######## design 1 ########
Fig. 1: design 1, placement view
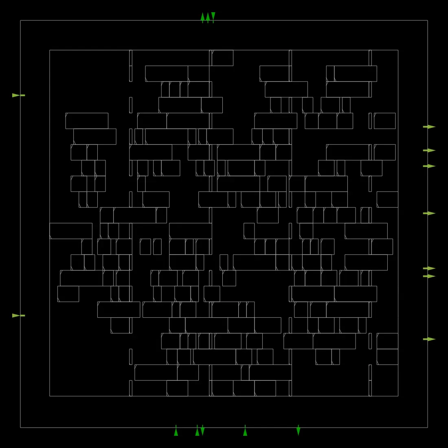
Fig. 2: design 1, gate families picked out
(6 px per µm)
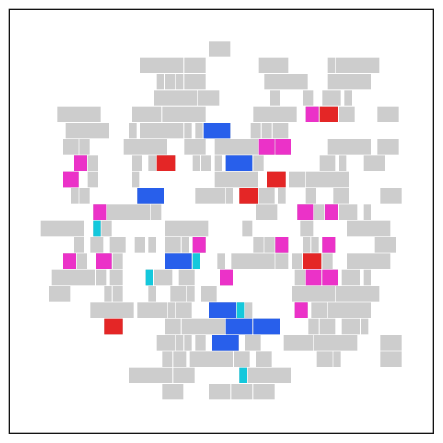
### src/rtl/bitstream_decoder_pkg.sv
// Shared types and helpers for the stochastic bitstream decoder.
// The package is named bitstream_pkg. It holds the FSM state encoding and
// the window-size helper used by the decoder and its ones counter.
package bitstream_pkg;

  // Decoder FSM states: waiting for start, counting a window, result held
  typedef enum logic [1:0] {
    IDLE  = 2'd0,
    ACCUM = 2'd1,
    DONE  = 2'd2
  } decoder_state_t;

  // Default log2 window size; must match the LFSR-compare generator
  localparam int unsigned DEFAULT_LENGTH = 32'd8;

  // Number of samples in one counting window
  function automatic int unsigned win_size(input int unsigned length);
    return 32'd1 << length;
  endfunction

endpackage

### src/rtl/bitstream_decoder_ones_counter.sv
// Window counter for the bitstream decoder (module bitstream_ones_counter).
// It counts valid samples and the ones among them. window_done flags the
// valid sample that completes a window of win_size(LENGTH) samples, so the
// caller can capture ones + sample_bit in that same cycle.
// Both counters are LENGTH+1 bits wide and top out at WIN, so they cannot wrap.
module bitstream_ones_counter
  import bitstream_pkg::*;
#(
  parameter int unsigned LENGTH = DEFAULT_LENGTH
) (
  input  logic              clk,
  input  logic              rst,
  input  logic              clear,
  input  logic              enable,
  input  logic              sample_bit,
  output logic [LENGTH:0]   ones,
  output logic [LENGTH:0]   samples,
  output logic              window_done
);

  localparam int unsigned    WIN         = win_size(LENGTH);
  localparam logic [LENGTH:0] LAST_SAMPLE = (LENGTH + 32'd1)'(WIN - 32'd1);
  localparam logic [LENGTH:0] ONE         = (LENGTH + 32'd1)'(32'd1);

  logic [LENGTH:0] bit_ext_s;

  // Zero-extend the incoming sample to counter width
  always_comb begin
    bit_ext_s = {{LENGTH{1'b0}}, sample_bit};
  end

  // Sample and ones counters: clear has priority over a counting enable
  always_ff @(posedge clk) begin
    if (rst) begin
      ones    <= {(LENGTH + 1){1'b0}};
      samples <= {(LENGTH + 1){1'b0}};
    end else if (clear) begin
      ones    <= {(LENGTH + 1){1'b0}};
      samples <= {(LENGTH + 1){1'b0}};
    end else if (enable) begin
      ones    <= ones + bit_ext_s;
      samples <= samples + ONE;
    end else begin
      ones    <= ones;
      samples <= samples;
    end
  end

  // A valid sample arriving while WIN-1 samples are already counted ends the window
  always_comb begin
    window_done = enable & (samples == LAST_SAMPLE);
  end

endmodule

### src/rtl/bitstream_decoder.sv
// Stochastic bitstream decoder: counts ones over 2**LENGTH valid samples and
// returns the count over a valid/ready handshake.
// Optional feature macro: BITSTREAM_DECODER_AUTORESTART_EN. When it is
// defined, accepting a result starts the next window at once, with the
// counters cleared. A sample offered in the acceptance cycle is not counted.
// When it is undefined, every window needs its own start pulse from IDLE.
module bitstream_decoder
  import bitstream_pkg::*;
#(
  parameter int unsigned LENGTH = DEFAULT_LENGTH
) (
  input  logic              clk,
  input  logic              rst,
  input  logic              start,
  input  logic              x,
  input  logic              x_valid,
  output logic              busy,
  output logic [LENGTH:0]   y,
  output logic              y_valid,
  input  logic              y_ready
);

  localparam int unsigned     WIN         = win_size(LENGTH);
  localparam logic [LENGTH:0] LAST_SAMPLE = (LENGTH + 32'd1)'(WIN - 32'd1);

  decoder_state_t  state_r;
  logic            clear_s;
  logic            count_en_s;
  logic            accept_s;
  logic            window_done_s;
  logic [LENGTH:0] ones_s;
  logic [LENGTH:0] samples_s;
  logic [LENGTH:0] x_ext_s;

  bitstream_ones_counter #(
    .LENGTH (LENGTH)
  ) u_ones_counter (
    .clk         (clk),
    .rst         (rst),
    .clear       (clear_s),
    .enable      (count_en_s),
    .sample_bit  (x),
    .ones        (ones_s),
    .samples     (samples_s),
    .window_done (window_done_s)
  );

  // Counter control: clear on window entry, count only valid samples in ACCUM
  always_comb begin
    clear_s    = 1'b0;
    count_en_s = 1'b0;
    accept_s   = 1'b0;
    x_ext_s    = {{LENGTH{1'b0}}, x};
    case (state_r)
      IDLE: begin
        clear_s = start;
      end
      ACCUM: begin
        count_en_s = x_valid;
      end
      DONE: begin
        accept_s = y_valid & y_ready;
`ifdef BITSTREAM_DECODER_AUTORESTART_EN
        clear_s  = accept_s;
`endif
      end
      default: begin
        clear_s = 1'b1;
      end
    endcase
  end

  // Decoder FSM with registered busy, result and result-valid outputs
  always_ff @(posedge clk) begin
    if (rst) begin
      state_r <= IDLE;
      y       <= {(LENGTH + 1){1'b0}};
      y_valid <= 1'b0;
      busy    <= 1'b0;
    end else begin
      case (state_r)
        IDLE: begin
          if (start) begin
            state_r <= ACCUM;
            busy    <= 1'b1;
          end else begin
            state_r <= IDLE;
            busy    <= 1'b0;
          end
        end
        ACCUM: begin
          if (window_done_s) begin
            // The last sample is still on x, so it is added here
            y       <= ones_s + x_ext_s;
            y_valid <= 1'b1;
            busy    <= 1'b0;
            state_r <= DONE;
          end else if (samples_s > LAST_SAMPLE) begin
            // The counter can only reach this value if it is corrupted:
            // drop the window rather than run past WIN
            busy    <= 1'b0;
            state_r <= IDLE;
          end else begin
            busy    <= 1'b1;
            state_r <= ACCUM;
          end
        end
        DONE: begin
          if (accept_s) begin
            y_valid <= 1'b0;
`ifdef BITSTREAM_DECODER_AUTORESTART_EN
            busy    <= 1'b1;
            state_r <= ACCUM;
`else
            busy    <= 1'b0;
            state_r <= IDLE;
`endif
          end else begin
            y_valid <= 1'b1;
            busy    <= 1'b0;
            state_r <= DONE;
          end
        end
        default: begin
          y_valid <= 1'b0;
          busy    <= 1'b0;
          state_r <= IDLE;
        end
      endcase
    end
  end

endmodule

### config.mk
export PLATFORM = sky130hd
export DESIGN_NAME = bitstream_decoder
export DESIGN_NICKNAME = d
export VERILOG_FILES = /design/src/rtl/bitstream_decoder_pkg.sv /design/src/rtl/bitstream_decoder_ones_counter.sv /design/src/rtl/bitstream_decoder.sv
export SDC_FILE = /design/constraint.sdc
export NUM_CORES = 1
export LEC_CHECK = 0
export ABC_CLOCK_PERIOD_IN_PS = 2600
export CAP_MARGIN = 5
export CORE_MARGIN = 5
export CORE_UTILIZATION = 40
export CTS_CLUSTER_SIZE = 20
export DETAILED_ROUTE_END_ITERATION = 7
export SKIP_CTS_REPAIR_TIMING = 1
export SYNTH_ARGS = -nofsm -noshare
export SYNTH_HDL_FRONTEND = slang
export SYNTH_SLANG_ARGS = --single-unit
### constraint.sdc
create_clock -name clk -period 2.6 [get_ports clk]
set_input_delay 0.26 -clock clk [delete_from_list [all_inputs] [get_ports clk]]
set_output_delay 0.26 -clock clk [all_outputs]
set_load 0.05 [all_outputs]
==> reports/metrics.cfg <==
[run_status]
outcome = finished, final reports clean

[pwr]
powerComb_mw = 0.0616
p_int_mw = 0.681
power.share.switching = 0.224
vdd_ir_drop_max_mv = 0.325
maxPowerGroup = registers

[synth]
synth_compound_gate_area_share = 0.204
synth_area_um2 = 1460

[clock_tree]
clock_insertion_delay_worst_skew_ps = 280
clkSlewWorstSetupHoldPaths_ps = 50
clock-sinks = 31

[worst_setup_path]
worst_setup_path_startpoint = u_ones_counter.samples[0]
critical_path.endpoint_type = flop
worstRegToRegCells = 8
regToRegStartpoint = u_ones_counter.samples[0]

[layout]
mostFrequentLayoutCell = dfxtp_1
n_multi_input_combinational_cell = 122
stdcell_count = 232
lay_top_cells = dfxtp_1, nor2_1, clkdlybuf4s50_1
multi_input_comb_area_um2 = 769
non_clock_buffer_area_fraction = 0.110
clk_share = 0.0419
nNonClkInverters = 5
seqAreaFraction = 0.358

[drt]
met2RoutedLength_mm = 1.45
detail_route.iter0.violations = 30
postRouteAntennaNets = 0

[final_timing]
final_report_hold_violation_count = 0
final.setup.worst_slack_ps = 660
worst_hold_slack_across_all_endpoints_ps = 474

[die]
num_io_pins = 17
floorplan.die.width_um = 70.4
core_area_um2 = 3610

[placed_design]
portBuffers = 16
dp.final_hpwl_mm = 2.21
place_congestion = 0.796

[global_routing]
grt.met3_usage = 0.0518
groute.layer.met2.usage = 0.217

[job]
maxCapViolCount = 0

About Fig. 1:
number of standard-cell rows in the floorplan: 22
fraction of the core area covered by cells at the end of the flow: 0.480
sequential cell count of the final layout: 31
Tapcells: 48

About Fig. 2:
[cyan] inv cells | cells: 5 | most used: inv_1
[red] xor and xnor cells | cells: 6 | most used: xor2_1
[blue] fa/ha/maj cells | cells: 8 | most used: ha_1
[magenta] and/or cells | cells: 17 | most used: or3_1

## how the worst min path moves through the flow
| stage | start | endpoint | slack [ps] | cells past startpoint |
|---|---|---|---|---|
| after floorplan | rst | y_valid | 360 | 1 |
| after global placement | u_ones_counter.ones[0] | u_ones_counter.ones[0] | 450 | 2 |
| after detailed placement | u_ones_counter.ones[0] | u_ones_counter.ones[0] | 470 | 2 |
| after CTS | u_ones_counter.ones[0] | u_ones_counter.ones[0] | 480 | 2 |
| after global routing | u_ones_counter.ones[0] | u_ones_counter.ones[0] | 500 | 2 |
| final | u_ones_counter.ones[0] | u_ones_counter.ones[0] | 470 | 2 |

######## design 2 ########
Fig. 3: design 2, placement view
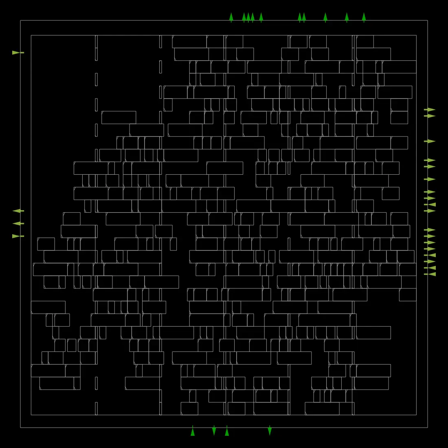
**src/rtl/dma_frame_sequencer.sv**
```systemverilog
// dma_frame_sequencer: frame-level controller for dma_writer_mux.
// Each frame goes capture -> flush -> mux reset. Completed frames rotate through
// a ring of NBUF banks that the host drains with done_ack. Drop and flush-timeout
// conditions raise sticky error flags.
//
// Handshakes: frame_start/frame_end are single-cycle pulses already synchronised
// to c. mux_flush is held high until mux_flush_complete is seen, or until the
// flush timeout expires. done_valid/done_ack is a valid/ack pair: a bank is
// consumed on any cycle where done_valid and done_ack are both high. done_ack
// while done_valid is low has no effect.
module dma_frame_sequencer #(
   parameter int NBUF    = 4,
   parameter int BW      = 2,
   parameter int RST_CYC = 8,
   parameter int TW      = 24,
   parameter logic [TW-1:0] TIMEOUT = 24'hFFFFFF
) (
   input  logic          c,
   input  logic          rst_n,
   input  logic          en,
   input  logic          frame_start,
   input  logic          frame_end,
   output logic          mux_rst,
   output logic          mux_flush,
   input  logic          mux_flush_complete,
   output logic [BW-1:0] bank,
   output logic          done_valid,
   output logic [BW-1:0] done_bank,
   input  logic          done_ack,
   output logic [15:0]   frame_cnt,
   output logic          busy,
   output logic          drop_err,
   output logic          timeout_err,
   input  logic          err_clr,
   output logic [1:0]    state_dbg
);

   typedef enum logic [1:0] {
      ST_RST   = 2'd0,
      ST_IDLE  = 2'd1,
      ST_CAPT  = 2'd2,
      ST_FLUSH = 2'd3
   } state_t;

   localparam logic [7:0]    RST_LAST = 8'(RST_CYC - 1);
   localparam logic [BW:0]   FULL     = (BW+1)'(NBUF);
   localparam logic [TW-1:0] TMO_LAST = TIMEOUT - {{(TW-1){1'b0}}, 1'b1};

   state_t        state, state_next;
   logic [7:0]    rst_cnt;
   logic [TW-1:0] tmo_cnt;
   logic          commit;
   logic [BW-1:0] wr_bank, rd_bank;
   logic [BW:0]   filled;

   logic rst_done, flush_ok, flush_tmo, drop;
   logic commit_do, ack_do;

   // State register; reset parks the machine in RST so the mux is reset too.
   always_ff @(posedge c) begin
      if (!rst_n) state <= ST_RST;
      else        state <= state_next;
   end

   // Next-state decode plus the single-cycle events that drive the datapath.
   always_comb begin
      state_next = state;
      rst_done   = 1'b0;
      flush_ok   = 1'b0;
      flush_tmo  = 1'b0;
      drop       = 1'b0;
      case (state)
         ST_RST: begin
            if (frame_start) drop = 1'b1;
            if (rst_cnt == RST_LAST) begin
               state_next = ST_IDLE;
               rst_done   = 1'b1;
            end
         end
         ST_IDLE: begin
            // en gates acceptance only; a disabled host sees no drop errors.
            if (frame_start && en) begin
               if (filled != FULL) state_next = ST_CAPT;
               else                drop       = 1'b1;
            end
         end
         ST_CAPT: begin
            if (frame_start) drop = 1'b1;
            if (frame_end) state_next = ST_FLUSH;
         end
         ST_FLUSH: begin
            if (frame_start) drop = 1'b1;
            // A completion in the same cycle as the timeout still commits.
            if (mux_flush_complete) begin
               state_next = ST_RST;
               flush_ok   = 1'b1;
            end else if (tmo_cnt == TMO_LAST) begin
               state_next = ST_RST;
               flush_tmo  = 1'b1;
            end
         end
         default: state_next = ST_RST;
      endcase
   end

   assign commit_do = rst_done & commit;
   assign ack_do    = done_ack & done_valid;

   // Counters, ring pointers and sticky error flags.
   always_ff @(posedge c) begin
      if (!rst_n) begin
         rst_cnt     <= '0;
         tmo_cnt     <= '0;
         commit      <= 1'b0;
         wr_bank     <= '0;
         rd_bank     <= '0;
         filled      <= '0;
         frame_cnt   <= '0;
         drop_err    <= 1'b0;
         timeout_err <= 1'b0;
      end else begin
         rst_cnt <= (state == ST_RST && !rst_done) ? rst_cnt + 8'd1 : 8'd0;
         // Counts only while flushing, so it starts at zero on every FLUSH entry.
         tmo_cnt <= (state == ST_FLUSH) ? tmo_cnt + {{(TW-1){1'b0}}, 1'b1} : '0;
         if (flush_ok)      commit <= 1'b1;
         else if (rst_done) commit <= 1'b0;
         if (commit_do) begin
            wr_bank   <= wr_bank + 1'b1;
            frame_cnt <= frame_cnt + 16'd1;
         end
         if (ack_do) rd_bank <= rd_bank + 1'b1;
         case ({commit_do, ack_do})
            2'b10:   filled <= filled + 1'b1;
            2'b01:   filled <= filled - 1'b1;
            default: filled <= filled;
         endcase
         if (err_clr)   drop_err <= 1'b0;
         else if (drop) drop_err <= 1'b1;
         if (err_clr)        timeout_err <= 1'b0;
         else if (flush_tmo) timeout_err <= 1'b1;
      end
   end

   assign mux_rst    = (state == ST_RST);
   assign mux_flush  = (state == ST_FLUSH);
   assign busy       = (state != ST_IDLE);
   assign bank       = wr_bank;
   assign done_valid = (filled != '0);
   assign done_bank  = rd_bank;
   assign state_dbg  = state;

endmodule

```
**config.mk**
```make
export PLATFORM = sky130hd
export DESIGN_NAME = dma_frame_sequencer
export DESIGN_NICKNAME = d
export VERILOG_FILES = /design/src/rtl/dma_frame_sequencer.sv
export SDC_FILE = /design/constraint.sdc
export NUM_CORES = 1
export LEC_CHECK = 0
export CAP_MARGIN = 40
export CORE_MARGIN = 2
export CORE_UTILIZATION = 40
export CTS_CLUSTER_DIAMETER = 120
export DETAILED_ROUTE_END_ITERATION = 8
export SYNTH_ARGS = -nofsm -noshare
export SYNTH_HDL_FRONTEND = slang
export SYNTH_SLANG_ARGS = --single-unit
```
**constraint.sdc**
```tcl
create_clock -name c -period 3.4 [get_ports c]
set_clock_uncertainty 0.2 [all_clocks]
set_input_delay 0.51 -clock c [delete_from_list [all_inputs] [get_ports c]]
set_output_delay 0.51 -clock c [all_outputs]
set_load 0.02 [all_outputs]
```
==> reports/metrics.cfg <==
[run_status]
outcome = finished, final reports clean

[worst_setup_path]
crit_path_end = filled[2]
timing.critical_path.arrival_ps = 2660
critPathBufInv = 2

[placed_design]
place_congestion = 0.790
standard_cell_area_after_detailed_placement_um2 = 3200

[global_routing]
antenna_violations_before_repair = 0

[die]
floorplan.die.width_um = 87.5
num_io_pins = 36

[pwr]
share_comb_of_total_power = 0.068
clock_power_mw = 0.643
seq_power_share = 0.495
power.share.switching = 0.226
vdd_ir_drop_max_mv = 0.211
total_power_mw = 1.47

[layout]
non_clock_buffer_area_fraction = 0.105
stdcell_count = 432
layout.cells.largest_class = multi-input combinational cells
filler_cell_count = 655
clk_share = 0.0596
final_nets = 366

[hold_path]
min_from = rst_cnt[0]

[drt]
routed_via_count = 2116

[synth]
yosys_cells = 307
synthDominantAreaCellType = dfxtp_1
common_cells = dfxtp_1, nor2_1, xnor2_1, xor2_1, nand3_1
synth-edff-count = 0
ys_chip_area_um2 = 2790

[final_timing]
timing.slew.headroom = 0.460
final_critical_path_share_of_the_clock_period = 0.765

[clock_tree]
clock_insertion_delay_worst_skew_ps = 340

About Fig. 3:
Tapcells: 80
number of standard-cell rows in the floorplan: 30
sequential cell area share: 0.353
Core Footprint: 6760 µm²
sequential cell count of the final layout: 60

registers in the layout (all words and copies together) (netlist names), 2 cells and up:
register / cells
done_bank: 2
frame_cnt: 16
rst_cnt: 8
tmo_cnt: 24
state_dbg: 2
filled: 3
bank: 2
routing by layer:
| layer | up-vias | part of all wire | global-route usage |
|---|---|---|---|
| met1 | 961 | 0.53 | 0.210 |
| met2 | 39 | 0.40 | 0.210 |
| met4 | 0 | 0.022 | 0.0713 |
| met3 | 10 | 0.044 | 0.0398 |
| li1 | 1106 | - | - |
| met5 | - | 0 | 0 |

######## design 3 ########
--- config.mk ---
export PLATFORM = sky130hd
export DESIGN_NAME = if_id_fetch_queue_flat
export DESIGN_NICKNAME = d
export VERILOG_FILES = /design/src/rtl/if_id_fetch_queue_if.sv /design/src/rtl/if_id_fetch_queue.sv /design/src/flat_wrapper.sv
export SDC_FILE = /design/constraint.sdc
export NUM_CORES = 1
export LEC_CHECK = 0
export CAP_MARGIN = 20
export CORE_UTILIZATION = 47
export DETAILED_ROUTE_END_ITERATION = 10
export GPL_ROUTABILITY_DRIVEN = 0
export HOLD_SLACK_MARGIN = 0.1
export PLACE_DENSITY = 0.89
export SLEW_MARGIN = 20
export SYNTH_ARGS = -nofsm -noshare
export SYNTH_HDL_FRONTEND = slang
export SYNTH_SLANG_ARGS = --single-unit
--- constraint.sdc ---
create_clock -name clk -period 7.2 [get_ports clk]
set_input_delay 0.72 -clock clk [delete_from_list [all_inputs] [get_ports clk]]
set_output_delay 0.72 -clock clk [all_outputs]
set_load 0.03 [all_outputs]
--- src/rtl/if_id_fetch_queue_if.sv ---
// ----------------------------------------------------------------------------
// if_id_fetch_queue_if
//   Bundles the fetch-side and decode-side handshake signals of the IF/ID
//   instruction queue.
//
//   Fetch side : fetch_valid, fetch_instr, fetch_pc (to queue), fetch_ready (from queue)
//   Control    : flush (to queue), overflow_err (from queue)
//   Decode side: id_ready (to queue), id_valid, id_instr, id_pc, id_pc_plus4,
//                id_opcode, id_rs, id_rt, id_rd, id_imm (from queue)
//
//   Modports:
//     slave  - the queue itself (consumes fetch words, produces the decode head)
//     master - the surrounding pipeline / testbench driving the queue
// ----------------------------------------------------------------------------
interface if_id_fetch_queue_if;

    // Fetch stage -> queue
    logic        fetch_valid;
    logic [31:0] fetch_instr;
    logic [31:0] fetch_pc;
    logic        fetch_ready;

    // Branch resolution -> queue
    logic        flush;

    // Queue -> decode stage
    logic        id_valid;
    logic        id_ready;
    logic [31:0] id_instr;
    logic [31:0] id_pc;
    logic [31:0] id_pc_plus4;
    logic [5:0]  id_opcode;
    logic [4:0]  id_rs;
    logic [4:0]  id_rt;
    logic [4:0]  id_rd;
    logic [15:0] id_imm;

    // Sticky error status
    logic        overflow_err;

    modport slave (
        input  fetch_valid,
        input  fetch_instr,
        input  fetch_pc,
        output fetch_ready,
        input  flush,
        output id_valid,
        input  id_ready,
        output id_instr,
        output id_pc,
        output id_pc_plus4,
        output id_opcode,
        output id_rs,
        output id_rt,
        output id_rd,
        output id_imm,
        output overflow_err
    );

    modport master (
        output fetch_valid,
        output fetch_instr,
        output fetch_pc,
        input  fetch_ready,
        output flush,
        input  id_valid,
        output id_ready,
        input  id_instr,
        input  id_pc,
        input  id_pc_plus4,
        input  id_opcode,
        input  id_rs,
        input  id_rt,
        input  id_rd,
        input  id_imm,
        input  overflow_err
    );

endinterface

--- src/rtl/if_id_fetch_queue.sv ---
// ----------------------------------------------------------------------------
// if_id_fetch_queue
//   Instruction queue between the fetch and decode stages. Fetched words and
//   their PCs are buffered in a DEPTH-entry circular buffer and presented to
//   decode over a valid/ready handshake. A taken-branch flush discards every
//   buffered word. The head instruction is also split into MIPS fields.
//
//   Ports:
//     clk    - rising-edge clock shared with fetch
//     rst_n  - asynchronous active-low reset
//     bus    - if_id_fetch_queue_if.slave (fetch handshake, flush,
//              decode handshake and head fields, overflow_err)
//
//   Parameters:
//     DEPTH    - buffered entries, power of two, >= 2
//     NOP_WORD - word shown on id_instr while the queue is empty
// ----------------------------------------------------------------------------
module if_id_fetch_queue #(
    parameter int unsigned DEPTH    = 2,
    parameter logic [31:0] NOP_WORD = 32'h0000_0000
) (
    input  logic                  clk,
    input  logic                  rst_n,
    if_id_fetch_queue_if.slave    bus
);

    localparam int unsigned AW = (DEPTH > 1) ? $clog2(DEPTH) : 1;
    localparam int unsigned CW = AW + 1;
    localparam logic [CW-1:0] FULL_CNT = CW'(DEPTH);

    if ((DEPTH < 2) || ((DEPTH & (DEPTH - 1)) != 0)) begin : g_bad_depth
        $error("if_id_fetch_queue: DEPTH must be a power of two >= 2");
    end

    // ------------------------------------------------------------------
    // Storage and state
    // ------------------------------------------------------------------
    logic [31:0]   instr_mem_q [DEPTH];
    logic [31:0]   pc_mem_q    [DEPTH];

    logic [AW-1:0] wr_ptr_q, wr_ptr_d;
    logic [AW-1:0] rd_ptr_q, rd_ptr_d;
    logic [CW-1:0] count_q,  count_d;
    logic          overflow_q, overflow_d;

    logic          fetch_ready_w;
    logic          head_valid_w;
    logic          push_w;
    logic          pop_w;

    logic [31:0]   head_instr_w;
    logic [31:0]   head_pc_w;
    logic [31:0]   head_pc_plus4_w;

    // ------------------------------------------------------------------
    // Handshake qualification. fetch_ready and id_valid come only from
    // registered occupancy, so id_ready never reaches fetch_ready
    // combinationally; a full queue cannot accept even while popping.
    // ------------------------------------------------------------------
    always_comb begin
        fetch_ready_w = (count_q < FULL_CNT);
        head_valid_w  = (count_q != '0);
        push_w        = bus.fetch_valid && fetch_ready_w;
        pop_w         = head_valid_w && bus.id_ready;
    end

    // ------------------------------------------------------------------
    // Next-state logic; flush has priority over push and pop
    // ------------------------------------------------------------------
    always_comb begin
        wr_ptr_d   = wr_ptr_q;
        rd_ptr_d   = rd_ptr_q;
        count_d    = count_q;
        // A refused word is an overflow regardless of flush
        overflow_d = overflow_q | (bus.fetch_valid & ~fetch_ready_w);

        if (bus.flush) begin
            wr_ptr_d = '0;
            rd_ptr_d = '0;
            count_d  = '0;
        end else begin
            if (push_w) begin
                wr_ptr_d = wr_ptr_q + AW'(1);
            end
            if (pop_w) begin
                rd_ptr_d = rd_ptr_q + AW'(1);
            end
            unique case ({push_w, pop_w})
                2'b10:   count_d = count_q + CW'(1);
                2'b01:   count_d = count_q - CW'(1);
                default: count_d = count_q;
            endcase
        end
    end

    // ------------------------------------------------------------------
    // State registers
    // ------------------------------------------------------------------
    always_ff @(posedge clk or negedge rst_n) begin
        if (!rst_n) begin
            wr_ptr_q   <= '0;
            rd_ptr_q   <= '0;
            count_q    <= '0;
            overflow_q <= 1'b0;
        end else begin
            wr_ptr_q   <= wr_ptr_d;
            rd_ptr_q   <= rd_ptr_d;
            count_q    <= count_d;
            overflow_q <= overflow_d;
        end
    end

    // Entry payload needs no reset: it is only visible while count is non-zero
    always_ff @(posedge clk) begin
        if (push_w && !bus.flush) begin
            instr_mem_q[wr_ptr_q] <= bus.fetch_instr;
            pc_mem_q[wr_ptr_q]    <= bus.fetch_pc;
        end
    end

    // ------------------------------------------------------------------
    // Head presentation; empty queue shows the NOP word and zero PCs
    // ------------------------------------------------------------------
    always_comb begin
        head_instr_w    = NOP_WORD;
        head_pc_w       = '0;
        head_pc_plus4_w = '0;
        if (head_valid_w) begin
            head_instr_w    = instr_mem_q[rd_ptr_q];
            head_pc_w       = pc_mem_q[rd_ptr_q];
            head_pc_plus4_w = pc_mem_q[rd_ptr_q] + 32'd4;
        end
    end

    assign bus.fetch_ready  = fetch_ready_w;
    assign bus.id_valid     = head_valid_w;
    assign bus.id_instr     = head_instr_w;
    assign bus.id_pc        = head_pc_w;
    assign bus.id_pc_plus4  = head_pc_plus4_w;
    assign bus.id_opcode    = head_instr_w[31:26];
    assign bus.id_rs        = head_instr_w[25:21];
    assign bus.id_rt        = head_instr_w[20:16];
    assign bus.id_rd        = head_instr_w[15:11];
    assign bus.id_imm       = head_instr_w[15:0];
    assign bus.overflow_err = overflow_q;

endmodule

--- src/flat_wrapper.sv ---
// flat-port wrapper written by rule: the top's interface ports become plain ports
module if_id_fetch_queue_flat 
#(
    parameter int unsigned DEPTH    = 2,
    parameter logic [31:0] NOP_WORD = 32'h0000_0000
)
  (clk, rst_n, bus_fetch_valid, bus_fetch_instr, bus_fetch_pc, bus_fetch_ready, bus_flush, bus_id_valid, bus_id_ready, bus_id_instr, bus_id_pc, bus_id_pc_plus4, bus_id_opcode, bus_id_rs, bus_id_rt, bus_id_rd, bus_id_imm, bus_overflow_err);
  if_id_fetch_queue_if bus_i ();
  input  logic clk;
  input  logic rst_n;
  input wire logic [$bits(bus_i.fetch_valid)-1:0] bus_fetch_valid;
  input wire logic [$bits(bus_i.fetch_instr)-1:0] bus_fetch_instr;
  input wire logic [$bits(bus_i.fetch_pc)-1:0] bus_fetch_pc;
  output wire logic [$bits(bus_i.fetch_ready)-1:0] bus_fetch_ready;
  input wire logic [$bits(bus_i.flush)-1:0] bus_flush;
  output wire logic [$bits(bus_i.id_valid)-1:0] bus_id_valid;
  input wire logic [$bits(bus_i.id_ready)-1:0] bus_id_ready;
  output wire logic [$bits(bus_i.id_instr)-1:0] bus_id_instr;
  output wire logic [$bits(bus_i.id_pc)-1:0] bus_id_pc;
  output wire logic [$bits(bus_i.id_pc_plus4)-1:0] bus_id_pc_plus4;
  output wire logic [$bits(bus_i.id_opcode)-1:0] bus_id_opcode;
  output wire logic [$bits(bus_i.id_rs)-1:0] bus_id_rs;
  output wire logic [$bits(bus_i.id_rt)-1:0] bus_id_rt;
  output wire logic [$bits(bus_i.id_rd)-1:0] bus_id_rd;
  output wire logic [$bits(bus_i.id_imm)-1:0] bus_id_imm;
  output wire logic [$bits(bus_i.overflow_err)-1:0] bus_overflow_err;
  assign bus_i.fetch_valid = bus_fetch_valid;
  assign bus_i.fetch_instr = bus_fetch_instr;
  assign bus_i.fetch_pc = bus_fetch_pc;
  assign bus_fetch_ready = bus_i.fetch_ready;
  assign bus_i.flush = bus_flush;
  assign bus_id_valid = bus_i.id_valid;
  assign bus_i.id_ready = bus_id_ready;
  assign bus_id_instr = bus_i.id_instr;
  assign bus_id_pc = bus_i.id_pc;
  assign bus_id_pc_plus4 = bus_i.id_pc_plus4;
  assign bus_id_opcode = bus_i.id_opcode;
  assign bus_id_rs = bus_i.id_rs;
  assign bus_id_rt = bus_i.id_rt;
  assign bus_id_rd = bus_i.id_rd;
  assign bus_id_imm = bus_i.id_imm;
  assign bus_overflow_err = bus_i.overflow_err;
  if_id_fetch_queue #(.DEPTH(DEPTH), .NOP_WORD(NOP_WORD)) u_core (.clk(clk), .rst_n(rst_n), .bus(bus_i));
endmodule
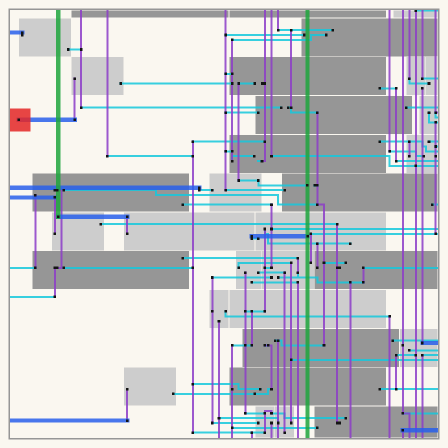
Fig. 4. Zoomed window (design 3).
Window x 44 to 74, y 44 to 74 µm. Cells in gray, sequential cells in the stronger gray; small squares are vias.
[cyan] M1
[purple] M2
[blue] M3
[red] M5
[green] M4
cells with their middle in the window: 27
sequential cells in the window: 11
most frequent: edfxtp_1 (11), clkdlybuf4s50_1 (5), nand2_1 (3)
netlist names of flops here include: u_core.pc_mem_q (11)

==> reports/metrics.cfg <==
[run_status]
outcome = finished, final reports clean

[layout]
layout_overhead_on_the_synthesized_area_pct = 39.9
final.signal_buffer_count = 208
non_clock_buffer_area_fraction = 0.233
clk_share = 0.0709

[synth]
synth-adder-area-share = 0.00197
synth_compound_gate_area_share = 0.0431
area_share_of_and_or_nand_nor_cells_after_synthesis = 0.131
ys_ff = 133
synthDominantAreaCellType = edfxtp_1
cell_type_count = 45

[final_timing]
setup_tns_ps = 0
period_minus_slack_ps = 5190
final_report_hold_violation_count = 0
worst-slew-pin-transition_ps = 879

[worst_setup_path]
timing.critical_path.fanout_max = 50
critical_path.top_delay_family = buffers and inverters
worst_setup_path_startpoint = u_core.rd_ptr_q
cp_num_cells = 7
timing.critical_path.slowest_cell_delay_ps = 830
crit_type = flop to primary output
crit_path_end = bus_id_pc_plus4[29]
crit_path_top_delay_cell = dfrtp_4
list_of_cells_traversed_by_the_critical_path = buf_4 > nand4_1 > a22oi_4 > nand4_1 > a211oi_1 > mux2_2 > clkdlybuf4s50_1
critPathMostFrequentCell = nand4_1

[pwr]
power.density_nw_per_um2 = 258
seq-power_mw = 0.914
vdd_ir_drop_max_mv = 0.165

[clock_tree]
tritoncts.num_buffers = 17

[global_routing]
grt.met1_usage = 0.248
grt_pass1_vias = 4620

[drt]
drt-pass1-iter-count = 5
detail_route.wirelength.met1_mm = 5.82
drc_errors = 0

[die]
die_area_um2 = 14000

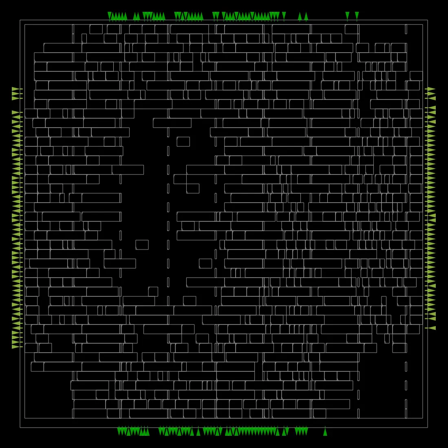
Fig. 5. Placement view (design 3).
sequential cell count of the final layout: 133
Core Footprint: 13200 µm²

through the flow:
stage                     std cells  instance area [µm²]  setup WS, ps   util  hold WS [ps]
after CTS                       848                 8890          2020  0.674           457
final                           849                 8890          2010  0.674           453
after global placement          816                 8260          2650  0.626           437
after detailed placement        816                 8260          2480  0.626           444
after global routing            848                 8890          1780  0.674           488
after floorplan                 493                 6350          1040      -           424
state kept, by name, indices dropped and copies added, names as in the netlist:
name	count
u_core.rd_ptr_q	1
u_core.pc_mem_q	64
u_core.instr_mem_q	64
u_core.bus.overflow_err	1
u_core.count_q	2
u_core.wr_ptr_q	1

######## design 4 ########
Fig. 6: design 4, wiring heat map
(3 px per µm) The die is cut into 18 by 18 equal tiles; dark purple is low, yellow is high, scaled to the fullest tile. Values are wire area over tile area, all layers added.
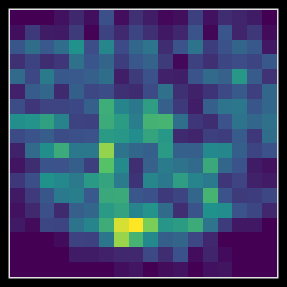
Fig. 7: design 4, metal layers overlaid
(4 px per µm) Only two layers are drawn.
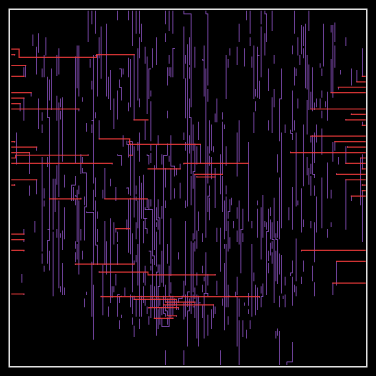
===== src/rtl/csm_port_if.sv =====
// Processor-side port of the CSM arbiter: multiplexed address/data bus with
// access, hold and release requests, plus the ack/err/read-data response.
interface csm_port_if #(parameter int DATA_W = 8);
   logic [DATA_W-1:0] in_ad;
   logic              rw;
   logic              enable;
   logic              hold;
   logic              release_lock;
   logic              ack;
   logic [1:0]        err;
   logic [DATA_W-1:0] out_data;

   modport master (output in_ad, rw, enable, hold, release_lock,
                   input  ack, err, out_data);
   modport slave  (input  in_ad, rw, enable, hold, release_lock,
                   output ack, err, out_data);
endinterface


===== src/rtl/csm_port_arbiter.sv =====
// Two-port sequencer in front of the single-ported CSM register file:
// per-port protocol FSMs, round-robin memory arbitration and a hold-lock table.
//
// state | meaning
// IDLE  | waiting for enable / hold / release
// WDATA | address latched, capturing write data from in_ad
// REQ   | requesting the memory (or lock-denied)
// RESP  | one-cycle ack with err
module csm_port_arbiter #(
   parameter int NUM_REGS = 4,
   parameter int ADDR_W   = 2,
   parameter int DATA_W   = 8
) (
   input  logic              clk,
   input  logic              reset,
   csm_port_if.slave         port_a,
   csm_port_if.slave         port_b,
   output logic              mem_en,
   output logic              mem_we,
   output logic [ADDR_W-1:0] mem_addr,
   output logic [DATA_W-1:0] mem_wdata,
   input  logic [DATA_W-1:0] mem_rdata
);
   typedef enum logic [1:0] {IDLE, WDATA, REQ, RESP} state_t;
   localparam logic [1:0] FREE = 2'd0;

   function automatic logic [1:0] own_code(input int p);
      return 2'(p + 1);
   endfunction

   logic [DATA_W-1:0] p_ad [2];
   logic              p_rw [2], p_en [2], p_hold [2], p_rel [2];

   assign p_ad[0]   = port_a.in_ad;        assign p_ad[1]   = port_b.in_ad;
   assign p_rw[0]   = port_a.rw;           assign p_rw[1]   = port_b.rw;
   assign p_en[0]   = port_a.enable;       assign p_en[1]   = port_b.enable;
   assign p_hold[0] = port_a.hold;         assign p_hold[1] = port_b.hold;
   assign p_rel[0]  = port_a.release_lock; assign p_rel[1]  = port_b.release_lock;

   state_t            state_q [2], state_d [2];
   logic [ADDR_W-1:0] addr_q  [2], addr_d  [2];
   logic              rw_q    [2], rw_d    [2];
   logic [DATA_W-1:0] wdata_q [2], wdata_d [2];
   logic [DATA_W-1:0] rdata_q [2], rdata_d [2];
   logic              ack_q   [2], ack_d   [2];
   logic [1:0]        err_q   [2], err_d   [2];
   logic [1:0]        lock_q  [NUM_REGS], lock_d [NUM_REGS];
   logic              last_q, last_d;   // 0 = A granted last, 1 = B

   logic [ADDR_W-1:0] in_addr [2];
   logic              acc_ok [2], req [2], grant [2], hold_only [2], multi [2];
   logic              hold_tie, sel;

   always_comb begin
      for (int p = 0; p < 2; p++) begin
         in_addr[p]   = p_ad[p][ADDR_W-1:0];
         acc_ok[p]    = (lock_q[addr_q[p]] == FREE) || (lock_q[addr_q[p]] == own_code(p));
         req[p]       = (state_q[p] == REQ) && acc_ok[p];
         multi[p]     = (p_en[p] & p_hold[p]) | (p_en[p] & p_rel[p]) | (p_hold[p] & p_rel[p]);
         hold_only[p] = (state_q[p] == IDLE) && p_hold[p] && !p_en[p] && !p_rel[p];
      end
      grant[0] = req[0] && (!req[1] || last_q);
      grant[1] = req[1] && (!req[0] || !last_q);
      hold_tie = hold_only[0] && hold_only[1] && (in_addr[0] == in_addr[1]) &&
                 (lock_q[in_addr[0]] == FREE);
   end

   // Memory strobe is combinational from the REQ-cycle grant; gated so a
   // reset landing on a REQ cycle can never write.
   assign sel       = grant[1];
   assign mem_en    = (grant[0] | grant[1]) & ~reset;
   assign mem_we    = mem_en & rw_q[sel];
   assign mem_addr  = addr_q[sel];
   assign mem_wdata = wdata_q[sel];

   always_comb begin
      state_d = state_q;
      addr_d  = addr_q;
      rw_d    = rw_q;
      wdata_d = wdata_q;
      rdata_d = rdata_q;
      lock_d  = lock_q;
      last_d  = last_q;
      for (int p = 0; p < 2; p++) begin
         ack_d[p] = 1'b0;
         err_d[p] = 2'b00;
         case (state_q[p])
            IDLE: begin
               if (multi[p]) begin
                  err_d[p]   = 2'b11;
                  ack_d[p]   = 1'b1;
                  state_d[p] = RESP;
               end else if (p_en[p]) begin
                  addr_d[p]  = in_addr[p];
                  rw_d[p]    = p_rw[p];
                  state_d[p] = p_rw[p] ? WDATA : REQ;
               end else if (p_hold[p]) begin
                  ack_d[p]   = 1'b1;
                  state_d[p] = RESP;
                  if (hold_tie) begin
                     if ((p == 0) ? last_q : !last_q) begin
                        lock_d[in_addr[p]] = own_code(p);
                        last_d             = 1'(p);
                     end else begin
                        err_d[p] = 2'b01;
                     end
                  end else if ((lock_q[in_addr[p]] == FREE) ||
                               (lock_q[in_addr[p]] == own_code(p))) begin
                     lock_d[in_addr[p]] = own_code(p);
                  end else begin
                     err_d[p] = 2'b01;
                  end
               end else if (p_rel[p]) begin
                  ack_d[p]   = 1'b1;
                  state_d[p] = RESP;
                  if (lock_q[in_addr[p]] == own_code(p)) begin
                     lock_d[in_addr[p]] = FREE;
                  end else begin
                     err_d[p] = 2'b10;
                  end
               end
            end
            WDATA: begin
               wdata_d[p] = p_ad[p];
               state_d[p] = REQ;
            end
            REQ: begin
               if (!acc_ok[p]) begin
                  err_d[p]   = 2'b01;
                  ack_d[p]   = 1'b1;
                  state_d[p] = RESP;
               end else if (grant[p]) begin
                  if (!rw_q[p]) rdata_d[p] = mem_rdata;
                  last_d     = 1'(p);
                  ack_d[p]   = 1'b1;
                  state_d[p] = RESP;
               end
            end
            default: state_d[p] = IDLE;
         endcase
      end
   end

   always_ff @(posedge clk) begin
      if (reset) begin
         for (int p = 0; p < 2; p++) begin
            state_q[p] <= IDLE;
            addr_q[p]  <= '0;
            rw_q[p]    <= 1'b0;
            wdata_q[p] <= '0;
            rdata_q[p] <= '0;
            ack_q[p]   <= 1'b0;
            err_q[p]   <= 2'b00;
         end
         for (int i = 0; i < NUM_REGS; i++) lock_q[i] <= FREE;
         last_q <= 1'b1;
      end else begin
         state_q <= state_d;
         addr_q  <= addr_d;
         rw_q    <= rw_d;
         wdata_q <= wdata_d;
         rdata_q <= rdata_d;
         ack_q   <= ack_d;
         err_q   <= err_d;
         lock_q  <= lock_d;
         last_q  <= last_d;
      end
   end

   assign port_a.ack      = ack_q[0];
   assign port_a.err      = err_q[0];
   assign port_a.out_data = rdata_q[0];
   assign port_b.ack      = ack_q[1];
   assign port_b.err      = err_q[1];
   assign port_b.out_data = rdata_q[1];
endmodule


===== src/flat_wrapper.sv =====
// flat-port wrapper written by rule: the top's interface ports become plain ports
module csm_port_arbiter_flat 
#(
   parameter int NUM_REGS = 4,
   parameter int ADDR_W   = 2,
   parameter int DATA_W   = 8
)
  (clk, reset, mem_en, mem_we, mem_addr, mem_wdata, mem_rdata, port_a_in_ad, port_a_rw, port_a_enable, port_a_hold, port_a_release_lock, port_a_ack, port_a_err, port_a_out_data, port_b_in_ad, port_b_rw, port_b_enable, port_b_hold, port_b_release_lock, port_b_ack, port_b_err, port_b_out_data);
  csm_port_if #(.DATA_W(DATA_W)) port_a_i ();
  csm_port_if #(.DATA_W(DATA_W)) port_b_i ();
  input  logic clk;
  input  logic reset;
  output logic mem_en;
  output logic mem_we;
  output logic [ADDR_W-1:0] mem_addr;
  output logic [DATA_W-1:0] mem_wdata;
  input  logic [DATA_W-1:0] mem_rdata;
  input wire logic [$bits(port_a_i.in_ad)-1:0] port_a_in_ad;
  input wire logic [$bits(port_a_i.rw)-1:0] port_a_rw;
  input wire logic [$bits(port_a_i.enable)-1:0] port_a_enable;
  input wire logic [$bits(port_a_i.hold)-1:0] port_a_hold;
  input wire logic [$bits(port_a_i.release_lock)-1:0] port_a_release_lock;
  output wire logic [$bits(port_a_i.ack)-1:0] port_a_ack;
  output wire logic [$bits(port_a_i.err)-1:0] port_a_err;
  output wire logic [$bits(port_a_i.out_data)-1:0] port_a_out_data;
  input wire logic [$bits(port_b_i.in_ad)-1:0] port_b_in_ad;
  input wire logic [$bits(port_b_i.rw)-1:0] port_b_rw;
  input wire logic [$bits(port_b_i.enable)-1:0] port_b_enable;
  input wire logic [$bits(port_b_i.hold)-1:0] port_b_hold;
  input wire logic [$bits(port_b_i.release_lock)-1:0] port_b_release_lock;
  output wire logic [$bits(port_b_i.ack)-1:0] port_b_ack;
  output wire logic [$bits(port_b_i.err)-1:0] port_b_err;
  output wire logic [$bits(port_b_i.out_data)-1:0] port_b_out_data;
  assign port_a_i.in_ad = port_a_in_ad;
  assign port_a_i.rw = port_a_rw;
  assign port_a_i.enable = port_a_enable;
  assign port_a_i.hold = port_a_hold;
  assign port_a_i.release_lock = port_a_release_lock;
  assign port_a_ack = port_a_i.ack;
  assign port_a_err = port_a_i.err;
  assign port_a_out_data = port_a_i.out_data;
  assign port_b_i.in_ad = port_b_in_ad;
  assign port_b_i.rw = port_b_rw;
  assign port_b_i.enable = port_b_enable;
  assign port_b_i.hold = port_b_hold;
  assign port_b_i.release_lock = port_b_release_lock;
  assign port_b_ack = port_b_i.ack;
  assign port_b_err = port_b_i.err;
  assign port_b_out_data = port_b_i.out_data;
  csm_port_arbiter #(.NUM_REGS(NUM_REGS), .ADDR_W(ADDR_W), .DATA_W(DATA_W)) u_core (.clk(clk), .reset(reset), .port_a(port_a_i), .port_b(port_b_i), .mem_en(mem_en), .mem_we(mem_we), .mem_addr(mem_addr), .mem_wdata(mem_wdata), .mem_rdata(mem_rdata));
endmodule

===== config.mk =====
export PLATFORM = sky130hd
export DESIGN_NAME = csm_port_arbiter_flat
export DESIGN_NICKNAME = d
export VERILOG_FILES = /design/src/rtl/csm_port_if.sv /design/src/rtl/csm_port_arbiter.sv /design/src/flat_wrapper.sv
export SDC_FILE = /design/constraint.sdc
export NUM_CORES = 1
export LEC_CHECK = 0
export CAP_MARGIN = 15
export CORE_MARGIN = 1
export CORE_UTILIZATION = 39
export CTS_CLUSTER_DIAMETER = 40
export CTS_CLUSTER_SIZE = 28
export DETAILED_ROUTE_END_ITERATION = 7
export HOLD_SLACK_MARGIN = 0.1
export SETUP_SLACK_MARGIN = 0.4
export SLEW_MARGIN = 30
export SYNTH_ARGS = -nofsm -noshare
export SYNTH_HDL_FRONTEND = slang
export SYNTH_SLANG_ARGS = --single-unit
export TNS_END_PERCENT = 20

===== constraint.sdc =====
create_clock -name clk -period 8.49 [get_ports clk]
set_clock_uncertainty 0.2 [all_clocks]
set_input_delay 2.1225 -clock clk [delete_from_list [all_inputs] [get_ports clk]]
set_output_delay 2.1225 -clock clk [all_outputs]
set_load 0.02 [all_outputs]

==> reports/metrics.cfg <==
[clock_tree]
holdBufCountCts = 0
clock_tree.root_cell = clkbuf_8
tritoncts = done

[layout]
seqAreaFraction = 0.295
lay_top_cells = clkdlybuf4s50_1, dfxtp_1, mux2i_1
mostFrequentLayoutCell = clkdlybuf4s50_1
final.signal_buffer_count = 68
nNonClkInverters = 14
comb-cell-share = 0.434

[die]
die_area_um2 = 7920
tapCellCount = 99

[worst_setup_path]
worstRegToRegCells = 6
crit_path_top_delay_cell = clkdlybuf4s50_1
timing.critical_path.slowest_cell_delay_ps = 560
critical_path.top_delay_family = buffers and inverters
reg2reg_to = u_core.port_a.err[0]

[run_status]
outcome = finished, final reports clean

[synth]
ys_sh_xor = 0.00593
synthMostInstantiatedCell = dfxtp_1
yosys_cells = 315

[drt]
detail_route.wirelength.met1_mm = 3.23
detail_route.iter0.violations = 142
drc_errors = 0

[final_timing]
final_critical_path_share_of_the_clock_period = 0.702
final.setup.worst_slack_ps = 2530
worst-slew-pin-transition_ps = 716

[pwr]
switching_power_mw = 0.399
power.density_nw_per_um2 = 277

[placed_design]
dp.final_hpwl_mm = 4.88

[hold_path]
min_from = u_core.port_b.out_data[7]

## Picture notes: Fig. 6
emptiest ninth of the die: bottom left
nearly empty tiles: 10%
mean over tiles: 0.14
routed wire length per instance: 14.6 µm
routed via count: 2533

## Picture notes: Fig. 7
[red] M3 | wire length: 498 µm
[purple] M2 | wire length: 3190 µm
wirelength, routed: 6.95 mm
total global routing track utilization: 0.191

## through the flow
step / hold slack (ps) / util
after floorplan: 241 / -
after global placement: 243 / 0.504
after detailed placement: 249 / 0.504
after CTS: 260 / 0.531
after global routing: 283 / 0.531
final: 256 / 0.531
## sequential cells by signal, summed over array words and instances, names as in the netlist
register / count
u_core.rw_q: 2
u_core.addr_q: 4
u_core.wdata_q: 16
u_core.lock_q: 8
u_core.port_a.ack: 1
u_core.port_b.out_data: 8
u_core.port_a.out_data: 8
u_core.port_a.err: 2
u_core.last_q: 1
u_core.state_q: 4
u_core.port_b.err: 2
u_core.port_b.ack: 1

######## design 5 ########
Fig. 8: design 5, placement view
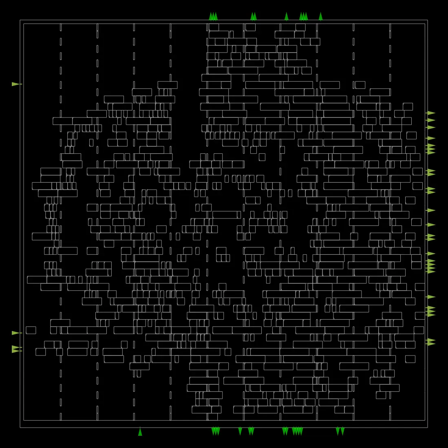
<file path="src/rtl/audio_adc_rx.sv">
`timescale 1ns/1ps
// WM8731 ADC I2S receiver: oversamples bclk/adclrc/adcdat in sys_clk and
// delivers left-aligned signed stereo pairs with a one-cycle valid strobe.
module audio_adc_rx #(
  parameter int DATA_WIDTH  = 24,
  parameter int SYNC_STAGES = 2
) (
  input  logic                         sys_clk,
  input  logic                         reset,
  input  logic                         bclk,
  input  logic                         adclrc,
  input  logic                         adcdat,
  output logic signed [DATA_WIDTH-1:0] data_left,
  output logic signed [DATA_WIDTH-1:0] data_right,
  output logic                         sample_valid,
  output logic                         frame_error
);

  localparam int CNT_W = $clog2(DATA_WIDTH + 1);
  localparam logic [CNT_W-1:0] FULL = CNT_W'(DATA_WIDTH);

  typedef enum logic {SYNC, RECV} state_t;

  // Left-align a partially filled word; missing LSBs become zero.
  function automatic logic signed [DATA_WIDTH-1:0] align_word(
    input logic [DATA_WIDTH-1:0] sr,
    input logic [CNT_W-1:0]      cnt
  );
    return $signed(sr << (FULL - cnt));
  endfunction

  logic [SYNC_STAGES-1:0] bclk_sync, lrc_sync, dat_sync;
  logic                   bclk_d;
  logic                   rise;

  logic                   rise_p0;
  logic                   lrc_p0;
  logic                   dat_p0;

  state_t                 state, state_next;
  logic                   lrc_prev;
  logic [CNT_W-1:0]       bit_cnt;
  logic [DATA_WIDTH-1:0]  shift_reg;
  logic signed [DATA_WIDTH-1:0] held_left;
  logic                   have_left;
  logic                   boundary;
  logic                   short_word;
  logic signed [DATA_WIDTH-1:0] word;

  logic                   vld_p1;
  logic                   err_p1;
  logic signed [DATA_WIDTH-1:0] left_p1, right_p1;

  assign rise = bclk_sync[SYNC_STAGES-1] & ~bclk_d;

  // Synchroniser and bclk edge detector
  always_ff @(posedge sys_clk) begin
    if (reset) begin
      bclk_sync <= '0;
      lrc_sync  <= '0;
      dat_sync  <= '0;
      bclk_d    <= 1'b0;
    end else begin
      bclk_sync <= {bclk_sync[SYNC_STAGES-2:0], bclk};
      lrc_sync  <= {lrc_sync[SYNC_STAGES-2:0], adclrc};
      dat_sync  <= {dat_sync[SYNC_STAGES-2:0], adcdat};
      bclk_d    <= bclk_sync[SYNC_STAGES-1];
    end
  end

  // Stage p0: registered edge event with the line values it saw
  always_ff @(posedge sys_clk) begin
    if (reset) begin
      rise_p0 <= 1'b0;
      lrc_p0  <= 1'b0;
    end else begin
      rise_p0 <= rise;
      lrc_p0  <= lrc_sync[SYNC_STAGES-1];
    end
  end

  always_ff @(posedge sys_clk) begin
    dat_p0 <= dat_sync[SYNC_STAGES-1];
  end

  always_comb begin
    state_next = state;
    boundary   = rise_p0 && (lrc_p0 != lrc_prev);
    short_word = bit_cnt < FULL;
    word       = align_word(shift_reg, bit_cnt);
    case (state)
      SYNC:    if (boundary) state_next = RECV;
      RECV:    state_next = RECV;
      default: state_next = SYNC;
    endcase
  end

  always_ff @(posedge sys_clk) begin
    if (reset) state <= SYNC;
    else       state <= state_next;
  end

  // Stage p1: capture, word commit and pair assembly
  always_ff @(posedge sys_clk) begin
    if (reset) begin
      lrc_prev  <= 1'b0;
      bit_cnt   <= '0;
      shift_reg <= '0;
      held_left <= '0;
      have_left <= 1'b0;
      vld_p1    <= 1'b0;
      err_p1    <= 1'b0;
    end else begin
      vld_p1 <= 1'b0;
      err_p1 <= 1'b0;
      if (boundary) begin
        lrc_prev  <= lrc_p0;
        bit_cnt   <= '0;
        shift_reg <= '0;
        if (state == RECV) begin
          err_p1 <= short_word;
          if (lrc_p0) begin
            held_left <= word;
            have_left <= 1'b1;
          end else if (have_left) begin
            vld_p1    <= 1'b1;
            have_left <= 1'b0;
          end
        end
      end else if (rise_p0 && state == RECV && short_word) begin
        shift_reg <= {shift_reg[DATA_WIDTH-2:0], dat_p0};
        bit_cnt   <= bit_cnt + 1'b1;
      end
    end
  end

  always_ff @(posedge sys_clk) begin
    if (boundary && state == RECV && !lrc_p0 && have_left) begin
      left_p1  <= held_left;
      right_p1 <= word;
    end
  end

  // Stage p2: output registers
  always_ff @(posedge sys_clk) begin
    if (reset) begin
      data_left    <= '0;
      data_right   <= '0;
      sample_valid <= 1'b0;
      frame_error  <= 1'b0;
    end else begin
      sample_valid <= vld_p1;
      frame_error  <= err_p1;
      if (vld_p1) begin
        data_left  <= left_p1;
        data_right <= right_p1;
      end
    end
  end

endmodule

</file>
<file path="config.mk">
export PLATFORM = sky130hd
export DESIGN_NAME = audio_adc_rx
export DESIGN_NICKNAME = d
export VERILOG_FILES = /design/src/rtl/audio_adc_rx.sv
export SDC_FILE = /design/constraint.sdc
export NUM_CORES = 1
export LEC_CHECK = 0
export CELL_PAD_IN_SITES_DETAIL_PLACEMENT = 0
export CELL_PAD_IN_SITES_GLOBAL_PLACEMENT = 2
export CORE_UTILIZATION = 30
export DETAILED_ROUTE_END_ITERATION = 16
export GPL_TIMING_DRIVEN = 0
export PLACE_DENSITY = 0.74
export SLEW_MARGIN = 15
export SYNTH_ARGS = -nofsm -noshare
export SYNTH_HDL_FRONTEND = slang
export SYNTH_SLANG_ARGS = --single-unit
</file>
<file path="constraint.sdc">
create_clock -name sys_clk -period 5.4 [get_ports sys_clk]
set_clock_uncertainty 0.15 [all_clocks]
set_input_delay 1.08 -clock sys_clk [delete_from_list [all_inputs] [get_ports sys_clk]]
set_output_delay 1.08 -clock sys_clk [all_outputs]
set_load 0.05 [all_outputs]
</file>
==> reports/metrics.cfg <==
[global_routing]
grt_max_degree = 19
antenna_violations_before_repair = 0
grt_residual_overflow = 0
groute.layer.met2.usage = 0.261

[run_status]
outcome = finished, final reports clean

[synth]
sequential_cell_area_fraction_in_the_yosys_report = 0.551
async_reset_ff_frac = 0
cell_type_count = 54
netlist_top_cells_area = dfxtp_1, edfxtp_1, mux2i_1
synthMostInstantiatedCell = dfxtp_1
synth-adder-area-share = 0.00362
ys_sh_xor = 0.0123
syn-instance-count = 663
area_share_of_and_or_nand_nor_cells_after_synthesis = 0.157

[drt]
postRouteAntennaNets = 0
routed_wire_length_per_instance_um = 17.2
routed_via_count = 4960
routed-wl-met3_um = 623
vias_per_cell = 4.78
topRoutingLayerUsed = met4

[worst_setup_path]
timing.critical_path.arrival_ps = 3680
critical_path.top_delay_family = buffers and inverters
nature_of_the_critical_path_startpoint = flop
list_of_cells_traversed_by_the_critical_path = buf_2 > inv_2 > buf_2 > ha_1 > buf_2 > buf_2 > buf_2 > mux4_2 > mux2i_1 > o22ai_1 > or2_2

[die]
die_height_um = 154
floorplan.core_util = 0.305

[pwr]
powerComb_mw = 0.0244
power.share.switching = 0.228
power.density_nw_per_um2 = 303
seq_power_share = 0.499
switching_power_mw = 0.583

[layout]
final_layout_size_suffix_gt1_frac = 0.102
lay_top_cells = dfxtp_1, nand2_1, mux2i_1
mostFrequentLayoutCell = dfxtp_1
layout_overhead_on_the_synthesized_area_pct = 22.5

[clock_tree]
tritoncts.num_buffers = 17
cts.repair.resized = 0

[final_timing]
finalMaxSlewViolations = 0
final_critical_path_share_of_the_clock_period = 0.676
worst-slew-pin-transition_ps = 790

[hold_path]
timing.hold.worst.class = flop to flop

[placed_design]
portBuffers = 53
dpl.cell_count = 1005

## Picture notes: Fig. 8
Post-Layout Cell Count: 1037
fraction of the core area covered by cells at the end of the flow: 0.374
number of standard-cell rows in the floorplan: 55
sequential cell area share: 0.450

## cell type report
type | instances | area [µm²]
tap | 285 | 357
timing repair buffer | 57 | 561
buffer | 46 | 190
clock buffer | 18 | 450
multi-input combinational | 447 | 2900
sequential | 166 | 3800
clock inverter | 14 | 179
inverter | 4 | 15.0
fill | 2239 | 14200
## path summary, 6_finish.rpt
check                      end   startpoint  slack, ps
setup / recovery  right_p1[23]   bit_cnt[0]       1750
hold / removal          dat_p0  dat_sync[1]        180
hold reg to reg         dat_p0  dat_sync[1]        180
setup reg to reg  right_p1[23]   bit_cnt[0]       1750

######## design 6 ########
Fig. 9: design 6, metal layers overlaid
(4 px per µm) Only two layers are drawn.
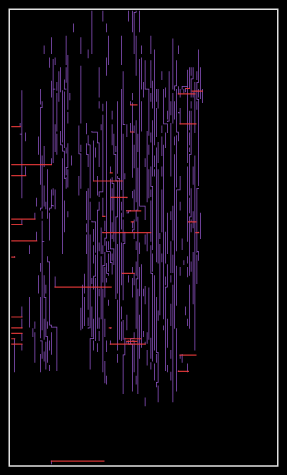
Fig. 10: design 6, wiring heat map
(3 px per µm) The die is cut into 13 by 23 equal tiles; dark purple is low, yellow is high, scaled to the fullest tile. Values are wire area over tile area, all layers added.
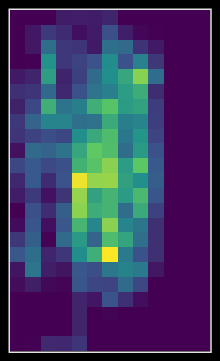
[config.mk]
export PLATFORM = sky130hd
export DESIGN_NAME = cam_ctrl
export DESIGN_NICKNAME = d
export VERILOG_FILES = /design/src/rtl/cam_pkg.sv /design/src/rtl/cam_timer.sv /design/src/rtl/cam_ctrl.sv
export SDC_FILE = /design/constraint.sdc
export NUM_CORES = 1
export LEC_CHECK = 0
export ABC_AREA = 1
export CAP_MARGIN = 20
export CORE_ASPECT_RATIO = 1.75
export CORE_MARGIN = 2
export CORE_UTILIZATION = 30
export CTS_BUF_LIST = sky130_fd_sc_hd__clkbuf_4 sky130_fd_sc_hd__clkbuf_8
export DETAILED_ROUTE_END_ITERATION = 7
export GPL_TIMING_DRIVEN = 0
export HOLD_SLACK_MARGIN = 0.06
export SYNTH_ARGS = -nofsm -noshare
export SYNTH_HDL_FRONTEND = slang
export SYNTH_SLANG_ARGS = --single-unit
[constraint.sdc]
create_clock -name clk -period 2.55 [get_ports clk]
set_input_delay 0.51 -clock clk [delete_from_list [all_inputs] [get_ports clk]]
set_output_delay 0.51 -clock clk [all_outputs]
set_load 0.02 [all_outputs]
[src/rtl/cam_pkg.sv]
// Shared types and constants for the cam_ctrl frame sequencer: state encoding,
// exposure clamp limits and the clamp helper.
package cam_pkg;

  typedef enum logic [2:0] {
    IDLE,
    ERASE,
    EXPOSE,
    READ1,
    READ2,
    DONE
  } cam_state_t;

  localparam int EXP_MIN     = 2;
  localparam int EXP_MAX     = 30;
  localparam int EXP_DEFAULT = 15;
  localparam int CNT_W       = 16;

  // Out-of-range exposure requests fall back to a safe mid-range value.
  function automatic int exp_clamp(input int v);
    return ((v < EXP_MIN) || (v > EXP_MAX)) ? EXP_DEFAULT : v;
  endfunction

endpackage

[src/rtl/cam_timer.sv]
// Loadable down-counter with terminal-count flag; the next count is exported so
// the sequencer can register its outputs in phase with the state.
module cam_timer #(
  parameter int CW = 16
) (
  input  logic          clk,
  input  logic          reset,
  input  logic          i_load,
  input  logic [CW-1:0] i_val,
  output logic [CW-1:0] o_cnt_nxt,
  output logic          o_tc
);

  logic [CW-1:0] r_cnt;
  logic [CW-1:0] w_cnt_nxt;

  always_comb begin
    w_cnt_nxt = r_cnt;
    if (i_load)
      w_cnt_nxt = i_val;
    else if (r_cnt != '0)
      w_cnt_nxt = r_cnt - CW'(1);
  end

  always_ff @(posedge clk) begin
    if (reset)
      r_cnt <= '0;
    else
      r_cnt <= w_cnt_nxt;
  end

  assign o_cnt_nxt = w_cnt_nxt;
  assign o_tc      = (r_cnt == '0);

endmodule

[src/rtl/cam_ctrl.sv]
// Pixel-array frame sequencer (erase, expose, two-row readout) with idle-gated
// exposure buttons. Optional macro CAM_CONTINUOUS_EN adds the cont input.
module cam_ctrl
  import cam_pkg::*;
#(
  parameter int EXP_W        = 5,
  parameter int ERASE_CYCLES = 2,
  parameter int ADC_CYCLES   = 4
) (
  input  logic             clk,
  input  logic             reset,
  input  logic             init,
`ifdef CAM_CONTINUOUS_EN
  input  logic             cont,
`endif
  input  logic             btn_inc,
  input  logic             btn_dec,
  input  logic [EXP_W-1:0] exp_time,
  output logic             exp_inc,
  output logic             exp_dec,
  output logic             erase,
  output logic             expose,
  output logic             nre_1,
  output logic             nre_2,
  output logic             adc,
  output logic             busy,
  output logic             frame_done
);

  localparam logic [CNT_W-1:0] L_ERASE = CNT_W'(ERASE_CYCLES - 1);
  localparam logic [CNT_W-1:0] L_READ  = CNT_W'(ADC_CYCLES + 1);

  cam_state_t       r_state;
  cam_state_t       w_state_nxt;
  logic [EXP_W-1:0] r_exp;
  logic [EXP_W-1:0] w_exp_clamped;
  logic             r_btn_inc_q;
  logic             r_btn_dec_q;
  logic             w_load;
  logic             w_latch;
  logic [CNT_W-1:0] w_load_val;
  logic [CNT_W-1:0] w_cnt_nxt;
  logic             w_tc;
  logic             w_inc_rise;
  logic             w_dec_rise;
  logic             w_in_row;

  cam_timer #(.CW(CNT_W)) u_timer (
    .clk      (clk),
    .reset    (reset),
    .i_load   (w_load),
    .i_val    (w_load_val),
    .o_cnt_nxt(w_cnt_nxt),
    .o_tc     (w_tc)
  );

  assign w_exp_clamped = EXP_W'(exp_clamp(int'(exp_time)));
  assign w_inc_rise    = btn_inc & ~r_btn_inc_q;
  assign w_dec_rise    = btn_dec & ~r_btn_dec_q;

  always_comb begin
    w_state_nxt = r_state;
    w_load      = 1'b0;
    w_load_val  = '0;
    w_latch     = 1'b0;
    case (r_state)
      IDLE: if (init) begin
        w_state_nxt = ERASE;
        w_load      = 1'b1;
        w_load_val  = L_ERASE;
        w_latch     = 1'b1;
      end
      ERASE: if (w_tc) begin
        w_state_nxt = EXPOSE;
        w_load      = 1'b1;
        w_load_val  = CNT_W'(r_exp) - CNT_W'(1);
      end
      EXPOSE: if (w_tc) begin
        w_state_nxt = READ1;
        w_load      = 1'b1;
        w_load_val  = L_READ;
      end
      READ1: if (w_tc) begin
        w_state_nxt = READ2;
        w_load      = 1'b1;
        w_load_val  = L_READ;
      end
      READ2: if (w_tc) w_state_nxt = DONE;
      DONE: begin
        w_state_nxt = IDLE;
`ifdef CAM_CONTINUOUS_EN
        if (cont) begin
          w_state_nxt = ERASE;
          w_load      = 1'b1;
          w_load_val  = L_ERASE;
          w_latch     = 1'b1;
        end
`endif
      end
      default: w_state_nxt = IDLE;
    endcase
  end

  // Row sub-cycle: first and last are settle slots, the middle ADC_CYCLES strobe.
  assign w_in_row = (w_state_nxt == READ1) || (w_state_nxt == READ2);

  always_ff @(posedge clk) begin
    if (reset) begin
      r_state     <= IDLE;
      r_btn_inc_q <= 1'b0;
      r_btn_dec_q <= 1'b0;
      exp_inc     <= 1'b0;
      exp_dec     <= 1'b0;
      erase       <= 1'b0;
      expose      <= 1'b0;
      nre_1       <= 1'b1;
      nre_2       <= 1'b1;
      adc         <= 1'b0;
      busy        <= 1'b0;
      frame_done  <= 1'b0;
    end else begin
      r_state     <= w_state_nxt;
      r_btn_inc_q <= btn_inc;
      r_btn_dec_q <= btn_dec;
      exp_inc     <= w_inc_rise && (r_state == IDLE);
      exp_dec     <= w_dec_rise && !w_inc_rise && (r_state == IDLE);
      erase       <= (w_state_nxt == ERASE);
      expose      <= (w_state_nxt == EXPOSE);
      nre_1       <= (w_state_nxt != READ1);
      nre_2       <= (w_state_nxt != READ2);
      adc         <= w_in_row && (w_cnt_nxt != '0) && (w_cnt_nxt != L_READ);
      busy        <= (w_state_nxt != IDLE);
      frame_done  <= (w_state_nxt == DONE);
    end
  end

  always_ff @(posedge clk) begin
    if (w_latch)
      r_exp <= w_exp_clamped;
  end

endmodule

==> reports/metrics.cfg <==
[worst_setup_path]
worst_setup_path_startpoint = u_timer.r_cnt[0]
regToRegStartpoint = u_timer.r_cnt[0]

[layout]
n_multi_input_combinational_cell = 225
seqAreaFraction = 0.302
numSequentialCells = 35

[final_timing]
finalMaxSlewViolations = 0
period_minus_slack_ps = 2240
final_report_hold_violation_count = 0

[clock_tree]
tritoncts = done
tritoncts.num_buffers = 5
clkSlewWorstSetupHoldPaths_ps = 80
clock-sinks = 35
cts.repair.resized = 0

[die]
floorplan.die.width_um = 66.7
core_area_um2 = 6760

[placed_design]
dpl.cell_count = 408

[synth]
synthMostInstantiatedCell = nand2_1
syn-instance-count = 306

[global_routing]
grt_max_degree = 12

[run_status]
outcome = finished, final reports clean

## Picture notes: Fig. 9
[red] M3 | wire length: 137 µm
[purple] M2 | wire length: 2760 µm

## Picture notes: Fig. 10
densest ninth of the die: middle
mean over tiles: 0.11
nearly empty tiles: 39%
routed wire length per instance: 12.0 µm
total global routing track utilization: 0.146
routed via count: 1915
wirelength, routed: 4.98 mm

## flip-flops by register name (all words and copies together) (netlist names)
name	cells
adc	1
exp_dec	1
erase	1
nre_1	1
r_btn_dec_q	1
u_timer.r_cnt	16
expose	1
r_exp	5
busy	1
frame_done	1
exp_inc	1
r_state	3
nre_2	1
r_btn_inc_q	1
## cell families after synthesis
group / after synthesis / share of synthesized area
compound gates: 25 / 0.0672
buf+inv: 46 / 0.0920
xor+xnor: 6 / 0.0254
fa+ha+maj: 3 / 0.0182
flops: 35 / 0.363
simple gates: 191 / 0.434

######## design 7 ########
Fig. 11: design 7, metal layers overlaid
(2 px per µm) Only two layers are drawn.
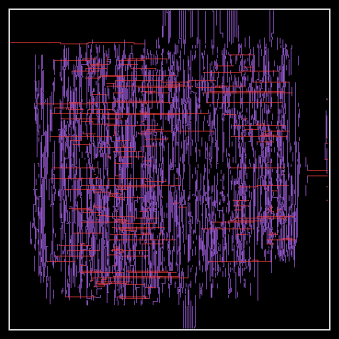
Fig. 12: design 7, gate families picked out
(2 px per µm)
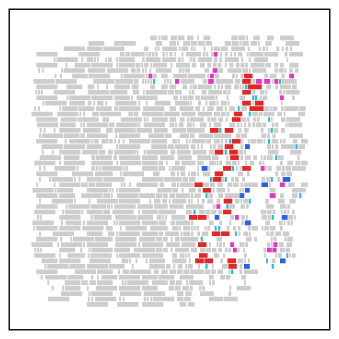
[src/rtl/srm_core_if.sv]
// Bus between the SRM core and its controller: start/load handshake, instruction word,
// result register and status outputs.
interface srm_core_if #(
    parameter int unsigned DATA_W = 16
);
    logic              s;
    logic              load;
    logic [15:0]       in;
    logic [DATA_W-1:0] out;
    logic              N;
    logic              V;
    logic              Z;
    logic              w;
    logic              err;

    modport master (
        output s, load, in,
        input  out, N, V, Z, w, err
    );

    modport slave (
        input  s, load, in,
        output out, N, V, Z, w, err
    );
endinterface

[src/rtl/srm_core.sv]
// Simple register machine: eight-register file, one-bit shifter on B, MOV/ADD/CMP/AND/MVN,
// executed by a multi-cycle FSM that idles in WAIT.
module srm_core #(
    parameter int unsigned DATA_W = 16
) (
    input  logic       clk,
    input  logic       reset,
    srm_core_if.slave  bus
);
    localparam int unsigned IW   = 16;
    localparam int unsigned NREG = 8;
    localparam int unsigned MSB  = DATA_W - 1;

    typedef enum logic [2:0] {
        ST_WAIT,
        ST_DECODE,
        ST_GET_A,
        ST_GET_B,
        ST_EXEC,
        ST_WR_IMM,
        ST_WR_REG
    } state_t;

    state_t            state_q;
    state_t            state_d;
    logic [IW-1:0]     ir_q;
    logic [DATA_W-1:0] a_q;
    logic [DATA_W-1:0] b_q;
    logic [DATA_W-1:0] c_q;
    logic [DATA_W-1:0] rf_q [NREG];
    logic              n_q;
    logic              v_q;
    logic              z_q;
    logic              err_q;
    logic              w_q;

    // Instruction fields
    logic [2:0] opcode;
    logic [1:0] op;
    logic [2:0] rn;
    logic [2:0] rd;
    logic [1:0] shift;
    logic [2:0] rm;
    logic [DATA_W-1:0] imm_sx;

    assign opcode = ir_q[15:13];
    assign op     = ir_q[12:11];
    assign rn     = ir_q[10:8];
    assign rd     = ir_q[7:5];
    assign shift  = ir_q[4:3];
    assign rm     = ir_q[2:0];
    assign imm_sx = DATA_W'($signed(ir_q[7:0]));

    logic is_mov_imm;
    logic is_mov_reg;
    logic is_add;
    logic is_cmp;
    logic is_and;
    logic is_mvn;
    logic is_undef;

    assign is_mov_imm = ({opcode, op} == 5'b110_10);
    assign is_mov_reg = ({opcode, op} == 5'b110_00);
    assign is_add     = ({opcode, op} == 5'b101_00);
    assign is_cmp     = ({opcode, op} == 5'b101_01);
    assign is_and     = ({opcode, op} == 5'b101_10);
    assign is_mvn     = ({opcode, op} == 5'b101_11);
    assign is_undef   = ~(is_mov_imm | is_mov_reg | is_add | is_cmp | is_and | is_mvn);

    // Shifter on B and ALU
    logic [DATA_W-1:0] sh_b;
    logic [DATA_W-1:0] diff;
    logic [DATA_W-1:0] alu_res;
    logic              cmp_v;

    always_comb begin
        sh_b = b_q;
        unique case (shift)
            2'b00:   sh_b = b_q;
            2'b01:   sh_b = {b_q[MSB-1:0], 1'b0};
            2'b10:   sh_b = {1'b0, b_q[MSB:1]};
            default: sh_b = {b_q[MSB], b_q[MSB:1]};
        endcase
    end

    assign diff  = a_q - sh_b;
    assign cmp_v = (a_q[MSB] ^ sh_b[MSB]) & (diff[MSB] ^ a_q[MSB]);

    always_comb begin
        alu_res = sh_b;
        if (is_add)      alu_res = a_q + sh_b;
        else if (is_and) alu_res = a_q & sh_b;
        else if (is_mvn) alu_res = ~sh_b;
    end

    // Next-state logic
    always_comb begin
        state_d = state_q;
        unique case (state_q)
            ST_WAIT:   if (bus.s) state_d = ST_DECODE;
            ST_DECODE: begin
                if (is_mov_imm)                  state_d = ST_WR_IMM;
                else if (is_mov_reg || is_mvn)   state_d = ST_GET_B;
                else if (is_add || is_and || is_cmp) state_d = ST_GET_A;
                else                             state_d = ST_WAIT;
            end
            ST_GET_A:  state_d = ST_GET_B;
            ST_GET_B:  state_d = ST_EXEC;
            ST_EXEC:   state_d = is_cmp ? ST_WAIT : ST_WR_REG;
            ST_WR_IMM: state_d = ST_WAIT;
            ST_WR_REG: state_d = ST_WAIT;
            default:   state_d = ST_WAIT;
        endcase
    end

    // Per-state datapath strobes
    logic              ir_we;
    logic              a_we;
    logic              b_we;
    logic              c_we;
    logic              flags_we;
    logic              rf_we;
    logic [2:0]        rf_waddr;
    logic [DATA_W-1:0] rf_wdata;
    logic              err_set;
    logic              err_clr;

    always_comb begin
        ir_we    = 1'b0;
        a_we     = 1'b0;
        b_we     = 1'b0;
        c_we     = 1'b0;
        flags_we = 1'b0;
        rf_we    = 1'b0;
        rf_waddr = rn;
        rf_wdata = imm_sx;
        err_set  = 1'b0;
        err_clr  = 1'b0;
        unique case (state_q)
            ST_WAIT: begin
                ir_we   = bus.load;
                err_clr = bus.s;
            end
            ST_DECODE: err_set = is_undef;
            ST_GET_A:  a_we = 1'b1;
            ST_GET_B:  b_we = 1'b1;
            ST_EXEC: begin
                c_we     = ~is_cmp;
                flags_we = is_cmp;
            end
            ST_WR_IMM: rf_we = 1'b1;
            ST_WR_REG: begin
                rf_we    = 1'b1;
                rf_waddr = rd;
                rf_wdata = c_q;
            end
            default: ;
        endcase
    end

    // State and datapath registers; reset wins over any in-flight instruction
    always_ff @(posedge clk) begin
        if (reset) begin
            state_q <= ST_WAIT;
            w_q     <= 1'b1;
            ir_q    <= '0;
            a_q     <= '0;
            b_q     <= '0;
            c_q     <= '0;
            n_q     <= 1'b0;
            v_q     <= 1'b0;
            z_q     <= 1'b0;
            err_q   <= 1'b0;
            for (int unsigned i = 0; i < NREG; i++) rf_q[i] <= '0;
        end else begin
            state_q <= state_d;
            w_q     <= (state_d == ST_WAIT);
            if (ir_we) ir_q <= bus.in;
            if (a_we)  a_q  <= rf_q[rn];
            if (b_we)  b_q  <= rf_q[rm];
            if (c_we)  c_q  <= alu_res;
            if (flags_we) begin
                n_q <= diff[MSB];
                v_q <= cmp_v;
                z_q <= (diff == '0);
            end
            if (rf_we) rf_q[rf_waddr] <= rf_wdata;
            if (err_set)      err_q <= 1'b1;
            else if (err_clr) err_q <= 1'b0;
        end
    end

    assign bus.out = c_q;
    assign bus.N   = n_q;
    assign bus.V   = v_q;
    assign bus.Z   = z_q;
    assign bus.w   = w_q;
    assign bus.err = err_q;
endmodule
[src/flat_wrapper.sv]
// flat-port wrapper written by rule: the top's interface ports become plain ports
module srm_core_flat 
#(
    parameter int unsigned DATA_W = 16
)
  (clk, reset, bus_s, bus_load, bus_in, bus_out, bus_N, bus_V, bus_Z, bus_w, bus_err);
  srm_core_if #(.DATA_W(DATA_W)) bus_i ();
  input  logic clk;
  input  logic reset;
  input wire logic [$bits(bus_i.s)-1:0] bus_s;
  input wire logic [$bits(bus_i.load)-1:0] bus_load;
  input wire logic [$bits(bus_i.in)-1:0] bus_in;
  output wire logic [$bits(bus_i.out)-1:0] bus_out;
  output wire logic [$bits(bus_i.N)-1:0] bus_N;
  output wire logic [$bits(bus_i.V)-1:0] bus_V;
  output wire logic [$bits(bus_i.Z)-1:0] bus_Z;
  output wire logic [$bits(bus_i.w)-1:0] bus_w;
  output wire logic [$bits(bus_i.err)-1:0] bus_err;
  assign bus_i.s = bus_s;
  assign bus_i.load = bus_load;
  assign bus_i.in = bus_in;
  assign bus_out = bus_i.out;
  assign bus_N = bus_i.N;
  assign bus_V = bus_i.V;
  assign bus_Z = bus_i.Z;
  assign bus_w = bus_i.w;
  assign bus_err = bus_i.err;
  srm_core #(.DATA_W(DATA_W)) u_core (.clk(clk), .reset(reset), .bus(bus_i));
endmodule
[config.mk]
export PLATFORM = sky130hd
export DESIGN_NAME = srm_core_flat
export DESIGN_NICKNAME = d
export VERILOG_FILES = /design/src/rtl/srm_core_if.sv /design/src/rtl/srm_core.sv /design/src/flat_wrapper.sv
export SDC_FILE = /design/constraint.sdc
export NUM_CORES = 1
export LEC_CHECK = 0
export CAP_MARGIN = 10
export CORE_MARGIN = 10
export CORE_UTILIZATION = 60
export CTS_CLUSTER_DIAMETER = 150
export CTS_CLUSTER_SIZE = 12
export DETAILED_ROUTE_END_ITERATION = 16
export HOLD_SLACK_MARGIN = 0.05
export PLACE_DENSITY = 0.78
export SLEW_MARGIN = 10
export SYNTH_ARGS = -nofsm -noshare
export SYNTH_HDL_FRONTEND = slang
export SYNTH_SLANG_ARGS = --single-unit
[constraint.sdc]
create_clock -name clk -period 4.4 [get_ports clk]
set_input_delay 0.88 -clock clk [delete_from_list [all_inputs] [get_ports clk]]
set_output_delay 0.88 -clock clk [all_outputs]
set_load 0.05 [all_outputs]
==> reports/metrics.cfg <==
[drt]
detail_route.iter0.violations = 860
drt-pass1-iter-count = 5

[worst_setup_path]
timing.critical_path.arrival_ps = 4030
crit_path_top_delay_cell = dfxtp_1
worstRegToRegCells = 13
rrSetupSlack_ps = 700
crit_type = flop to flop

[hold_path]
timing.hold.worst.class = flop to flop

[job]
log.warning_count = 42

[synth]
yosysWarnings = 0
synth-edff-count = 128
netlist_logic_family_top = multiplexers
area_share_of_and_or_nand_nor_cells_after_synthesis = 0.149

[run_status]
outcome = finished, final reports clean

[pwr]
power.density_nw_per_um2 = 311
switching_power_mw = 0.973
static-leakage-power_nw = 4.36

[layout]
num_antenna_cells = 0
comb-cell-share = 0.462
mostFrequentLayoutCell = nor2_1
non_clock_buffer_area_fraction = 0.0445
n_multi_input_combinational_cell = 786
multi_input_comb_area_um2 = 5890

[global_routing]
groute.layer.met2.usage = 0.385

[die]
floorplan.die.width_um = 159

[placed_design]
dp.final_hpwl_mm = 20.5

## Picture notes: Fig. 11
[purple] M2 | wire length: 14900 µm
[red] M3 | wire length: 2380 µm

## Picture notes: Fig. 12
[red] fa/ha/maj cells | cells: 34 | most used: ha_1
[magenta] and/or cells | cells: 21 | most used: and2_1
[cyan] inv cells | cells: 34 | most used: inv_1
[blue] non-inverting ao/oa cells | cells: 11 | most used: o21a_1 | where: right middle

state kept, by name, indices dropped and copies added (netlist names):
signal,count
u_core.state_q,3
u_core.bus.V,1
u_core.bus.w,1
u_core.bus.out,16
u_core.ir_q,16
u_core.rf_q,128
u_core.a_q,16
u_core.bus.N,1
u_core.bus.Z,1
u_core.bus.err,1
u_core.b_q,16
per-layer routing:
| metal | share of wire | vias up |
|---|---|---|
| li1 | - | 4033 |
| met1 | 0.40 | 4222 |
| met2 | 0.49 | 392 |
| met3 | 0.079 | 66 |
| met4 | 0.025 | 0 |
| met5 | 0 | - |

######## design 8 ########
Fig. 13: design 8, gate families picked out
(2 px per µm)
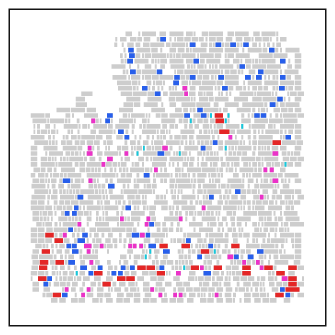
Fig. 14: design 8, wiring heat map
(2 px per µm) The die is cut into 31 by 31 equal tiles; dark purple is low, yellow is high, scaled to the fullest tile. Values are wire area over tile area, all layers added.
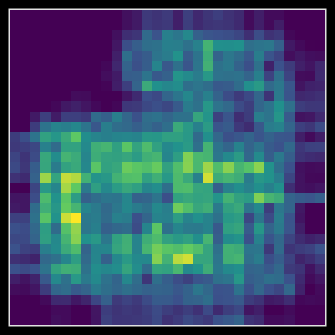
==> config.mk <==
export PLATFORM = sky130hd
export DESIGN_NAME = fetch_stage
export DESIGN_NICKNAME = d
export VERILOG_FILES = /design/src/rtl/fetch_stage.sv
export SDC_FILE = /design/constraint.sdc
export NUM_CORES = 1
export LEC_CHECK = 0
export CAP_MARGIN = 5
export CORE_MARGIN = 10
export CORE_UTILIZATION = 57
export CTS_BUF_LIST = sky130_fd_sc_hd__clkbuf_4 sky130_fd_sc_hd__clkbuf_8
export DETAILED_ROUTE_END_ITERATION = 8
export PLACE_DENSITY = 0.95
export SLEW_MARGIN = 10
export SYNTH_ARGS = -nofsm -noshare
export SYNTH_HDL_FRONTEND = slang
export SYNTH_SLANG_ARGS = --single-unit
==> constraint.sdc <==
create_clock -name clk -period 6.94 [get_ports clk]
set_input_delay 0.694 -clock clk [delete_from_list [all_inputs] [get_ports clk]]
set_output_delay 0.694 -clock clk [all_outputs]
set_load 0.01 [all_outputs]
==> src/rtl/fetch_stage.sv <==
// fetch_stage: PC register, instruction-memory req/ack fetch, IF/ID register with stall hold and redirect flush.
// Optional build macro FETCH_PERF_EN adds perf_fetch / perf_redirect event counters.
module fetch_stage #(
  parameter logic [31:0] RESET_PC  = 32'h0000_0000,
  parameter logic [31:0] NOP_INSTR = 32'h0000_0000
) (
  input  logic        clk,
  input  logic        rst,
  output logic        imem_req,
  output logic [31:0] imem_addr,
  input  logic        imem_ack,
  input  logic [31:0] imem_rdata,
  input  logic        stall,
  input  logic        branch,
  input  logic        zero,
  input  logic [31:0] branch_off,
  input  logic        jump,
  input  logic        jal,
  input  logic [25:0] jump_idx,
  input  logic        jr,
  input  logic [31:0] jr_target,
  output logic [31:0] ifid_instr,
  output logic [31:0] ifid_pc4,
  output logic        ifid_valid
`ifdef FETCH_PERF_EN
  ,
  output logic [31:0] perf_fetch,
  output logic [31:0] perf_redirect
`endif
);

  // state | meaning
  // IDLE  | no request outstanding; next cycle issues a fetch at pc
  // FETCH | imem_req high, imem_addr=pc held until imem_ack
  // HOLD  | fetched word parked in hold_buf until stall drops
  localparam logic [1:0] S_IDLE  = 2'd0;
  localparam logic [1:0] S_FETCH = 2'd1;
  localparam logic [1:0] S_HOLD  = 2'd2;

  logic [1:0]  state_q, state_d;
  logic [31:0] pc_q, pc_d;
  logic [31:0] instr_q, instr_d;
  logic [31:0] pc4_q, pc4_d;
  logic        valid_q, valid_d;
  logic        kill_q, kill_d;
  logic [31:0] kill_tgt_q, kill_tgt_d;
  logic [31:0] hold_instr_q, hold_instr_d;
  logic [31:0] hold_pc4_q, hold_pc4_d;
  logic        redirect;
  logic [31:0] redirect_tgt;
  logic [31:0] pc_plus4;

  assign pc_plus4 = pc_q + 32'd4;
  assign redirect = valid_q & ~stall & (jr | jump | jal | (branch & zero));

  always_comb begin
    if (jr)               redirect_tgt = jr_target & 32'hFFFF_FFFC;
    else if (jump | jal)  redirect_tgt = {pc4_q[31:28], jump_idx, 2'b00};
    else                  redirect_tgt = pc4_q + (branch_off << 2);
  end

  always_comb begin
    state_d      = state_q;
    pc_d         = pc_q;
    kill_d       = kill_q;
    kill_tgt_d   = kill_tgt_q;
    hold_instr_d = hold_instr_q;
    hold_pc4_d   = hold_pc4_q;
    instr_d      = instr_q;
    pc4_d        = pc4_q;
    valid_d      = valid_q;
    // Unstalled IF/ID is consumed by decode (or flushed by a redirect): bubble unless refilled below
    if (!stall) begin
      instr_d = NOP_INSTR;
      valid_d = 1'b0;
    end
    case (state_q)
      S_IDLE: begin
        if (redirect) pc_d = redirect_tgt;
        else          state_d = S_FETCH;
      end
      S_FETCH: begin
        if (imem_ack) begin
          state_d = S_IDLE;
          if (kill_q) begin
            pc_d   = kill_tgt_q;
            kill_d = 1'b0;
          end else if (redirect) begin
            pc_d = redirect_tgt;
          end else begin
            pc_d = pc_plus4;
            if (stall) begin
              hold_instr_d = imem_rdata;
              hold_pc4_d   = pc_plus4;
              state_d      = S_HOLD;
            end else begin
              instr_d = imem_rdata;
              pc4_d   = pc_plus4;
              valid_d = 1'b1;
            end
          end
        end else if (redirect) begin
          kill_d     = 1'b1;
          kill_tgt_d = redirect_tgt;
        end
      end
      S_HOLD: begin
        if (redirect) begin
          pc_d    = redirect_tgt;
          state_d = S_IDLE;
        end else if (!stall) begin
          instr_d = hold_instr_q;
          pc4_d   = hold_pc4_q;
          valid_d = 1'b1;
          state_d = S_IDLE;
        end
      end
      default: state_d = S_IDLE;
    endcase
  end

  always_ff @(posedge clk) begin
    if (rst) begin
      state_q      <= S_IDLE;
      pc_q         <= RESET_PC;
      instr_q      <= NOP_INSTR;
      pc4_q        <= 32'd0;
      valid_q      <= 1'b0;
      kill_q       <= 1'b0;
      kill_tgt_q   <= 32'd0;
      hold_instr_q <= NOP_INSTR;
      hold_pc4_q   <= 32'd0;
    end else begin
      state_q      <= state_d;
      pc_q         <= pc_d & 32'hFFFF_FFFC;
      instr_q      <= instr_d;
      pc4_q        <= pc4_d;
      valid_q      <= valid_d;
      kill_q       <= kill_d;
      kill_tgt_q   <= kill_tgt_d;
      hold_instr_q <= hold_instr_d;
      hold_pc4_q   <= hold_pc4_d;
    end
  end

  assign imem_req   = (state_q == S_FETCH);
  assign imem_addr  = pc_q;
  assign ifid_instr = instr_q;
  assign ifid_pc4   = pc4_q;
  assign ifid_valid = valid_q;

`ifdef FETCH_PERF_EN
  logic [31:0] perf_fetch_q, perf_redirect_q;

  // A valid_d with stall low is always a fresh write; under stall it is only the held copy
  always_ff @(posedge clk) begin
    if (rst) begin
      perf_fetch_q    <= 32'd0;
      perf_redirect_q <= 32'd0;
    end else begin
      if (valid_d && !stall) perf_fetch_q <= perf_fetch_q + 32'd1;
      if (redirect)          perf_redirect_q <= perf_redirect_q + 32'd1;
    end
  end

  assign perf_fetch    = perf_fetch_q;
  assign perf_redirect = perf_redirect_q;
`endif

endmodule

==> reports/metrics.cfg <==
[drt]
drc_errors = 0

[pwr]
total_power_mw = 2.57
share_comb_of_total_power = 0.230
powerComb_mw = 0.591

[worst_setup_path]
cp_num_cells = 11
worst_setup_path_startpoint = jr
timing.critical_path.fanout_max = 50
list_of_cells_traversed_by_the_critical_path = clkdlybuf4s50_1 > buf_4 > nor3_1 > buf_4 > a21boi_1 > nand2b_1 > a21o_1 > nor2_1 > o21ai_0 > a221oi_1 > a21o_1
timing.critical_path.slowest_cell_delay_ps = 920

[global_routing]
grt_max_degree = 99
grt_util_all_layers = 0.297
antenna_violations_before_repair = 0

[job]
log.warning_count = 32

[hold_path]
timing.hold.worst.class = flop to flop

[die]
floorplan.die.width_um = 157
die_area_um2 = 24800
die_height_um = 157
floorplan.core_util = 0.578

[layout]
lay_top_cells = nand2_1, clkdlybuf4s50_1, dfxtp_1
mostFrequentLayoutCell = nand2_1
layout_overhead_on_the_synthesized_area_pct = 24.7

[clock_tree]
ctsLongestPathBuffers = 2
clock_insertion_delay_worst_skew_ps = 490

[run_status]
outcome = finished, final reports clean

[placed_design]
dpl.cell_count = 1785
pre_cts_ws_ps = 2290

[synth]
synthMuxAreaShare = 0.00755
async_reset_ff_frac = 0
synth-edff-count = 0
ys_sh_xor = 0.0309
ys_chip_area_um2 = 10800

[final_timing]
final_critical_path_share_of_the_clock_period = 0.626
finClkSkew_ps = 26.8

Notes on Fig. 13 above:
[cyan] inv cells | cells: 15 | most used: inv_1
[red] fa/ha/maj cells | cells: 34 | most used: ha_1
[magenta] and/or cells | cells: 47 | most used: and3_1
[blue] non-inverting ao/oa cells | cells: 83 | most used: a22o_1 | where: widely spread

Notes on Fig. 14 above:
fullest tile: 0.88
tiles over half the peak: 20%
mean over tiles: 0.26

routing by layer:
layer / track usage / wire length [µm] / vias to the layer above
li1: - / - / 5455
met1: 0.359 / 14300 / 5522
met2: 0.483 / 17900 / 705
met3: 0.0652 / 3930 / 125
met4: 0.157 / 1890 / 0
met5: 0 / 0 / -
cell type report:
class / instances / area share
multi-input combinational: 1109 / 0.487
sequential: 188 / 0.280
timing repair buffer: 239 / 0.174
tap: 234 / 0.0218
clock buffer: 18 / 0.0180
clock inverter: 14 / 0.0145
inverter: 15 / 0.00419

######## design 9 ########
Fig. 15: design 9, metal layers overlaid
(1 px per µm) Only two layers are drawn.
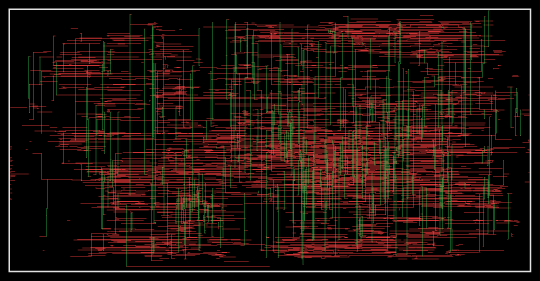
Fig. 16: design 9, wiring heat map
The die is cut into 26 by 13 equal tiles; dark purple is low, yellow is high, scaled to the fullest tile. Values are wire area over tile area, all layers added.
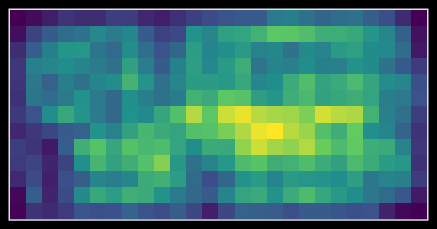
Fig. 17: design 9, zoomed window
Window x 245 to 275, y 115 to 145 µm. Cells in gray, sequential cells in the stronger gray; small squares are vias.
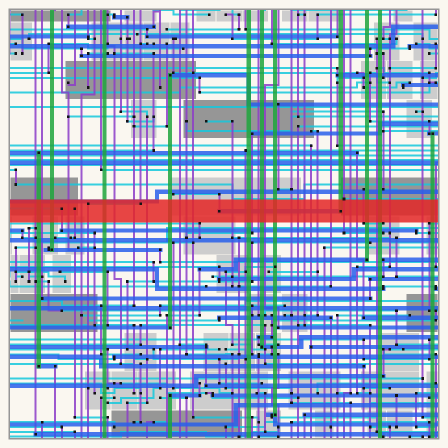
===== config.mk =====
export PLATFORM = sky130hd
export DESIGN_NAME = branch_predictor_bht
export DESIGN_NICKNAME = d
export VERILOG_FILES = /design/src/rtl/branch_predictor_bht_pkg.sv /design/src/rtl/bp_sat_cnt.sv /design/src/rtl/branch_predictor_bht.sv
export SDC_FILE = /design/constraint.sdc
export NUM_CORES = 2
export LEC_CHECK = 0
export ABC_AREA = 1
export CAP_MARGIN = 30
export CORE_ASPECT_RATIO = 0.5
export CORE_UTILIZATION = 35
export DETAILED_ROUTE_END_ITERATION = 7
export GPL_TIMING_DRIVEN = 0
export PLACE_DENSITY = 0.5
export SETUP_SLACK_MARGIN = 0.15
export SYNTH_ARGS = -nofsm -noshare
export SYNTH_HDL_FRONTEND = slang
export SYNTH_SLANG_ARGS = --single-unit

===== constraint.sdc =====
create_clock -name clk -period 2.85 [get_ports clk]
set_input_delay 0.57 -clock clk [delete_from_list [all_inputs] [get_ports clk]]
set_output_delay 0.57 -clock clk [all_outputs]
set_load 0.05 [all_outputs]

===== src/rtl/branch_predictor_bht_pkg.sv =====
// Shared constants and helpers for the branch predictor BHT/BTB block.
package branch_predictor_bht_pkg;

   // Width of every program-counter and target bus.
   localparam int PC_BUS = 32;

   // The mispredict counter sticks at this value.
   localparam logic [31:0] MISPRED_MAX = 32'hFFFF_FFFF;

   // Weakly not-taken start value for a counter of the given width:
   // 01 for 2-bit counters, 0 for a 1-bit counter.
   function automatic int bp_cnt_init(input int cnt_bits);
      return (1 << (cnt_bits - 1)) - 1;
   endfunction

endpackage


===== src/rtl/bp_sat_cnt.sv =====
// One saturating up/down counter of the branch history table.
// init (table sweep) has priority over inc/dec; inc and dec are never both set.
module bp_sat_cnt
   import branch_predictor_bht_pkg::*;
#(
   parameter int CNT_BITS = 2
) (
   input  logic                clk,
   input  logic                rst,
   input  logic                init,
   input  logic                inc,
   input  logic                dec,
   output logic [CNT_BITS-1:0] cnt
);

   localparam logic [CNT_BITS-1:0] CNT_INIT = CNT_BITS'(bp_cnt_init(CNT_BITS));
   localparam logic [CNT_BITS-1:0] CNT_MAX  = '1;

   logic [CNT_BITS-1:0] cnt_reg;
   logic [CNT_BITS-1:0] cnt_next;

   // Next value: sweep re-init, otherwise step toward the outcome and hold at the rails.
   always_comb begin
      cnt_next = cnt_reg;
      if (init) begin
         cnt_next = CNT_INIT;
      end else if (inc && (cnt_reg != CNT_MAX)) begin
         cnt_next = cnt_reg + CNT_BITS'(1);
      end else if (dec && (cnt_reg != '0)) begin
         cnt_next = cnt_reg - CNT_BITS'(1);
      end
   end

   // Counter state; reset puts it at weakly not-taken.
   always_ff @(posedge clk or negedge rst) begin
      if (!rst) begin
         cnt_reg <= CNT_INIT;
      end else begin
         cnt_reg <= cnt_next;
      end
   end

   assign cnt = cnt_reg;

endmodule


===== src/rtl/branch_predictor_bht.sv =====
// Dual-issue fetch branch predictor: per-PC saturating-counter BHT plus a
// direct-mapped BTB, N_SLOT combinational predictions per fetch group, one
// resolved-branch update per cycle, a table-clear sweep and a mispredict counter.
module branch_predictor_bht
   import branch_predictor_bht_pkg::*;
#(
   parameter int N_SLOT    = 2,
   parameter int BHT_DEPTH = 64,
   parameter int CNT_BITS  = 2,
   parameter int BTB_DEPTH = 16,
   parameter int TAG_BITS  = 8
) (
   input  logic                     clk,
   input  logic                     rst,
   input  logic [PC_BUS-1:0]        lookup_pc,
   output logic [N_SLOT-1:0]        pred_taken,
   output logic [N_SLOT-1:0]        pred_hit,
   output logic [PC_BUS*N_SLOT-1:0] pred_target,
   input  logic                     upd_valid,
   input  logic [PC_BUS-1:0]        upd_pc,
   input  logic                     upd_taken,
   input  logic [PC_BUS-1:0]        upd_target,
   input  logic                     upd_mispredict,
   input  logic                     clear,
   output logic                     busy,
   output logic [31:0]              mispred_cnt
);

   localparam int BHT_IW      = $clog2(BHT_DEPTH);
   localparam int BTB_IW      = $clog2(BTB_DEPTH);
   localparam int SWEEP_DEPTH = (BHT_DEPTH > BTB_DEPTH) ? BHT_DEPTH : BTB_DEPTH;
   localparam int PTR_W       = $clog2(SWEEP_DEPTH);
   localparam logic [PTR_W-1:0] PTR_LAST = PTR_W'(SWEEP_DEPTH - 1);

   typedef enum logic {
      ST_IDLE  = 1'b0,
      ST_SWEEP = 1'b1
   } sweep_state_t;

   sweep_state_t            state_reg;
   logic [PTR_W-1:0]        sweep_ptr_reg;
   logic                    busy_reg;
   logic [31:0]             mispred_cnt_reg;

   logic                    upd_accept;
   logic                    sweep_active;
   logic [BHT_IW-1:0]       upd_bht_idx;
   logic [BTB_IW-1:0]       upd_btb_idx;
   logic [TAG_BITS-1:0]     upd_tag;

   logic [CNT_BITS-1:0]     cnt_val        [BHT_DEPTH];
   logic                    btb_valid_reg  [BTB_DEPTH];
   logic [TAG_BITS-1:0]     btb_tag_reg    [BTB_DEPTH];
   logic [PC_BUS-1:0]       btb_target_reg [BTB_DEPTH];

   logic [N_SLOT-1:0][PC_BUS-1:0] slot_pc;
   logic                    unused_pc_bits;

   // Updates are only taken while the sweep is idle; busy is the registered sweep flag.
   assign upd_accept   = upd_valid && !busy_reg;
   assign sweep_active = (state_reg == ST_SWEEP);
   assign upd_bht_idx  = upd_pc[BHT_IW+1:2];
   assign upd_btb_idx  = upd_pc[BTB_IW+1:2];
   assign upd_tag      = upd_pc[TAG_BITS+BTB_IW+1:BTB_IW+2];

   // Clear-sweep FSM: walks the pointer across the larger table, busy follows the state.
   always_ff @(posedge clk or negedge rst) begin
      if (!rst) begin
         state_reg     <= ST_IDLE;
         sweep_ptr_reg <= '0;
         busy_reg      <= 1'b0;
      end else begin
         case (state_reg)
            ST_IDLE: begin
               if (clear) begin
                  state_reg     <= ST_SWEEP;
                  sweep_ptr_reg <= '0;
                  busy_reg      <= 1'b1;
               end
            end
            ST_SWEEP: begin
               if (sweep_ptr_reg == PTR_LAST) begin
                  state_reg     <= ST_IDLE;
                  sweep_ptr_reg <= '0;
                  busy_reg      <= 1'b0;
               end else begin
                  sweep_ptr_reg <= sweep_ptr_reg + PTR_W'(1);
               end
            end
            default: begin
               state_reg     <= ST_IDLE;
               sweep_ptr_reg <= '0;
               busy_reg      <= 1'b0;
            end
         endcase
      end
   end

   // Mispredict counter: counts accepted mispredict updates, sticks at all-ones, survives sweeps.
   always_ff @(posedge clk or negedge rst) begin
      if (!rst) begin
         mispred_cnt_reg <= '0;
      end else if (upd_accept && upd_mispredict && (mispred_cnt_reg != MISPRED_MAX)) begin
         mispred_cnt_reg <= mispred_cnt_reg + 32'd1;
      end
   end

   // BHT: one counter per entry, stepped by the matching update, re-initialised by the sweep.
   generate
      for (genvar gi = 0; gi < BHT_DEPTH; gi++) begin : g_bht
         logic upd_here;
         logic sweep_here;

         assign upd_here   = upd_accept && (upd_bht_idx == BHT_IW'(gi));
         assign sweep_here = sweep_active && (sweep_ptr_reg == PTR_W'(gi));

         bp_sat_cnt #(
            .CNT_BITS (CNT_BITS)
         ) u_cnt (
            .clk  (clk),
            .rst  (rst),
            .init (sweep_here),
            .inc  (upd_here && upd_taken),
            .dec  (upd_here && !upd_taken),
            .cnt  (cnt_val[gi])
         );
      end
   endgenerate

   // BTB: per-entry registers so reset and the sweep can clear every entry.
   generate
      for (genvar gi = 0; gi < BTB_DEPTH; gi++) begin : g_btb
         // Entry state: cleared by reset/sweep, overwritten by a taken update that indexes it.
         always_ff @(posedge clk or negedge rst) begin
            if (!rst) begin
               btb_valid_reg[gi]  <= 1'b0;
               btb_tag_reg[gi]    <= '0;
               btb_target_reg[gi] <= '0;
            end else if (sweep_active && (sweep_ptr_reg == PTR_W'(gi))) begin
               btb_valid_reg[gi]  <= 1'b0;
               btb_tag_reg[gi]    <= '0;
               btb_target_reg[gi] <= '0;
            end else if (upd_accept && upd_taken && (upd_btb_idx == BTB_IW'(gi))) begin
               btb_valid_reg[gi]  <= 1'b1;
               btb_tag_reg[gi]    <= upd_tag;
               btb_target_reg[gi] <= upd_target;
            end
         end
      end
   endgenerate

   // Lookup: pure combinational read of the registered tables, muted while sweeping.
   generate
      for (genvar gi = 0; gi < N_SLOT; gi++) begin : g_slot
         logic [BHT_IW-1:0]   bht_idx;
         logic [BTB_IW-1:0]   btb_idx;
         logic [TAG_BITS-1:0] tag;
         logic                hit;

         assign slot_pc[gi] = lookup_pc + PC_BUS'(4 * gi);
         assign bht_idx     = slot_pc[gi][BHT_IW+1:2];
         assign btb_idx     = slot_pc[gi][BTB_IW+1:2];
         assign tag         = slot_pc[gi][TAG_BITS+BTB_IW+1:BTB_IW+2];
         assign hit         = !busy_reg && btb_valid_reg[btb_idx] && (btb_tag_reg[btb_idx] == tag);

         assign pred_hit[gi]                        = hit;
         assign pred_taken[gi]                      = hit && cnt_val[bht_idx][CNT_BITS-1];
         assign pred_target[PC_BUS*gi +: PC_BUS]    = hit ? btb_target_reg[btb_idx] : '0;
      end
   endgenerate

   // PC bits outside the index/tag fields carry no information for the predictor.
   assign unused_pc_bits = ^{slot_pc, upd_pc};

   assign busy        = busy_reg;
   assign mispred_cnt = mispred_cnt_reg;

endmodule


==> reports/metrics.cfg <==
[run_status]
outcome = finished with violations
violations_in_the_final_reports = setup timing

[worst_setup_path]
timing.critical_path.fanout_max = 10
worst_setup_path_startpoint = lookup_pc[2]
rrSetupSlack_ps = -170
timing.critical_path.arrival_ps = 3120

[synth]
area_share_of_and_or_nand_nor_cells_after_synthesis = 0.169
synth_compound_gate_area_share = 0.261
yosys_cells = 6232
ys_ff = 824
sequential_cell_area_fraction_in_the_yosys_report = 0.441

[final_timing]
final_setup_violations = 236
final.setup.worst_slack_ps = -837
worst-slew-pin-transition_ps = 1150
rsz0062_at_grt = true

[clock_tree]
clock-sinks = 824
clkSlewWorstSetupHoldPaths_ps = 70

[drt]
met2RoutedLength_mm = 117

[layout]
final_nets = 6776
lay_top_cells = inv_1, dfrtp_1, o21ai_0
final.signal_buffer_count = 858
stdcell_count = 8529

[die]
tapCellCount = 1776

[global_routing]
grt_residual_overflow = 0

## Picture notes: Fig. 15
[red] M3 | wire length: 44.5 mm
[green] M4 | wire length: 15900 µm

## Picture notes: Fig. 16
densest ninth of the die: middle
fullest tile: 0.88
mean over tiles: 0.40
tiles over half the peak: 41%
nearly empty tiles: 1.2%
routed wire length per instance: 35.0 µm
wirelength, routed: 298 mm

## Picture notes: Fig. 17
[cyan] M1
[red] M5
[blue] M3
[green] M4
[purple] M2
sequential cells in the window: 6
netlist names of flops here include: btb_target_reg (6)
cells with their middle in the window: 46
most frequent: o21ai_0 (8), a21oi_1 (7)

## per-stage QoR
step / setup slack [ps] / hold slack [ps] / cell area (µm²) / setup TNS (ps)
floorplan: -272 / 274 / 47700 / -10800
global placement: -39290 / 480 / 51600 / -
detailed placement: -3110 / 441 / 53100 / -951690
CTS: -767 / 491 / 59600 / -58190
global route: -872 / 530 / 60200 / -71860
finish: -837 / 485 / 60200 / -60840
## worst min-delay path: cells and delay by family
kind / cells / cell delay [ps]
buffers and inverters: 3 / 1090

######## design 10 ########
Fig. 18: design 10, metal layers overlaid
(8 px per µm) Only two layers are drawn.
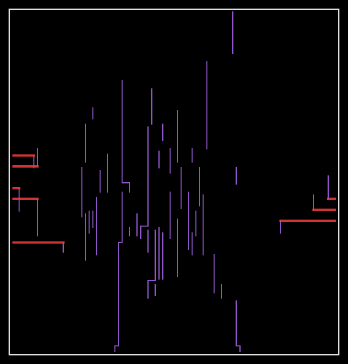
Fig. 19: design 10, sizing map
(8 px per µm)
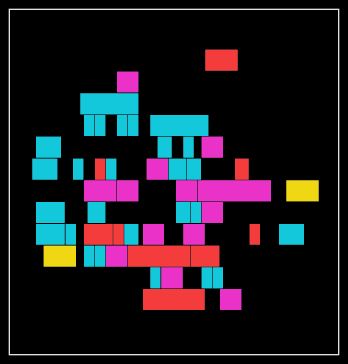
Fig. 20: design 10, gate families picked out
(8 px per µm)
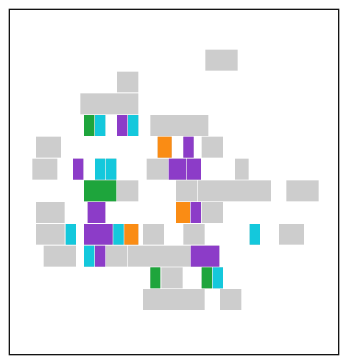
===== config.mk =====
export PLATFORM = sky130hd
export DESIGN_NAME = reg_pipe_elastic
export DESIGN_NICKNAME = d
export VERILOG_FILES = /design/src/rtl/reg_pipe_elastic.sv
export SDC_FILE = /design/constraint.sdc
export NUM_CORES = 1
export LEC_CHECK = 0
export ABC_AREA = 1
export CORE_AREA = 2 2 39 41
export DETAILED_ROUTE_END_ITERATION = 8
export DIE_AREA = 0 0 41 43
export PLACE_DENSITY = 0.41
export SYNTH_ARGS = -nofsm -noshare
export SYNTH_HDL_FRONTEND = slang
export SYNTH_SLANG_ARGS = --single-unit
export TNS_END_PERCENT = 1

===== constraint.sdc =====
create_clock -name CLK -period 1 [get_ports CLK]
set_input_delay 0.15 -clock CLK [delete_from_list [all_inputs] [get_ports CLK]]
set_output_delay 0.15 -clock CLK [all_outputs]
set_load 0.02 [all_outputs]

===== src/rtl/reg_pipe_elastic.sv =====
// Elastic multi-stage register: DEPTH stages of WIDTH-bit data with per-stage
// valid bits, valid/ready on both ends, bubble collapsing, flush and occupancy.
module reg_pipe_elastic #(
  parameter int unsigned      width = 1,
  parameter int unsigned      depth = 2,
  parameter logic [width-1:0] init  = '0,
  localparam int unsigned     cntw  = $clog2(depth + 1)
) (
  input  logic             CLK,
  input  logic             RST,
  input  logic             ENQ_VALID,
  output logic             ENQ_READY,
  input  logic [width-1:0] ENQ_DATA,
  output logic             DEQ_VALID,
  input  logic             DEQ_READY,
  output logic [width-1:0] DEQ_DATA,
  input  logic             FLUSH,
  output logic [cntw-1:0]  COUNT
);

  logic [depth-1:0] v_q;
  logic [depth-1:0] v_d;
  logic [depth-1:0] mv;
  logic [width-1:0] d_q [depth];
  logic [width-1:0] d_d [depth];
  logic             live;
  logic             enq_fire;

  // Handshakes are suppressed while reset or flush is asserted.
  assign live      = RST & ~FLUSH;
  assign ENQ_READY = live & (~v_q[0] | mv[0]);
  assign DEQ_VALID = live & v_q[depth-1];
  assign DEQ_DATA  = d_q[depth-1];
  assign enq_fire  = ENQ_VALID & ENQ_READY;

  // Move chain evaluated from the output stage backwards; a stage advances
  // when the next stage is empty or is itself advancing.
  always_comb begin : move_chain
    logic m_up;
    mv          = '0;
    m_up        = v_q[depth-1] & DEQ_READY;
    mv[depth-1] = m_up;
    for (int unsigned k = 1; k < depth; k++) begin
      m_up            = v_q[depth-1-k] & (~v_q[depth-k] | m_up);
      mv[depth-1-k]   = m_up;
    end
  end

  always_comb begin
    v_d = v_q;
    d_d = d_q;
    if (enq_fire) begin
      v_d[0] = 1'b1;
      d_d[0] = ENQ_DATA;
    end else if (mv[0]) begin
      v_d[0] = 1'b0;
    end
    for (int unsigned k = 1; k < depth; k++) begin
      if (mv[k-1]) begin
        v_d[k] = 1'b1;
        d_d[k] = d_q[k-1];
      end else if (mv[k]) begin
        v_d[k] = 1'b0;
      end
    end
  end

  always_comb begin
    COUNT = '0;
    for (int unsigned k = 0; k < depth; k++) begin
      COUNT = COUNT + cntw'(v_q[k]);
    end
  end

  always_ff @(posedge CLK) begin
    if (!RST) begin
      v_q <= '0;
      for (int unsigned k = 0; k < depth; k++) begin
        d_q[k] <= init;
      end
    end else if (FLUSH) begin
      v_q <= '0;
    end else begin
      v_q <= v_d;
      d_q <= d_d;
    end
  end

endmodule


==> reports/metrics.cfg <==
[final_timing]
period_minus_slack_ps = 1090
final.setup.worst_slack_ps = -91.2
final_setup_violations = 4
worst-slew-pin-transition_ps = 136

[worst_setup_path]
reg2reg_to = d_q[1]
rrSetupSlack_ps = 100
timing.critical_path.slowest_cell_delay_ps = 340
list_of_cells_traversed_by_the_critical_path = ha_4 > buf_6

[drt]
routed-wl-met3_um = 25
met2RoutedLength_um = 230
drt-pass1-iter-count = 1
drc_errors = 0

[synth]
common_cells = inv_1, nand2_1, dfxtp_1, a21oi_1, nor2_1
post-synth-top-area-fraction = 0.364
syn-instance-count = 31
synth-adder-area-share = 0.0568
async_reset_ff_frac = 0
area_share_of_and_or_nand_nor_cells_after_synthesis = 0.358
synthDominantAreaCellType = dfxtp_1
synth_top_flop_cell = dfxtp_1
ys_ff = 4

[layout]
final_layout_size_suffix_gt1_frac = 0.471
final_core_util = 0.306
finish.instance_area_um2 = 423
clk_share = 0.0533
sequential_cell_area_in_the_final_layout_um2 = 82.6
numSequentialCells = 4

[pwr]
powerComb_mw = 0.0662
maxPowerGroup = clock

[run_status]
outcome = finished with violations
violations_in_the_final_reports = setup timing

[global_routing]
antenna_violations_before_repair = 0
grt_pass1_wl_um = 800
grt_util_all_layers = 0.0703

[placed_design]
place_congestion = 0.645
standard_cell_area_after_detailed_placement_um2 = 393
dp.final_hpwl_um = 393

[job]
maxCapViolCount = 0

[hold_path]
hold_depth = 3

[clock_tree]
clock_insertion_delay_worst_skew_ps = 230

## Picture notes: Fig. 18
[purple] M2 | wire length: 230 µm
[red] M3 | wire length: 25.7 µm

## Picture notes: Fig. 19
[cyan] x1 and smaller | cells: 27 | share: 53% | most used: inv_1
[red] x2 | cells: 9 | share: 18% | most used: inv_2
[yellow] x6 and larger | cells: 2 | share: 3.9% | most used: buf_6
[magenta] x3 and x4 | cells: 13 | share: 25% | most used: buf_4

## Picture notes: Fig. 20
[orange] aoi and oai cells | cells: 3 | most used: a21oi_1
[green] nor cells | cells: 4 | most used: nor2_1
[purple] nand cells | cells: 10 | most used: nand2_1 | where: middle
[cyan] inv cells | cells: 9 | most used: inv_1
Post-Layout Cell Count: 67
Top cell excl fill/tap: buf_4
Comb area share: 0.281

-- flip-flops by register name, summed over array words and instances (netlist names) --
name      cells
v_q           2
DEQ_DATA      1
d_q           1
-- worst max-delay path, delay by kind of cell, from the launching register on --
family,cells,cell delay [ps]
buf+inv,1,100
fa+ha+maj,1,270
flops,1,340
-- repair_timing --
action | CTS | global route
gates resized | 32 | 0
buffers inserted | 0 | 0
pin swaps | 1 | 0
setup endpoints to repair | 5 | 4
hold buffers | 0 | 0

######## design 11 ########
### src/rtl/uart_pkg.sv
// Shared UART types and constants: FSM state encoding, bit-period helper, default clock/baud.
// No datapath here; UART_TX_PARITY_EN adds the PARITY state to the encoding.
package uart_pkg;

    localparam int DEF_MHZ  = 125;
    localparam int DEF_BAUD = 115200;

`ifdef UART_TX_PARITY_EN
    typedef enum logic [2:0] {
        ST_IDLE,
        ST_START,
        ST_DATA,
        ST_PARITY,
        ST_STOP
    } tx_state_t;
`else
    typedef enum logic [1:0] {
        ST_IDLE,
        ST_START,
        ST_DATA,
        ST_STOP
    } tx_state_t;
`endif

    // Clocks per serial bit, truncated.
    function automatic int clk_baud(input int mhz, input int baud);
        return (mhz * 1000000) / baud;
    endfunction

endpackage

### src/rtl/uart_baud_tick.sv
// Bit-period counter: o_tick high for one cycle when the count reaches CLK_BAUD-1, then wraps.
// Latency 0 (o_tick is decoded from the count); i_clr holds the count at zero, no backpressure.
module uart_baud_tick #(
    parameter int CLK_BAUD = 1085
) (
    input  logic i_clk,
    input  logic i_rst,
    input  logic i_clr,
    output logic o_tick
);

    localparam int CW = (CLK_BAUD > 1) ? $clog2(CLK_BAUD) : 1;
    localparam logic [CW-1:0] CNT_MAX = CW'(CLK_BAUD - 1);

    logic [CW-1:0] cnt;

    assign o_tick = !i_clr && (cnt == CNT_MAX);

    always_ff @(posedge i_clk) begin
        if (i_rst || i_clr || o_tick) begin
            cnt <= '0;
        end else begin
            cnt <= cnt + CW'(1);
        end
    end

endmodule

### src/rtl/uart_tx_sched.sv
// Round-robin scheduler feeding one UART transmitter; grant pulses one cycle after i_req is seen in IDLE.
// No backpressure: requesters hold i_req until o_gnt; UART_TX_PARITY_EN inserts an even-parity bit.
module uart_tx_sched
    import uart_pkg::*;
#(
    parameter int Mhz       = DEF_MHZ,
    parameter int Baud_Rate = DEF_BAUD,
    parameter int N_REQ     = 4
) (
    input  logic               i_clk,
    input  logic               i_rst,
    input  logic [N_REQ-1:0]   i_req,
    input  logic [8*N_REQ-1:0] i_data,
    output logic [N_REQ-1:0]   o_gnt,
    output logic [2:0]         o_gnt_id,
    output logic               o_busy,
    output logic               o_tx
);

    localparam int CLK_BAUD = clk_baud(Mhz, Baud_Rate);

    tx_state_t  state;
    logic [7:0] shreg;
    logic [2:0] bit_idx;
    logic [2:0] rr_ptr;
    logic       tick;
    logic       baud_clr;
`ifdef UART_TX_PARITY_EN
    logic       par;
`endif

    // Counter is parked in IDLE and restarted during the grant cycle so the start bit is a full period.
    assign baud_clr = (state == ST_IDLE) || (o_gnt != '0);

    uart_baud_tick #(
        .CLK_BAUD (CLK_BAUD)
    ) u_baud (
        .i_clk  (i_clk),
        .i_rst  (i_rst),
        .i_clr  (baud_clr),
        .o_tick (tick)
    );

    logic [7:0]  req_ext;
    logic [63:0] data_ext;
    logic [3:0]  cand;
    logic [2:0]  pick_id;
    logic        pick_vld;
    logic [7:0]  pick_byte;

    assign req_ext   = 8'(i_req);
    assign data_ext  = 64'(i_data);
    assign pick_byte = data_ext[{pick_id, 3'b000} +: 8];

    // Round-robin search starting at rr_ptr and wrapping at N_REQ.
    always_comb begin
        pick_vld = 1'b0;
        pick_id  = '0;
        cand     = '0;
        for (int i = 0; i < N_REQ; i++) begin
            cand = {1'b0, rr_ptr} + 4'(i);
            if (cand >= 4'(N_REQ)) begin
                cand = cand - 4'(N_REQ);
            end
            if (!pick_vld && req_ext[cand[2:0]]) begin
                pick_vld = 1'b1;
                pick_id  = cand[2:0];
            end
        end
    end

    always_ff @(posedge i_clk) begin
        if (i_rst) begin
            state    <= ST_IDLE;
            o_tx     <= 1'b1;
            o_busy   <= 1'b0;
            o_gnt    <= '0;
            o_gnt_id <= '0;
            rr_ptr   <= '0;
            shreg    <= '0;
            bit_idx  <= '0;
`ifdef UART_TX_PARITY_EN
            par      <= 1'b0;
`endif
        end else begin
            o_gnt <= '0;
            case (state)
                ST_IDLE: begin
                    o_tx   <= 1'b1;
                    o_busy <= 1'b0;
                    if (pick_vld) begin
                        state    <= ST_START;
                        o_gnt    <= N_REQ'(1) << pick_id;
                        o_gnt_id <= pick_id;
                        o_busy   <= 1'b1;
                        shreg    <= pick_byte;
                        rr_ptr   <= (pick_id == 3'(N_REQ - 1)) ? 3'd0 : pick_id + 3'd1;
`ifdef UART_TX_PARITY_EN
                        par      <= ^pick_byte;
`endif
                    end
                end
                ST_START: begin
                    if (tick) begin
                        state   <= ST_DATA;
                        o_tx    <= shreg[0];
                        shreg   <= {1'b0, shreg[7:1]};
                        bit_idx <= '0;
                    end else begin
                        o_tx <= 1'b0;
                    end
                end
                ST_DATA: begin
                    if (tick) begin
                        if (bit_idx == 3'd7) begin
`ifdef UART_TX_PARITY_EN
                            state <= ST_PARITY;
                            o_tx  <= par;
`else
                            state <= ST_STOP;
                            o_tx  <= 1'b1;
`endif
                        end else begin
                            bit_idx <= bit_idx + 3'd1;
                            o_tx    <= shreg[0];
                            shreg   <= {1'b0, shreg[7:1]};
                        end
                    end
                end
`ifdef UART_TX_PARITY_EN
                ST_PARITY: begin
                    if (tick) begin
                        state <= ST_STOP;
                        o_tx  <= 1'b1;
                    end
                end
`endif
                ST_STOP: begin
                    o_tx <= 1'b1;
                    if (tick) begin
                        state  <= ST_IDLE;
                        o_busy <= 1'b0;
                    end
                end
                default: begin
                    state <= ST_IDLE;
                    o_tx  <= 1'b1;
                end
            endcase
        end
    end

endmodule

### config.mk
export PLATFORM = sky130hd
export DESIGN_NAME = uart_tx_sched
export DESIGN_NICKNAME = d
export VERILOG_FILES = /design/src/rtl/uart_pkg.sv /design/src/rtl/uart_baud_tick.sv /design/src/rtl/uart_tx_sched.sv
export SDC_FILE = /design/constraint.sdc
export NUM_CORES = 1
export LEC_CHECK = 0
export ABC_AREA = 1
export CAP_MARGIN = 20
export CORE_MARGIN = 5
export CORE_UTILIZATION = 57
export CTS_BUF_LIST = sky130_fd_sc_hd__clkbuf_4 sky130_fd_sc_hd__clkbuf_8
export CTS_CLUSTER_DIAMETER = 150
export DETAILED_ROUTE_END_ITERATION = 6
export GPL_TIMING_DRIVEN = 1
export PLACE_DENSITY = 0.95
export SETUP_SLACK_MARGIN = 0.4
export SLEW_MARGIN = 5
export SYNTH_ARGS = -nofsm -noshare
export SYNTH_HDL_FRONTEND = slang
export SYNTH_SLANG_ARGS = --single-unit
### constraint.sdc
create_clock -name i_clk -period 6.91 [get_ports i_clk]
set_input_delay 1.382 -clock i_clk [delete_from_list [all_inputs] [get_ports i_clk]]
set_output_delay 1.382 -clock i_clk [all_outputs]
set_load 0.05 [all_outputs]
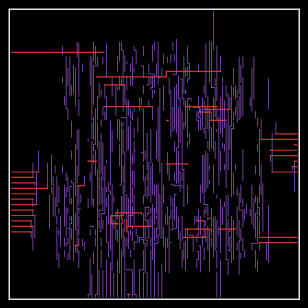
Fig. 21. Metal layers overlaid (design 11).
(4 px per µm) Only two layers are drawn.
[red] M3 | wire length: 273 µm
[purple] M2 | wire length: 2680 µm

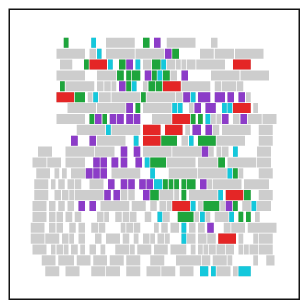
Fig. 22. Gate families picked out (design 11).
(4 px per µm)
[purple] aoi and oai cells | cells: 49 | most used: a21oi_1
[cyan] inv cells | cells: 33 | most used: inv_1
[red] fa/ha/maj cells | cells: 12 | most used: ha_1
[green] nor cells | cells: 40 | most used: nor2_1
Comb area share: 0.465
Post-Layout Cell Count: 398
Top cell excl fill/tap: nand3_1

==> reports/metrics.cfg <==
[run_status]
outcome = finished, final reports clean

[synth]
synth_compound_gate_area_share = 0.121
synthMuxAreaShare = 0
synth-adder-area-share = 0.0683
area_share_of_and_or_nand_nor_cells_after_synthesis = 0.383
synth_area_um2 = 2200
ys_sh_xor = 0.00796
syn_avg_cell_area_um2 = 7.19
syn-instance-count = 306
mappedNetlistNets = 356
netlist_top_cells_area = dfxtp_1, nand3_1, nand2_1

[hold_path]
timing.hold.worst.class = flop to flop

[clock_tree]
number_of_h_tree_branching_levels = 2
cts.repair.resized = 0

[die]
die_height_um = 72.1
core_area_um2 = 3690

[layout]
final_layout_size_suffix_gt1_frac = 0.114
final_nets = 399

[global_routing]
grt_residual_overflow = 0
grt_pass1_wl_mm = 9.07
antenna_violations_before_repair = 0
grt_util_all_layers = 0.213

[drt]
vias_per_cell = 5.59
routed-wl-met3_um = 272
routed_wire_length_per_instance_um = 13.3

[placed_design]
place_congestion = 0.883
portBuffers = 46
standard_cell_area_after_detailed_placement_um2 = 2650

[final_timing]
final_setup_violations = 0
rsz0062_at_grt = false
timing.fmax_ghz = 0.300

[worst_setup_path]
crit_type = input pin to flop
reg2reg_to = rr_ptr[1]
critical_path.top_delay_family = simple AND/OR/NAND/NOR gates
nature_of_the_critical_path_startpoint = input pin

[pwr]
powerComb_mw = 0.792
seq_power_share = 0.244

[job]
log.warning_count = 32

final cells by class:
type / count / area (µm²) / area share
Inverter: 33 / 134 / 0.0488
Clock buffer: 6 / 82.6 / 0.0301
Clock inverter: 2 / 10.0 / 0.00365
Timing Repair Buffer: 46 / 460 / 0.168
Multi-Input combinational cell: 227 / 1280 / 0.465
Tap cell: 48 / 60.1 / 0.0219
Sequential cell: 36 / 721 / 0.263
sequential cells by signal, summed over array words and instances (netlist names):
signal      count
bit_idx         3
o_busy          1
o_gnt           4
o_gnt_id        3
o_tx            1
rr_ptr          3
shreg           8
state           2
u_baud.cnt     11

######## design 12 ########
Fig. 23: design 12, placement view
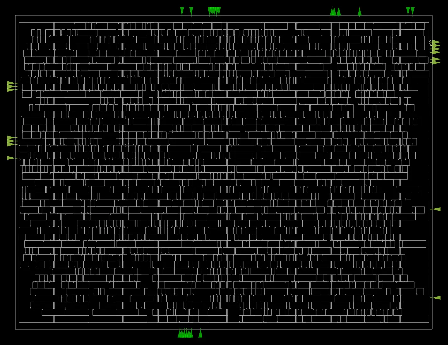
Fig. 24: design 12, metal layers overlaid
(2 px per µm) Only two layers are drawn.
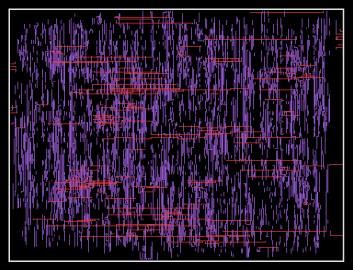
Fig. 25: design 12, zoomed window
Window x 68 to 98, y 48 to 78 µm. Cells in gray, sequential cells in the stronger gray; small squares are vias.
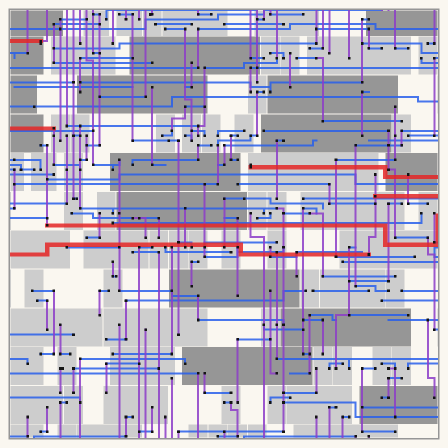
## config.mk

```make
export PLATFORM = sky130hd
export DESIGN_NAME = fir_stream_filter
export DESIGN_NICKNAME = d
export VERILOG_FILES = /design/src/rtl/fir_pkg.sv /design/src/rtl/fx_round_sat.sv /design/src/rtl/fir_stream_filter.sv
export SDC_FILE = /design/constraint.sdc
export NUM_CORES = 1
export LEC_CHECK = 0
export ABC_AREA = 1
export CAP_MARGIN = 20
export CORE_ASPECT_RATIO = 0.75
export CORE_UTILIZATION = 64
export DETAILED_ROUTE_END_ITERATION = 7
export PLACE_DENSITY_LB_ADDON = 0.2
export REMOVE_ABC_BUFFERS = 1
export SLEW_MARGIN = 25
export SYNTH_ARGS = -nofsm -noshare
export SYNTH_HDL_FRONTEND = slang
export SYNTH_HIERARCHICAL = 1
export SYNTH_SLANG_ARGS = --single-unit
```

## constraint.sdc

```tcl
create_clock -name CLK -period 9.6 [get_ports CLK]
set_input_delay 0.96 -clock CLK [delete_from_list [all_inputs] [get_ports CLK]]
set_output_delay 0.96 -clock CLK [all_outputs]
set_load 0.05 [all_outputs]
```

## src/rtl/fir_pkg.sv

```systemverilog
// Shared fixed-point helpers for the streaming FIR filter.
//   clog2     : ceiling log2, returns 0 for values <= 1
//   acc_w     : width of the tap-sum accumulator (never overflows)
//   one_q     : the value 1.0 in a format with wf fractional bits
//   sat_max/  : signed range limits of a wl-bit output word
//   sat_min
package fir_pkg;

  localparam int DEF_WL = 8;
  localparam int DEF_WF = 6;

  function automatic int clog2(input int v);
    int r;
    r = 0;
    while ((1 << r) < v) r++;
    return r;
  endfunction

  // Full-precision products are 2*wl bits wide. Summing taps of them needs
  // clog2(taps) extra bits of headroom.
  function automatic int acc_w(input int wl, input int taps);
    return 2 * wl + clog2(taps);
  endfunction

  function automatic longint one_q(input int wf);
    return longint'(1) << wf;
  endfunction

  function automatic longint sat_max(input int wl);
    return (longint'(1) << (wl - 1)) - 1;
  endfunction

  function automatic longint sat_min(input int wl);
    return -(longint'(1) << (wl - 1));
  endfunction

endpackage

```

## src/rtl/fx_round_sat.sv

```systemverilog
// Combinational requantiser: round half up, arithmetic shift right by WF,
// then saturate to a WL-bit signed word.
//   din  : signed value with 2*WF fractional bits (IW bits wide)
//   dout : signed result with WF fractional bits (WL bits wide)
//   clip : 1 when the rounded value was outside the WL-bit range
// WF must be at least 1.
module fx_round_sat
  import fir_pkg::*;
#(
  parameter int IW = 18,
  parameter int WF = 6,
  parameter int WL = 8
) (
  input  logic signed [IW-1:0] din,
  output logic signed [WL-1:0] dout,
  output logic                 clip
);

  // One extra bit so adding the rounding constant can never wrap.
  localparam int RW = IW + 1;
  localparam int SW = RW - WF;
  localparam logic signed [SW-1:0] MAX_V = SW'(sat_max(WL));
  localparam logic signed [SW-1:0] MIN_V = SW'(sat_min(WL));

  function automatic logic signed [SW-1:0] round_shift(input logic signed [IW-1:0] v);
    logic signed [RW-1:0] t;
    t = RW'(v);
    t = t + (RW'(1) << (WF - 1));
    return t[RW-1:WF];
  endfunction

  // Returns {clip, value}.
  function automatic logic [WL:0] saturate(input logic signed [SW-1:0] v);
    logic [WL:0] r;
    if (v > MAX_V)      r = {1'b1, MAX_V[WL-1:0]};
    else if (v < MIN_V) r = {1'b1, MIN_V[WL-1:0]};
    else                r = {1'b0, v[WL-1:0]};
    return r;
  endfunction

  logic signed [SW-1:0] shifted;
  logic        [WL:0]   packed_res;

  always_comb begin
    shifted    = round_shift(din);
    packed_res = saturate(shifted);
    clip       = packed_res[WL];
    dout       = packed_res[WL-1:0];
  end

endmodule

```

## src/rtl/fir_stream_filter.sv

```systemverilog
// Parametrised direct-form FIR filter with valid handshake, flush, runtime
// coefficient load, round-half-up and saturation.
//   CLK, RST_N         : clock (rising edge), asynchronous active-low reset
//   x, in_valid        : signed input sample and its accept strobe
//   flush              : clears the delay line and drops results in flight
//   coef_wr, coef_addr,
//   coef_data          : coefficient write port (addresses >= TAPS ignored)
//   y, out_valid, sat  : registered result, its valid, and its clip flag
// Result for a sample is presented two cycles after the cycle it was accepted.
// After reset the coefficients are {1.0, 0, ...}, i.e. a pass-through.
module fir_stream_filter
  import fir_pkg::*;
#(
  parameter int WL   = 8,
  parameter int WF   = 6,
  parameter int TAPS = 3,
  parameter int AW   = 4
) (
  input  logic                 CLK,
  input  logic                 RST_N,
  input  logic signed [WL-1:0] x,
  input  logic                 in_valid,
  input  logic                 flush,
  input  logic                 coef_wr,
  input  logic        [AW-1:0] coef_addr,
  input  logic signed [WL-1:0] coef_data,
  output logic signed [WL-1:0] y,
  output logic                 out_valid,
  output logic                 sat
);

  localparam int PW    = 2 * WL;
  localparam int ACC_W = acc_w(WL, TAPS);
  localparam logic signed [WL-1:0] ONE_H = WL'(one_q(WF));

  logic signed [WL-1:0]    d_p0     [TAPS];
  logic signed [WL-1:0]    h        [TAPS];
  logic signed [WL-1:0]    src      [TAPS];
  logic signed [PW-1:0]    prod_nxt [TAPS];
  logic signed [PW-1:0]    prod_p1  [TAPS];
  logic                    vld_p1;
  logic signed [ACC_W-1:0] acc_p1;
  logic signed [WL-1:0]    y_nxt;
  logic                    clip_nxt;

  // Next delay-line contents on an accept. A concurrent flush empties the old
  // taps, so the line becomes {x, 0, ..., 0}. Products are formed from these
  // next contents with the coefficients currently held, which is why a write
  // in the same cycle only affects later samples.
  always_comb begin
    src[0] = x;
    for (int k = 1; k < TAPS; k++)
      src[k] = flush ? '0 : d_p0[k-1];
    for (int k = 0; k < TAPS; k++)
      prod_nxt[k] = PW'(src[k]) * PW'(h[k]);
  end

  // ---- Stage 0/1 boundary: delay line, coefficients, registered products ----
  always_ff @(posedge CLK or negedge RST_N) begin
    if (!RST_N) begin
      for (int k = 0; k < TAPS; k++) begin
        d_p0[k]    <= '0;
        prod_p1[k] <= '0;
        h[k]       <= (k == 0) ? ONE_H : '0;
      end
      vld_p1 <= 1'b0;
    end else begin
      for (int k = 0; k < TAPS; k++) begin
        if (in_valid) begin
          d_p0[k]    <= src[k];
          prod_p1[k] <= prod_nxt[k];
        end else if (flush) begin
          d_p0[k] <= '0;
        end
        // Index compare against k means out-of-range addresses match nothing.
        if (coef_wr && (coef_addr == AW'(k)))
          h[k] <= coef_data;
      end
      vld_p1 <= in_valid;
    end
  end

  always_comb begin
    acc_p1 = '0;
    for (int k = 0; k < TAPS; k++)
      acc_p1 = acc_p1 + ACC_W'(prod_p1[k]);
  end

  fx_round_sat #(
    .IW (ACC_W),
    .WF (WF),
    .WL (WL)
  ) u_round_sat (
    .din  (acc_p1),
    .dout (y_nxt),
    .clip (clip_nxt)
  );

  // ---- Stage 1/2 boundary: requantised output register ----
  // A flush drops the result currently in stage 1; y and sat hold otherwise.
  always_ff @(posedge CLK or negedge RST_N) begin
    if (!RST_N) begin
      y         <= '0;
      sat       <= 1'b0;
      out_valid <= 1'b0;
    end else begin
      out_valid <= vld_p1 && !flush;
      if (vld_p1 && !flush) begin
        y   <= y_nxt;
        sat <= clip_nxt;
      end
    end
  end

endmodule
```

==> reports/metrics.cfg <==
[global_routing]
grt_pass1_wl_mm = 51.9
antenna_violations_before_repair = 0
grt.met1_usage = 0.458

[drt]
met2RoutedLength_mm = 13.7
drc_errors = 1

[clock_tree]
clock_insertion_delay_worst_skew_ps = 370
post_cts.repair.setup_buffers = 0
holdBufCountCts = 0
tritoncts = done
ctsLongestPathBuffers = 2
tritoncts.num_buffers = 9
clock-sinks = 99

[pwr]
static-leakage-power_nw = 7.71
total_power_mw = 4.16

[hold_path]
min_from = y[4]
whs_endpoint = y[4]

[run_status]
outcome = finished with violations
violations_in_the_final_reports = DRC

[worst_setup_path]
reg2reg_to = prod_p1[47]
timing.critical_path.arrival_ps = 6170
crit_type = input pin to flop
crit_path_top_delay_cell = inv_1
critPathRequiredTime_ps = 9850
critPathBufInv = 7

[final_timing]
finalMaxSlewViolations = 0
rsz0062_at_grt = false
final_report_hold_violation_count = 0
timing.slew.headroom = 0.404
worst_hold_slack_across_all_endpoints_ps = 485
final_critical_path_share_of_the_clock_period = 0.617

[job]
log.warning_count = 28

[die]
num_io_pins = 35
die_height_um = 125

[layout]
finish.instance_area_um2 = 13800
layout_overhead_on_the_synthesized_area_pct = 6.39

[synth]
syn_avg_cell_area_um2 = 7.68
synth_area_um2 = 13000
syn-instance-count = 1687

[placed_design]
dp.final_hpwl_mm = 25.0

## Picture notes: Fig. 23
sequential cell area share: 0.180
Post-Layout Cell Count: 1959
Tapcells: 253
fraction of the core area covered by cells at the end of the flow: 0.704

## Picture notes: Fig. 24
[purple] M2 | wire length: 13700 µm
[red] M3 | wire length: 2150 µm
wirelength, routed: 30.5 mm
routed wire length per instance: 15.6 µm

## Picture notes: Fig. 25
[red] M3
[blue] M1
[purple] M2
cells with their middle in the window: 67
most frequent: nand2_1 (27), dfrtp_1 (11), ha_1 (10)
sequential cells in the window: 11
netlist names of flops here include: prod_p1 (11)

[area by class of cell]
cell class	instances	area (µm²)
Inverter	390	1460
Multi-Input combinational cell	1164	8880
Clock buffer	9	225
Fill cell	1590	5810
Sequential cell	99	2480
Timing Repair Buffer	37	355
Clock inverter	7	70.1
Tap cell	253	317
[power breakdown]
part | switching, mW | internal, mW
registers | 0.136 | 0.537
clock network | 0.183 | 0.184
logic | 2.02 | 1.10
total | 2.34 | 1.82
[sequential cells by signal, indices dropped and copies added (netlist names)]
signal,flops
prod_p1,48
h,24
d_p0,16
y,8
out_valid,1
sat,1
vld_p1,1

######## design 13 ########
File: src/rtl/stack_pkg.sv
// stack_pkg: shared encodings for the stack engine
package stack_pkg;
  typedef enum logic [1:0] {
    SRC_FLAGS = 2'b00,
    SRC_PC_HI = 2'b01,
    SRC_PC_LO = 2'b10,
    SRC_REG   = 2'b11
  } src_sel_e;
  typedef enum logic {
    PC_IDLE,
    PC_HAVE_LOW
  } pc_state_e;
endpackage

File: src/rtl/stack_pointer_ctrl.sv
// stack_pointer_ctrl: owns sp, reports full/empty and grants push/pop (push wins)
// Ports: clk, reset, push_req, pop_req in; sp, full, empty, push_ok, pop_ok out.
module stack_pointer_ctrl #(
  parameter int ADDR_W = 12,
  parameter int SP_TOP = 2**ADDR_W-1,
  parameter int DEPTH  = 64
) (
  input  logic              clk,
  input  logic              reset,
  input  logic              push_req,
  input  logic              pop_req,
  output logic [ADDR_W-1:0] sp,
  output logic              full,
  output logic              empty,
  output logic              push_ok,
  output logic              pop_ok
);
  localparam logic [ADDR_W-1:0] TOP = ADDR_W'(SP_TOP);
  localparam logic [ADDR_W-1:0] BOTTOM = ADDR_W'(SP_TOP - DEPTH);
  localparam logic [ADDR_W-1:0] ONE = ADDR_W'(1);
  assign empty = sp == TOP;
  assign full = sp == BOTTOM;
  // grants are masked during reset so no memory access escapes while it is held
  assign push_ok = push_req & ~full & ~reset;
  assign pop_ok = pop_req & ~push_req & ~empty & ~reset;
  always_ff @(posedge clk or posedge reset)
    if (reset) sp <= TOP;
    else if (push_ok) sp <= sp - ONE;
    else if (pop_ok) sp <= sp + ONE;
endmodule

File: src/rtl/stack_engine.sv
// stack_engine: memory-stage stack responder; pushes/pops words and rebuilds PC, flags and registers
// Ports: push_req/pop_req/src_sel/reg_wdata/flags_in/pc_in requests; mem_* data-memory port;
//        reg_pop_*, flags_restore*, pc_restore* results; sp; sticky overflow/underflow/seq_err.
module stack_engine
  import stack_pkg::*;
#(
  parameter int ADDR_W = 12,
  parameter int SP_TOP = 2**12-1,
  parameter int DEPTH  = 64,
  parameter int FLAG_W = 3
) (
  input  logic              clk,
  input  logic              reset,
  input  logic              push_req,
  input  logic              pop_req,
  input  logic [1:0]        src_sel,
  input  logic [15:0]       reg_wdata,
  input  logic [FLAG_W-1:0] flags_in,
  input  logic [31:0]       pc_in,
  output logic [ADDR_W-1:0] mem_addr,
  output logic [15:0]       mem_wdata,
  output logic              mem_we,
  output logic              mem_re,
  input  logic [15:0]       mem_rdata,
  output logic              reg_pop_valid,
  output logic [15:0]       reg_pop_data,
  output logic              flags_restore_valid,
  output logic [FLAG_W-1:0] flags_restore,
  output logic              pc_restore_valid,
  output logic [31:0]       pc_restore,
  output logic [ADDR_W-1:0] sp,
  output logic              overflow,
  output logic              underflow,
  output logic              seq_err
);
  src_sel_e  sel, rtn_sel;
  pc_state_e pc_state;
  logic full, empty, push_ok, pop_ok, rtn_valid;
  logic [15:0] push_word, low;
  assign sel = src_sel_e'(src_sel);
  stack_pointer_ctrl #(.ADDR_W(ADDR_W), .SP_TOP(SP_TOP), .DEPTH(DEPTH)) u_sp (
    .clk(clk), .reset(reset), .push_req(push_req), .pop_req(pop_req),
    .sp(sp), .full(full), .empty(empty), .push_ok(push_ok), .pop_ok(pop_ok)
  );
  always_comb
    push_word = sel == SRC_FLAGS ? 16'(flags_in) :
                sel == SRC_PC_HI ? pc_in[31:16] :
                sel == SRC_PC_LO ? pc_in[15:0] : reg_wdata;
  assign mem_we = push_ok;
  assign mem_re = pop_ok;
  // pops read the last written slot, one above the free slot sp points at
  assign mem_addr = pop_ok ? sp + ADDR_W'(1) : sp;
  assign mem_wdata = push_ok ? push_word : '0;
  assign reg_pop_valid = rtn_valid && rtn_sel == SRC_REG;
  assign reg_pop_data = mem_rdata;
  assign flags_restore_valid = rtn_valid && rtn_sel == SRC_FLAGS;
  assign flags_restore = mem_rdata[FLAG_W-1:0];
  always_ff @(posedge clk or posedge reset)
    if (reset) begin
      rtn_valid <= 1'b0;
      rtn_sel <= SRC_FLAGS;
      pc_state <= PC_IDLE;
      low <= '0;
      pc_restore <= '0;
      pc_restore_valid <= 1'b0;
      overflow <= 1'b0;
      underflow <= 1'b0;
      seq_err <= 1'b0;
    end else begin
      rtn_valid <= pop_ok;
      if (pop_ok) rtn_sel <= sel;
      pc_restore_valid <= rtn_valid && rtn_sel == SRC_PC_HI;
      if (rtn_valid && rtn_sel == SRC_PC_LO) begin
        low <= mem_rdata;
        pc_state <= PC_HAVE_LOW;
      end
      // a high half with no low half pending still emits, using whatever low is buffered
      if (rtn_valid && rtn_sel == SRC_PC_HI) begin
        pc_restore <= {mem_rdata, low};
        pc_state <= PC_IDLE;
      end
      overflow <= overflow | (push_req & full);
      underflow <= underflow | (pop_req & ~push_req & empty);
      seq_err <= seq_err | (push_req & pop_req) |
                 (rtn_valid && rtn_sel == SRC_PC_HI && pc_state == PC_IDLE);
    end
endmodule

File: config.mk
export PLATFORM = sky130hd
export DESIGN_NAME = stack_engine
export DESIGN_NICKNAME = d
export VERILOG_FILES = /design/src/rtl/stack_pkg.sv /design/src/rtl/stack_pointer_ctrl.sv /design/src/rtl/stack_engine.sv
export SDC_FILE = /design/constraint.sdc
export NUM_CORES = 1
export LEC_CHECK = 0
export CAP_MARGIN = 10
export CORE_UTILIZATION = 45
export CTS_BUF_LIST = sky130_fd_sc_hd__clkbuf_4
export DETAILED_ROUTE_END_ITERATION = 7
export PLACE_DENSITY = 0.84
export SLEW_MARGIN = 20
export SYNTH_ARGS = -nofsm -noshare
export SYNTH_HDL_FRONTEND = slang
export SYNTH_HIERARCHICAL = 1
export SYNTH_SLANG_ARGS = --single-unit
File: constraint.sdc
create_clock -name clk -period 4 [get_ports clk]
set_clock_uncertainty 0.1 [all_clocks]
set_input_delay 0.8 -clock clk [delete_from_list [all_inputs] [get_ports clk]]
set_output_delay 0.8 -clock clk [all_outputs]
set_load 0.05 [all_outputs]
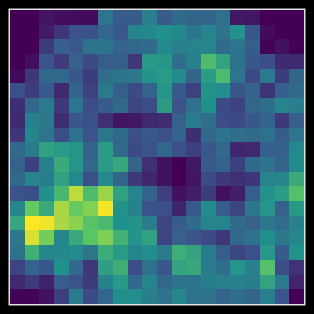
Fig. 26. Wiring heat map (design 13).
(3 px per µm) The die is cut into 20 by 20 equal tiles; dark purple is low, yellow is high, scaled to the fullest tile. Values are wire area over tile area, all layers added.
mean over tiles: 0.18
emptiest ninth of the die: top left
densest ninth of the die: bottom left
wirelength, routed: 11.2 mm
routed wire length per instance: 17.8 µm
routed via count: 3375

==> reports/metrics.cfg <==
[layout]
n_multi_input_combinational_cell = 232
max_reg_flops = 32
largest-register = pc_restore
clk_share = 0.0254

[job]
maxCapViolCount = 0

[global_routing]
grt_util_all_layers = 0.237
grt_residual_overflow = 0

[placed_design]
portBuffers = 171
dp.final_hpwl_mm = 8.62
dpl.cell_count = 611

[pwr]
power.share.switching = 0.465
static-leakage-power_nw = 2.82
seq-power_mw = 1.25

[worst_setup_path]
timing.critical_path.arrival_ps = 4160

[run_status]
violations_in_the_final_reports = DRC
outcome = finished with violations

[synth]
cell_type_count = 53
sequential_cell_area_fraction_in_the_yosys_report = 0.414
common_cells = dfrtp_1, mux2_2, mux2_4, buf_4, nand2_1

[clock_tree]
clock-sinks = 68
ctsLongestPathBuffers = 2

[die]
floorplan.die.width_um = 98.0

[drt]
drc_errors = 13

-- layer usage --
layer | vias up | track usage | wire, µm
li1 | 1578 | - | -
met1 | 1678 | 0.277 | 4360
met2 | 104 | 0.439 | 6160
met3 | 15 | 0.0344 | 503
met4 | 0 | 0.0886 | 176
met5 | - | 0 | 0
-- per-stage QoR --
| step | hold WS, ps | setup TNS (ps) |
|---|---|---|
| after detailed placement | 375 | 0 |
| after global placement | 346 | 0 |
| after floorplan | 337 | -113 |
| after global routing | 425 | -68.9 |
| final | 394 | 0 |
| after CTS | 394 | 0 |

######## design 14 ########
Fig. 27: design 14, wiring heat map
(3 px per µm) The die is cut into 20 by 20 equal tiles; dark purple is low, yellow is high, scaled to the fullest tile. Values are wire area over tile area, all layers added.
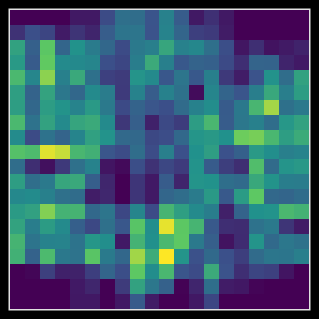
Fig. 28: design 14, zoomed window
Window x 35 to 65, y 35 to 65 µm. Cells in gray, sequential cells in the stronger gray; small squares are vias.
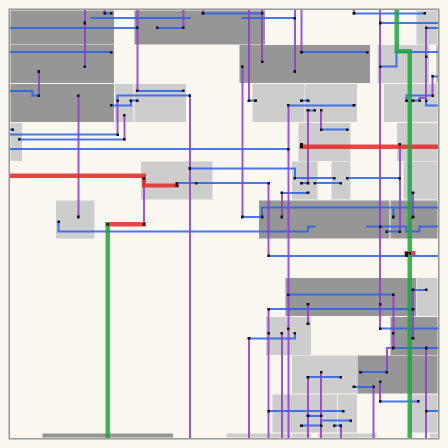
Fig. 29: design 14, metal layers overlaid
(4 px per µm) Only two layers are drawn.
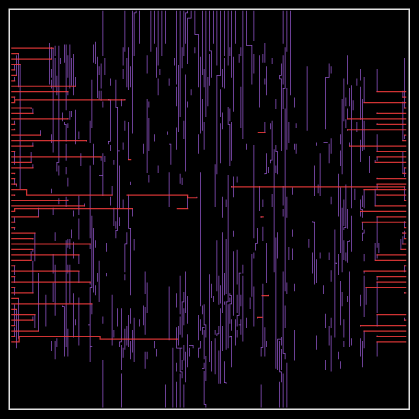
## src/rtl/sam_pkg.sv

```systemverilog
// Shared definitions for the SAM memory arbiter.
//   state_e : arbiter FSM state encoding (IDLE, CPU, DMA, DONE)
//   owner_e : which requester holds the current access
//   ADDR_W_DEF / DATA_W_DEF : default bus widths
//   lat_cnt_w() : counter width able to hold 0..MEM_LAT
package sam_pkg;

  localparam int ADDR_W_DEF = 12;
  localparam int DATA_W_DEF = 16;

  typedef enum logic [1:0] {
    ST_IDLE = 2'd0,
    ST_CPU  = 2'd1,
    ST_DMA  = 2'd2,
    ST_DONE = 2'd3
  } state_e;

  typedef enum logic {
    OWN_CPU = 1'b0,
    OWN_DMA = 1'b1
  } owner_e;

  function automatic int lat_cnt_w(input int lat);
    return $clog2(lat + 1);
  endfunction

endpackage

```

## src/rtl/mem_lat_counter.sv

```systemverilog
// Access-latency counter.
//   clk_i, rst_i : clock, async active-high reset
//   clr_i        : access start, counter returns to 0
//   inc_i        : access cycle in progress, count up
//   last_o       : current cycle is the final access cycle (count == MEM_LAT-1)
module mem_lat_counter
  import sam_pkg::*;
#(
  parameter int MEM_LAT = 2
) (
  input  logic clk_i,
  input  logic rst_i,
  input  logic clr_i,
  input  logic inc_i,
  output logic last_o
);

  localparam int            CW   = lat_cnt_w(MEM_LAT);
  localparam logic [CW-1:0] LAST = CW'(MEM_LAT - 1);

  logic [CW-1:0] cnt_q, cnt_d;

  always_comb begin
    cnt_d = cnt_q;
    if (clr_i)      cnt_d = '0;
    else if (inc_i) cnt_d = cnt_q + CW'(1);
  end

  always_ff @(posedge clk_i or posedge rst_i) begin
    if (rst_i) cnt_q <= '0;
    else       cnt_q <= cnt_d;
  end

  // Only meaningful while an access is running.
  assign last_o = inc_i && (cnt_q == LAST);

endmodule

```

## src/rtl/mem_arbiter.sv

```systemverilog
// Arbiter sharing the single SAM memory port between the CPU datapath and a
// DMA requester. Each access holds mem_* constant for MEM_LAT cycles, then
// spends one DONE cycle signalling completion before returning to IDLE.
//   clk, reset                     : clock, async active-high reset
//   cpu_rd/cpu_wr/cpu_addr/wdata   : CPU level requests (rd&wr acts as write)
//   cpu_rdata, wait_               : CPU read data (registered), stall flag
//   dma_req/we/addr/wdata          : DMA request, held until dma_done
//   dma_gnt, dma_done, dma_rdata   : DMA grant, completion pulse, read data
//   mem_en/we/addr/wdata, mem_rdata: synchronous memory port
module mem_arbiter
  import sam_pkg::*;
#(
  parameter int ADDR_W  = ADDR_W_DEF,
  parameter int DATA_W  = DATA_W_DEF,
  parameter int MEM_LAT = 2
) (
  input  logic              clk,
  input  logic              reset,
  input  logic              cpu_rd,
  input  logic              cpu_wr,
  input  logic [ADDR_W-1:0] cpu_addr,
  input  logic [DATA_W-1:0] cpu_wdata,
  output logic [DATA_W-1:0] cpu_rdata,
  output logic              wait_,
  input  logic              dma_req,
  input  logic              dma_we,
  input  logic [ADDR_W-1:0] dma_addr,
  input  logic [DATA_W-1:0] dma_wdata,
  output logic              dma_gnt,
  output logic              dma_done,
  output logic [DATA_W-1:0] dma_rdata,
  output logic              mem_en,
  output logic              mem_we,
  output logic [ADDR_W-1:0] mem_addr,
  output logic [DATA_W-1:0] mem_wdata,
  input  logic [DATA_W-1:0] mem_rdata
);

  state_e state_q;
  owner_e owner_q;
  logic   last_dma_q;
  logic   cpu_req, start_cpu, start_dma, start, cnt_last;

  assign cpu_req = cpu_rd | cpu_wr;

  // Under contention the side not served last wins.
  always_comb begin
    start_cpu = 1'b0;
    start_dma = 1'b0;
    if (state_q == ST_IDLE) begin
      if (cpu_req && dma_req) begin
        start_cpu = last_dma_q;
        start_dma = ~last_dma_q;
      end else begin
        start_cpu = cpu_req;
        start_dma = dma_req;
      end
    end
  end

  assign start = start_cpu | start_dma;

  // mem_en is high exactly in CPU/DMA, so it doubles as the count enable.
  mem_lat_counter #(.MEM_LAT(MEM_LAT)) u_lat (
    .clk_i  (clk),
    .rst_i  (reset),
    .clr_i  (start),
    .inc_i  (mem_en),
    .last_o (cnt_last)
  );

  // Combinational from request level and state only, never from memory data.
  assign wait_ = cpu_req & ~((state_q == ST_DONE) && (owner_q == OWN_CPU));

  always_ff @(posedge clk or posedge reset) begin
    if (reset) begin
      state_q    <= ST_IDLE;
      owner_q    <= OWN_CPU;
      last_dma_q <= 1'b1;
      mem_en     <= 1'b0;
      mem_we     <= 1'b0;
      mem_addr   <= '0;
      mem_wdata  <= '0;
      dma_gnt    <= 1'b0;
      dma_done   <= 1'b0;
      cpu_rdata  <= '0;
      dma_rdata  <= '0;
    end else begin
      dma_done <= 1'b0;
      case (state_q)
        ST_IDLE: begin
          if (start) begin
            state_q   <= start_cpu ? ST_CPU : ST_DMA;
            owner_q   <= start_cpu ? OWN_CPU : OWN_DMA;
            mem_en    <= 1'b1;
            // A simultaneous rd+wr from the CPU resolves to a write.
            mem_we    <= start_cpu ? cpu_wr : dma_we;
            mem_addr  <= start_cpu ? cpu_addr : dma_addr;
            mem_wdata <= start_cpu ? cpu_wdata : dma_wdata;
            dma_gnt   <= start_dma;
          end
        end
        ST_CPU, ST_DMA: begin
          if (cnt_last) begin
            state_q    <= ST_DONE;
            mem_en     <= 1'b0;
            mem_we     <= 1'b0;
            dma_gnt    <= 1'b0;
            last_dma_q <= (state_q == ST_DMA);
            dma_done   <= (state_q == ST_DMA);
            if (!mem_we) begin
              if (state_q == ST_CPU) cpu_rdata <= mem_rdata;
              else                   dma_rdata <= mem_rdata;
            end
          end
        end
        ST_DONE: state_q <= ST_IDLE;
        default: state_q <= ST_IDLE;
      endcase
    end
  end

endmodule

```

## config.mk

```make
export PLATFORM = sky130hd
export DESIGN_NAME = mem_arbiter
export DESIGN_NICKNAME = d
export VERILOG_FILES = /design/src/rtl/sam_pkg.sv /design/src/rtl/mem_lat_counter.sv /design/src/rtl/mem_arbiter.sv
export SDC_FILE = /design/constraint.sdc
export NUM_CORES = 1
export LEC_CHECK = 0
export CORE_MARGIN = 5
export CORE_UTILIZATION = 40
export DETAILED_ROUTE_END_ITERATION = 8
export PLACE_DENSITY_LB_ADDON = 0.25
export SETUP_SLACK_MARGIN = 0.02
export SYNTH_ARGS = -nofsm -noshare
export SYNTH_HDL_FRONTEND = slang
export SYNTH_HIERARCHICAL = 1
export SYNTH_SLANG_ARGS = --single-unit
```

## constraint.sdc

```tcl
create_clock -name clk -period 3.5 [get_ports clk]
set_input_delay 0.35 -clock clk [delete_from_list [all_inputs] [get_ports clk]]
set_output_delay 0.35 -clock clk [all_outputs]
set_load 0.03 [all_outputs]
```

==> reports/metrics.cfg <==
[synth]
async_reset_ff_frac = 1.00
syn-instance-count = 253
synth_compound_gate_area_share = 0.0798
sequential_cell_area_fraction_in_the_yosys_report = 0.545
post-synth-top-area-fraction = 0.537
yosysWarnings = 6
ys_ff = 70
mappedNetlistNets = 337
synth_top_flop_cell = dfrtp_1

[clock_tree]
clock_insertion_delay_worst_skew_ps = 330
ctsLongestPathBuffers = 2
clkSlewWorstSetupHoldPaths_ps = 70

[worst_setup_path]
critical_path.top_delay_family = simple AND/OR/NAND/NOR gates
cp_num_cells = 4
worst_setup_path_startpoint = state_q[1]
timing.critical_path.fanout_max = 16
crit_type = flop to flop
nature_of_the_critical_path_startpoint = flop
critical_path.endpoint_type = flop
worstRegToRegCells = 4

[die]
rows = 32
num_io_pins = 143
floorplan.core_util = 0.414
die_height_um = 99.6

[layout]
layout_overhead_on_the_synthesized_area_pct = 50.4
stdcell_count = 501
filler_cell_count = 664
finish.instance_area_um2 = 4830

[final_timing]
period_minus_slack_ps = 2300
final_report_hold_violation_count = 0
final.setup.worst_slack_ps = 1200
worst-slew-pin-transition_ps = 915

[global_routing]
grt_max_degree = 58
grt.met1_usage = 0.196
top_usage_layer = met2

[placed_design]
standard_cell_area_after_detailed_placement_um2 = 4630
portBuffers = 142

[job]
maxCapViolCount = 0

[pwr]
seq-power_mw = 1.44
vdd_ir_drop_max_mv = 0.320
clock_power_mw = 0.640
static-leakage-power_nw = 2.22

[drt]
vias_per_cell = 4.70

[run_status]
outcome = finished, final reports clean

About Fig. 27:
tiles over half the peak: 24%
fullest tile: 0.37
mean over tiles: 0.13
nearly empty tiles: 11%
routed via count: 2356
total global routing track utilization: 0.156
routed wire length per instance: 15.1 µm

About Fig. 28:
[blue] M1
[green] M4
[red] M3
[purple] M2
cells with their middle in the window: 25
most frequent: dfrtp_1 (8), clkdlybuf4s50_1 (5)
sequential cells in the window: 8
netlist names of flops here include: mem_addr (5)

About Fig. 29:
[purple] M2 | wire length: 3360 µm
[red] M3 | wire length: 795 µm
wirelength, routed: 7.57 mm

==> state kept, by name (all words and copies together), names as in the netlist <==
register,flops
cpu_rdata,16
dma_rdata,16
mem_wdata,16
mem_addr,12
state_q,2
u_lat/cnt_q,2
dma_done,1
dma_gnt,1
last_dma_q,1
mem_en,1
mem_we,1
owner_q,1
==> cell type report <==
type / instances / area [µm²] / area share
clock inverter: 6 / 61.3 / 0.0127
timing repair buffer: 144 / 1440 / 0.297
multi-input combinational: 161 / 1290 / 0.266
inverter: 8 / 30.0 / 0.00621
sequential: 70 / 1750 / 0.363
clock buffer: 10 / 138 / 0.0285
tap: 102 / 128 / 0.0264

######## design 15 ########
Fig. 30: design 15, zoomed window
Window x 14 to 44, y 28 to 58 µm. Cells in gray, sequential cells in the stronger gray; small squares are vias.
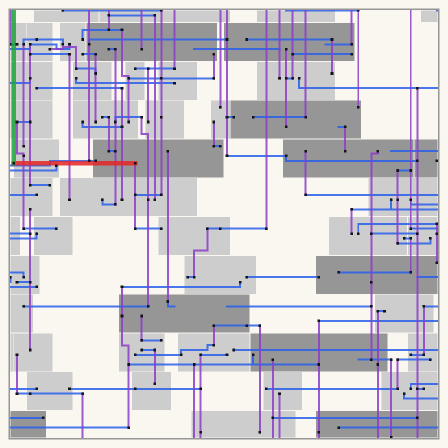
Fig. 31: design 15, metal layers overlaid
(4 px per µm) Only two layers are drawn.
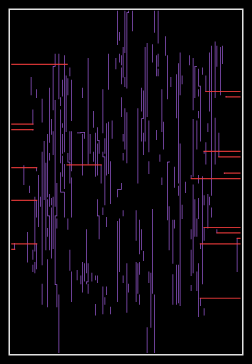
<file path="config.mk">
export PLATFORM = sky130hd
export DESIGN_NAME = fifo_reader_flat
export DESIGN_NICKNAME = d
export VERILOG_FILES = /design/src/rtl/fifo_reader_if.sv /design/src/rtl/fifo_reader.sv /design/src/flat_wrapper.sv
export SDC_FILE = /design/constraint.sdc
export NUM_CORES = 1
export LEC_CHECK = 0
export CAP_MARGIN = 20
export CORE_AREA = 3 3 55 83
export DETAILED_ROUTE_END_ITERATION = 8
export DIE_AREA = 0 0 58 86
export PLACE_DENSITY_LB_ADDON = 0.08
export SETUP_SLACK_MARGIN = 0.02
export SLEW_MARGIN = 5
export SYNTH_ARGS = -nofsm -noshare
export SYNTH_HDL_FRONTEND = slang
export SYNTH_SLANG_ARGS = --single-unit
</file>
<file path="constraint.sdc">
create_clock -name clk -period 1.3 [get_ports clk]
set_input_delay 0.39 -clock clk [delete_from_list [all_inputs] [get_ports clk]]
set_output_delay 0.39 -clock clk [all_outputs]
set_load 0.01 [all_outputs]
</file>
<file path="src/rtl/fifo_reader_if.sv">
// Signal bundle between fifo_reader, the shift FIFO read port and the downstream sink.
// m_valid/m_ready: a word moves on a rising edge where both are high; once m_valid rises, m_valid and m_data hold until that edge.
interface fifo_reader_if #(
    parameter int DATA_W = 8
);
    logic              fifo_read;
    logic [DATA_W-1:0] fifo_dataout;
    logic              fifo_val;
    logic              fifo_full;
    logic [DATA_W-1:0] m_data;
    logic              m_valid;
    logic              m_ready;

    modport master (
        output fifo_read,
        input  fifo_dataout,
        input  fifo_val,
        input  fifo_full,
        output m_data,
        output m_valid,
        input  m_ready
    );

    modport slave (
        input  fifo_read,
        output fifo_dataout,
        output fifo_val,
        output fifo_full,
        input  m_data,
        input  m_valid,
        output m_ready
    );
endinterface

</file>
<file path="src/rtl/fifo_reader.sv">
// Polls a flagless shift FIFO, buffers returned words and hands them to a valid/ready sink.
// Define FIFO_READER_STATS_EN to add the saturating miss_cnt/word_cnt outputs.
module fifo_reader #(
    parameter int DATA_W    = 8,
    parameter int BUF_DEPTH = 2,
    parameter int BACKOFF   = 4
) (
    input  logic          clk,
    input  logic          reset,
`ifdef FIFO_READER_STATS_EN
    output logic [15:0]   miss_cnt,
    output logic [15:0]   word_cnt,
`endif
    input  logic          enable,
    output logic          busy,
    output logic [1:0]    dbg_state,
    fifo_reader_if.master bus
);
    localparam int PTR_W = $clog2(BUF_DEPTH);
    localparam int CNT_W = PTR_W + 1;
    localparam int BO_W  = $clog2(BACKOFF + 1);

    typedef enum logic [1:0] {
        S_IDLE    = 2'd0,
        S_POLL    = 2'd1,
        S_BACKOFF = 2'd2,
        S_DRAIN   = 2'd3
    } state_t;

    state_t            state_q, state_d;
    logic              read_q, read_d;
    logic              rd_pend_q;
    logic [BO_W-1:0]   bo_q, bo_d;
    logic [CNT_W-1:0]  cnt_q;
    logic [PTR_W-1:0]  wr_ptr_q, rd_ptr_q;
    logic [DATA_W-1:0] mem_q [BUF_DEPTH];
    logic              hit, miss, pop, credit;

    assign hit  = rd_pend_q && bus.fifo_val;
    assign miss = rd_pend_q && !bus.fifo_val;
    assign pop  = (cnt_q != '0) && bus.m_ready;

    // Buffered words plus reads still outstanding must leave room for one more;
    // a pop in this cycle is deliberately not counted as free space.
    assign credit = ({1'b0, cnt_q} + (CNT_W + 1)'(read_q) + (CNT_W + 1)'(rd_pend_q))
                    < (CNT_W + 1)'(BUF_DEPTH);

    always_comb begin
        state_d = state_q;
        bo_d    = bo_q;
        unique case (state_q)
            S_IDLE: begin
                if (enable) state_d = S_POLL;
            end
            S_POLL: begin
                if (!enable) begin
                    state_d = S_DRAIN;
                end else if (miss) begin
                    state_d = S_BACKOFF;
                    bo_d    = BO_W'(BACKOFF - 1);
                end
            end
            S_BACKOFF: begin
                if (!enable) state_d = S_DRAIN;
                else if (bus.fifo_full || bo_q == '0) state_d = S_POLL;
                else bo_d = bo_q - BO_W'(1);
            end
            S_DRAIN: begin
                if (!rd_pend_q && !read_q) state_d = S_IDLE;
            end
            default: state_d = S_IDLE;
        endcase
        read_d = (state_d == S_POLL) && credit;
    end

    always_ff @(posedge clk or negedge reset) begin
        if (!reset) begin
            state_q   <= S_IDLE;
            read_q    <= 1'b0;
            rd_pend_q <= 1'b0;
            bo_q      <= '0;
        end else begin
            state_q   <= state_d;
            read_q    <= read_d;
            rd_pend_q <= read_q;
            bo_q      <= bo_d;
        end
    end

    always_ff @(posedge clk or negedge reset) begin
        if (!reset) begin
            cnt_q    <= '0;
            wr_ptr_q <= '0;
            rd_ptr_q <= '0;
            for (int i = 0; i < BUF_DEPTH; i++) mem_q[i] <= '0;
        end else begin
            if (hit) begin
                mem_q[wr_ptr_q] <= bus.fifo_dataout;
                wr_ptr_q        <= wr_ptr_q + PTR_W'(1);
            end
            if (pop) rd_ptr_q <= rd_ptr_q + PTR_W'(1);
            if (hit && !pop) cnt_q <= cnt_q + CNT_W'(1);
            else if (pop && !hit) cnt_q <= cnt_q - CNT_W'(1);
        end
    end

`ifdef FIFO_READER_STATS_EN
    always_ff @(posedge clk or negedge reset) begin
        if (!reset) begin
            miss_cnt <= '0;
            word_cnt <= '0;
        end else begin
            if (miss && miss_cnt != 16'hFFFF) miss_cnt <= miss_cnt + 16'd1;
            if (hit && word_cnt != 16'hFFFF) word_cnt <= word_cnt + 16'd1;
        end
    end
`endif

    assign bus.fifo_read = read_q;
    assign bus.m_valid   = (cnt_q != '0);
    assign bus.m_data    = mem_q[rd_ptr_q];
    assign busy          = (state_q != S_IDLE) || rd_pend_q || read_q;
    assign dbg_state     = state_q;
endmodule

</file>
<file path="src/flat_wrapper.sv">
// flat-port wrapper written by rule: the top's interface ports become plain ports
module fifo_reader_flat 
#(
    parameter int DATA_W    = 8,
    parameter int BUF_DEPTH = 2,
    parameter int BACKOFF   = 4
)
  (clk, reset, enable, busy, dbg_state, bus_fifo_read, bus_fifo_dataout, bus_fifo_val, bus_fifo_full, bus_m_data, bus_m_valid, bus_m_ready);
  fifo_reader_if #(.DATA_W(DATA_W)) bus_i ();
  input  logic clk;
  input  logic reset;
  input  logic enable;
  output logic busy;
  output logic [1:0] dbg_state;
  output wire logic [$bits(bus_i.fifo_read)-1:0] bus_fifo_read;
  input wire logic [$bits(bus_i.fifo_dataout)-1:0] bus_fifo_dataout;
  input wire logic [$bits(bus_i.fifo_val)-1:0] bus_fifo_val;
  input wire logic [$bits(bus_i.fifo_full)-1:0] bus_fifo_full;
  output wire logic [$bits(bus_i.m_data)-1:0] bus_m_data;
  output wire logic [$bits(bus_i.m_valid)-1:0] bus_m_valid;
  input wire logic [$bits(bus_i.m_ready)-1:0] bus_m_ready;
  assign bus_fifo_read = bus_i.fifo_read;
  assign bus_i.fifo_dataout = bus_fifo_dataout;
  assign bus_i.fifo_val = bus_fifo_val;
  assign bus_i.fifo_full = bus_fifo_full;
  assign bus_m_data = bus_i.m_data;
  assign bus_m_valid = bus_i.m_valid;
  assign bus_i.m_ready = bus_m_ready;
  fifo_reader #(.DATA_W(DATA_W), .BUF_DEPTH(BUF_DEPTH), .BACKOFF(BACKOFF)) u_core (.clk(clk), .reset(reset), .enable(enable), .busy(busy), .dbg_state(dbg_state), .bus(bus_i));
endmodule
</file>
==> reports/metrics.cfg <==
[final_timing]
final_setup_violations = 22
final.setup.worst_slack_ps = -343
worst-slew-pin-transition_ps = 356

[clock_tree]
clock-sinks = 27
clock_tree.root_cell = clkbuf_8
ctsLongestPathBuffers = 2

[synth]
yosysWarnings = 0
synth_compound_gate_area_share = 0.0717
mappedNetlistNets = 121
async_reset_ff_frac = 1.00
cell_type_count = 36
synth-adder-area-share = 0.0368
common_cells = dfrtp_1, mux2_2, mux2_4, ha_1, nor2_1

[layout]
finish.instance_area_um2 = 2150
nNonClkInverters = 3

[run_status]
outcome = finished with violations
violations_in_the_final_reports = setup timing

[global_routing]
grt_pass1_wl_mm = 4.80
grt_pass1_vias = 1033

[worst_setup_path]
worst_setup_path_startpoint = u_core.rd_ptr_q
crit_path_top_delay_cell = dfrtp_2
list_of_cells_traversed_by_the_critical_path = buf_6 > mux2_2 > buf_6
reg2reg_to = u_core.cnt_q[1]
critical_path.endpoint_type = primary output

[pwr]
maxPowerGroup = combinational logic
powerComb_mw = 3.11
share_of_power_burned_in_the_clock_network = 0.093
switching_power_mw = 1.68
p_int_mw = 3.45

[placed_design]
portBuffers = 26

[job]
maxCapViolCount = 0

[drt]
detail_route.wirelength.met1_mm = 1.18

[die]
floorplan.die.width_um = 58

Notes on Fig. 30 above:
[green] M4
[purple] M2
[red] M3
[blue] M1
most frequent: buf_4 (8), dfrtp_1 (8), mux2_4 (4)
sequential cells in the window: 9
netlist names of flops here include: u_core.mem_q (5), u_core.bo_q (2)
cells with their middle in the window: 39

Notes on Fig. 31 above:
[red] M3 | wire length: 130 µm
[purple] M2 | wire length: 1640 µm
routed via count: 989
total global routing track utilization: 0.126
wirelength, routed: 2.98 mm

==> per-stage QoR <==
stage	instances	total power, mW
6_report	206	5.13
5_1_grt	206	5.47
4_1_cts	203	4.89
3_5_place_dp	191	3.95
3_3_place_gp	191	3.89
2_1_floorplan	103	2.86
==> cells in the final DEF (no fill, tap or decap), types with 7 or more instances in the layout <==
cell             netlist  final
dfrtp_1               27     26
buf_4                  1     23
buf_6                  2     18
mux2_4                 8     17
clkdlybuf4s50_1        0     10
mux2_2                16      7

######## design 16 ########
<file path="config.mk">
export PLATFORM = sky130hd
export DESIGN_NAME = circle_draw
export DESIGN_NICKNAME = d
export VERILOG_FILES = /design/src/rtl/gfx_pkg.sv /design/src/rtl/circle_step.sv /design/src/rtl/circle_draw.sv
export SDC_FILE = /design/constraint.sdc
export NUM_CORES = 1
export LEC_CHECK = 0
export ABC_CLOCK_PERIOD_IN_PS = 5900
export CORE_ASPECT_RATIO = 0.8
export CORE_UTILIZATION = 57
export DETAILED_ROUTE_END_ITERATION = 7
export GPL_TIMING_DRIVEN = 0
export HOLD_SLACK_MARGIN = 0.03
export PLACE_DENSITY = 0.85
export SKIP_LAST_GASP = 1
export SLEW_MARGIN = 20
export SYNTH_ARGS = -nofsm -noshare
export SYNTH_HDL_FRONTEND = slang
export SYNTH_HIERARCHICAL = 1
export SYNTH_SLANG_ARGS = --single-unit
</file>
<file path="constraint.sdc">
create_clock -name clk -period 5.9 [get_ports clk]
set_input_delay 0.59 -clock clk [delete_from_list [all_inputs] [get_ports clk]]
set_output_delay 0.59 -clock clk [all_outputs]
set_load 0.005 [all_outputs]
</file>
<file path="src/rtl/gfx_pkg.sv">
// Shared graphics definitions: draw-mode encodings and the circle FSM state
// encoding, also intended for use by the ellipse rasteriser.
package gfx_pkg;

    // Draw modes, latched when a shape starts
    localparam logic DRAW_OUTLINE = 1'b0;
    localparam logic DRAW_FILL    = 1'b1;

    // Circle FSM state encoding
    localparam logic [2:0] CIRC_IDLE   = 3'd0;
    localparam logic [2:0] CIRC_CALC_Y = 3'd1;
    localparam logic [2:0] CIRC_CALC_X = 3'd2;
    localparam logic [2:0] CIRC_EMIT   = 3'd3;
    localparam logic [2:0] CIRC_DONE   = 3'd4;

    typedef enum logic [2:0] {
        ST_IDLE   = CIRC_IDLE,
        ST_CALC_Y = CIRC_CALC_Y,
        ST_CALC_X = CIRC_CALC_X,
        ST_EMIT   = CIRC_EMIT,
        ST_DONE   = CIRC_DONE
    } circ_state_e;

endpackage

</file>
<file path="src/rtl/circle_step.sv">
// Midpoint circle stepper. Holds the quadrant point (xa, ya) and the error
// terms. A "next" request performs the y half-step; the x half-step follows
// on the next cycle, during which step_valid is high. "last" flags that the
// sweep has reached xa == 0 and no further step will be taken.
module circle_step
    import gfx_pkg::*;
#(
    parameter int CORDW = 16
) (
    input  logic                    clk,
    input  logic                    rst_n,
    input  logic                    load_i,
    input  logic signed [CORDW-1:0] r0_i,
    input  logic                    next_i,
    output logic                    step_valid_o,
    output logic                    last_o,
    output logic signed [CORDW-1:0] xa_o,
    output logic signed [CORDW-1:0] ya_o,
    output logic signed [CORDW-1:0] xa_nxt_o,
    output logic signed [CORDW-1:0] ya_nxt_o
);

    localparam int EW = CORDW + 2;
    localparam logic signed [EW-1:0]    E_ONE = EW'(32'sd1);
    localparam logic signed [EW-1:0]    E_TWO = EW'(32'sd2);
    localparam logic signed [CORDW-1:0] C_ONE = CORDW'(32'sd1);

    logic signed [CORDW-1:0] xa_q, xa_d;
    logic signed [CORDW-1:0] ya_q, ya_d;
    logic signed [EW-1:0]    err_q, err_d;
    logic signed [EW-1:0]    err_tmp_q, err_tmp_d;
    logic                    phase_q, phase_d;   // 1: x half-step pending

    logic signed [EW-1:0]    xa_ext_s;
    logic signed [EW-1:0]    ya_ext_s;
    logic signed [EW-1:0]    r0_ext_s;
    logic                    last_s;

    assign xa_ext_s = {{2{xa_q[CORDW-1]}}, xa_q};
    assign ya_ext_s = {{2{ya_q[CORDW-1]}}, ya_q};
    assign r0_ext_s = {{2{r0_i[CORDW-1]}}, r0_i};
    assign last_s   = (xa_q == {CORDW{1'b0}});

    // Next-state for the point and error terms: load, y half-step, x half-step
    always_comb begin
        xa_d      = xa_q;
        ya_d      = ya_q;
        err_d     = err_q;
        err_tmp_d = err_tmp_q;
        phase_d   = 1'b0;
        if (load_i) begin
            xa_d      = -r0_i;
            ya_d      = {CORDW{1'b0}};
            err_d     = E_TWO - (r0_ext_s <<< 1);
            err_tmp_d = {EW{1'b0}};
        end else if (phase_q) begin
            // x half-step compares the y-updated err/ya with the saved err
            if ((err_tmp_q > xa_ext_s) || (err_q > ya_ext_s)) begin
                xa_d  = xa_q + C_ONE;
                err_d = err_q + ((xa_ext_s + E_ONE) <<< 1) + E_ONE;
            end else begin
                xa_d  = xa_q;
            end
        end else if (next_i && !last_s) begin
            err_tmp_d = err_q;
            phase_d   = 1'b1;
            if (err_q <= ya_ext_s) begin
                ya_d  = ya_q + C_ONE;
                err_d = err_q + ((ya_ext_s + E_ONE) <<< 1) + E_ONE;
            end else begin
                ya_d  = ya_q;
            end
        end else begin
            phase_d = 1'b0;
        end
    end

    // Stepper state registers
    always_ff @(posedge clk or negedge rst_n) begin
        if (!rst_n) begin
            xa_q      <= {CORDW{1'b0}};
            ya_q      <= {CORDW{1'b0}};
            err_q     <= {EW{1'b0}};
            err_tmp_q <= {EW{1'b0}};
            phase_q   <= 1'b0;
        end else begin
            xa_q      <= xa_d;
            ya_q      <= ya_d;
            err_q     <= err_d;
            err_tmp_q <= err_tmp_d;
            phase_q   <= phase_d;
        end
    end

    assign step_valid_o = phase_q;
    assign last_o       = last_s;
    assign xa_o         = xa_q;
    assign ya_o         = ya_q;
    assign xa_nxt_o     = xa_d;
    assign ya_nxt_o     = ya_d;

endmodule

</file>
<file path="src/rtl/circle_draw.sv">
// Midpoint circle rasteriser. Emits four symmetric outline pixels or two
// horizontal fill spans per midpoint step, paced by the oe handshake.
// Output coordinates wrap modulo 2^CORDW.
module circle_draw
    import gfx_pkg::*;
#(
    parameter int CORDW = 16
) (
    input  logic                    clk,
    input  logic                    rst_n,
    input  logic                    start,
    input  logic                    oe,
    input  logic                    mode,
    input  logic signed [CORDW-1:0] x0,
    input  logic signed [CORDW-1:0] y0,
    input  logic signed [CORDW-1:0] r0,
    output logic signed [CORDW-1:0] x,
    output logic signed [CORDW-1:0] y,
    output logic signed [CORDW-1:0] x_end,
    output logic                    busy,
    output logic                    valid,
    output logic                    done
);

    circ_state_e             state_q;
    logic [1:0]              idx_q;
    logic                    mode_q;
    logic signed [CORDW-1:0] x0_q, y0_q;
    logic signed [CORDW-1:0] x_q, y_q, xe_q;
    logic                    busy_q, valid_q, done_q;

    logic                    load_s, next_s;
    logic                    step_valid_s, step_last_s;
    logic signed [CORDW-1:0] xa_s, ya_s, xa_nxt_s, ya_nxt_s;
    logic signed [CORDW-1:0] neg_r0_s;
    logic [1:0]              idx_inc_s, last_idx_s;
    logic [3*CORDW-1:0]      map_start_s, map_next_s, map_step_s;

    // Map a quadrant point and symmetry index to {x, y, x_end}
    function automatic logic [3*CORDW-1:0] map_out(
        input logic                    md,
        input logic [1:0]              ix,
        input logic signed [CORDW-1:0] cx,
        input logic signed [CORDW-1:0] cy,
        input logic signed [CORDW-1:0] ax,
        input logic signed [CORDW-1:0] ay
    );
        logic signed [CORDW-1:0] px, py, pe;
        px = cx;
        py = cy;
        pe = cx;
        if (md == DRAW_FILL) begin
            px = cx + ax;
            pe = cx - ax;
            if (ix[0]) py = cy - ay;
            else       py = cy + ay;
        end else begin
            case (ix)
                2'd0:    begin px = cx - ax; py = cy + ay; end
                2'd1:    begin px = cx - ay; py = cy - ax; end
                2'd2:    begin px = cx + ax; py = cy - ay; end
                default: begin px = cx + ay; py = cy + ax; end
            endcase
            pe = px;
        end
        return {px, py, pe};
    endfunction

    assign load_s     = (state_q == ST_IDLE) && start && !r0[CORDW-1];
    assign next_s     = (state_q == ST_CALC_Y);
    assign neg_r0_s   = -r0;
    assign idx_inc_s  = idx_q + 2'd1;
    assign last_idx_s = (mode_q == DRAW_FILL) ? 2'd1 : 2'd3;

    circle_step #(.CORDW(CORDW)) u_step (
        .clk          (clk),
        .rst_n        (rst_n),
        .load_i       (load_s),
        .r0_i         (r0),
        .next_i       (next_s),
        .step_valid_o (step_valid_s),
        .last_o       (step_last_s),
        .xa_o         (xa_s),
        .ya_o         (ya_s),
        .xa_nxt_o     (xa_nxt_s),
        .ya_nxt_o     (ya_nxt_s)
    );

    // Candidate output words: first point of a circle, next index, next step
    always_comb begin
        map_start_s = map_out(mode, 2'd0, x0, y0, neg_r0_s, {CORDW{1'b0}});
        map_next_s  = map_out(mode_q, idx_inc_s, x0_q, y0_q, xa_s, ya_s);
        map_step_s  = map_out(mode_q, 2'd0, x0_q, y0_q, xa_nxt_s, ya_nxt_s);
    end

    // Control FSM with registered outputs
    always_ff @(posedge clk or negedge rst_n) begin
        if (!rst_n) begin
            state_q <= ST_IDLE;
            idx_q   <= 2'd0;
            mode_q  <= DRAW_OUTLINE;
            x0_q    <= {CORDW{1'b0}};
            y0_q    <= {CORDW{1'b0}};
            x_q     <= {CORDW{1'b0}};
            y_q     <= {CORDW{1'b0}};
            xe_q    <= {CORDW{1'b0}};
            busy_q  <= 1'b0;
            valid_q <= 1'b0;
            done_q  <= 1'b0;
        end else begin
            done_q <= 1'b0;
            case (state_q)
                ST_IDLE: begin
                    if (start) begin
                        mode_q <= mode;
                        x0_q   <= x0;
                        y0_q   <= y0;
                        busy_q <= 1'b1;
                        idx_q  <= 2'd0;
                        if (r0[CORDW-1]) begin
                            done_q  <= 1'b1;
                            state_q <= ST_DONE;
                        end else begin
                            {x_q, y_q, xe_q} <= map_start_s;
                            valid_q <= 1'b1;
                            state_q <= ST_EMIT;
                        end
                    end else begin
                        state_q <= ST_IDLE;
                    end
                end
                ST_EMIT: begin
                    if (oe) begin
                        if (idx_q == last_idx_s) begin
                            valid_q <= 1'b0;
                            state_q <= ST_CALC_Y;
                        end else begin
                            idx_q <= idx_inc_s;
                            {x_q, y_q, xe_q} <= map_next_s;
                        end
                    end else begin
                        state_q <= ST_EMIT;
                    end
                end
                ST_CALC_Y: begin
                    if (step_last_s) begin
                        done_q  <= 1'b1;
                        state_q <= ST_DONE;
                    end else begin
                        state_q <= ST_CALC_X;
                    end
                end
                ST_CALC_X: begin
                    if (step_valid_s) begin
                        idx_q   <= 2'd0;
                        {x_q, y_q, xe_q} <= map_step_s;
                        valid_q <= 1'b1;
                        state_q <= ST_EMIT;
                    end else begin
                        state_q <= ST_CALC_X;
                    end
                end
                ST_DONE: begin
                    busy_q  <= 1'b0;
                    state_q <= ST_IDLE;
                end
                default: begin
                    busy_q  <= 1'b0;
                    valid_q <= 1'b0;
                    state_q <= ST_IDLE;
                end
            endcase
        end
    end

    assign x     = x_q;
    assign y     = y_q;
    assign x_end = xe_q;
    assign busy  = busy_q;
    assign valid = valid_q;
    assign done  = done_q;

endmodule

</file>
==> reports/metrics.cfg <==
[placed_design]
dp.final_hpwl_mm = 68.0
standard_cell_area_after_detailed_placement_um2 = 22300

[final_timing]
period_minus_slack_ps = 5810

[worst_setup_path]
list_of_cells_traversed_by_the_critical_path = ha_1 > and4_1 > and4bb_4 > a221oi_2 > o221ai_2 > mux2i_2 > buf_4 > o2bb2ai_4 > buf_8 > nand2_1 > xnor2_1 > o21ai_0 > inv_1 > ha_1 > clkbuf_1 > and3_1 > nand2_1 > o21bai_2 > a221o_1 > xor2_1 > a311oi_2 > o2111ai_1 > o32a_1
regToRegStartpoint = u_step/err_q[8]
crit_path_top_delay_cell = dfrtp_1
worst_setup_path_startpoint = u_step/err_q[8]

[layout]
stdcell_count = 3337
lay_top_cells = nand2_1, ha_1, nor2_1

[run_status]
outcome = finished, final reports clean

[global_routing]
antenna_violations_before_repair = 0

[job]
log.warning_count = 91

[hold_path]
timing.hold.worst.class = input pin to asynchronous set/reset pin

[die]
floorplan.die.width_um = 215

[synth]
synthMostInstantiatedCell = nand2_1

[metal layers]
layer	vias to the layer above	part of all wire	GRT usage
met5	-	0.0028	0.0493
met4	4	0.062	0.262
met3	305	0.13	0.149
met2	1564	0.41	0.676
met1	10600	0.39	0.595
li1	9968	-	-
[logic make-up after synthesis]
family,share of synthesized area
compound gates,0.251
simple gates,0.195
flops,0.190
buf+inv,0.0564
xor+xnor,0.115
mux,0.0316
fa+ha+maj,0.161
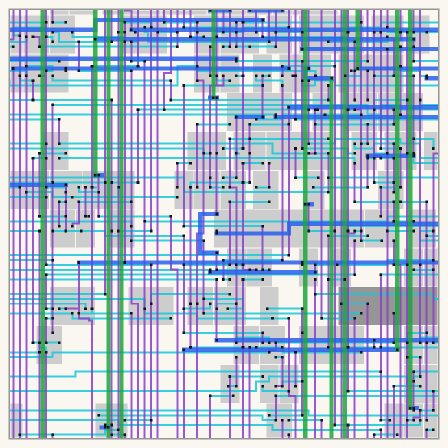
Fig. 32. Zoomed window (design 16).
Window x 92 to 122, y 71 to 101 µm. Cells in gray, sequential cells in the stronger gray; small squares are vias.
[cyan] M1
[blue] M3
[purple] M2
[green] M4
cells with their middle in the window: 70
most frequent: nor2_1 (11), inv_1 (8), o21ai_0 (8)
sequential cells in the window: 1
netlist names of flops here include: mode_q (1)

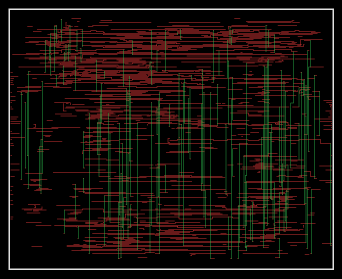
Fig. 33. Metal layers overlaid (design 16).
(1.5 px per µm) Only two layers are drawn.
[red] M3 | wire length: 11800 µm
[green] M4 | wire length: 5440 µm
wirelength, routed: 87.9 mm
routed via count: 22500
routed wire length per instance: 26.3 µm
total global routing track utilization: 0.462

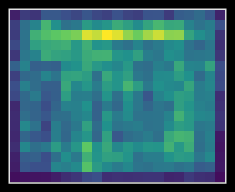
Fig. 34. Wiring heat map (design 16).
(1 px per µm) The die is cut into 21 by 17 equal tiles; dark purple is low, yellow is high, scaled to the fullest tile. Values are wire area over tile area, all layers added.
emptiest ninth of the die: bottom left
tiles over half the peak: 29%
mean over tiles: 0.43


######## design 17 ########
**config.mk**
```make
export PLATFORM = sky130hd
export DESIGN_NAME = uart_rx
export DESIGN_NICKNAME = d
export VERILOG_FILES = /design/src/rtl/uart_rx.sv
export SDC_FILE = /design/constraint.sdc
export NUM_CORES = 1
export LEC_CHECK = 0
export CORE_UTILIZATION = 55
export CTS_CLUSTER_SIZE = 8
export DETAILED_ROUTE_END_ITERATION = 6
export GPL_TIMING_DRIVEN = 0
export HOLD_SLACK_MARGIN = 0.06
export PLACE_DENSITY_LB_ADDON = 0.05
export SYNTH_ARGS = -nofsm -noshare
export SYNTH_HDL_FRONTEND = slang
export SYNTH_SLANG_ARGS = --single-unit
```
**constraint.sdc**
```tcl
create_clock -name tx_clk -period 2 [get_ports tx_clk]
set_input_delay 0.4 -clock tx_clk [delete_from_list [all_inputs] [get_ports tx_clk]]
set_output_delay 0.4 -clock tx_clk [all_outputs]
set_load 0.03 [all_outputs]
```
**src/rtl/uart_rx.sv**
```systemverilog
// UART receiver: 2-flop synchronized, oversampled, 8N1 framing with one-cycle valid/error strobes.
// Optional even parity bit (8E1) when UART_RX_PARITY_EN is defined.
module uart_rx #(
  parameter int unsigned OVERSAMPLE = 16,
  parameter int unsigned DATA_BITS  = 8
) (
  input  logic                 tx_clk,
  input  logic                 rst,
  input  logic                 en,
  input  logic                 rx_in,
  output logic [DATA_BITS-1:0] data_out,
  output logic                 data_valid,
  output logic                 busy,
  output logic                 frame_err
`ifdef UART_RX_PARITY_EN
  ,
  output logic                 parity_err
`endif
);

  localparam int unsigned TICK_W = $clog2(OVERSAMPLE);
  localparam int unsigned IDX_W  = 3;

`ifdef UART_RX_PARITY_EN
  typedef enum logic [2:0] {IDLE, START, DATA, PARITY, STOP, WAIT_HIGH} state_t;
`else
  typedef enum logic [2:0] {IDLE, START, DATA, STOP, WAIT_HIGH} state_t;
`endif

  state_t               state_q, state_d;
  logic [1:0]           rx_sync_q;
  logic [TICK_W-1:0]    tick_q, tick_d;
  logic [IDX_W-1:0]     idx_q, idx_d;
  logic [DATA_BITS-1:0] shift_q, shift_d;
  logic [DATA_BITS-1:0] data_q, data_d;
  logic                 valid_q, valid_d;
  logic                 ferr_q, ferr_d;
  logic                 busy_q, busy_d;
  logic                 rx_s;
  logic                 tick_last;
  logic                 tick_half;
`ifdef UART_RX_PARITY_EN
  logic                 pbad_q, pbad_d;
  logic                 perr_q, perr_d;
`endif

  assign rx_s      = rx_sync_q[1];
  assign tick_last = (tick_q == TICK_W'(OVERSAMPLE - 1));
  assign tick_half = (tick_q == TICK_W'(OVERSAMPLE / 2 - 1));

  // Next-state and registered-output logic
  always_comb begin
    state_d = state_q;
    tick_d  = tick_q;
    idx_d   = idx_q;
    shift_d = shift_q;
    data_d  = data_q;
    valid_d = 1'b0;
    ferr_d  = 1'b0;
`ifdef UART_RX_PARITY_EN
    pbad_d  = pbad_q;
    perr_d  = 1'b0;
`endif
    case (state_q)
      IDLE: begin
        tick_d = '0;
        idx_d  = '0;
        if (en && !rx_s) state_d = START;
      end
      START: begin
        tick_d = tick_q + TICK_W'(1);
        if (tick_half) begin
          tick_d  = '0;
          state_d = rx_s ? IDLE : DATA;
        end
      end
      DATA: begin
        tick_d = tick_q + TICK_W'(1);
        if (tick_last) begin
          tick_d         = '0;
          shift_d[idx_q] = rx_s;
          idx_d          = idx_q + IDX_W'(1);
          if (idx_q == IDX_W'(DATA_BITS - 1)) begin
            idx_d = '0;
`ifdef UART_RX_PARITY_EN
            state_d = PARITY;
`else
            state_d = STOP;
`endif
          end
        end
      end
`ifdef UART_RX_PARITY_EN
      PARITY: begin
        tick_d = tick_q + TICK_W'(1);
        if (tick_last) begin
          tick_d  = '0;
          pbad_d  = ^{shift_q, rx_s};
          state_d = STOP;
        end
      end
`endif
      STOP: begin
        tick_d = tick_q + TICK_W'(1);
        if (tick_last) begin
          tick_d = '0;
          if (rx_s) begin
            data_d  = shift_q;
            valid_d = 1'b1;
`ifdef UART_RX_PARITY_EN
            perr_d  = pbad_q;
`endif
            state_d = IDLE;
          end else begin
            ferr_d  = 1'b1;
            state_d = WAIT_HIGH;
          end
        end
      end
      WAIT_HIGH: begin
        // Hold off until the line returns high so a break is not seen as new starts
        if (rx_s) state_d = IDLE;
      end
      default: state_d = IDLE;
    endcase
    busy_d = (state_d != IDLE);
  end

  always_ff @(posedge tx_clk or posedge rst) begin
    if (rst) begin
      state_q   <= IDLE;
      rx_sync_q <= 2'b11;
      tick_q    <= '0;
      idx_q     <= '0;
      shift_q   <= '0;
      data_q    <= '0;
      valid_q   <= 1'b0;
      ferr_q    <= 1'b0;
      busy_q    <= 1'b0;
`ifdef UART_RX_PARITY_EN
      pbad_q    <= 1'b0;
      perr_q    <= 1'b0;
`endif
    end else begin
      state_q   <= state_d;
      rx_sync_q <= {rx_sync_q[0], rx_in};
      tick_q    <= tick_d;
      idx_q     <= idx_d;
      shift_q   <= shift_d;
      data_q    <= data_d;
      valid_q   <= valid_d;
      ferr_q    <= ferr_d;
      busy_q    <= busy_d;
`ifdef UART_RX_PARITY_EN
      pbad_q    <= pbad_d;
      perr_q    <= perr_d;
`endif
    end
  end

  assign data_out   = data_q;
  assign data_valid = valid_q;
  assign frame_err  = ferr_q;
  assign busy       = busy_q;
`ifdef UART_RX_PARITY_EN
  assign parity_err = perr_q;
`endif

endmodule

```
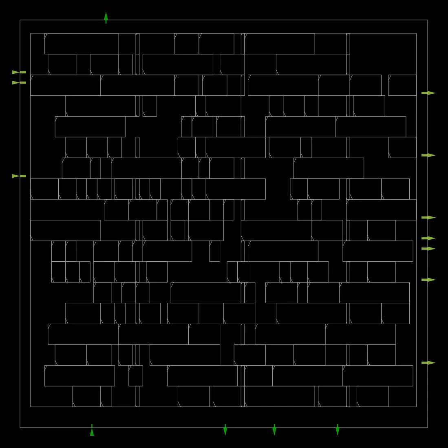
Fig. 35. Placement view (design 17).
fraction of the core area covered by cells at the end of the flow: 0.680
Tapcells: 30
Core Footprint: 2480 µm²
final-layout fill cell count: 199
sequential cell area share: 0.462

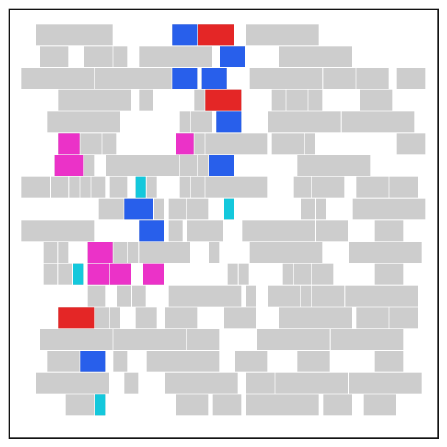
Fig. 36. Gate families picked out (design 17).
(8 px per µm)
[magenta] and/or cells | cells: 7 | most used: and3_2 | where: left middle
[cyan] inv cells | cells: 4 | most used: inv_1
[red] fa/ha/maj cells | cells: 3 | most used: ha_1
[blue] non-inverting ao/oa cells | cells: 9 | most used: a22o_1

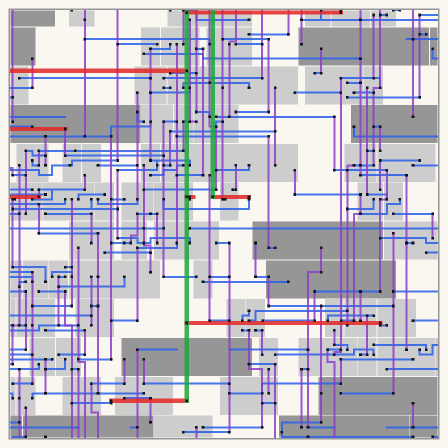
Fig. 37. Zoomed window (design 17).
Window x 12 to 42, y 12 to 42 µm. Cells in gray, sequential cells in the stronger gray; small squares are vias.
[blue] M1
[red] M3
[purple] M2
[green] M4
most frequent: nand2_1 (9), dfrtp_1 (9), mux2_2 (6)
cells with their middle in the window: 63
sequential cells in the window: 9
netlist names of flops here include: shift_q (5)

==> reports/metrics.cfg <==
[clock_tree]
tritoncts = done
clock_tree.root_cell = clkbuf_4

[synth]
sequential_cell_area_fraction_in_the_yosys_report = 0.535
synthDominantAreaCellType = dfrtp_1
ys_chip_area_um2 = 1460
synth-edff-count = 0
synth_area_um2 = 1460

[final_timing]
finalMaxSlewViolations = 0
final.setup.worst_slack_ps = 151
worst-slew-pin-transition_ps = 1130
timing.slew.headroom = 0.249
period_minus_slack_ps = 1850
final_critical_path_share_of_the_clock_period = 0.925

[layout]
finish.instance_area_um2 = 1690

[placed_design]
dp.final_hpwl_mm = 1.70
portBuffers = 14

[drt]
routed_via_count = 983
drc_errors = 0
postRouteAntennaNets = 0
drt_wl_total_mm = 2.39
detail_route.iter0.violations = 24

[worst_setup_path]
regToRegStartpoint = tick_q[0]
critPathRequiredTime_ps = 2190
reg2reg_to = busy
worstRegToRegCells = 5

[global_routing]
grt_max_degree = 32
grt_pass1_vias = 866

[hold_path]
hold_depth = 0
whs_endpoint = rx_sync_q[1]
timing.hold.worst.class = flop to flop

[run_status]
outcome = finished, final reports clean

[die]
die_height_um = 53.4
num_io_pins = 15

## layout make-up
type                    count  area (µm²)
well taps                  30        37.5
plain buffers               5        28.8
clock inverters             3        15.0
flip-flops and latches     31         778
fillers                   199         792
clock buffers               5        37.5
multi-input cells          81         633
inverters                   4        15.0
repair buffers             14         140
## cell families (layout without fill, tap and decap cells)
logic type | Yosys count | count (layout)
flip-flops | 31 | 31
multiplexers | 17 | 17
buffers and inverters | 9 | 31
AND-OR/OR-AND | 18 | 18
AND/OR/NAND/NOR | 43 | 43
adder cells (fa/ha/maj) | 3 | 3

######## design 18 ########
Fig. 38: design 18, metal layers overlaid
(6 px per µm) Only two layers are drawn.
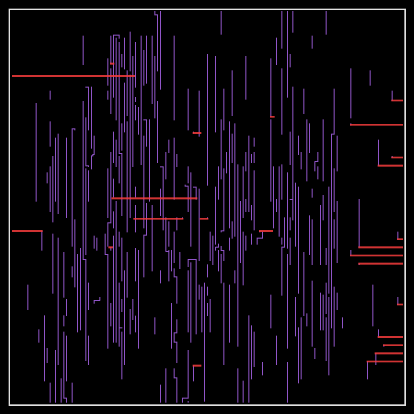
Fig. 39: design 18, wiring heat map
(4 px per µm) The die is cut into 13 by 13 equal tiles; dark purple is low, yellow is high, scaled to the fullest tile. Values are wire area over tile area, all layers added.
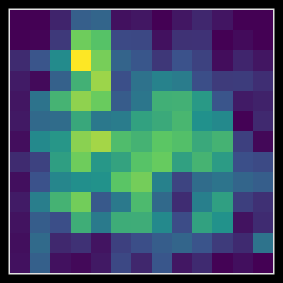
<file path="config.mk">
export PLATFORM = sky130hd
export DESIGN_NAME = lc_trans_requester
export DESIGN_NICKNAME = d
export VERILOG_FILES = /design/src/rtl/lc_trans_pkg.sv /design/src/rtl/lc_trans_timeout_cnt.sv /design/src/rtl/lc_trans_requester.sv
export SDC_FILE = /design/constraint.sdc
export NUM_CORES = 1
export LEC_CHECK = 0
export CAP_MARGIN = 40
export CELL_PAD_IN_SITES_DETAIL_PLACEMENT = 1
export CELL_PAD_IN_SITES_GLOBAL_PLACEMENT = 1
export CORE_UTILIZATION = 37
export DETAILED_ROUTE_END_ITERATION = 10
export GPL_TIMING_DRIVEN = 0
export PLACE_DENSITY_LB_ADDON = 0.08
export RECOVER_POWER = 50
export SETUP_SLACK_MARGIN = 0.15
export SLEW_MARGIN = 30
export SYNTH_ARGS = -nofsm -noshare
export SYNTH_HDL_FRONTEND = slang
export SYNTH_SLANG_ARGS = --single-unit
</file>
<file path="constraint.sdc">
create_clock -name clk -period 1.75 [get_ports clk]
set_input_delay 0.35 -clock clk [delete_from_list [all_inputs] [get_ports clk]]
set_output_delay 0.35 -clock clk [all_outputs]
set_load 0.05 [all_outputs]
</file>
<file path="src/rtl/lc_trans_pkg.sv">
// Shared life cycle transition types: decoded state codes, status codes, legality table.
// Latency: n/a (types and pure functions only).
// Backpressure: n/a.
package lc_trans_pkg;

    localparam int DecLcStateWidth  = 3;
    localparam int DecLcStateNumRep = 2;

    // Codes 4..7 are all treated as Invalid; only 4 is named.
    typedef enum logic [DecLcStateWidth-1:0] {
        DecLcStRaw           = 3'd0,
        DecLcStTestUnlocked0 = 3'd1,
        DecLcStTestLocked0   = 3'd2,
        DecLcStRma           = 3'd3,
        DecLcStInvalid       = 3'd4
    } dec_lc_state_e;

    typedef enum logic [1:0] {
        TransStOk          = 2'd0,
        TransStLocalReject = 2'd1,
        TransStCtrlError   = 2'd2,
        TransStTimeout     = 2'd3
    } trans_status_e;

    // Legal transitions: Raw->TU0, TU0->TL0, TL0->TU0, TU0->Rma, TL0->Rma.
    // Anything involving an Invalid code, leaving Rma, or target==current is illegal.
    function automatic logic is_legal_trans(input logic [DecLcStateWidth-1:0] cur,
                                            input logic [DecLcStateWidth-1:0] tgt);
        logic legal;
        legal = 1'b0;
        case (cur)
            DecLcStRaw:           legal = (tgt == DecLcStTestUnlocked0);
            DecLcStTestUnlocked0: legal = (tgt == DecLcStTestLocked0) || (tgt == DecLcStRma);
            DecLcStTestLocked0:   legal = (tgt == DecLcStTestUnlocked0) || (tgt == DecLcStRma);
            default:              legal = 1'b0;
        endcase
        return legal;
    endfunction

endpackage

</file>
<file path="src/rtl/lc_trans_timeout_cnt.sv">
// Saturating wait-cycle counter: start/clear reload zero, en counts, expired flags the last allowed cycle.
// Latency: expired asserts combinationally during the Limit-th enabled cycle after start.
// Backpressure: none; counter holds at Limit and never wraps.
module lc_trans_timeout_cnt #(
    parameter int Limit = 64
) (
    input  logic clk,
    input  logic rst_n,
    input  logic i_clr,
    input  logic i_start,
    input  logic i_en,
    output logic o_expired
);

    localparam int CntW = $clog2(Limit + 1);

    logic [CntW-1:0] r_cnt;

    // Count enabled cycles since the last start, saturating at Limit
    always_ff @(posedge clk or negedge rst_n) begin
        if (!rst_n) begin
            r_cnt <= '0;
        end else if (i_clr || i_start) begin
            r_cnt <= '0;
        end else if (i_en && (r_cnt != CntW'(Limit))) begin
            r_cnt <= r_cnt + 1'b1;
        end
    end

    // r_cnt holds the number of earlier enabled cycles, so Limit-1 marks the Limit-th one
    assign o_expired = (r_cnt >= CntW'(Limit - 1));

endmodule

</file>
<file path="src/rtl/lc_trans_requester.sv">
// Host-side LC transition requester: screens, issues trans_cmd, waits/retries, returns one status.
// Latency: cmd 2 cycles after accept; local reject status at 2, fastest success status at 3.
// Backpressure: req_ready_o only in IDLE; status held until resp_ready_i. LC_TRANS_REQ_HIST_EN enables trans_hist_o.
module lc_trans_requester
    import lc_trans_pkg::*;
#(
    parameter int NumRep        = DecLcStateNumRep,
    parameter int TimeoutCycles = 64,
    parameter int MaxRetries    = 2
) (
    input  logic                  clk,
    input  logic                  rst_n,
    input  logic                  req_valid_i,
    output logic                  req_ready_o,
    input  logic [2:0]            req_target_i,
    input  logic [2:0]            lc_state_i,
    output logic                  trans_cmd_o,
    output logic [3*NumRep-1:0]   trans_target_o,
    input  logic                  trans_success_i,
    input  logic                  trans_invalid_error_i,
    output logic                  resp_valid_o,
    input  logic                  resp_ready_i,
    output logic [1:0]            resp_status_o,
    output logic                  busy_o,
    output logic [11:0]           trans_hist_o
);

    localparam int RetryW = (MaxRetries > 0) ? $clog2(MaxRetries + 1) : 1;

    typedef enum logic [2:0] {
        StIdle,
        StCheck,
        StIssue,
        StWait,
        StResp
    } state_e;

    state_e                r_state;
    logic                  r_req_ready;
    logic                  r_busy;
    logic                  r_cmd;
    logic [3*NumRep-1:0]   r_target_rep;
    logic                  r_resp_valid;
    trans_status_e         r_status;
    logic [2:0]            r_tgt;
    logic [2:0]            r_cur;
    logic [RetryW-1:0]     r_retry_cnt;

    logic                  w_legal;
    logic                  w_rsp_any;
    trans_status_e         w_rsp_status;
    logic                  w_can_retry;
    logic                  w_to_expired;
    logic                  w_resp_done;

    assign w_legal      = is_legal_trans(r_cur, r_tgt);
    assign w_rsp_any    = trans_success_i || trans_invalid_error_i;
    // Error wins when both responses arrive together
    assign w_rsp_status = trans_invalid_error_i ? TransStCtrlError : TransStOk;
    assign w_can_retry  = (r_retry_cnt < RetryW'(MaxRetries));
    assign w_resp_done  = (r_state == StResp) && resp_ready_i;

    // Wait window restarts on every ISSUE so each retry gets a full TimeoutCycles
    lc_trans_timeout_cnt #(
        .Limit (TimeoutCycles)
    ) u_timeout_cnt (
        .clk       (clk),
        .rst_n     (rst_n),
        .i_clr     (w_resp_done),
        .i_start   (r_state == StIssue),
        .i_en      (r_state == StWait),
        .o_expired (w_to_expired)
    );

    // Request FSM with all host/controller-facing outputs registered
    always_ff @(posedge clk or negedge rst_n) begin
        if (!rst_n) begin
            r_state      <= StIdle;
            r_req_ready  <= 1'b1;
            r_busy       <= 1'b0;
            r_cmd        <= 1'b0;
            r_target_rep <= '0;
            r_resp_valid <= 1'b0;
            r_status     <= TransStOk;
            r_tgt        <= '0;
            r_cur        <= '0;
            r_retry_cnt  <= '0;
        end else begin
            r_cmd <= 1'b0;
            case (r_state)
                StIdle: begin
                    if (req_valid_i && r_req_ready) begin
                        r_tgt       <= req_target_i;
                        r_cur       <= lc_state_i;
                        r_req_ready <= 1'b0;
                        r_busy      <= 1'b1;
                        r_state     <= StCheck;
                    end
                end
                StCheck: begin
                    if (w_legal) begin
                        r_cmd        <= 1'b1;
                        r_target_rep <= {NumRep{r_tgt}};
                        r_state      <= StIssue;
                    end else begin
                        r_status     <= TransStLocalReject;
                        r_resp_valid <= 1'b1;
                        r_state      <= StResp;
                    end
                end
                StIssue, StWait: begin
                    if (w_rsp_any) begin
                        r_status     <= w_rsp_status;
                        r_resp_valid <= 1'b1;
                        r_target_rep <= '0;
                        r_state      <= StResp;
                    end else if ((r_state == StWait) && w_to_expired) begin
                        if (w_can_retry) begin
                            r_retry_cnt <= r_retry_cnt + 1'b1;
                            r_cmd       <= 1'b1;
                            r_state     <= StIssue;
                        end else begin
                            r_status     <= TransStTimeout;
                            r_resp_valid <= 1'b1;
                            r_target_rep <= '0;
                            r_state      <= StResp;
                        end
                    end else begin
                        r_state <= StWait;
                    end
                end
                StResp: begin
                    if (resp_ready_i) begin
                        r_resp_valid <= 1'b0;
                        r_req_ready  <= 1'b1;
                        r_busy       <= 1'b0;
                        r_retry_cnt  <= '0;
                        r_state      <= StIdle;
                    end
                end
                default: begin
                    r_state <= StIdle;
                end
            endcase
        end
    end

`ifdef LC_TRANS_REQ_HIST_EN
    logic [11:0] r_hist;
    logic        w_hist_push;

    assign w_hist_push = ((r_state == StIssue) || (r_state == StWait))
                         && trans_success_i && !trans_invalid_error_i;

    // Shift each successfully completed target in, newest in the low bits
    always_ff @(posedge clk or negedge rst_n) begin
        if (!rst_n) begin
            r_hist <= '0;
        end else if (w_hist_push) begin
            r_hist <= {r_hist[8:0], r_tgt};
        end
    end

    assign trans_hist_o = r_hist;
`else
    assign trans_hist_o = '0;
`endif

    assign req_ready_o    = r_req_ready;
    assign busy_o         = r_busy;
    assign trans_cmd_o    = r_cmd;
    assign trans_target_o = r_target_rep;
    assign resp_valid_o   = r_resp_valid;
    assign resp_status_o  = r_status;

endmodule

</file>
==> reports/metrics.cfg <==
[pwr]
clock_power_mw = 0.370
total_power_mw = 2.51
powerComb_mw = 1.21
seq_power_share = 0.370

[synth]
netlist_top_cells_area = dfrtp_1, buf_4, mux2_4
ys_sh_xor = 0.0291
netlist_logic_family_top = simple AND/OR/NAND/NOR gates
synth_top_flop_cell = dfrtp_1
ys_chip_area_um2 = 1500
ys_ff = 27

[worst_setup_path]
crit_path_end = u_timeout_cnt.r_cnt[6]
critPathRequiredTime_ps = 1970
critPathBufInv = 1

[layout]
clk_share = 0.0236
seqAreaFraction = 0.328
num-clock-buffers = 3
filler_cell_count = 430
n_multi_input_combinational_cell = 105

[drt]
postRouteAntennaNets = 0
topRoutingLayerUsed = met4
drc_errors = 0

[global_routing]
grt.met1_usage = 0.234
grt_max_degree = 28
grt_residual_overflow = 0
grt_pass1_wl_mm = 6.23
antenna_violations_before_repair = 0

[die]
die_height_um = 65.7
rows = 22
tapCellCount = 48

[final_timing]
period_minus_slack_ps = 1680
finClkSkew_ps = 2.45

[clock_tree]
post_cts.repair.setup_buffers = 11
cts.repair.resized = 24
ctsLongestPathBuffers = 2

[run_status]
outcome = finished with violations
violations_in_the_final_reports = capacitance limit

[placed_design]
place_congestion = 0.786
standard_cell_area_after_detailed_placement_um2 = 1830
portBuffers = 23

[job]
maxCapViolCount = 1
log.warning_count = 30

About Fig. 38:
[red] M3 | wire length: 110 µm
[purple] M2 | wire length: 2000 µm

About Fig. 39:
fullest tile: 0.43
emptiest ninth of the die: top right
densest ninth of the die: middle
nearly empty tiles: 7.1%
mean over tiles: 0.14
wirelength, routed: 3.95 mm
routed wire length per instance: 15.9 µm
total global routing track utilization: 0.191

synthesized netlist by cell type, drive strengths merged, types with 2 or more instances:
cell / n
a21o: 2
a21oi: 7
a31o: 2
and2: 2
buf: 17
dfrtp: 26
ha: 2
inv: 6
mux2: 6
mux2i: 4
nand2: 10
nand2b: 4
nand3: 4
nand4: 3
nor2: 19
nor2b: 3
nor4: 2
o21ai: 5
o2bb2ai: 2
xnor2: 2
xor2: 3
stage by stage:
stage,util,hold WS (ps)
finish,0.549,411
global route,0.549,515
CTS,0.523,86.2
detailed placement,0.486,400
global placement,0.487,463
floorplan,-,54.4

######## design 19 ########
$ cat src/rtl/mem_port_arbiter.sv
// -----------------------------------------------------------------------------
// mem_port_arbiter
//   Round-robin arbiter sharing one memory port between NUM_REQ requesters.
//   A grant is held for a whole transaction (accept -> issue -> wait -> done),
//   so only one memory access is ever outstanding. The registered grant index
//   o_sel steers the shared data-path muxes outside this block.
//
//   Optional feature: define MEM_ARB_TIMEOUT_EN to enable the response
//   watchdog (TIMEOUT_CYCLES WAIT cycles without i_mem_rvalid -> error reply).
//
// Ports
//   i_clk, i_rst_n            clock, asynchronous active-low reset
//   i_req_valid/we [NUM_REQ]  per-requester request and write enable
//   i_req_addr/wdata          concatenated payloads, requester i at slice i
//   o_req_ready [NUM_REQ]     one-hot accept (combinational, IDLE only)
//   o_rsp_valid [NUM_REQ]     one-hot, one-cycle response pulse
//   o_rsp_rdata, o_rsp_err    shared response data, timeout flag
//   o_sel                     registered grant index
//   o_mem_*                   request to memory (valid/we/addr/wdata)
//   i_mem_ready               memory accepted the request
//   i_mem_rvalid, i_mem_rdata memory response / write acknowledge
// -----------------------------------------------------------------------------
module mem_port_arbiter #(
  parameter int NUM_REQ        = 2,
  parameter int ADDR_WIDTH     = 32,
  parameter int DATA_WIDTH     = 32,
  parameter int TIMEOUT_CYCLES = 64
) (
  input  logic                          i_clk,
  input  logic                          i_rst_n,
  input  logic [NUM_REQ-1:0]            i_req_valid,
  input  logic [NUM_REQ-1:0]            i_req_we,
  input  logic [NUM_REQ*ADDR_WIDTH-1:0] i_req_addr,
  input  logic [NUM_REQ*DATA_WIDTH-1:0] i_req_wdata,
  output logic [NUM_REQ-1:0]            o_req_ready,
  output logic [NUM_REQ-1:0]            o_rsp_valid,
  output logic [DATA_WIDTH-1:0]         o_rsp_rdata,
  output logic                          o_rsp_err,
  output logic [$clog2(NUM_REQ)-1:0]    o_sel,
  output logic                          o_mem_valid,
  output logic                          o_mem_we,
  output logic [ADDR_WIDTH-1:0]         o_mem_addr,
  output logic [DATA_WIDTH-1:0]         o_mem_wdata,
  input  logic                          i_mem_ready,
  input  logic                          i_mem_rvalid,
  input  logic [DATA_WIDTH-1:0]         i_mem_rdata
);

  localparam int SEL_W = $clog2(NUM_REQ);

  typedef enum logic [1:0] {S_IDLE, S_ISSUE, S_WAIT, S_DONE} state_t;

  state_t                r_state;
  logic [SEL_W-1:0]      r_rr_ptr;
  logic [SEL_W-1:0]      r_sel;
  logic                  r_mem_valid;
  logic                  r_mem_we;
  logic [ADDR_WIDTH-1:0] r_mem_addr;
  logic [DATA_WIDTH-1:0] r_mem_wdata;
  logic [NUM_REQ-1:0]    r_rsp_valid;
  logic [DATA_WIDTH-1:0] r_rsp_rdata;

  // Unpack the concatenated payload buses into per-requester arrays.
  logic [ADDR_WIDTH-1:0] w_addr_arr  [NUM_REQ];
  logic [DATA_WIDTH-1:0] w_wdata_arr [NUM_REQ];
  for (genvar gi = 0; gi < NUM_REQ; gi++) begin : g_slice
    assign w_addr_arr[gi]  = i_req_addr[gi*ADDR_WIDTH +: ADDR_WIDTH];
    assign w_wdata_arr[gi] = i_req_wdata[gi*DATA_WIDTH +: DATA_WIDTH];
  end

  // Round-robin search: first valid requester at or above r_rr_ptr, wrapping.
  logic [SEL_W-1:0] w_winner;
  logic             w_any;
  int               w_idx;
  always_comb begin
    w_winner = r_rr_ptr;
    w_any    = 1'b0;
    w_idx    = 0;
    for (int k = 0; k < NUM_REQ; k++) begin
      w_idx = (int'(r_rr_ptr) + k) % NUM_REQ;
      if (!w_any && i_req_valid[SEL_W'(w_idx)]) begin
        w_winner = SEL_W'(w_idx);
        w_any    = 1'b1;
      end
    end
  end

  logic [SEL_W-1:0] w_rr_next;
  assign w_rr_next = (w_winner == SEL_W'(NUM_REQ-1)) ? '0 : w_winner + SEL_W'(1);

  always_comb begin
    o_req_ready = '0;
    if (r_state == S_IDLE && w_any) o_req_ready[w_winner] = 1'b1;
  end

  logic [NUM_REQ-1:0] w_sel_onehot;
  always_comb begin
    w_sel_onehot        = '0;
    w_sel_onehot[r_sel] = 1'b1;
  end

`ifdef MEM_ARB_TIMEOUT_EN
  localparam int CNT_W = $clog2(TIMEOUT_CYCLES + 1);
  // Counts WAIT cycles already spent; the timeout fires on the
  // TIMEOUT_CYCLES-th WAIT cycle unless i_mem_rvalid arrives in it.
  logic [CNT_W-1:0] r_to_cnt;
  logic             r_rsp_err;
`endif

  always_ff @(posedge i_clk or negedge i_rst_n) begin
    if (!i_rst_n) begin
      r_state     <= S_IDLE;
      r_rr_ptr    <= '0;
      r_sel       <= '0;
      r_mem_valid <= 1'b0;
      r_mem_we    <= 1'b0;
      r_mem_addr  <= '0;
      r_mem_wdata <= '0;
      r_rsp_valid <= '0;
      r_rsp_rdata <= '0;
`ifdef MEM_ARB_TIMEOUT_EN
      r_to_cnt    <= '0;
      r_rsp_err   <= 1'b0;
`endif
    end else begin
      case (r_state)
        S_IDLE: begin
          if (w_any) begin
            r_sel       <= w_winner;
            r_rr_ptr    <= w_rr_next;
            r_mem_addr  <= w_addr_arr[w_winner];
            r_mem_wdata <= w_wdata_arr[w_winner];
            r_mem_we    <= i_req_we[w_winner];
            r_mem_valid <= 1'b1;
            r_state     <= S_ISSUE;
          end
        end
        S_ISSUE: begin
          if (i_mem_ready) begin
            r_mem_valid <= 1'b0;
            r_state     <= S_WAIT;
`ifdef MEM_ARB_TIMEOUT_EN
            r_to_cnt    <= '0;
`endif
          end
        end
        S_WAIT: begin
          if (i_mem_rvalid) begin
            r_rsp_rdata <= i_mem_rdata;
            r_rsp_valid <= w_sel_onehot;
            r_state     <= S_DONE;
`ifdef MEM_ARB_TIMEOUT_EN
            r_rsp_err   <= 1'b0;
          end else if (r_to_cnt == CNT_W'(TIMEOUT_CYCLES - 1)) begin
            r_rsp_rdata <= '0;
            r_rsp_err   <= 1'b1;
            r_rsp_valid <= w_sel_onehot;
            r_state     <= S_DONE;
          end else begin
            r_to_cnt    <= r_to_cnt + CNT_W'(1);
`endif
          end
        end
        S_DONE: begin
          r_rsp_valid <= '0;
          r_state     <= S_IDLE;
        end
        default: r_state <= S_IDLE;
      endcase
    end
  end

`ifdef MEM_ARB_TIMEOUT_EN
  assign o_rsp_err = r_rsp_err;
`else
  // Watchdog compiled out: the error flag is constant and the limit unused.
  logic w_unused_timeout;
  assign w_unused_timeout = (TIMEOUT_CYCLES > 0);
  assign o_rsp_err        = 1'b0;
`endif

  assign o_sel       = r_sel;
  assign o_mem_valid = r_mem_valid;
  assign o_mem_we    = r_mem_we;
  assign o_mem_addr  = r_mem_addr;
  assign o_mem_wdata = r_mem_wdata;
  assign o_rsp_valid = r_rsp_valid;
  assign o_rsp_rdata = r_rsp_rdata;

endmodule

$ cat config.mk
export PLATFORM = sky130hd
export DESIGN_NAME = mem_port_arbiter
export DESIGN_NICKNAME = d
export VERILOG_FILES = /design/src/rtl/mem_port_arbiter.sv
export SDC_FILE = /design/constraint.sdc
export NUM_CORES = 1
export LEC_CHECK = 0
export CAP_MARGIN = 20
export CORE_AREA = 3 3 114 116
export DETAILED_ROUTE_END_ITERATION = 8
export DIE_AREA = 0 0 117 119
export PLACE_DENSITY = 0.81
export SYNTH_ARGS = -nofsm -noshare
export SYNTH_HDL_FRONTEND = slang
export SYNTH_SLANG_ARGS = --single-unit
$ cat constraint.sdc
create_clock -name i_clk -period 2.04 [get_ports i_clk]
set_input_delay 0.204 -clock i_clk [delete_from_list [all_inputs] [get_ports i_clk]]
set_output_delay 0.204 -clock i_clk [all_outputs]
set_load 0.1 [all_outputs]
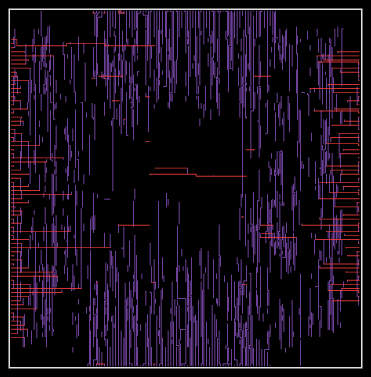
Fig. 40. Metal layers overlaid (design 19).
(3 px per µm) Only two layers are drawn.
[purple] M2 | wire length: 6650 µm
[red] M3 | wire length: 952 µm
routed via count: 3822
routed wire length per instance: 15.8 µm
wirelength, routed: 12.7 mm

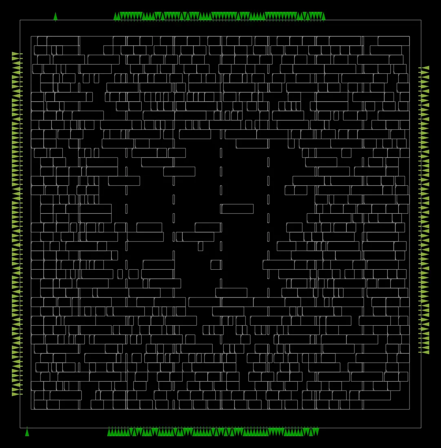
Fig. 41. Placement view (design 19).
Post-Layout Cell Count: 805
Core Footprint: 12000 µm²
Tapcells: 147

==> per-layer routing <==
| metal | up-vias | track usage |
|---|---|---|
| met5 | - | 0 |
| met4 | 0 | 0.0695 |
| met3 | 24 | 0.0422 |
| met2 | 164 | 0.324 |
| met1 | 1767 | 0.203 |
| li1 | 1867 | - |
==> reports/metrics.cfg <==
[run_status]
outcome = finished, final reports clean

[synth]
post-synth-top-area-fraction = 0.567
ys_ff = 104
mappedNetlistNets = 563
synth-adder-area-share = 0.0136

[final_timing]
worst_hold_slack_across_all_endpoints_ps = 380
timing.fmax_ghz = 0.526

[layout]
non_clock_buffer_area_fraction = 0.346
num-clock-buffers = 12
layout_overhead_on_the_synthesized_area_pct = 62.9
numSequentialCells = 104
filler_cell_count = 1006

[clock_tree]
ctsLongestPathBuffers = 2
tritoncts = done

[worst_setup_path]
critical_path.top_delay_family = flip-flops
crit_type = flop to primary output
crit_path_top_delay_cell = dfrtp_1
critical_path.endpoint_type = primary output
nature_of_the_critical_path_startpoint = flop

[drt]
detail_route.wirelength.met1_mm = 4.82
drc_errors = 0
vias_per_cell = 4.75

[placed_design]
pre_cts_ws_ps = 418

[job]
maxCapViolCount = 0

[global_routing]
grt_pass1_wl_mm = 19.9


######## design 20 ########
Fig. 42: design 20, gate families picked out
(4 px per µm)
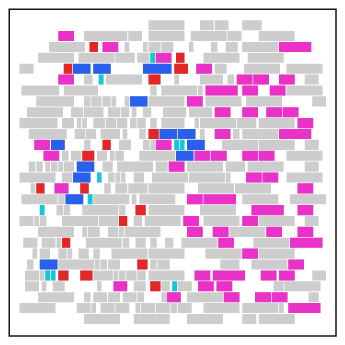
Fig. 43: design 20, metal layers overlaid
(4 px per µm) Only two layers are drawn.
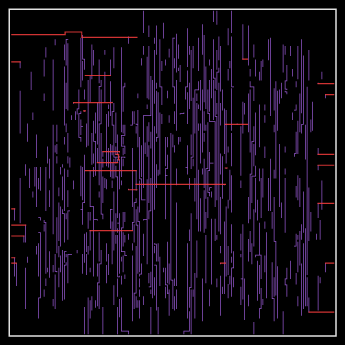
Fig. 44: design 20, placement view
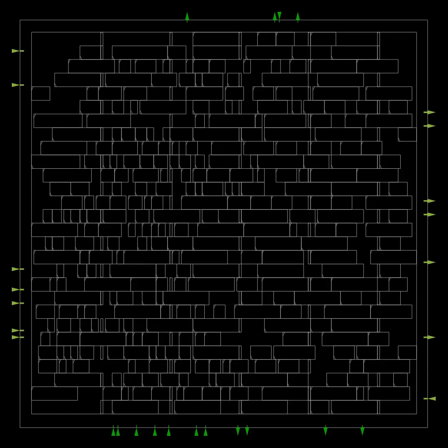
**src/rtl/uart_rx_os.sv**
```systemverilog
`timescale 1ns/1ps
// uart_rx_os: 16x oversampling UART receiver with majority-vote sampling and a small output FIFO.
// Latency: 2 clk rxd synchroniser; a byte is pushed on the clk after the stop-bit decision tick.
// Backpressure: valid/ready drain; a good byte arriving while the FIFO is full is dropped and flagged by overrun.
// Optional parity bit is compiled in with `define UART_RX_PARITY_EN (sense from PARITY_ODD).
module uart_rx_os #(
  parameter int FIFO_DEPTH = 4,
  parameter bit PARITY_ODD = 1'b0
) (
  input  logic        clk,
  input  logic        rst,
  input  logic [11:0] ubrr,
  input  logic        rxd,
  output logic [7:0]  data_o,
  output logic        valid_o,
  input  logic        ready_i,
  output logic        busy,
  output logic        frame_err,
  output logic        overrun,
  output logic        parity_err
);

  localparam int PTR_W = $clog2(FIFO_DEPTH);
  localparam logic [PTR_W:0] FULL_CNT = (PTR_W + 1)'(FIFO_DEPTH);

  typedef enum logic [2:0] {
    S_IDLE,
    S_START,
    S_DATA,
`ifdef UART_RX_PARITY_EN
    S_PARITY,
`endif
    S_STOP,
    S_BREAK
  } state_t;

  logic        sync1, rxd_s;
  logic [11:0] tcnt;
  logic        tick;

  state_t      state_q, state_d;
  logic [3:0]  os_q, os_d;
  logic [2:0]  bit_q, bit_d;
  logic [7:0]  sh_q, sh_d;
  logic [1:0]  samp_q, samp_d;
  logic        bad_q, bad_d;
  logic        maj;
  logic        push, ferr, perr;

  logic [7:0]       mem [FIFO_DEPTH];
  logic [PTR_W-1:0] rd_ptr, wr_ptr;
  logic [PTR_W:0]   count;
  logic             do_pop, do_push, full;

  // Two-flop synchroniser; idle-high reset so a reset never looks like a start bit.
  always_ff @(posedge clk or negedge rst) begin
    if (!rst) begin
      sync1 <= 1'b1;
      rxd_s <= 1'b1;
    end else begin
      sync1 <= rxd;
      rxd_s <= sync1;
    end
  end

  // Oversample tick: down-counter reloading from ubrr, so a new divisor lands at the next reload.
  always_ff @(posedge clk or negedge rst) begin
    if (!rst)
      tcnt <= 12'd0;
    else if (tcnt == 12'd0)
      tcnt <= ubrr;
    else
      tcnt <= tcnt - 12'd1;
  end

  assign tick = (tcnt == 12'd0);

  // Majority of the samples taken at os_cnt 7, 8 and the live sample at os_cnt 9.
  assign maj = (samp_q[0] & samp_q[1]) | (samp_q[0] & rxd_s) | (samp_q[1] & rxd_s);

  // FSM state and bit-timing registers.
  always_ff @(posedge clk or negedge rst) begin
    if (!rst) begin
      state_q <= S_IDLE;
      os_q    <= 4'd0;
      bit_q   <= 3'd0;
      sh_q    <= 8'd0;
      samp_q  <= 2'b11;
      bad_q   <= 1'b0;
    end else begin
      state_q <= state_d;
      os_q    <= os_d;
      bit_q   <= bit_d;
      sh_q    <= sh_d;
      samp_q  <= samp_d;
      bad_q   <= bad_d;
    end
  end

  // Next-state logic; everything advances only on oversample ticks.
  always_comb begin
    state_d = state_q;
    os_d    = os_q;
    bit_d   = bit_q;
    sh_d    = sh_q;
    samp_d  = samp_q;
    bad_d   = bad_q;
    push    = 1'b0;
    ferr    = 1'b0;
    perr    = 1'b0;
    if (tick) begin
      if (state_q != S_IDLE && state_q != S_BREAK) begin
        os_d = os_q + 4'd1;
        if (os_q == 4'd7) samp_d[0] = rxd_s;
        if (os_q == 4'd8) samp_d[1] = rxd_s;
      end
      case (state_q)
        S_IDLE: begin
          if (!rxd_s) begin
            state_d = S_START;
            os_d    = 4'd1;
            bad_d   = 1'b0;
          end
        end
        S_START: begin
          if (os_q == 4'd9 && maj) begin
            state_d = S_IDLE;
            os_d    = 4'd0;
          end else if (os_q == 4'd15) begin
            state_d = S_DATA;
            bit_d   = 3'd0;
          end
        end
        S_DATA: begin
          if (os_q == 4'd9) sh_d = {maj, sh_q[7:1]};
          if (os_q == 4'd15) begin
            if (bit_q == 3'd7) begin
`ifdef UART_RX_PARITY_EN
              state_d = S_PARITY;
`else
              state_d = S_STOP;
`endif
            end else begin
              bit_d = bit_q + 3'd1;
            end
          end
        end
`ifdef UART_RX_PARITY_EN
        S_PARITY: begin
          if (os_q == 4'd9 && (maj != ((^sh_q) ^ PARITY_ODD))) begin
            perr  = 1'b1;
            bad_d = 1'b1;
          end
          if (os_q == 4'd15) state_d = S_STOP;
        end
`endif
        S_STOP: begin
          if (os_q == 4'd9) begin
            os_d = 4'd0;
            if (maj) begin
              push    = !bad_q;
              state_d = S_IDLE;
            end else begin
              ferr    = 1'b1;
              state_d = S_BREAK;
            end
          end
        end
        S_BREAK: begin
          if (rxd_s) state_d = S_IDLE;
        end
        default: state_d = S_IDLE;
      endcase
    end
  end

  assign full    = (count == FULL_CNT);
  assign valid_o = (count != '0);
  assign do_pop  = valid_o && ready_i;
  assign do_push = push && (!full || do_pop);
  assign data_o  = mem[rd_ptr];
  assign busy    = (state_q != S_IDLE);

  // Output FIFO: circular buffer with an occupancy count; contents cleared on reset.
  always_ff @(posedge clk or negedge rst) begin
    if (!rst) begin
      for (int i = 0; i < FIFO_DEPTH; i++) mem[i] <= 8'd0;
      rd_ptr <= '0;
      wr_ptr <= '0;
      count  <= '0;
    end else begin
      if (do_push) begin
        mem[wr_ptr] <= sh_q;
        wr_ptr      <= wr_ptr + 1'b1;
      end
      if (do_pop) rd_ptr <= rd_ptr + 1'b1;
      if (do_push && !do_pop)
        count <= count + 1'b1;
      else if (do_pop && !do_push)
        count <= count - 1'b1;
    end
  end

  // Registered single-cycle error pulses.
  always_ff @(posedge clk or negedge rst) begin
    if (!rst) begin
      frame_err <= 1'b0;
      overrun   <= 1'b0;
    end else begin
      frame_err <= ferr;
      overrun   <= push && full && !do_pop;
    end
  end

`ifdef UART_RX_PARITY_EN
  // Registered parity mismatch pulse.
  always_ff @(posedge clk or negedge rst) begin
    if (!rst)
      parity_err <= 1'b0;
    else
      parity_err <= perr;
  end
`else
  // No parity bit in the frame: the flag is constant; PARITY_ODD only matters with parity compiled in.
  assign parity_err = 1'b0 & PARITY_ODD;
`endif

endmodule

```
**config.mk**
```make
export PLATFORM = sky130hd
export DESIGN_NAME = uart_rx_os
export DESIGN_NICKNAME = d
export VERILOG_FILES = /design/src/rtl/uart_rx_os.sv
export SDC_FILE = /design/constraint.sdc
export NUM_CORES = 1
export LEC_CHECK = 0
export CAP_MARGIN = 20
export CORE_MARGIN = 2
export CORE_UTILIZATION = 62
export DETAILED_ROUTE_END_ITERATION = 12
export PLACE_DENSITY = 0.82
export SLEW_MARGIN = 20
export SYNTH_ARGS = -nofsm -noshare
export SYNTH_HDL_FRONTEND = slang
export SYNTH_SLANG_ARGS = --single-unit
```
**constraint.sdc**
```tcl
create_clock -name clk -period 5.5 [get_ports clk]
set_input_delay 1.65 -clock clk [delete_from_list [all_inputs] [get_ports clk]]
set_output_delay 1.65 -clock clk [all_outputs]
set_load 0.02 [all_outputs]
```
==> reports/metrics.cfg <==
[run_status]
outcome = finished, final reports clean

[clock_tree]
tritoncts = done
clkSlewWorstSetupHoldPaths_ps = 70
clock_insertion_delay_worst_skew_ps = 350
holdBufCountCts = 0

[pwr]
share_of_power_burned_in_the_clock_network = 0.330
static-leakage-power_nw = 1.91
clock_power_mw = 0.417
switching_power_mw = 0.350
share_comb_of_total_power = 0.133

[drt]
detail_route.iter0.violations = 105
detail_route.wirelength.met1_mm = 2.94

[synth]
post-synth-top-area-fraction = 0.479
netlist_logic_family_top = multiplexers
yosysWarnings = 0
synth_area_um2 = 3710

[final_timing]
final.setup.worst_slack_ps = 1610
rsz0062_at_grt = false
worst-slew-pin-transition_ps = 920
finalMaxSlewViolations = 0

[layout]
mostFrequentLayoutCell = dfrtp_1
layout_overhead_on_the_synthesized_area_pct = 13.8
final.signal_buffer_count = 29
final_layout_size_suffix_gt1_frac = 0.248
layout.cells.largest_class = flip-flops and latches
numSequentialCells = 75

[hold_path]
timing.hold.worst.class = flop to flop

[placed_design]
portBuffers = 27
standard_cell_area_after_detailed_placement_um2 = 4020
dpl.cell_count = 389

[job]
maxCapViolCount = 0

[global_routing]
grt.met3_usage = 0.0356

[worst_setup_path]
reg2reg_to = count[2]

About Fig. 42:
[cyan] inv cells | cells: 10 | most used: inv_1
[magenta] mux cells | cells: 58 | most used: mux2_2
[blue] fa/ha/maj cells | cells: 13 | most used: ha_1
[red] and/or cells | cells: 17

About Fig. 43:
[purple] M2 | wire length: 3580 µm
[red] M3 | wire length: 153 µm
routed via count: 2411
wirelength, routed: 6.79 mm

About Fig. 44:
Post-Layout Cell Count: 405
fraction of the core area covered by cells at the end of the flow: 0.721
number of standard-cell rows in the floorplan: 28
final-layout fill cell count: 406

-- worst max path at each step --
stage | startpoint | end | slack, ps | cells past startpoint
after floorplan | ready_i | count[1] | 1840 | 8
after global placement | ready_i | count[1] | 1370 | 8
after detailed placement | ready_i | count[1] | 1320 | 8
after CTS | rd_ptr[0] | data_o[6] | 1570 | 2
after global routing | rd_ptr[0] | data_o[6] | 1490 | 2
final | rd_ptr[0] | data_o[6] | 1610 | 2

######## design 21 ########
## src/rtl/count_stream_monitor_if.sv

```systemverilog
// Event stream handshake between the count monitor and its consumer.
// The monitor drives the master side; the consumer drives ev_ready.
interface count_stream_monitor_if #(
   parameter int WIDTH = 4
);
   logic             ev_valid;
   logic             ev_ready;
   logic [WIDTH+1:0] ev_data;

   modport master (output ev_valid, output ev_data, input ev_ready);
   modport slave  (input ev_valid, input ev_data, output ev_ready);
endinterface

```

## src/rtl/count_stream_monitor.sv

```systemverilog
// Samples a foreign-clock counter, filters transition skew, classifies each
// accepted change (step/wrap/clear/error) and queues it in a small event FIFO.
module count_stream_monitor #(
   parameter int WIDTH         = 4,
   parameter int STABLE_CYCLES = 3,
   parameter int FIFO_DEPTH    = 4,
   parameter int WRAPW         = 8
) (
   input  logic                    clk,
   input  logic                    reset,
   input  logic [WIDTH-1:0]        cnt_in,
   input  logic                    clr_stats,
   count_stream_monitor_if.master  ev_if,
   output logic [WRAPW-1:0]        wrap_count,
   output logic                    err_sticky,
   output logic                    ovf_sticky
);

   localparam int SW = $clog2(STABLE_CYCLES + 1);
   localparam int AW = $clog2(FIFO_DEPTH);
   localparam int PW = AW + 1;
   localparam int EW = WIDTH + 2;

   localparam logic [SW-1:0]    STAB_SAT = SW'(STABLE_CYCLES);
   localparam logic [SW-1:0]    STAB_ACC = SW'(STABLE_CYCLES - 1);
   localparam logic [WIDTH-1:0] MAXV     = {WIDTH{1'b1}};

   localparam logic [1:0] KIND_STEP  = 2'b00;
   localparam logic [1:0] KIND_WRAP  = 2'b01;
   localparam logic [1:0] KIND_CLEAR = 2'b10;
   localparam logic [1:0] KIND_ERROR = 2'b11;

   logic [WIDTH-1:0] r_s1;
   logic [WIDTH-1:0] r_s2;
   logic [WIDTH-1:0] r_cand;
   logic [WIDTH-1:0] r_last;
   logic [SW-1:0]    r_stab;

   logic [EW-1:0]    r_mem [FIFO_DEPTH];
   logic [PW-1:0]    r_wr;
   logic [PW-1:0]    r_rd;

   logic [WRAPW-1:0] r_wrap;
   logic             r_err;
   logic             r_ovf;

   logic             w_accept;
   logic [1:0]       w_kind;
   logic             w_empty;
   logic             w_full;
   logic             w_pop;
   logic             w_push;
   logic             w_drop;

   // A value is accepted exactly once, on the edge its stable run completes.
   assign w_accept = (r_s2 == r_cand) && (r_stab == STAB_ACC) && (r_cand != r_last);

   always_comb begin
      w_kind = KIND_ERROR;
      if (r_last == MAXV && r_cand == '0)
         w_kind = KIND_WRAP;
      else if (r_cand == WIDTH'(r_last + 1'b1))
         w_kind = KIND_STEP;
      else if (r_cand == '0)
         w_kind = KIND_CLEAR;
   end

   assign w_empty = (r_wr == r_rd);
   assign w_full  = (r_wr[PW-1] != r_rd[PW-1]) && (r_wr[AW-1:0] == r_rd[AW-1:0]);
   assign w_pop   = !w_empty && ev_if.ev_ready;
   assign w_push  = w_accept && (!w_full || w_pop);
   assign w_drop  = w_accept && w_full && !w_pop;

   assign ev_if.ev_valid = !w_empty;
   assign ev_if.ev_data  = r_mem[r_rd[AW-1:0]];

   always_ff @(posedge clk or negedge reset) begin
      if (!reset) begin
         r_s1   <= '0;
         r_s2   <= '0;
         r_cand <= '0;
         r_last <= '0;
         r_stab <= STAB_SAT;
      end else begin
         r_s1 <= cnt_in;
         r_s2 <= r_s1;
         if (r_s2 != r_cand) begin
            r_cand <= r_s2;
            r_stab <= '0;
         end else if (r_stab < STAB_SAT) begin
            r_stab <= SW'(r_stab + 1'b1);
         end
         if (w_accept)
            r_last <= r_cand;
      end
   end

   // Memory is cleared on reset so ev_data reads zero while nothing was ever queued.
   always_ff @(posedge clk or negedge reset) begin
      if (!reset) begin
         r_wr <= '0;
         r_rd <= '0;
         for (int i = 0; i < FIFO_DEPTH; i++)
            r_mem[i] <= '0;
      end else begin
         if (w_pop)
            r_rd <= PW'(r_rd + 1'b1);
         if (w_push) begin
            r_mem[r_wr[AW-1:0]] <= {w_kind, r_cand};
            r_wr <= PW'(r_wr + 1'b1);
         end
      end
   end

   always_ff @(posedge clk or negedge reset) begin
      if (!reset) begin
         r_wrap <= '0;
         r_err  <= 1'b0;
         r_ovf  <= 1'b0;
      end else if (clr_stats) begin
         r_wrap <= '0;
         r_err  <= 1'b0;
         r_ovf  <= 1'b0;
      end else begin
         if (w_accept && w_kind == KIND_WRAP && r_wrap != {WRAPW{1'b1}})
            r_wrap <= WRAPW'(r_wrap + 1'b1);
         if (w_accept && w_kind == KIND_ERROR)
            r_err <= 1'b1;
         if (w_drop)
            r_ovf <= 1'b1;
      end
   end

   assign wrap_count = r_wrap;
   assign err_sticky = r_err;
   assign ovf_sticky = r_ovf;

endmodule

```

## src/flat_wrapper.sv

```systemverilog
// flat-port wrapper written by rule: the top's interface ports become plain ports
module count_stream_monitor_flat 
#(
   parameter int WIDTH         = 4,
   parameter int STABLE_CYCLES = 3,
   parameter int FIFO_DEPTH    = 4,
   parameter int WRAPW         = 8
)
  (clk, reset, cnt_in, clr_stats, wrap_count, err_sticky, ovf_sticky, ev_if_ev_valid, ev_if_ev_data, ev_if_ev_ready);
  count_stream_monitor_if #(.WIDTH(WIDTH)) ev_if_i ();
  input  logic clk;
  input  logic reset;
  input  logic [WIDTH-1:0] cnt_in;
  input  logic clr_stats;
  output logic [WRAPW-1:0] wrap_count;
  output logic err_sticky;
  output logic ovf_sticky;
  output wire logic [$bits(ev_if_i.ev_valid)-1:0] ev_if_ev_valid;
  output wire logic [$bits(ev_if_i.ev_data)-1:0] ev_if_ev_data;
  input wire logic [$bits(ev_if_i.ev_ready)-1:0] ev_if_ev_ready;
  assign ev_if_ev_valid = ev_if_i.ev_valid;
  assign ev_if_ev_data = ev_if_i.ev_data;
  assign ev_if_i.ev_ready = ev_if_ev_ready;
  count_stream_monitor #(.WIDTH(WIDTH), .STABLE_CYCLES(STABLE_CYCLES), .FIFO_DEPTH(FIFO_DEPTH), .WRAPW(WRAPW)) u_core (.clk(clk), .reset(reset), .cnt_in(cnt_in), .clr_stats(clr_stats), .ev_if(ev_if_i), .wrap_count(wrap_count), .err_sticky(err_sticky), .ovf_sticky(ovf_sticky));
endmodule
```

## config.mk

```make
export PLATFORM = sky130hd
export DESIGN_NAME = count_stream_monitor_flat
export DESIGN_NICKNAME = d
export VERILOG_FILES = /design/src/rtl/count_stream_monitor_if.sv /design/src/rtl/count_stream_monitor.sv /design/src/flat_wrapper.sv
export SDC_FILE = /design/constraint.sdc
export NUM_CORES = 1
export LEC_CHECK = 0
export CAP_MARGIN = 20
export CORE_UTILIZATION = 48
export CTS_CLUSTER_DIAMETER = 120
export CTS_CLUSTER_SIZE = 12
export DETAILED_ROUTE_END_ITERATION = 6
export PLACE_DENSITY = 0.74
export SYNTH_ARGS = -nofsm -noshare
export SYNTH_HDL_FRONTEND = slang
export SYNTH_SLANG_ARGS = --single-unit
```

## constraint.sdc

```tcl
create_clock -name clk -period 6.7 [get_ports clk]
set_input_delay 1.34 -clock clk [delete_from_list [all_inputs] [get_ports clk]]
set_output_delay 1.34 -clock clk [all_outputs]
set_load 0.05 [all_outputs]
```

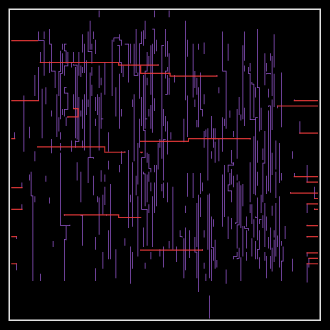
Fig. 45. Metal layers overlaid (design 21).
(4 px per µm) Only two layers are drawn.
[purple] M2 | wire length: 2110 µm
[red] M3 | wire length: 217 µm
routed wire length per instance: 15.1 µm
total global routing track utilization: 0.181
wirelength, routed: 4.60 mm
routed via count: 1602

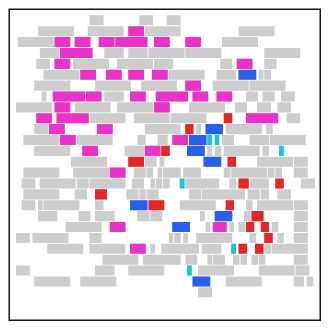
Fig. 46. Gate families picked out (design 21).
(4 px per µm)
[cyan] inv cells | cells: 6 | most used: inv_1
[red] and/or cells | cells: 16 | most used: or3_1
[blue] fa/ha/maj cells | cells: 9 | most used: ha_1
[magenta] mux cells | cells: 36 | most used: mux2_2

==> reports/metrics.cfg <==
[synth]
ys_chip_area_um2 = 2730
synth-edff-count = 0
synthMuxAreaShare = 0.173
synth_compound_gate_area_share = 0.0381
common_cells = dfrtp_1, mux2_2, xnor2_1, ha_1
mappedNetlistNets = 223
sequential_cell_area_fraction_in_the_yosys_report = 0.533
netlist_logic_family_top = multiplexers
yosysWarnings = 0

[pwr]
maxPowerGroup = registers

[final_timing]
period_minus_slack_ps = 3670
setup_tns_ps = 0
worst-slew-pin-transition_ps = 801

[die]
floorplan.core_util = 0.495
rows = 27
die_area_um2 = 5990

[clock_tree]
tritoncts = done

[worst_setup_path]
crit_type = flop to primary output
critPathRequiredTime_ps = 5360
cp_num_cells = 2
nature_of_the_critical_path_startpoint = flop

[layout]
final_layout_size_suffix_gt1_frac = 0.250
seqAreaFraction = 0.459
final_nets = 244
layout_overhead_on_the_synthesized_area_pct = 16.0
clk_share = 0.0684
stdcell_count = 304

[global_routing]
grt_max_degree = 59

[run_status]
outcome = finished, final reports clean

[hold_path]
whs_endpoint = u_core.r_s2[0]
hold_depth = 0
min_from = u_core.r_s1[0]

[drt]
postRouteAntennaNets = 0

[job]
maxCapViolCount = 0

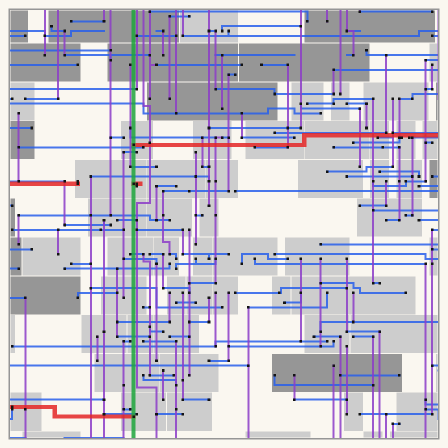
Fig. 47. Zoomed window (design 21).
Window x 24 to 54, y 24 to 54 µm. Cells in gray, sequential cells in the stronger gray; small squares are vias.
[blue] M1
[green] M4
[purple] M2
[red] M3
sequential cells in the window: 8
most frequent: dfrtp_1 (8), ha_1 (6), xor2_1 (5)
cells with their middle in the window: 51
netlist names of flops here include: u_core.r_mem (5), u_core.r_last (2)

[per-layer routing]
layer / global-route usage / up-vias / wire length [µm]
met1: 0.234 / 801 / 2200
met4: 0.0623 / 0 / 70
met5: 0 / - / 0
met2: 0.274 / 32 / 2110
li1: - / 762 / -
met3: 0.0765 / 7 / 216
[stage by stage]
step | cell area (µm²) | util
5_1_grt | 3160 | 0.575
4_1_cts | 3160 | 0.575
2_1_floorplan | 2730 | -
6_report | 3160 | 0.575
3_3_place_gp | 2950 | 0.535
3_5_place_dp | 2950 | 0.535

######## design 22 ########
Fig. 48: design 22, placement view
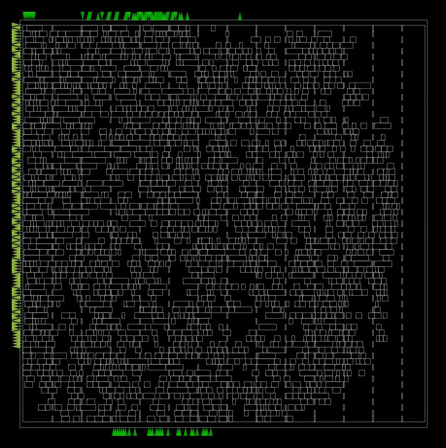
[config.mk]
export PLATFORM = sky130hd
export DESIGN_NAME = issue_scheduler
export DESIGN_NICKNAME = d
export VERILOG_FILES = /design/src/rtl/issue_scheduler.sv
export SDC_FILE = /design/constraint.sdc
export NUM_CORES = 1
export LEC_CHECK = 0
export ABC_AREA = 0
export CORE_UTILIZATION = 30
export DETAILED_ROUTE_END_ITERATION = 7
export PLACE_DENSITY = 0.58
export REMOVE_ABC_BUFFERS = 1
export SLEW_MARGIN = 0
export SYNTH_ARGS = -nofsm -noshare
export SYNTH_HDL_FRONTEND = slang
export SYNTH_SLANG_ARGS = --single-unit
[constraint.sdc]
create_clock -name clk -period 8 [get_ports clk]
set_clock_uncertainty 0.1 [all_clocks]
set_input_delay 1.6 -clock clk [delete_from_list [all_inputs] [get_ports clk]]
set_output_delay 1.6 -clock clk [all_outputs]
set_load 0.02 [all_outputs]
[src/rtl/issue_scheduler.sv]
// issue_scheduler
//   Round-robin warp issue scheduler with a one-entry output register.
//   Each cycle it picks the first issue-ready warp at or after rr_ptr+1.
//   The warp issued on the previous cycle and a warp being flushed are both
//   masked out of the pick. The picked warp id reads the instruction buffer
//   combinationally. The entry is captured when the output register is
//   empty or is being drained in the same cycle.
//
//   Optional build macro: ISSUE_SCHEDULER_STATS_EN adds issue/stall counters.
//
// Ports
//   clk              clock, rising edge
//   rst              synchronous active-high reset
//   warp_ready_mask  per-warp issue-ready
//   ib_rd_warp_id    instruction-buffer read index (selected warp, 0 if none)
//   ib_instruction   buffer entry for ib_rd_warp_id, same cycle
//   m_tvalid_sb      one-cycle issue notification to scoreboard
//   target_warp      warp id qualified by m_tvalid_sb
//   m_tvalid         held instruction valid
//   m_tready         operand stage accepts
//   m_warp_id        warp of held instruction
//   m_instruction    held instruction
//   flush_valid      cancel request for one warp
//   flush_warp_id    warp to cancel
//   issue_count      (stats build) issues since reset, wraps at 2^32
//   stall_count      (stats build) cycles with m_tvalid=1 and m_tready=0
//
// state | meaning
// ------+-------------------------------------------
// EMPTY | output register holds nothing
// HOLD  | output register holds an entry, m_tvalid=1

module issue_scheduler #(
    parameter int NUM_WARPS = 32,
    parameter int WARP_ID_W = 5,
    parameter int INSTR_W   = 63
) (
    input  logic                 clk,
    input  logic                 rst,
    input  logic [NUM_WARPS-1:0] warp_ready_mask,
    output logic [WARP_ID_W-1:0] ib_rd_warp_id,
    input  logic [INSTR_W-1:0]   ib_instruction,
    output logic                 m_tvalid_sb,
    output logic [WARP_ID_W-1:0] target_warp,
    output logic                 m_tvalid,
    input  logic                 m_tready,
    output logic [WARP_ID_W-1:0] m_warp_id,
    output logic [INSTR_W-1:0]   m_instruction,
    input  logic                 flush_valid,
    input  logic [WARP_ID_W-1:0] flush_warp_id
`ifdef ISSUE_SCHEDULER_STATS_EN
    ,
    output logic [31:0]          issue_count,
    output logic [31:0]          stall_count
`endif
);

    typedef enum logic {EMPTY = 1'b0, HOLD = 1'b1} state_t;

    state_t               state_q, state_d;
    logic [WARP_ID_W-1:0] rr_ptr_q, rr_ptr_d;
    logic                 sb_valid_q, sb_valid_d;
    logic [WARP_ID_W-1:0] sb_warp_q, sb_warp_d;
    logic [WARP_ID_W-1:0] warp_id_q, warp_id_d;
    logic [INSTR_W-1:0]   instr_q, instr_d;

    logic [NUM_WARPS-1:0] block;
    logic [NUM_WARPS-1:0] candidate;
    logic                 sel_valid;
    logic [WARP_ID_W-1:0] sel_id;
    logic [WARP_ID_W-1:0] idx_w;
    int unsigned          idx;
    logic                 issue;

    // The scoreboard notification register doubles as the last-issued record:
    // it is set exactly on the cycle after an issue.
    always_comb begin
        block = '0;
        if (sb_valid_q)  block[sb_warp_q]     = 1'b1;
        if (flush_valid) block[flush_warp_id] = 1'b1;
        candidate = warp_ready_mask & ~block;
    end

    // Search offsets 1..NUM_WARPS from rr_ptr; the last offset is rr_ptr itself.
    always_comb begin
        sel_valid = 1'b0;
        sel_id    = '0;
        idx       = 0;
        idx_w     = '0;
        for (int i = 1; i <= NUM_WARPS; i++) begin
            idx = int'(unsigned'(rr_ptr_q)) + i;
            if (idx >= NUM_WARPS) idx = idx - NUM_WARPS;
            idx_w = WARP_ID_W'(idx);
            if (!sel_valid && candidate[idx_w]) begin
                sel_valid = 1'b1;
                sel_id    = idx_w;
            end
        end
    end

    assign ib_rd_warp_id = sel_id;
    assign issue = sel_valid && ((state_q == EMPTY) || m_tready);

    always_comb begin
        state_d    = state_q;
        rr_ptr_d   = rr_ptr_q;
        sb_valid_d = issue;
        sb_warp_d  = sb_warp_q;
        warp_id_d  = warp_id_q;
        instr_d    = instr_q;
        if (issue) begin
            state_d   = HOLD;
            rr_ptr_d  = sel_id;
            sb_warp_d = sel_id;
            warp_id_d = sel_id;
            instr_d   = ib_instruction;
        end else if (state_q == HOLD) begin
            // A completing handshake takes priority over a flush of the same entry.
            if (m_tready)
                state_d = EMPTY;
            else if (flush_valid && (flush_warp_id == warp_id_q))
                state_d = EMPTY;
        end
    end

    always_ff @(posedge clk) begin
        if (rst) begin
            state_q    <= EMPTY;
            rr_ptr_q   <= WARP_ID_W'(NUM_WARPS - 1);
            sb_valid_q <= 1'b0;
            sb_warp_q  <= '0;
            warp_id_q  <= '0;
            instr_q    <= '0;
        end else begin
            state_q    <= state_d;
            rr_ptr_q   <= rr_ptr_d;
            sb_valid_q <= sb_valid_d;
            sb_warp_q  <= sb_warp_d;
            warp_id_q  <= warp_id_d;
            instr_q    <= instr_d;
        end
    end

    assign m_tvalid      = (state_q == HOLD);
    assign m_warp_id     = warp_id_q;
    assign m_instruction = instr_q;
    assign m_tvalid_sb   = sb_valid_q;
    assign target_warp   = sb_warp_q;

`ifdef ISSUE_SCHEDULER_STATS_EN
    logic [31:0] issue_cnt_q, stall_cnt_q;

    always_ff @(posedge clk) begin
        if (rst) begin
            issue_cnt_q <= '0;
            stall_cnt_q <= '0;
        end else begin
            if (issue)                   issue_cnt_q <= issue_cnt_q + 32'd1;
            if (m_tvalid && !m_tready)   stall_cnt_q <= stall_cnt_q + 32'd1;
        end
    end

    assign issue_count = issue_cnt_q;
    assign stall_count = stall_cnt_q;
`endif

endmodule

==> reports/metrics.cfg <==
[placed_design]
standard_cell_area_after_detailed_placement_um2 = 16300

[die]
num_io_pins = 184

[synth]
synth_area_um2 = 10900
synthMuxAreaShare = 0.117
ys_chip_area_um2 = 10900
common_cells = nand2_1, nor2_1, a21oi_1, o21ai_0, clkbuf_1

[final_timing]
final_critical_path_share_of_the_clock_period = 0.994
final.setup.worst_slack_ps = 50.2
period_minus_slack_ps = 7950
finalMaxSlewViolations = 0

[drt]
routed_via_count = 16100
vias_per_cell = 6.24

[hold_path]
min_from = m_instruction[29]
whs_endpoint = m_instruction[29]

[worst_setup_path]
timing.critical_path.fanout_max = 7
list_of_cells_traversed_by_the_critical_path = clkdlybuf4s15_1 > or3b_4 > buf_6 > o221ai_4 > buf_6 > mux2_2 > mux4_2 > buf_6 > a22oi_1 > o211a_1 > or3_4 > buf_4 > nor2_2 > buf_4 > nand4_1 > buf_4 > o22ai_1 > or3_1 > a222oi_1 > a21oi_2 > a211o_1 > buf_6

[job]
maxCapViolCount = 0
log.warning_count = 34

[clock_tree]
clkSlewWorstSetupHoldPaths_ps = 60
cts.repair.resized = 120

[layout]
final.signal_buffer_count = 667
lay_top_cells = buf_4, nand2_1, clkdlybuf4s50_1
mostFrequentLayoutCell = buf_4
num-clock-buffers = 9
sequential_cell_area_in_the_final_layout_um2 = 1500
finish.instance_area_um2 = 17500

[global_routing]
grt_residual_overflow = 0
grt_pass1_wl_mm = 97.3

[run_status]
outcome = finished, final reports clean

## Picture notes: Fig. 48
Core Footprint: 35700 µm²
Tapcells: 461
final-layout fill cell count: 3651

## routing by layer
| metal | track usage | up-vias | share of wire |
|---|---|---|---|
| met5 | 0 | - | 0 |
| met4 | 0.147 | 0 | 0.050 |
| met3 | 0.0769 | 195 | 0.11 |
| met2 | 0.535 | 1097 | 0.43 |
| met1 | 0.475 | 7652 | 0.41 |
| li1 | - | 7123 | - |
## registers in the layout, summed over array words and instances, names as in the netlist
| register | count |
|---|---|
| m_instruction | 63 |
| m_tvalid | 1 |
| m_tvalid_sb | 1 |
| m_warp_id | 5 |
| rr_ptr_q | 5 |

######## design 23 ########
Fig. 49: design 23, metal layers overlaid
(8 px per µm) Only two layers are drawn.
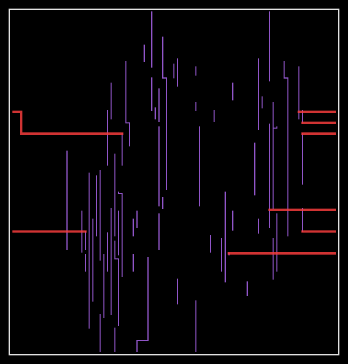
Fig. 50: design 23, placement view
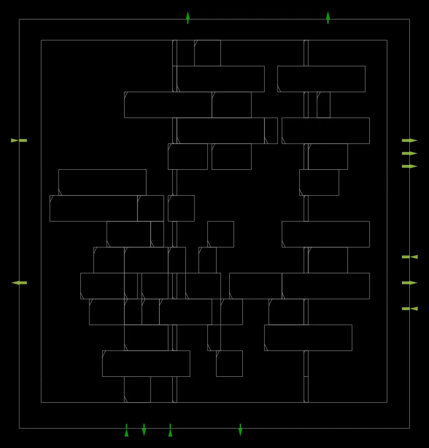
Fig. 51: design 23, sizing map
(8 px per µm)
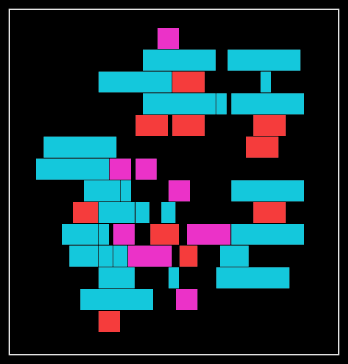
$ cat config.mk
export PLATFORM = sky130hd
export DESIGN_NAME = tdm_demux4
export DESIGN_NICKNAME = d
export VERILOG_FILES = /design/src/rtl/tdm_demux4.sv
export SDC_FILE = /design/constraint.sdc
export NUM_CORES = 1
export LEC_CHECK = 0
export CAP_MARGIN = 0
export CORE_AREA = 2 2 39 41
export DETAILED_ROUTE_END_ITERATION = 6
export DIE_AREA = 0 0 41 43
export DONT_BUFFER_PORTS = 1
export SYNTH_ARGS = -nofsm -noshare
export SYNTH_HDL_FRONTEND = slang
export SYNTH_SLANG_ARGS = --single-unit
$ cat constraint.sdc
create_clock -name clk -period 2 [get_ports clk]
set_clock_uncertainty 0.1 [all_clocks]
set_input_delay 0.5 -clock clk [delete_from_list [all_inputs] [get_ports clk]]
set_output_delay 0.5 -clock clk [all_outputs]
set_load 0.05 [all_outputs]
$ cat src/rtl/tdm_demux4.sv
// Four-slot TDM receiver: collects one beat per slot and publishes all four slots together.
// Optional frame-sync checking in the LOCKED state is enabled by TDM_DEMUX4_SYNC_CHECK_EN.
module tdm_demux4 #(
    parameter int WIDTH = 1
) (
    input  logic             clk,
    input  logic             rst_n,
    input  logic [WIDTH-1:0] din,
    input  logic             din_valid,
    input  logic             frame_sync,
    output logic [WIDTH-1:0] y0,
    output logic [WIDTH-1:0] y1,
    output logic [WIDTH-1:0] y2,
    output logic [WIDTH-1:0] y3,
    output logic             s1,
    output logic             s0,
    output logic             locked,
    output logic             frame_valid,
    output logic             sync_err
);

    typedef enum logic {
        HUNT   = 1'b0,
        LOCKED = 1'b1
    } state_t;

    state_t           state_q, state_d;
    logic [1:0]       slot_q, slot_d;
    logic [WIDTH-1:0] shadow_q [3];
    logic [WIDTH-1:0] shadow_d [3];
    logic [WIDTH-1:0] y_q [4];
    logic [WIDTH-1:0] y_d [4];
    logic             frame_valid_q, frame_valid_d;
    logic             sync_err_q, sync_err_d;
    logic             take_beat;

    always_comb begin
        // NOTE: every next-state signal gets a hold/idle default first, so no path infers a latch.
        state_d       = state_q;
        slot_d        = slot_q;
        shadow_d      = shadow_q;
        y_d           = y_q;
        frame_valid_d = 1'b0;
        sync_err_d    = 1'b0;
        take_beat     = 1'b0;

        if (din_valid) begin
            unique case (state_q)
                HUNT: begin
                    if (frame_sync) begin
                        shadow_d[0] = din;
                        slot_d      = 2'd1;
                        state_d     = LOCKED;
                    end
                end
                LOCKED: begin
`ifdef TDM_DEMUX4_SYNC_CHECK_EN
                    if (frame_sync && slot_q != 2'd0) begin
                        // Early marker: drop the partial frame and restart on this beat.
                        sync_err_d  = 1'b1;
                        shadow_d[0] = din;
                        slot_d      = 2'd1;
                    end else if (!frame_sync && slot_q == 2'd0) begin
                        sync_err_d = 1'b1;
                        slot_d     = 2'd0;
                        state_d    = HUNT;
                    end else begin
                        take_beat = 1'b1;
                    end
`else
                    take_beat = 1'b1;
`endif
                end
                default: state_d = HUNT;
            endcase
        end

        if (take_beat) begin
            slot_d = slot_q + 2'd1;
            unique case (slot_q)
                2'd0: shadow_d[0] = din;
                2'd1: shadow_d[1] = din;
                2'd2: shadow_d[2] = din;
                default: begin
                    // Slot 3 goes straight to y3 so the whole frame lands on one edge.
                    y_d[0]        = shadow_q[0];
                    y_d[1]        = shadow_q[1];
                    y_d[2]        = shadow_q[2];
                    y_d[3]        = din;
                    frame_valid_d = 1'b1;
                end
            endcase
        end
    end

    always_ff @(posedge clk or negedge rst_n) begin
        if (!rst_n) begin
            state_q       <= HUNT;
            slot_q        <= 2'd0;
            frame_valid_q <= 1'b0;
            sync_err_q    <= 1'b0;
            // NOTE: the shadow array is small and explicitly reset, so no stale beat survives reset.
            for (int i = 0; i < 3; i++) shadow_q[i] <= '0;
            for (int i = 0; i < 4; i++) y_q[i] <= '0;
        end else begin
            // NOTE: non-blocking assignments keep every flop sampling the pre-edge values.
            state_q       <= state_d;
            slot_q        <= slot_d;
            frame_valid_q <= frame_valid_d;
            sync_err_q    <= sync_err_d;
            shadow_q      <= shadow_d;
            y_q           <= y_d;
        end
    end

    assign y0          = y_q[0];
    assign y1          = y_q[1];
    assign y2          = y_q[2];
    assign y3          = y_q[3];
    assign s1          = slot_q[1];
    assign s0          = slot_q[0];
    assign locked      = (state_q == LOCKED);
    assign frame_valid = frame_valid_q;
    assign sync_err    = sync_err_q;

endmodule

==> reports/metrics.cfg <==
[run_status]
outcome = finished, final reports clean

[synth]
synth-adder-area-share = 0.0964
cell_type_count = 16
netlist_logic_family_top = multiplexers
yosysWarnings = 0
area_share_of_and_or_nand_nor_cells_after_synthesis = 0.0651
syn_avg_cell_area_um2 = 13.7
post-synth-top-area-fraction = 0.530

[global_routing]
grt_max_degree = 12
antenna_violations_before_repair = 0

[layout]
final_layout_size_suffix_gt1_frac = 0.409
finish.instance_area_um2 = 579
n_multi_input_combinational_cell = 22
seqAreaFraction = 0.475
layout.cells.largest_class = flip-flops and latches
clk_share = 0.0454
max_reg_flops = 3
filler_cell_count = 141

[final_timing]
timing.fmax_ghz = 0.611
worst-slew-pin-transition_ps = 497
rsz0062_at_grt = false

[worst_setup_path]
timing.critical_path.slowest_cell_delay_ps = 510
critPathBufInv = 1
timing.critical_path.arrival_ps = 1040
regToRegStartpoint = slot_q[0]
worst_setup_path_startpoint = locked

[die]
floorplan.die.width_um = 41
num_io_pins = 14

[hold_path]
min_from = din_valid

[clock_tree]
clock_insertion_delay_worst_skew_ps = 260
clock-sinks = 11

[pwr]
power.density_nw_per_um2 = 1600
power.share.switching = 0.448
share_comb_of_total_power = 0.277
maxPowerGroup = registers
share_of_power_burned_in_the_clock_network = 0.165
static-leakage-power_nw = 0.280

[drt]
vias_per_cell = 4.83
detail_route.iter0.violations = 2

[job]
maxCapViolCount = 0

[placed_design]
portBuffers = 0

Notes on Fig. 49 above:
[purple] M2 | wire length: 397 µm
[red] M3 | wire length: 63.2 µm
routed wire length per instance: 14.2 µm
routed via count: 290
total global routing track utilization: 0.121
wirelength, routed: 850 µm

Notes on Fig. 50 above:
Core Footprint: 1380 µm²
Post-Layout Cell Count: 60
Tapcells: 16

Notes on Fig. 51 above:
[magenta] x3 and x4 | cells: 8 | share: 18%
[cyan] x1 and smaller | cells: 26 | share: 59% | most used: dfrtp_1
[red] x2 | cells: 10 | share: 23% | most used: mux2_2
Repair and plain buffers: 4
slack of the critical path: 364 ps

## synth_stat cells
cell type,n
ha_1,4
nand3_2,1
buf_6,1
buf_4,1
mux2_4,2
nand2_2,1
and3_2,1
dfrtp_1,11
a21oi_1,1
mux2_2,6
nand3_1,2
a32o_1,1
inv_1,3
conb_1,1
o21ai_0,1
a21o_2,1
## metal layers
layer | track usage | vias to the layer above
met3 | 0.0419 | 0
met4 | 0.0800 | 0
met2 | 0.153 | 8
met1 | 0.167 | 142
met5 | 0 | -
li1 | - | 140

######## design 24 ########
## config.mk

```make
export PLATFORM = sky130hd
export DESIGN_NAME = imem_loader
export DESIGN_NICKNAME = d
export VERILOG_FILES = /design/src/rtl/imem_loader.sv
export SDC_FILE = /design/constraint.sdc
export NUM_CORES = 1
export LEC_CHECK = 0
export ABC_CLOCK_PERIOD_IN_PS = 4300
export CORE_UTILIZATION = 55
export CTS_CLUSTER_SIZE = 8
export DETAILED_ROUTE_END_ITERATION = 6
export PLACE_DENSITY = 0.79
export SLEW_MARGIN = 20
export SYNTH_ARGS = -nofsm -noshare
export SYNTH_HDL_FRONTEND = slang
export SYNTH_SLANG_ARGS = --single-unit
```

## constraint.sdc

```tcl
create_clock -name clock_i -period 4.3 [get_ports clock_i]
set_input_delay 0.86 -clock clock_i [delete_from_list [all_inputs] [get_ports clock_i]]
set_output_delay 0.86 -clock clock_i [all_outputs]
set_load 0.01 [all_outputs]
```

## src/rtl/imem_loader.sv

```systemverilog
// Instruction-memory download port: framed byte stream in, 32-bit word writes out.
// Optional checksum trailer enabled by defining CHECKSUM_EN.
module imem_loader #(
   parameter int          DEPTH     = 2048,
   parameter int          ADDR_W    = 13,
   parameter logic [7:0]  SYNC_BYTE = 8'hA5
) (
   input  logic              clock_i,
   input  logic              reset_i,
   input  logic [7:0]        byte_i,
   input  logic              byte_valid_i,
   output logic              byte_ready_o,
   output logic              imem_we_o,
   output logic [ADDR_W-1:0] imem_addr_o,
   output logic [31:0]       imem_wdata_o,
   output logic              cpu_reset_no,
   output logic              busy_o,
   output logic              done_o,
   output logic              error_o
);

   typedef enum logic [2:0] {
      S_IDLE, S_LEN0, S_LEN1, S_DATA, S_WRITE, S_DONE, S_ERROR
`ifdef CHECKSUM_EN
      , S_CSUM
`endif
   } state_t;

   localparam logic [15:0] DEPTH_L = 16'(DEPTH);

   state_t              state_q, state_d;
   logic [15:0]         len_q, len_d;
   logic [15:0]         wcnt_q, wcnt_d;
   logic [1:0]          bidx_q, bidx_d;
   logic [23:0]         asm_q, asm_d;
   logic [ADDR_W-1:0]   addr_q, addr_d;
   logic [31:0]         wdata_q, wdata_d;
   logic                ready_q, we_q, cpu_rst_n_q, busy_q, done_q, err_q;
   logic                fire;
`ifdef CHECKSUM_EN
   logic [7:0]          csum_q, csum_d;
`endif

   assign fire = byte_valid_i & ready_q;

   // Where the payload ends: straight to DONE, or via the checksum byte.
   state_t end_state;
`ifdef CHECKSUM_EN
   assign end_state = S_CSUM;
`else
   assign end_state = S_DONE;
`endif

   always_comb begin
      state_d = state_q;
      len_d   = len_q;
      wcnt_d  = wcnt_q;
      bidx_d  = bidx_q;
      asm_d   = asm_q;
      addr_d  = addr_q;
      wdata_d = wdata_q;
`ifdef CHECKSUM_EN
      csum_d  = csum_q;
`endif
      case (state_q)
         S_IDLE, S_DONE, S_ERROR: begin
            if (fire && byte_i == SYNC_BYTE) state_d = S_LEN0;
         end
         S_LEN0: begin
            if (fire) begin
               len_d[7:0] = byte_i;
               state_d    = S_LEN1;
            end
         end
         S_LEN1: begin
            if (fire) begin
               len_d  = {byte_i, len_q[7:0]};
               wcnt_d = '0;
               bidx_d = '0;
               if (len_d == 16'd0)        state_d = end_state;
               else if (len_d > DEPTH_L)  state_d = S_ERROR;
               else                       state_d = S_DATA;
            end
         end
         S_DATA: begin
            if (fire) begin
               bidx_d = bidx_q + 2'd1;
`ifdef CHECKSUM_EN
               csum_d = csum_q ^ byte_i;
`endif
               case (bidx_q)
                  2'd0: asm_d[7:0]   = byte_i;
                  2'd1: asm_d[15:8]  = byte_i;
                  2'd2: asm_d[23:16] = byte_i;
                  default: begin
                     wdata_d = {byte_i, asm_q};
                     addr_d  = wcnt_q[ADDR_W-1:0];
                     state_d = S_WRITE;
                  end
               endcase
            end
         end
         S_WRITE: begin
            wcnt_d  = wcnt_q + 16'd1;
            state_d = (wcnt_d == len_q) ? end_state : S_DATA;
         end
`ifdef CHECKSUM_EN
         S_CSUM: begin
            if (fire) state_d = (byte_i == csum_q) ? S_DONE : S_ERROR;
         end
`endif
         default: state_d = S_IDLE;
      endcase
`ifdef CHECKSUM_EN
      if (state_d == S_LEN0) csum_d = '0;
`endif
   end

   // Status outputs are registered from the next state so they track the FSM exactly.
   always_ff @(posedge clock_i or posedge reset_i) begin
      if (reset_i) begin
         state_q     <= S_IDLE;
         len_q       <= '0;
         wcnt_q      <= '0;
         bidx_q      <= '0;
         asm_q       <= '0;
         addr_q      <= '0;
         wdata_q     <= '0;
         ready_q     <= 1'b0;
         we_q        <= 1'b0;
         cpu_rst_n_q <= 1'b0;
         busy_q      <= 1'b0;
         done_q      <= 1'b0;
         err_q       <= 1'b0;
`ifdef CHECKSUM_EN
         csum_q      <= '0;
`endif
      end else begin
         state_q     <= state_d;
         len_q       <= len_d;
         wcnt_q      <= wcnt_d;
         bidx_q      <= bidx_d;
         asm_q       <= asm_d;
         addr_q      <= addr_d;
         wdata_q     <= wdata_d;
         ready_q     <= (state_d != S_WRITE);
         we_q        <= (state_d == S_WRITE);
         cpu_rst_n_q <= (state_d == S_DONE);
         busy_q      <= !(state_d inside {S_IDLE, S_DONE, S_ERROR});
         done_q      <= (state_d == S_DONE);
         err_q       <= (state_d == S_ERROR);
`ifdef CHECKSUM_EN
         csum_q      <= csum_d;
`endif
      end
   end

   assign byte_ready_o = ready_q;
   assign imem_we_o    = we_q;
   assign imem_addr_o  = addr_q;
   assign imem_wdata_o = wdata_q;
   assign cpu_reset_no = cpu_rst_n_q;
   assign busy_o       = busy_q;
   assign done_o       = done_q;
   assign error_o      = err_q;

endmodule

```

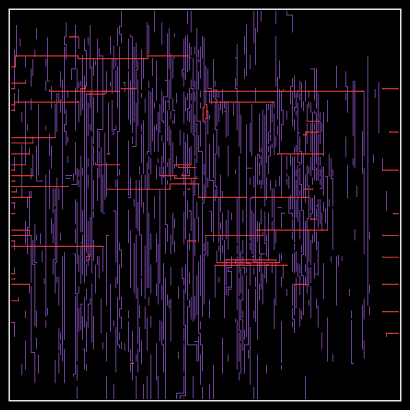
Fig. 52. Metal layers overlaid (design 24).
(4 px per µm) Only two layers are drawn.
[red] M3 | wire length: 472 µm
[purple] M2 | wire length: 5250 µm
total global routing track utilization: 0.229
wirelength, routed: 10.4 mm

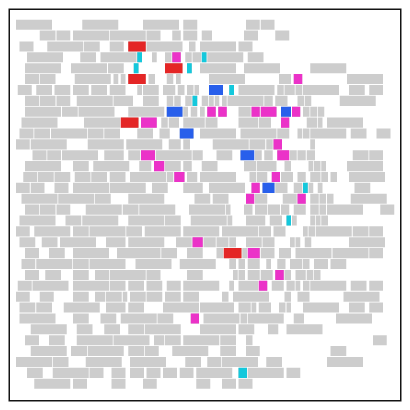
Fig. 53. Gate families picked out (design 24).
(4 px per µm)
[blue] non-inverting ao/oa cells | cells: 6
[cyan] inv cells | cells: 9 | most used: inv_1
[red] fa/ha/maj cells | cells: 5 | most used: ha_1
[magenta] and/or cells | cells: 23 | most used: or3_1
Post-Layout Cell Count: 573
Comb area share: 0.358
Top cell excl fill/tap: dfrtp_1

==> reports/metrics.cfg <==
[pwr]
clock_power_mw = 0.640
switching_power_mw = 0.864
power.density_nw_per_um2 = 464
seq-power_mw = 1.41
share_comb_of_total_power = 0.254

[worst_setup_path]
timing.critical_path.fanout_max = 8
critical_path.top_delay_family = simple AND/OR/NAND/NOR gates
worstRegToRegCells = 7
regToRegStartpoint = wcnt_q[0]
nature_of_the_critical_path_startpoint = input pin
cp_num_cells = 7
critPathBufInv = 1
worst_setup_path_startpoint = byte_i[0]

[global_routing]
antenna_violations_before_repair = 0
grt_max_degree = 70

[final_timing]
setup_tns_ps = 0
final.setup.worst_slack_ps = 1150

[job]
log.warning_count = 29
maxCapViolCount = 0

[clock_tree]
number_of_h_tree_branching_levels = 3
tritoncts = done
clkSlewWorstSetupHoldPaths_ps = 110
tritoncts.num_buffers = 9

[synth]
synth-edff-count = 0
area_share_of_and_or_nand_nor_cells_after_synthesis = 0.101
ys_chip_area_um2 = 5020
syn-instance-count = 403
synthMostInstantiatedCell = dfrtp_1

[layout]
clk_share = 0.0342
seqAreaFraction = 0.469
filler_cell_count = 645
lay_top_cells = dfrtp_1, mux2_2, clkdlybuf4s50_1
layout_overhead_on_the_synthesized_area_pct = 18.1
layout.cells.largest_class = flip-flops and latches

[drt]
routed_via_count = 3389
routed_wire_length_per_instance_um = 18.1
drc_errors = 0

[hold_path]
whs_endpoint = imem_addr_o[3]

[run_status]
outcome = finished, final reports clean

[placed_design]
pre_cts_ws_ps = 790

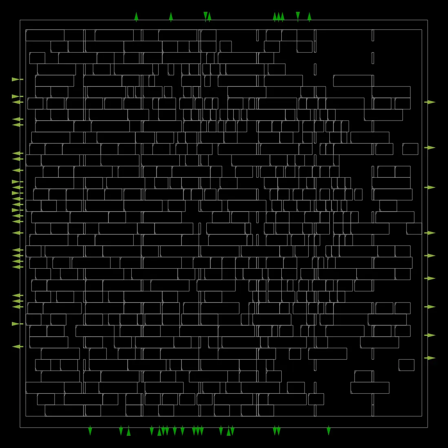
Fig. 54. Placement view (design 24).
sequential cell count of the final layout: 111
Core Footprint: 8760 µm²
Tapcells: 108
fraction of the core area covered by cells at the end of the flow: 0.676
number of standard-cell rows in the floorplan: 34

per-layer routing:
layer	vias to the layer above	global-route usage	wire length [µm]
met5	-	0	0
met4	0	0.0882	157
met3	11	0.0309	471
met2	100	0.386	5250
met1	1716	0.302	4510
li1	1562	-	-
stage by stage:
| step | std cells | hold slack [ps] |
|---|---|---|
| finish | 573 | 501 |
| global route | 573 | 530 |
| CTS | 573 | 508 |
| detailed placement | 557 | 482 |
| global placement | 557 | 480 |
| floorplan | 403 | 470 |


==> layout pictures side by side <==
Placement view.
Plate I
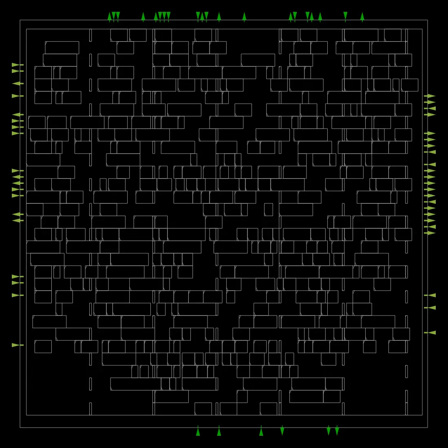
Plate II
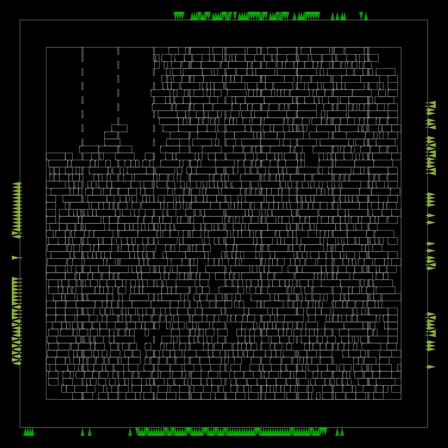
Plate III
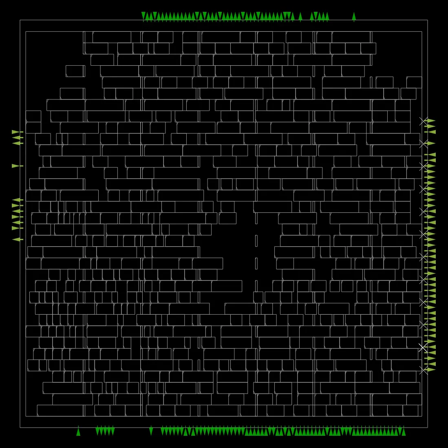
Plate IV
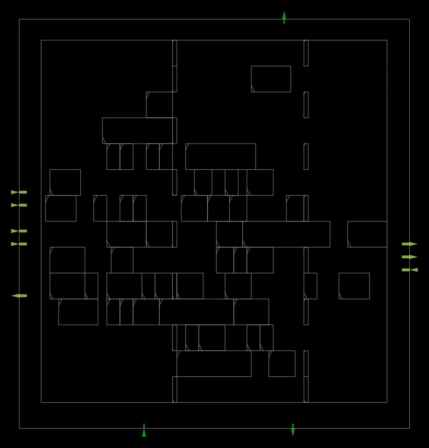
Plate V
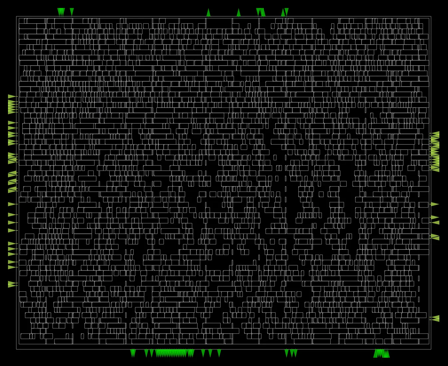
Plate VI
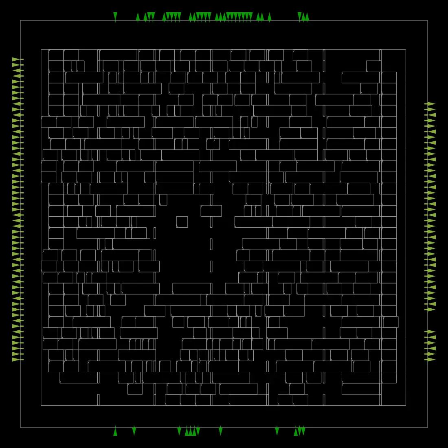
Design 14 is Plate VI.
Design 8 is Plate II.
Design 10 is Plate IV.
Design 13 is Plate III.
Design 4 is Plate I.
Design 16 is Plate V.
The one with the most cells is Plate V.
The one with the lowest utilization is Plate IV.


## Gallery

Placement view.
picture 1
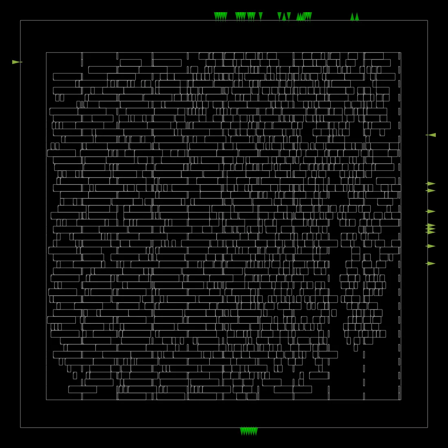
picture 2
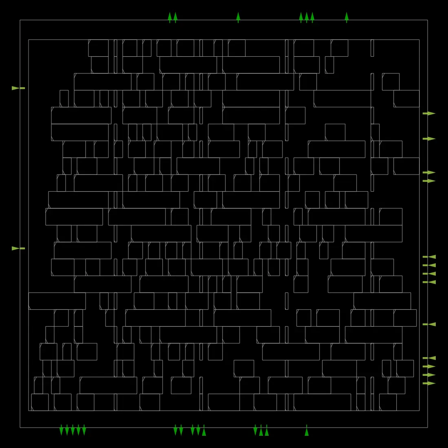
picture 3
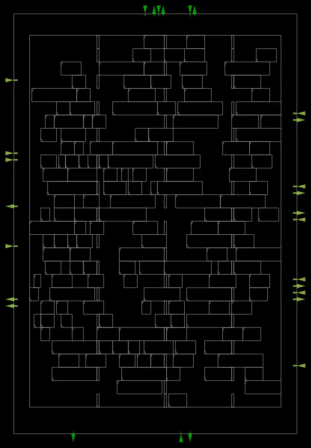
picture 4
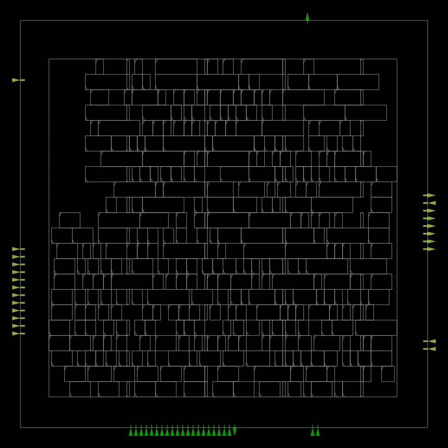
picture 5
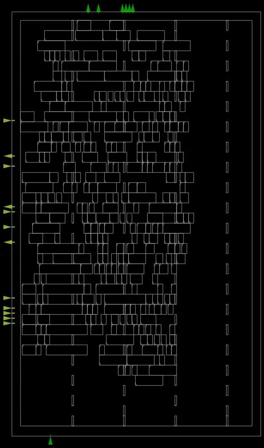
picture 6
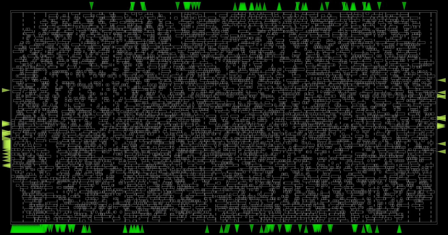
Picture 6 comes from design 9.
Picture 3 comes from design 15.
Picture 2 comes from design 18.
Picture 4 comes from design 11.
Picture 1 comes from design 7.
Picture 5 comes from design 6.
Of these, most sequential cells: picture 6
Of these, fewest cells: picture 3

Power figures rest on the tool's default switching activity, not on a simulated workload.
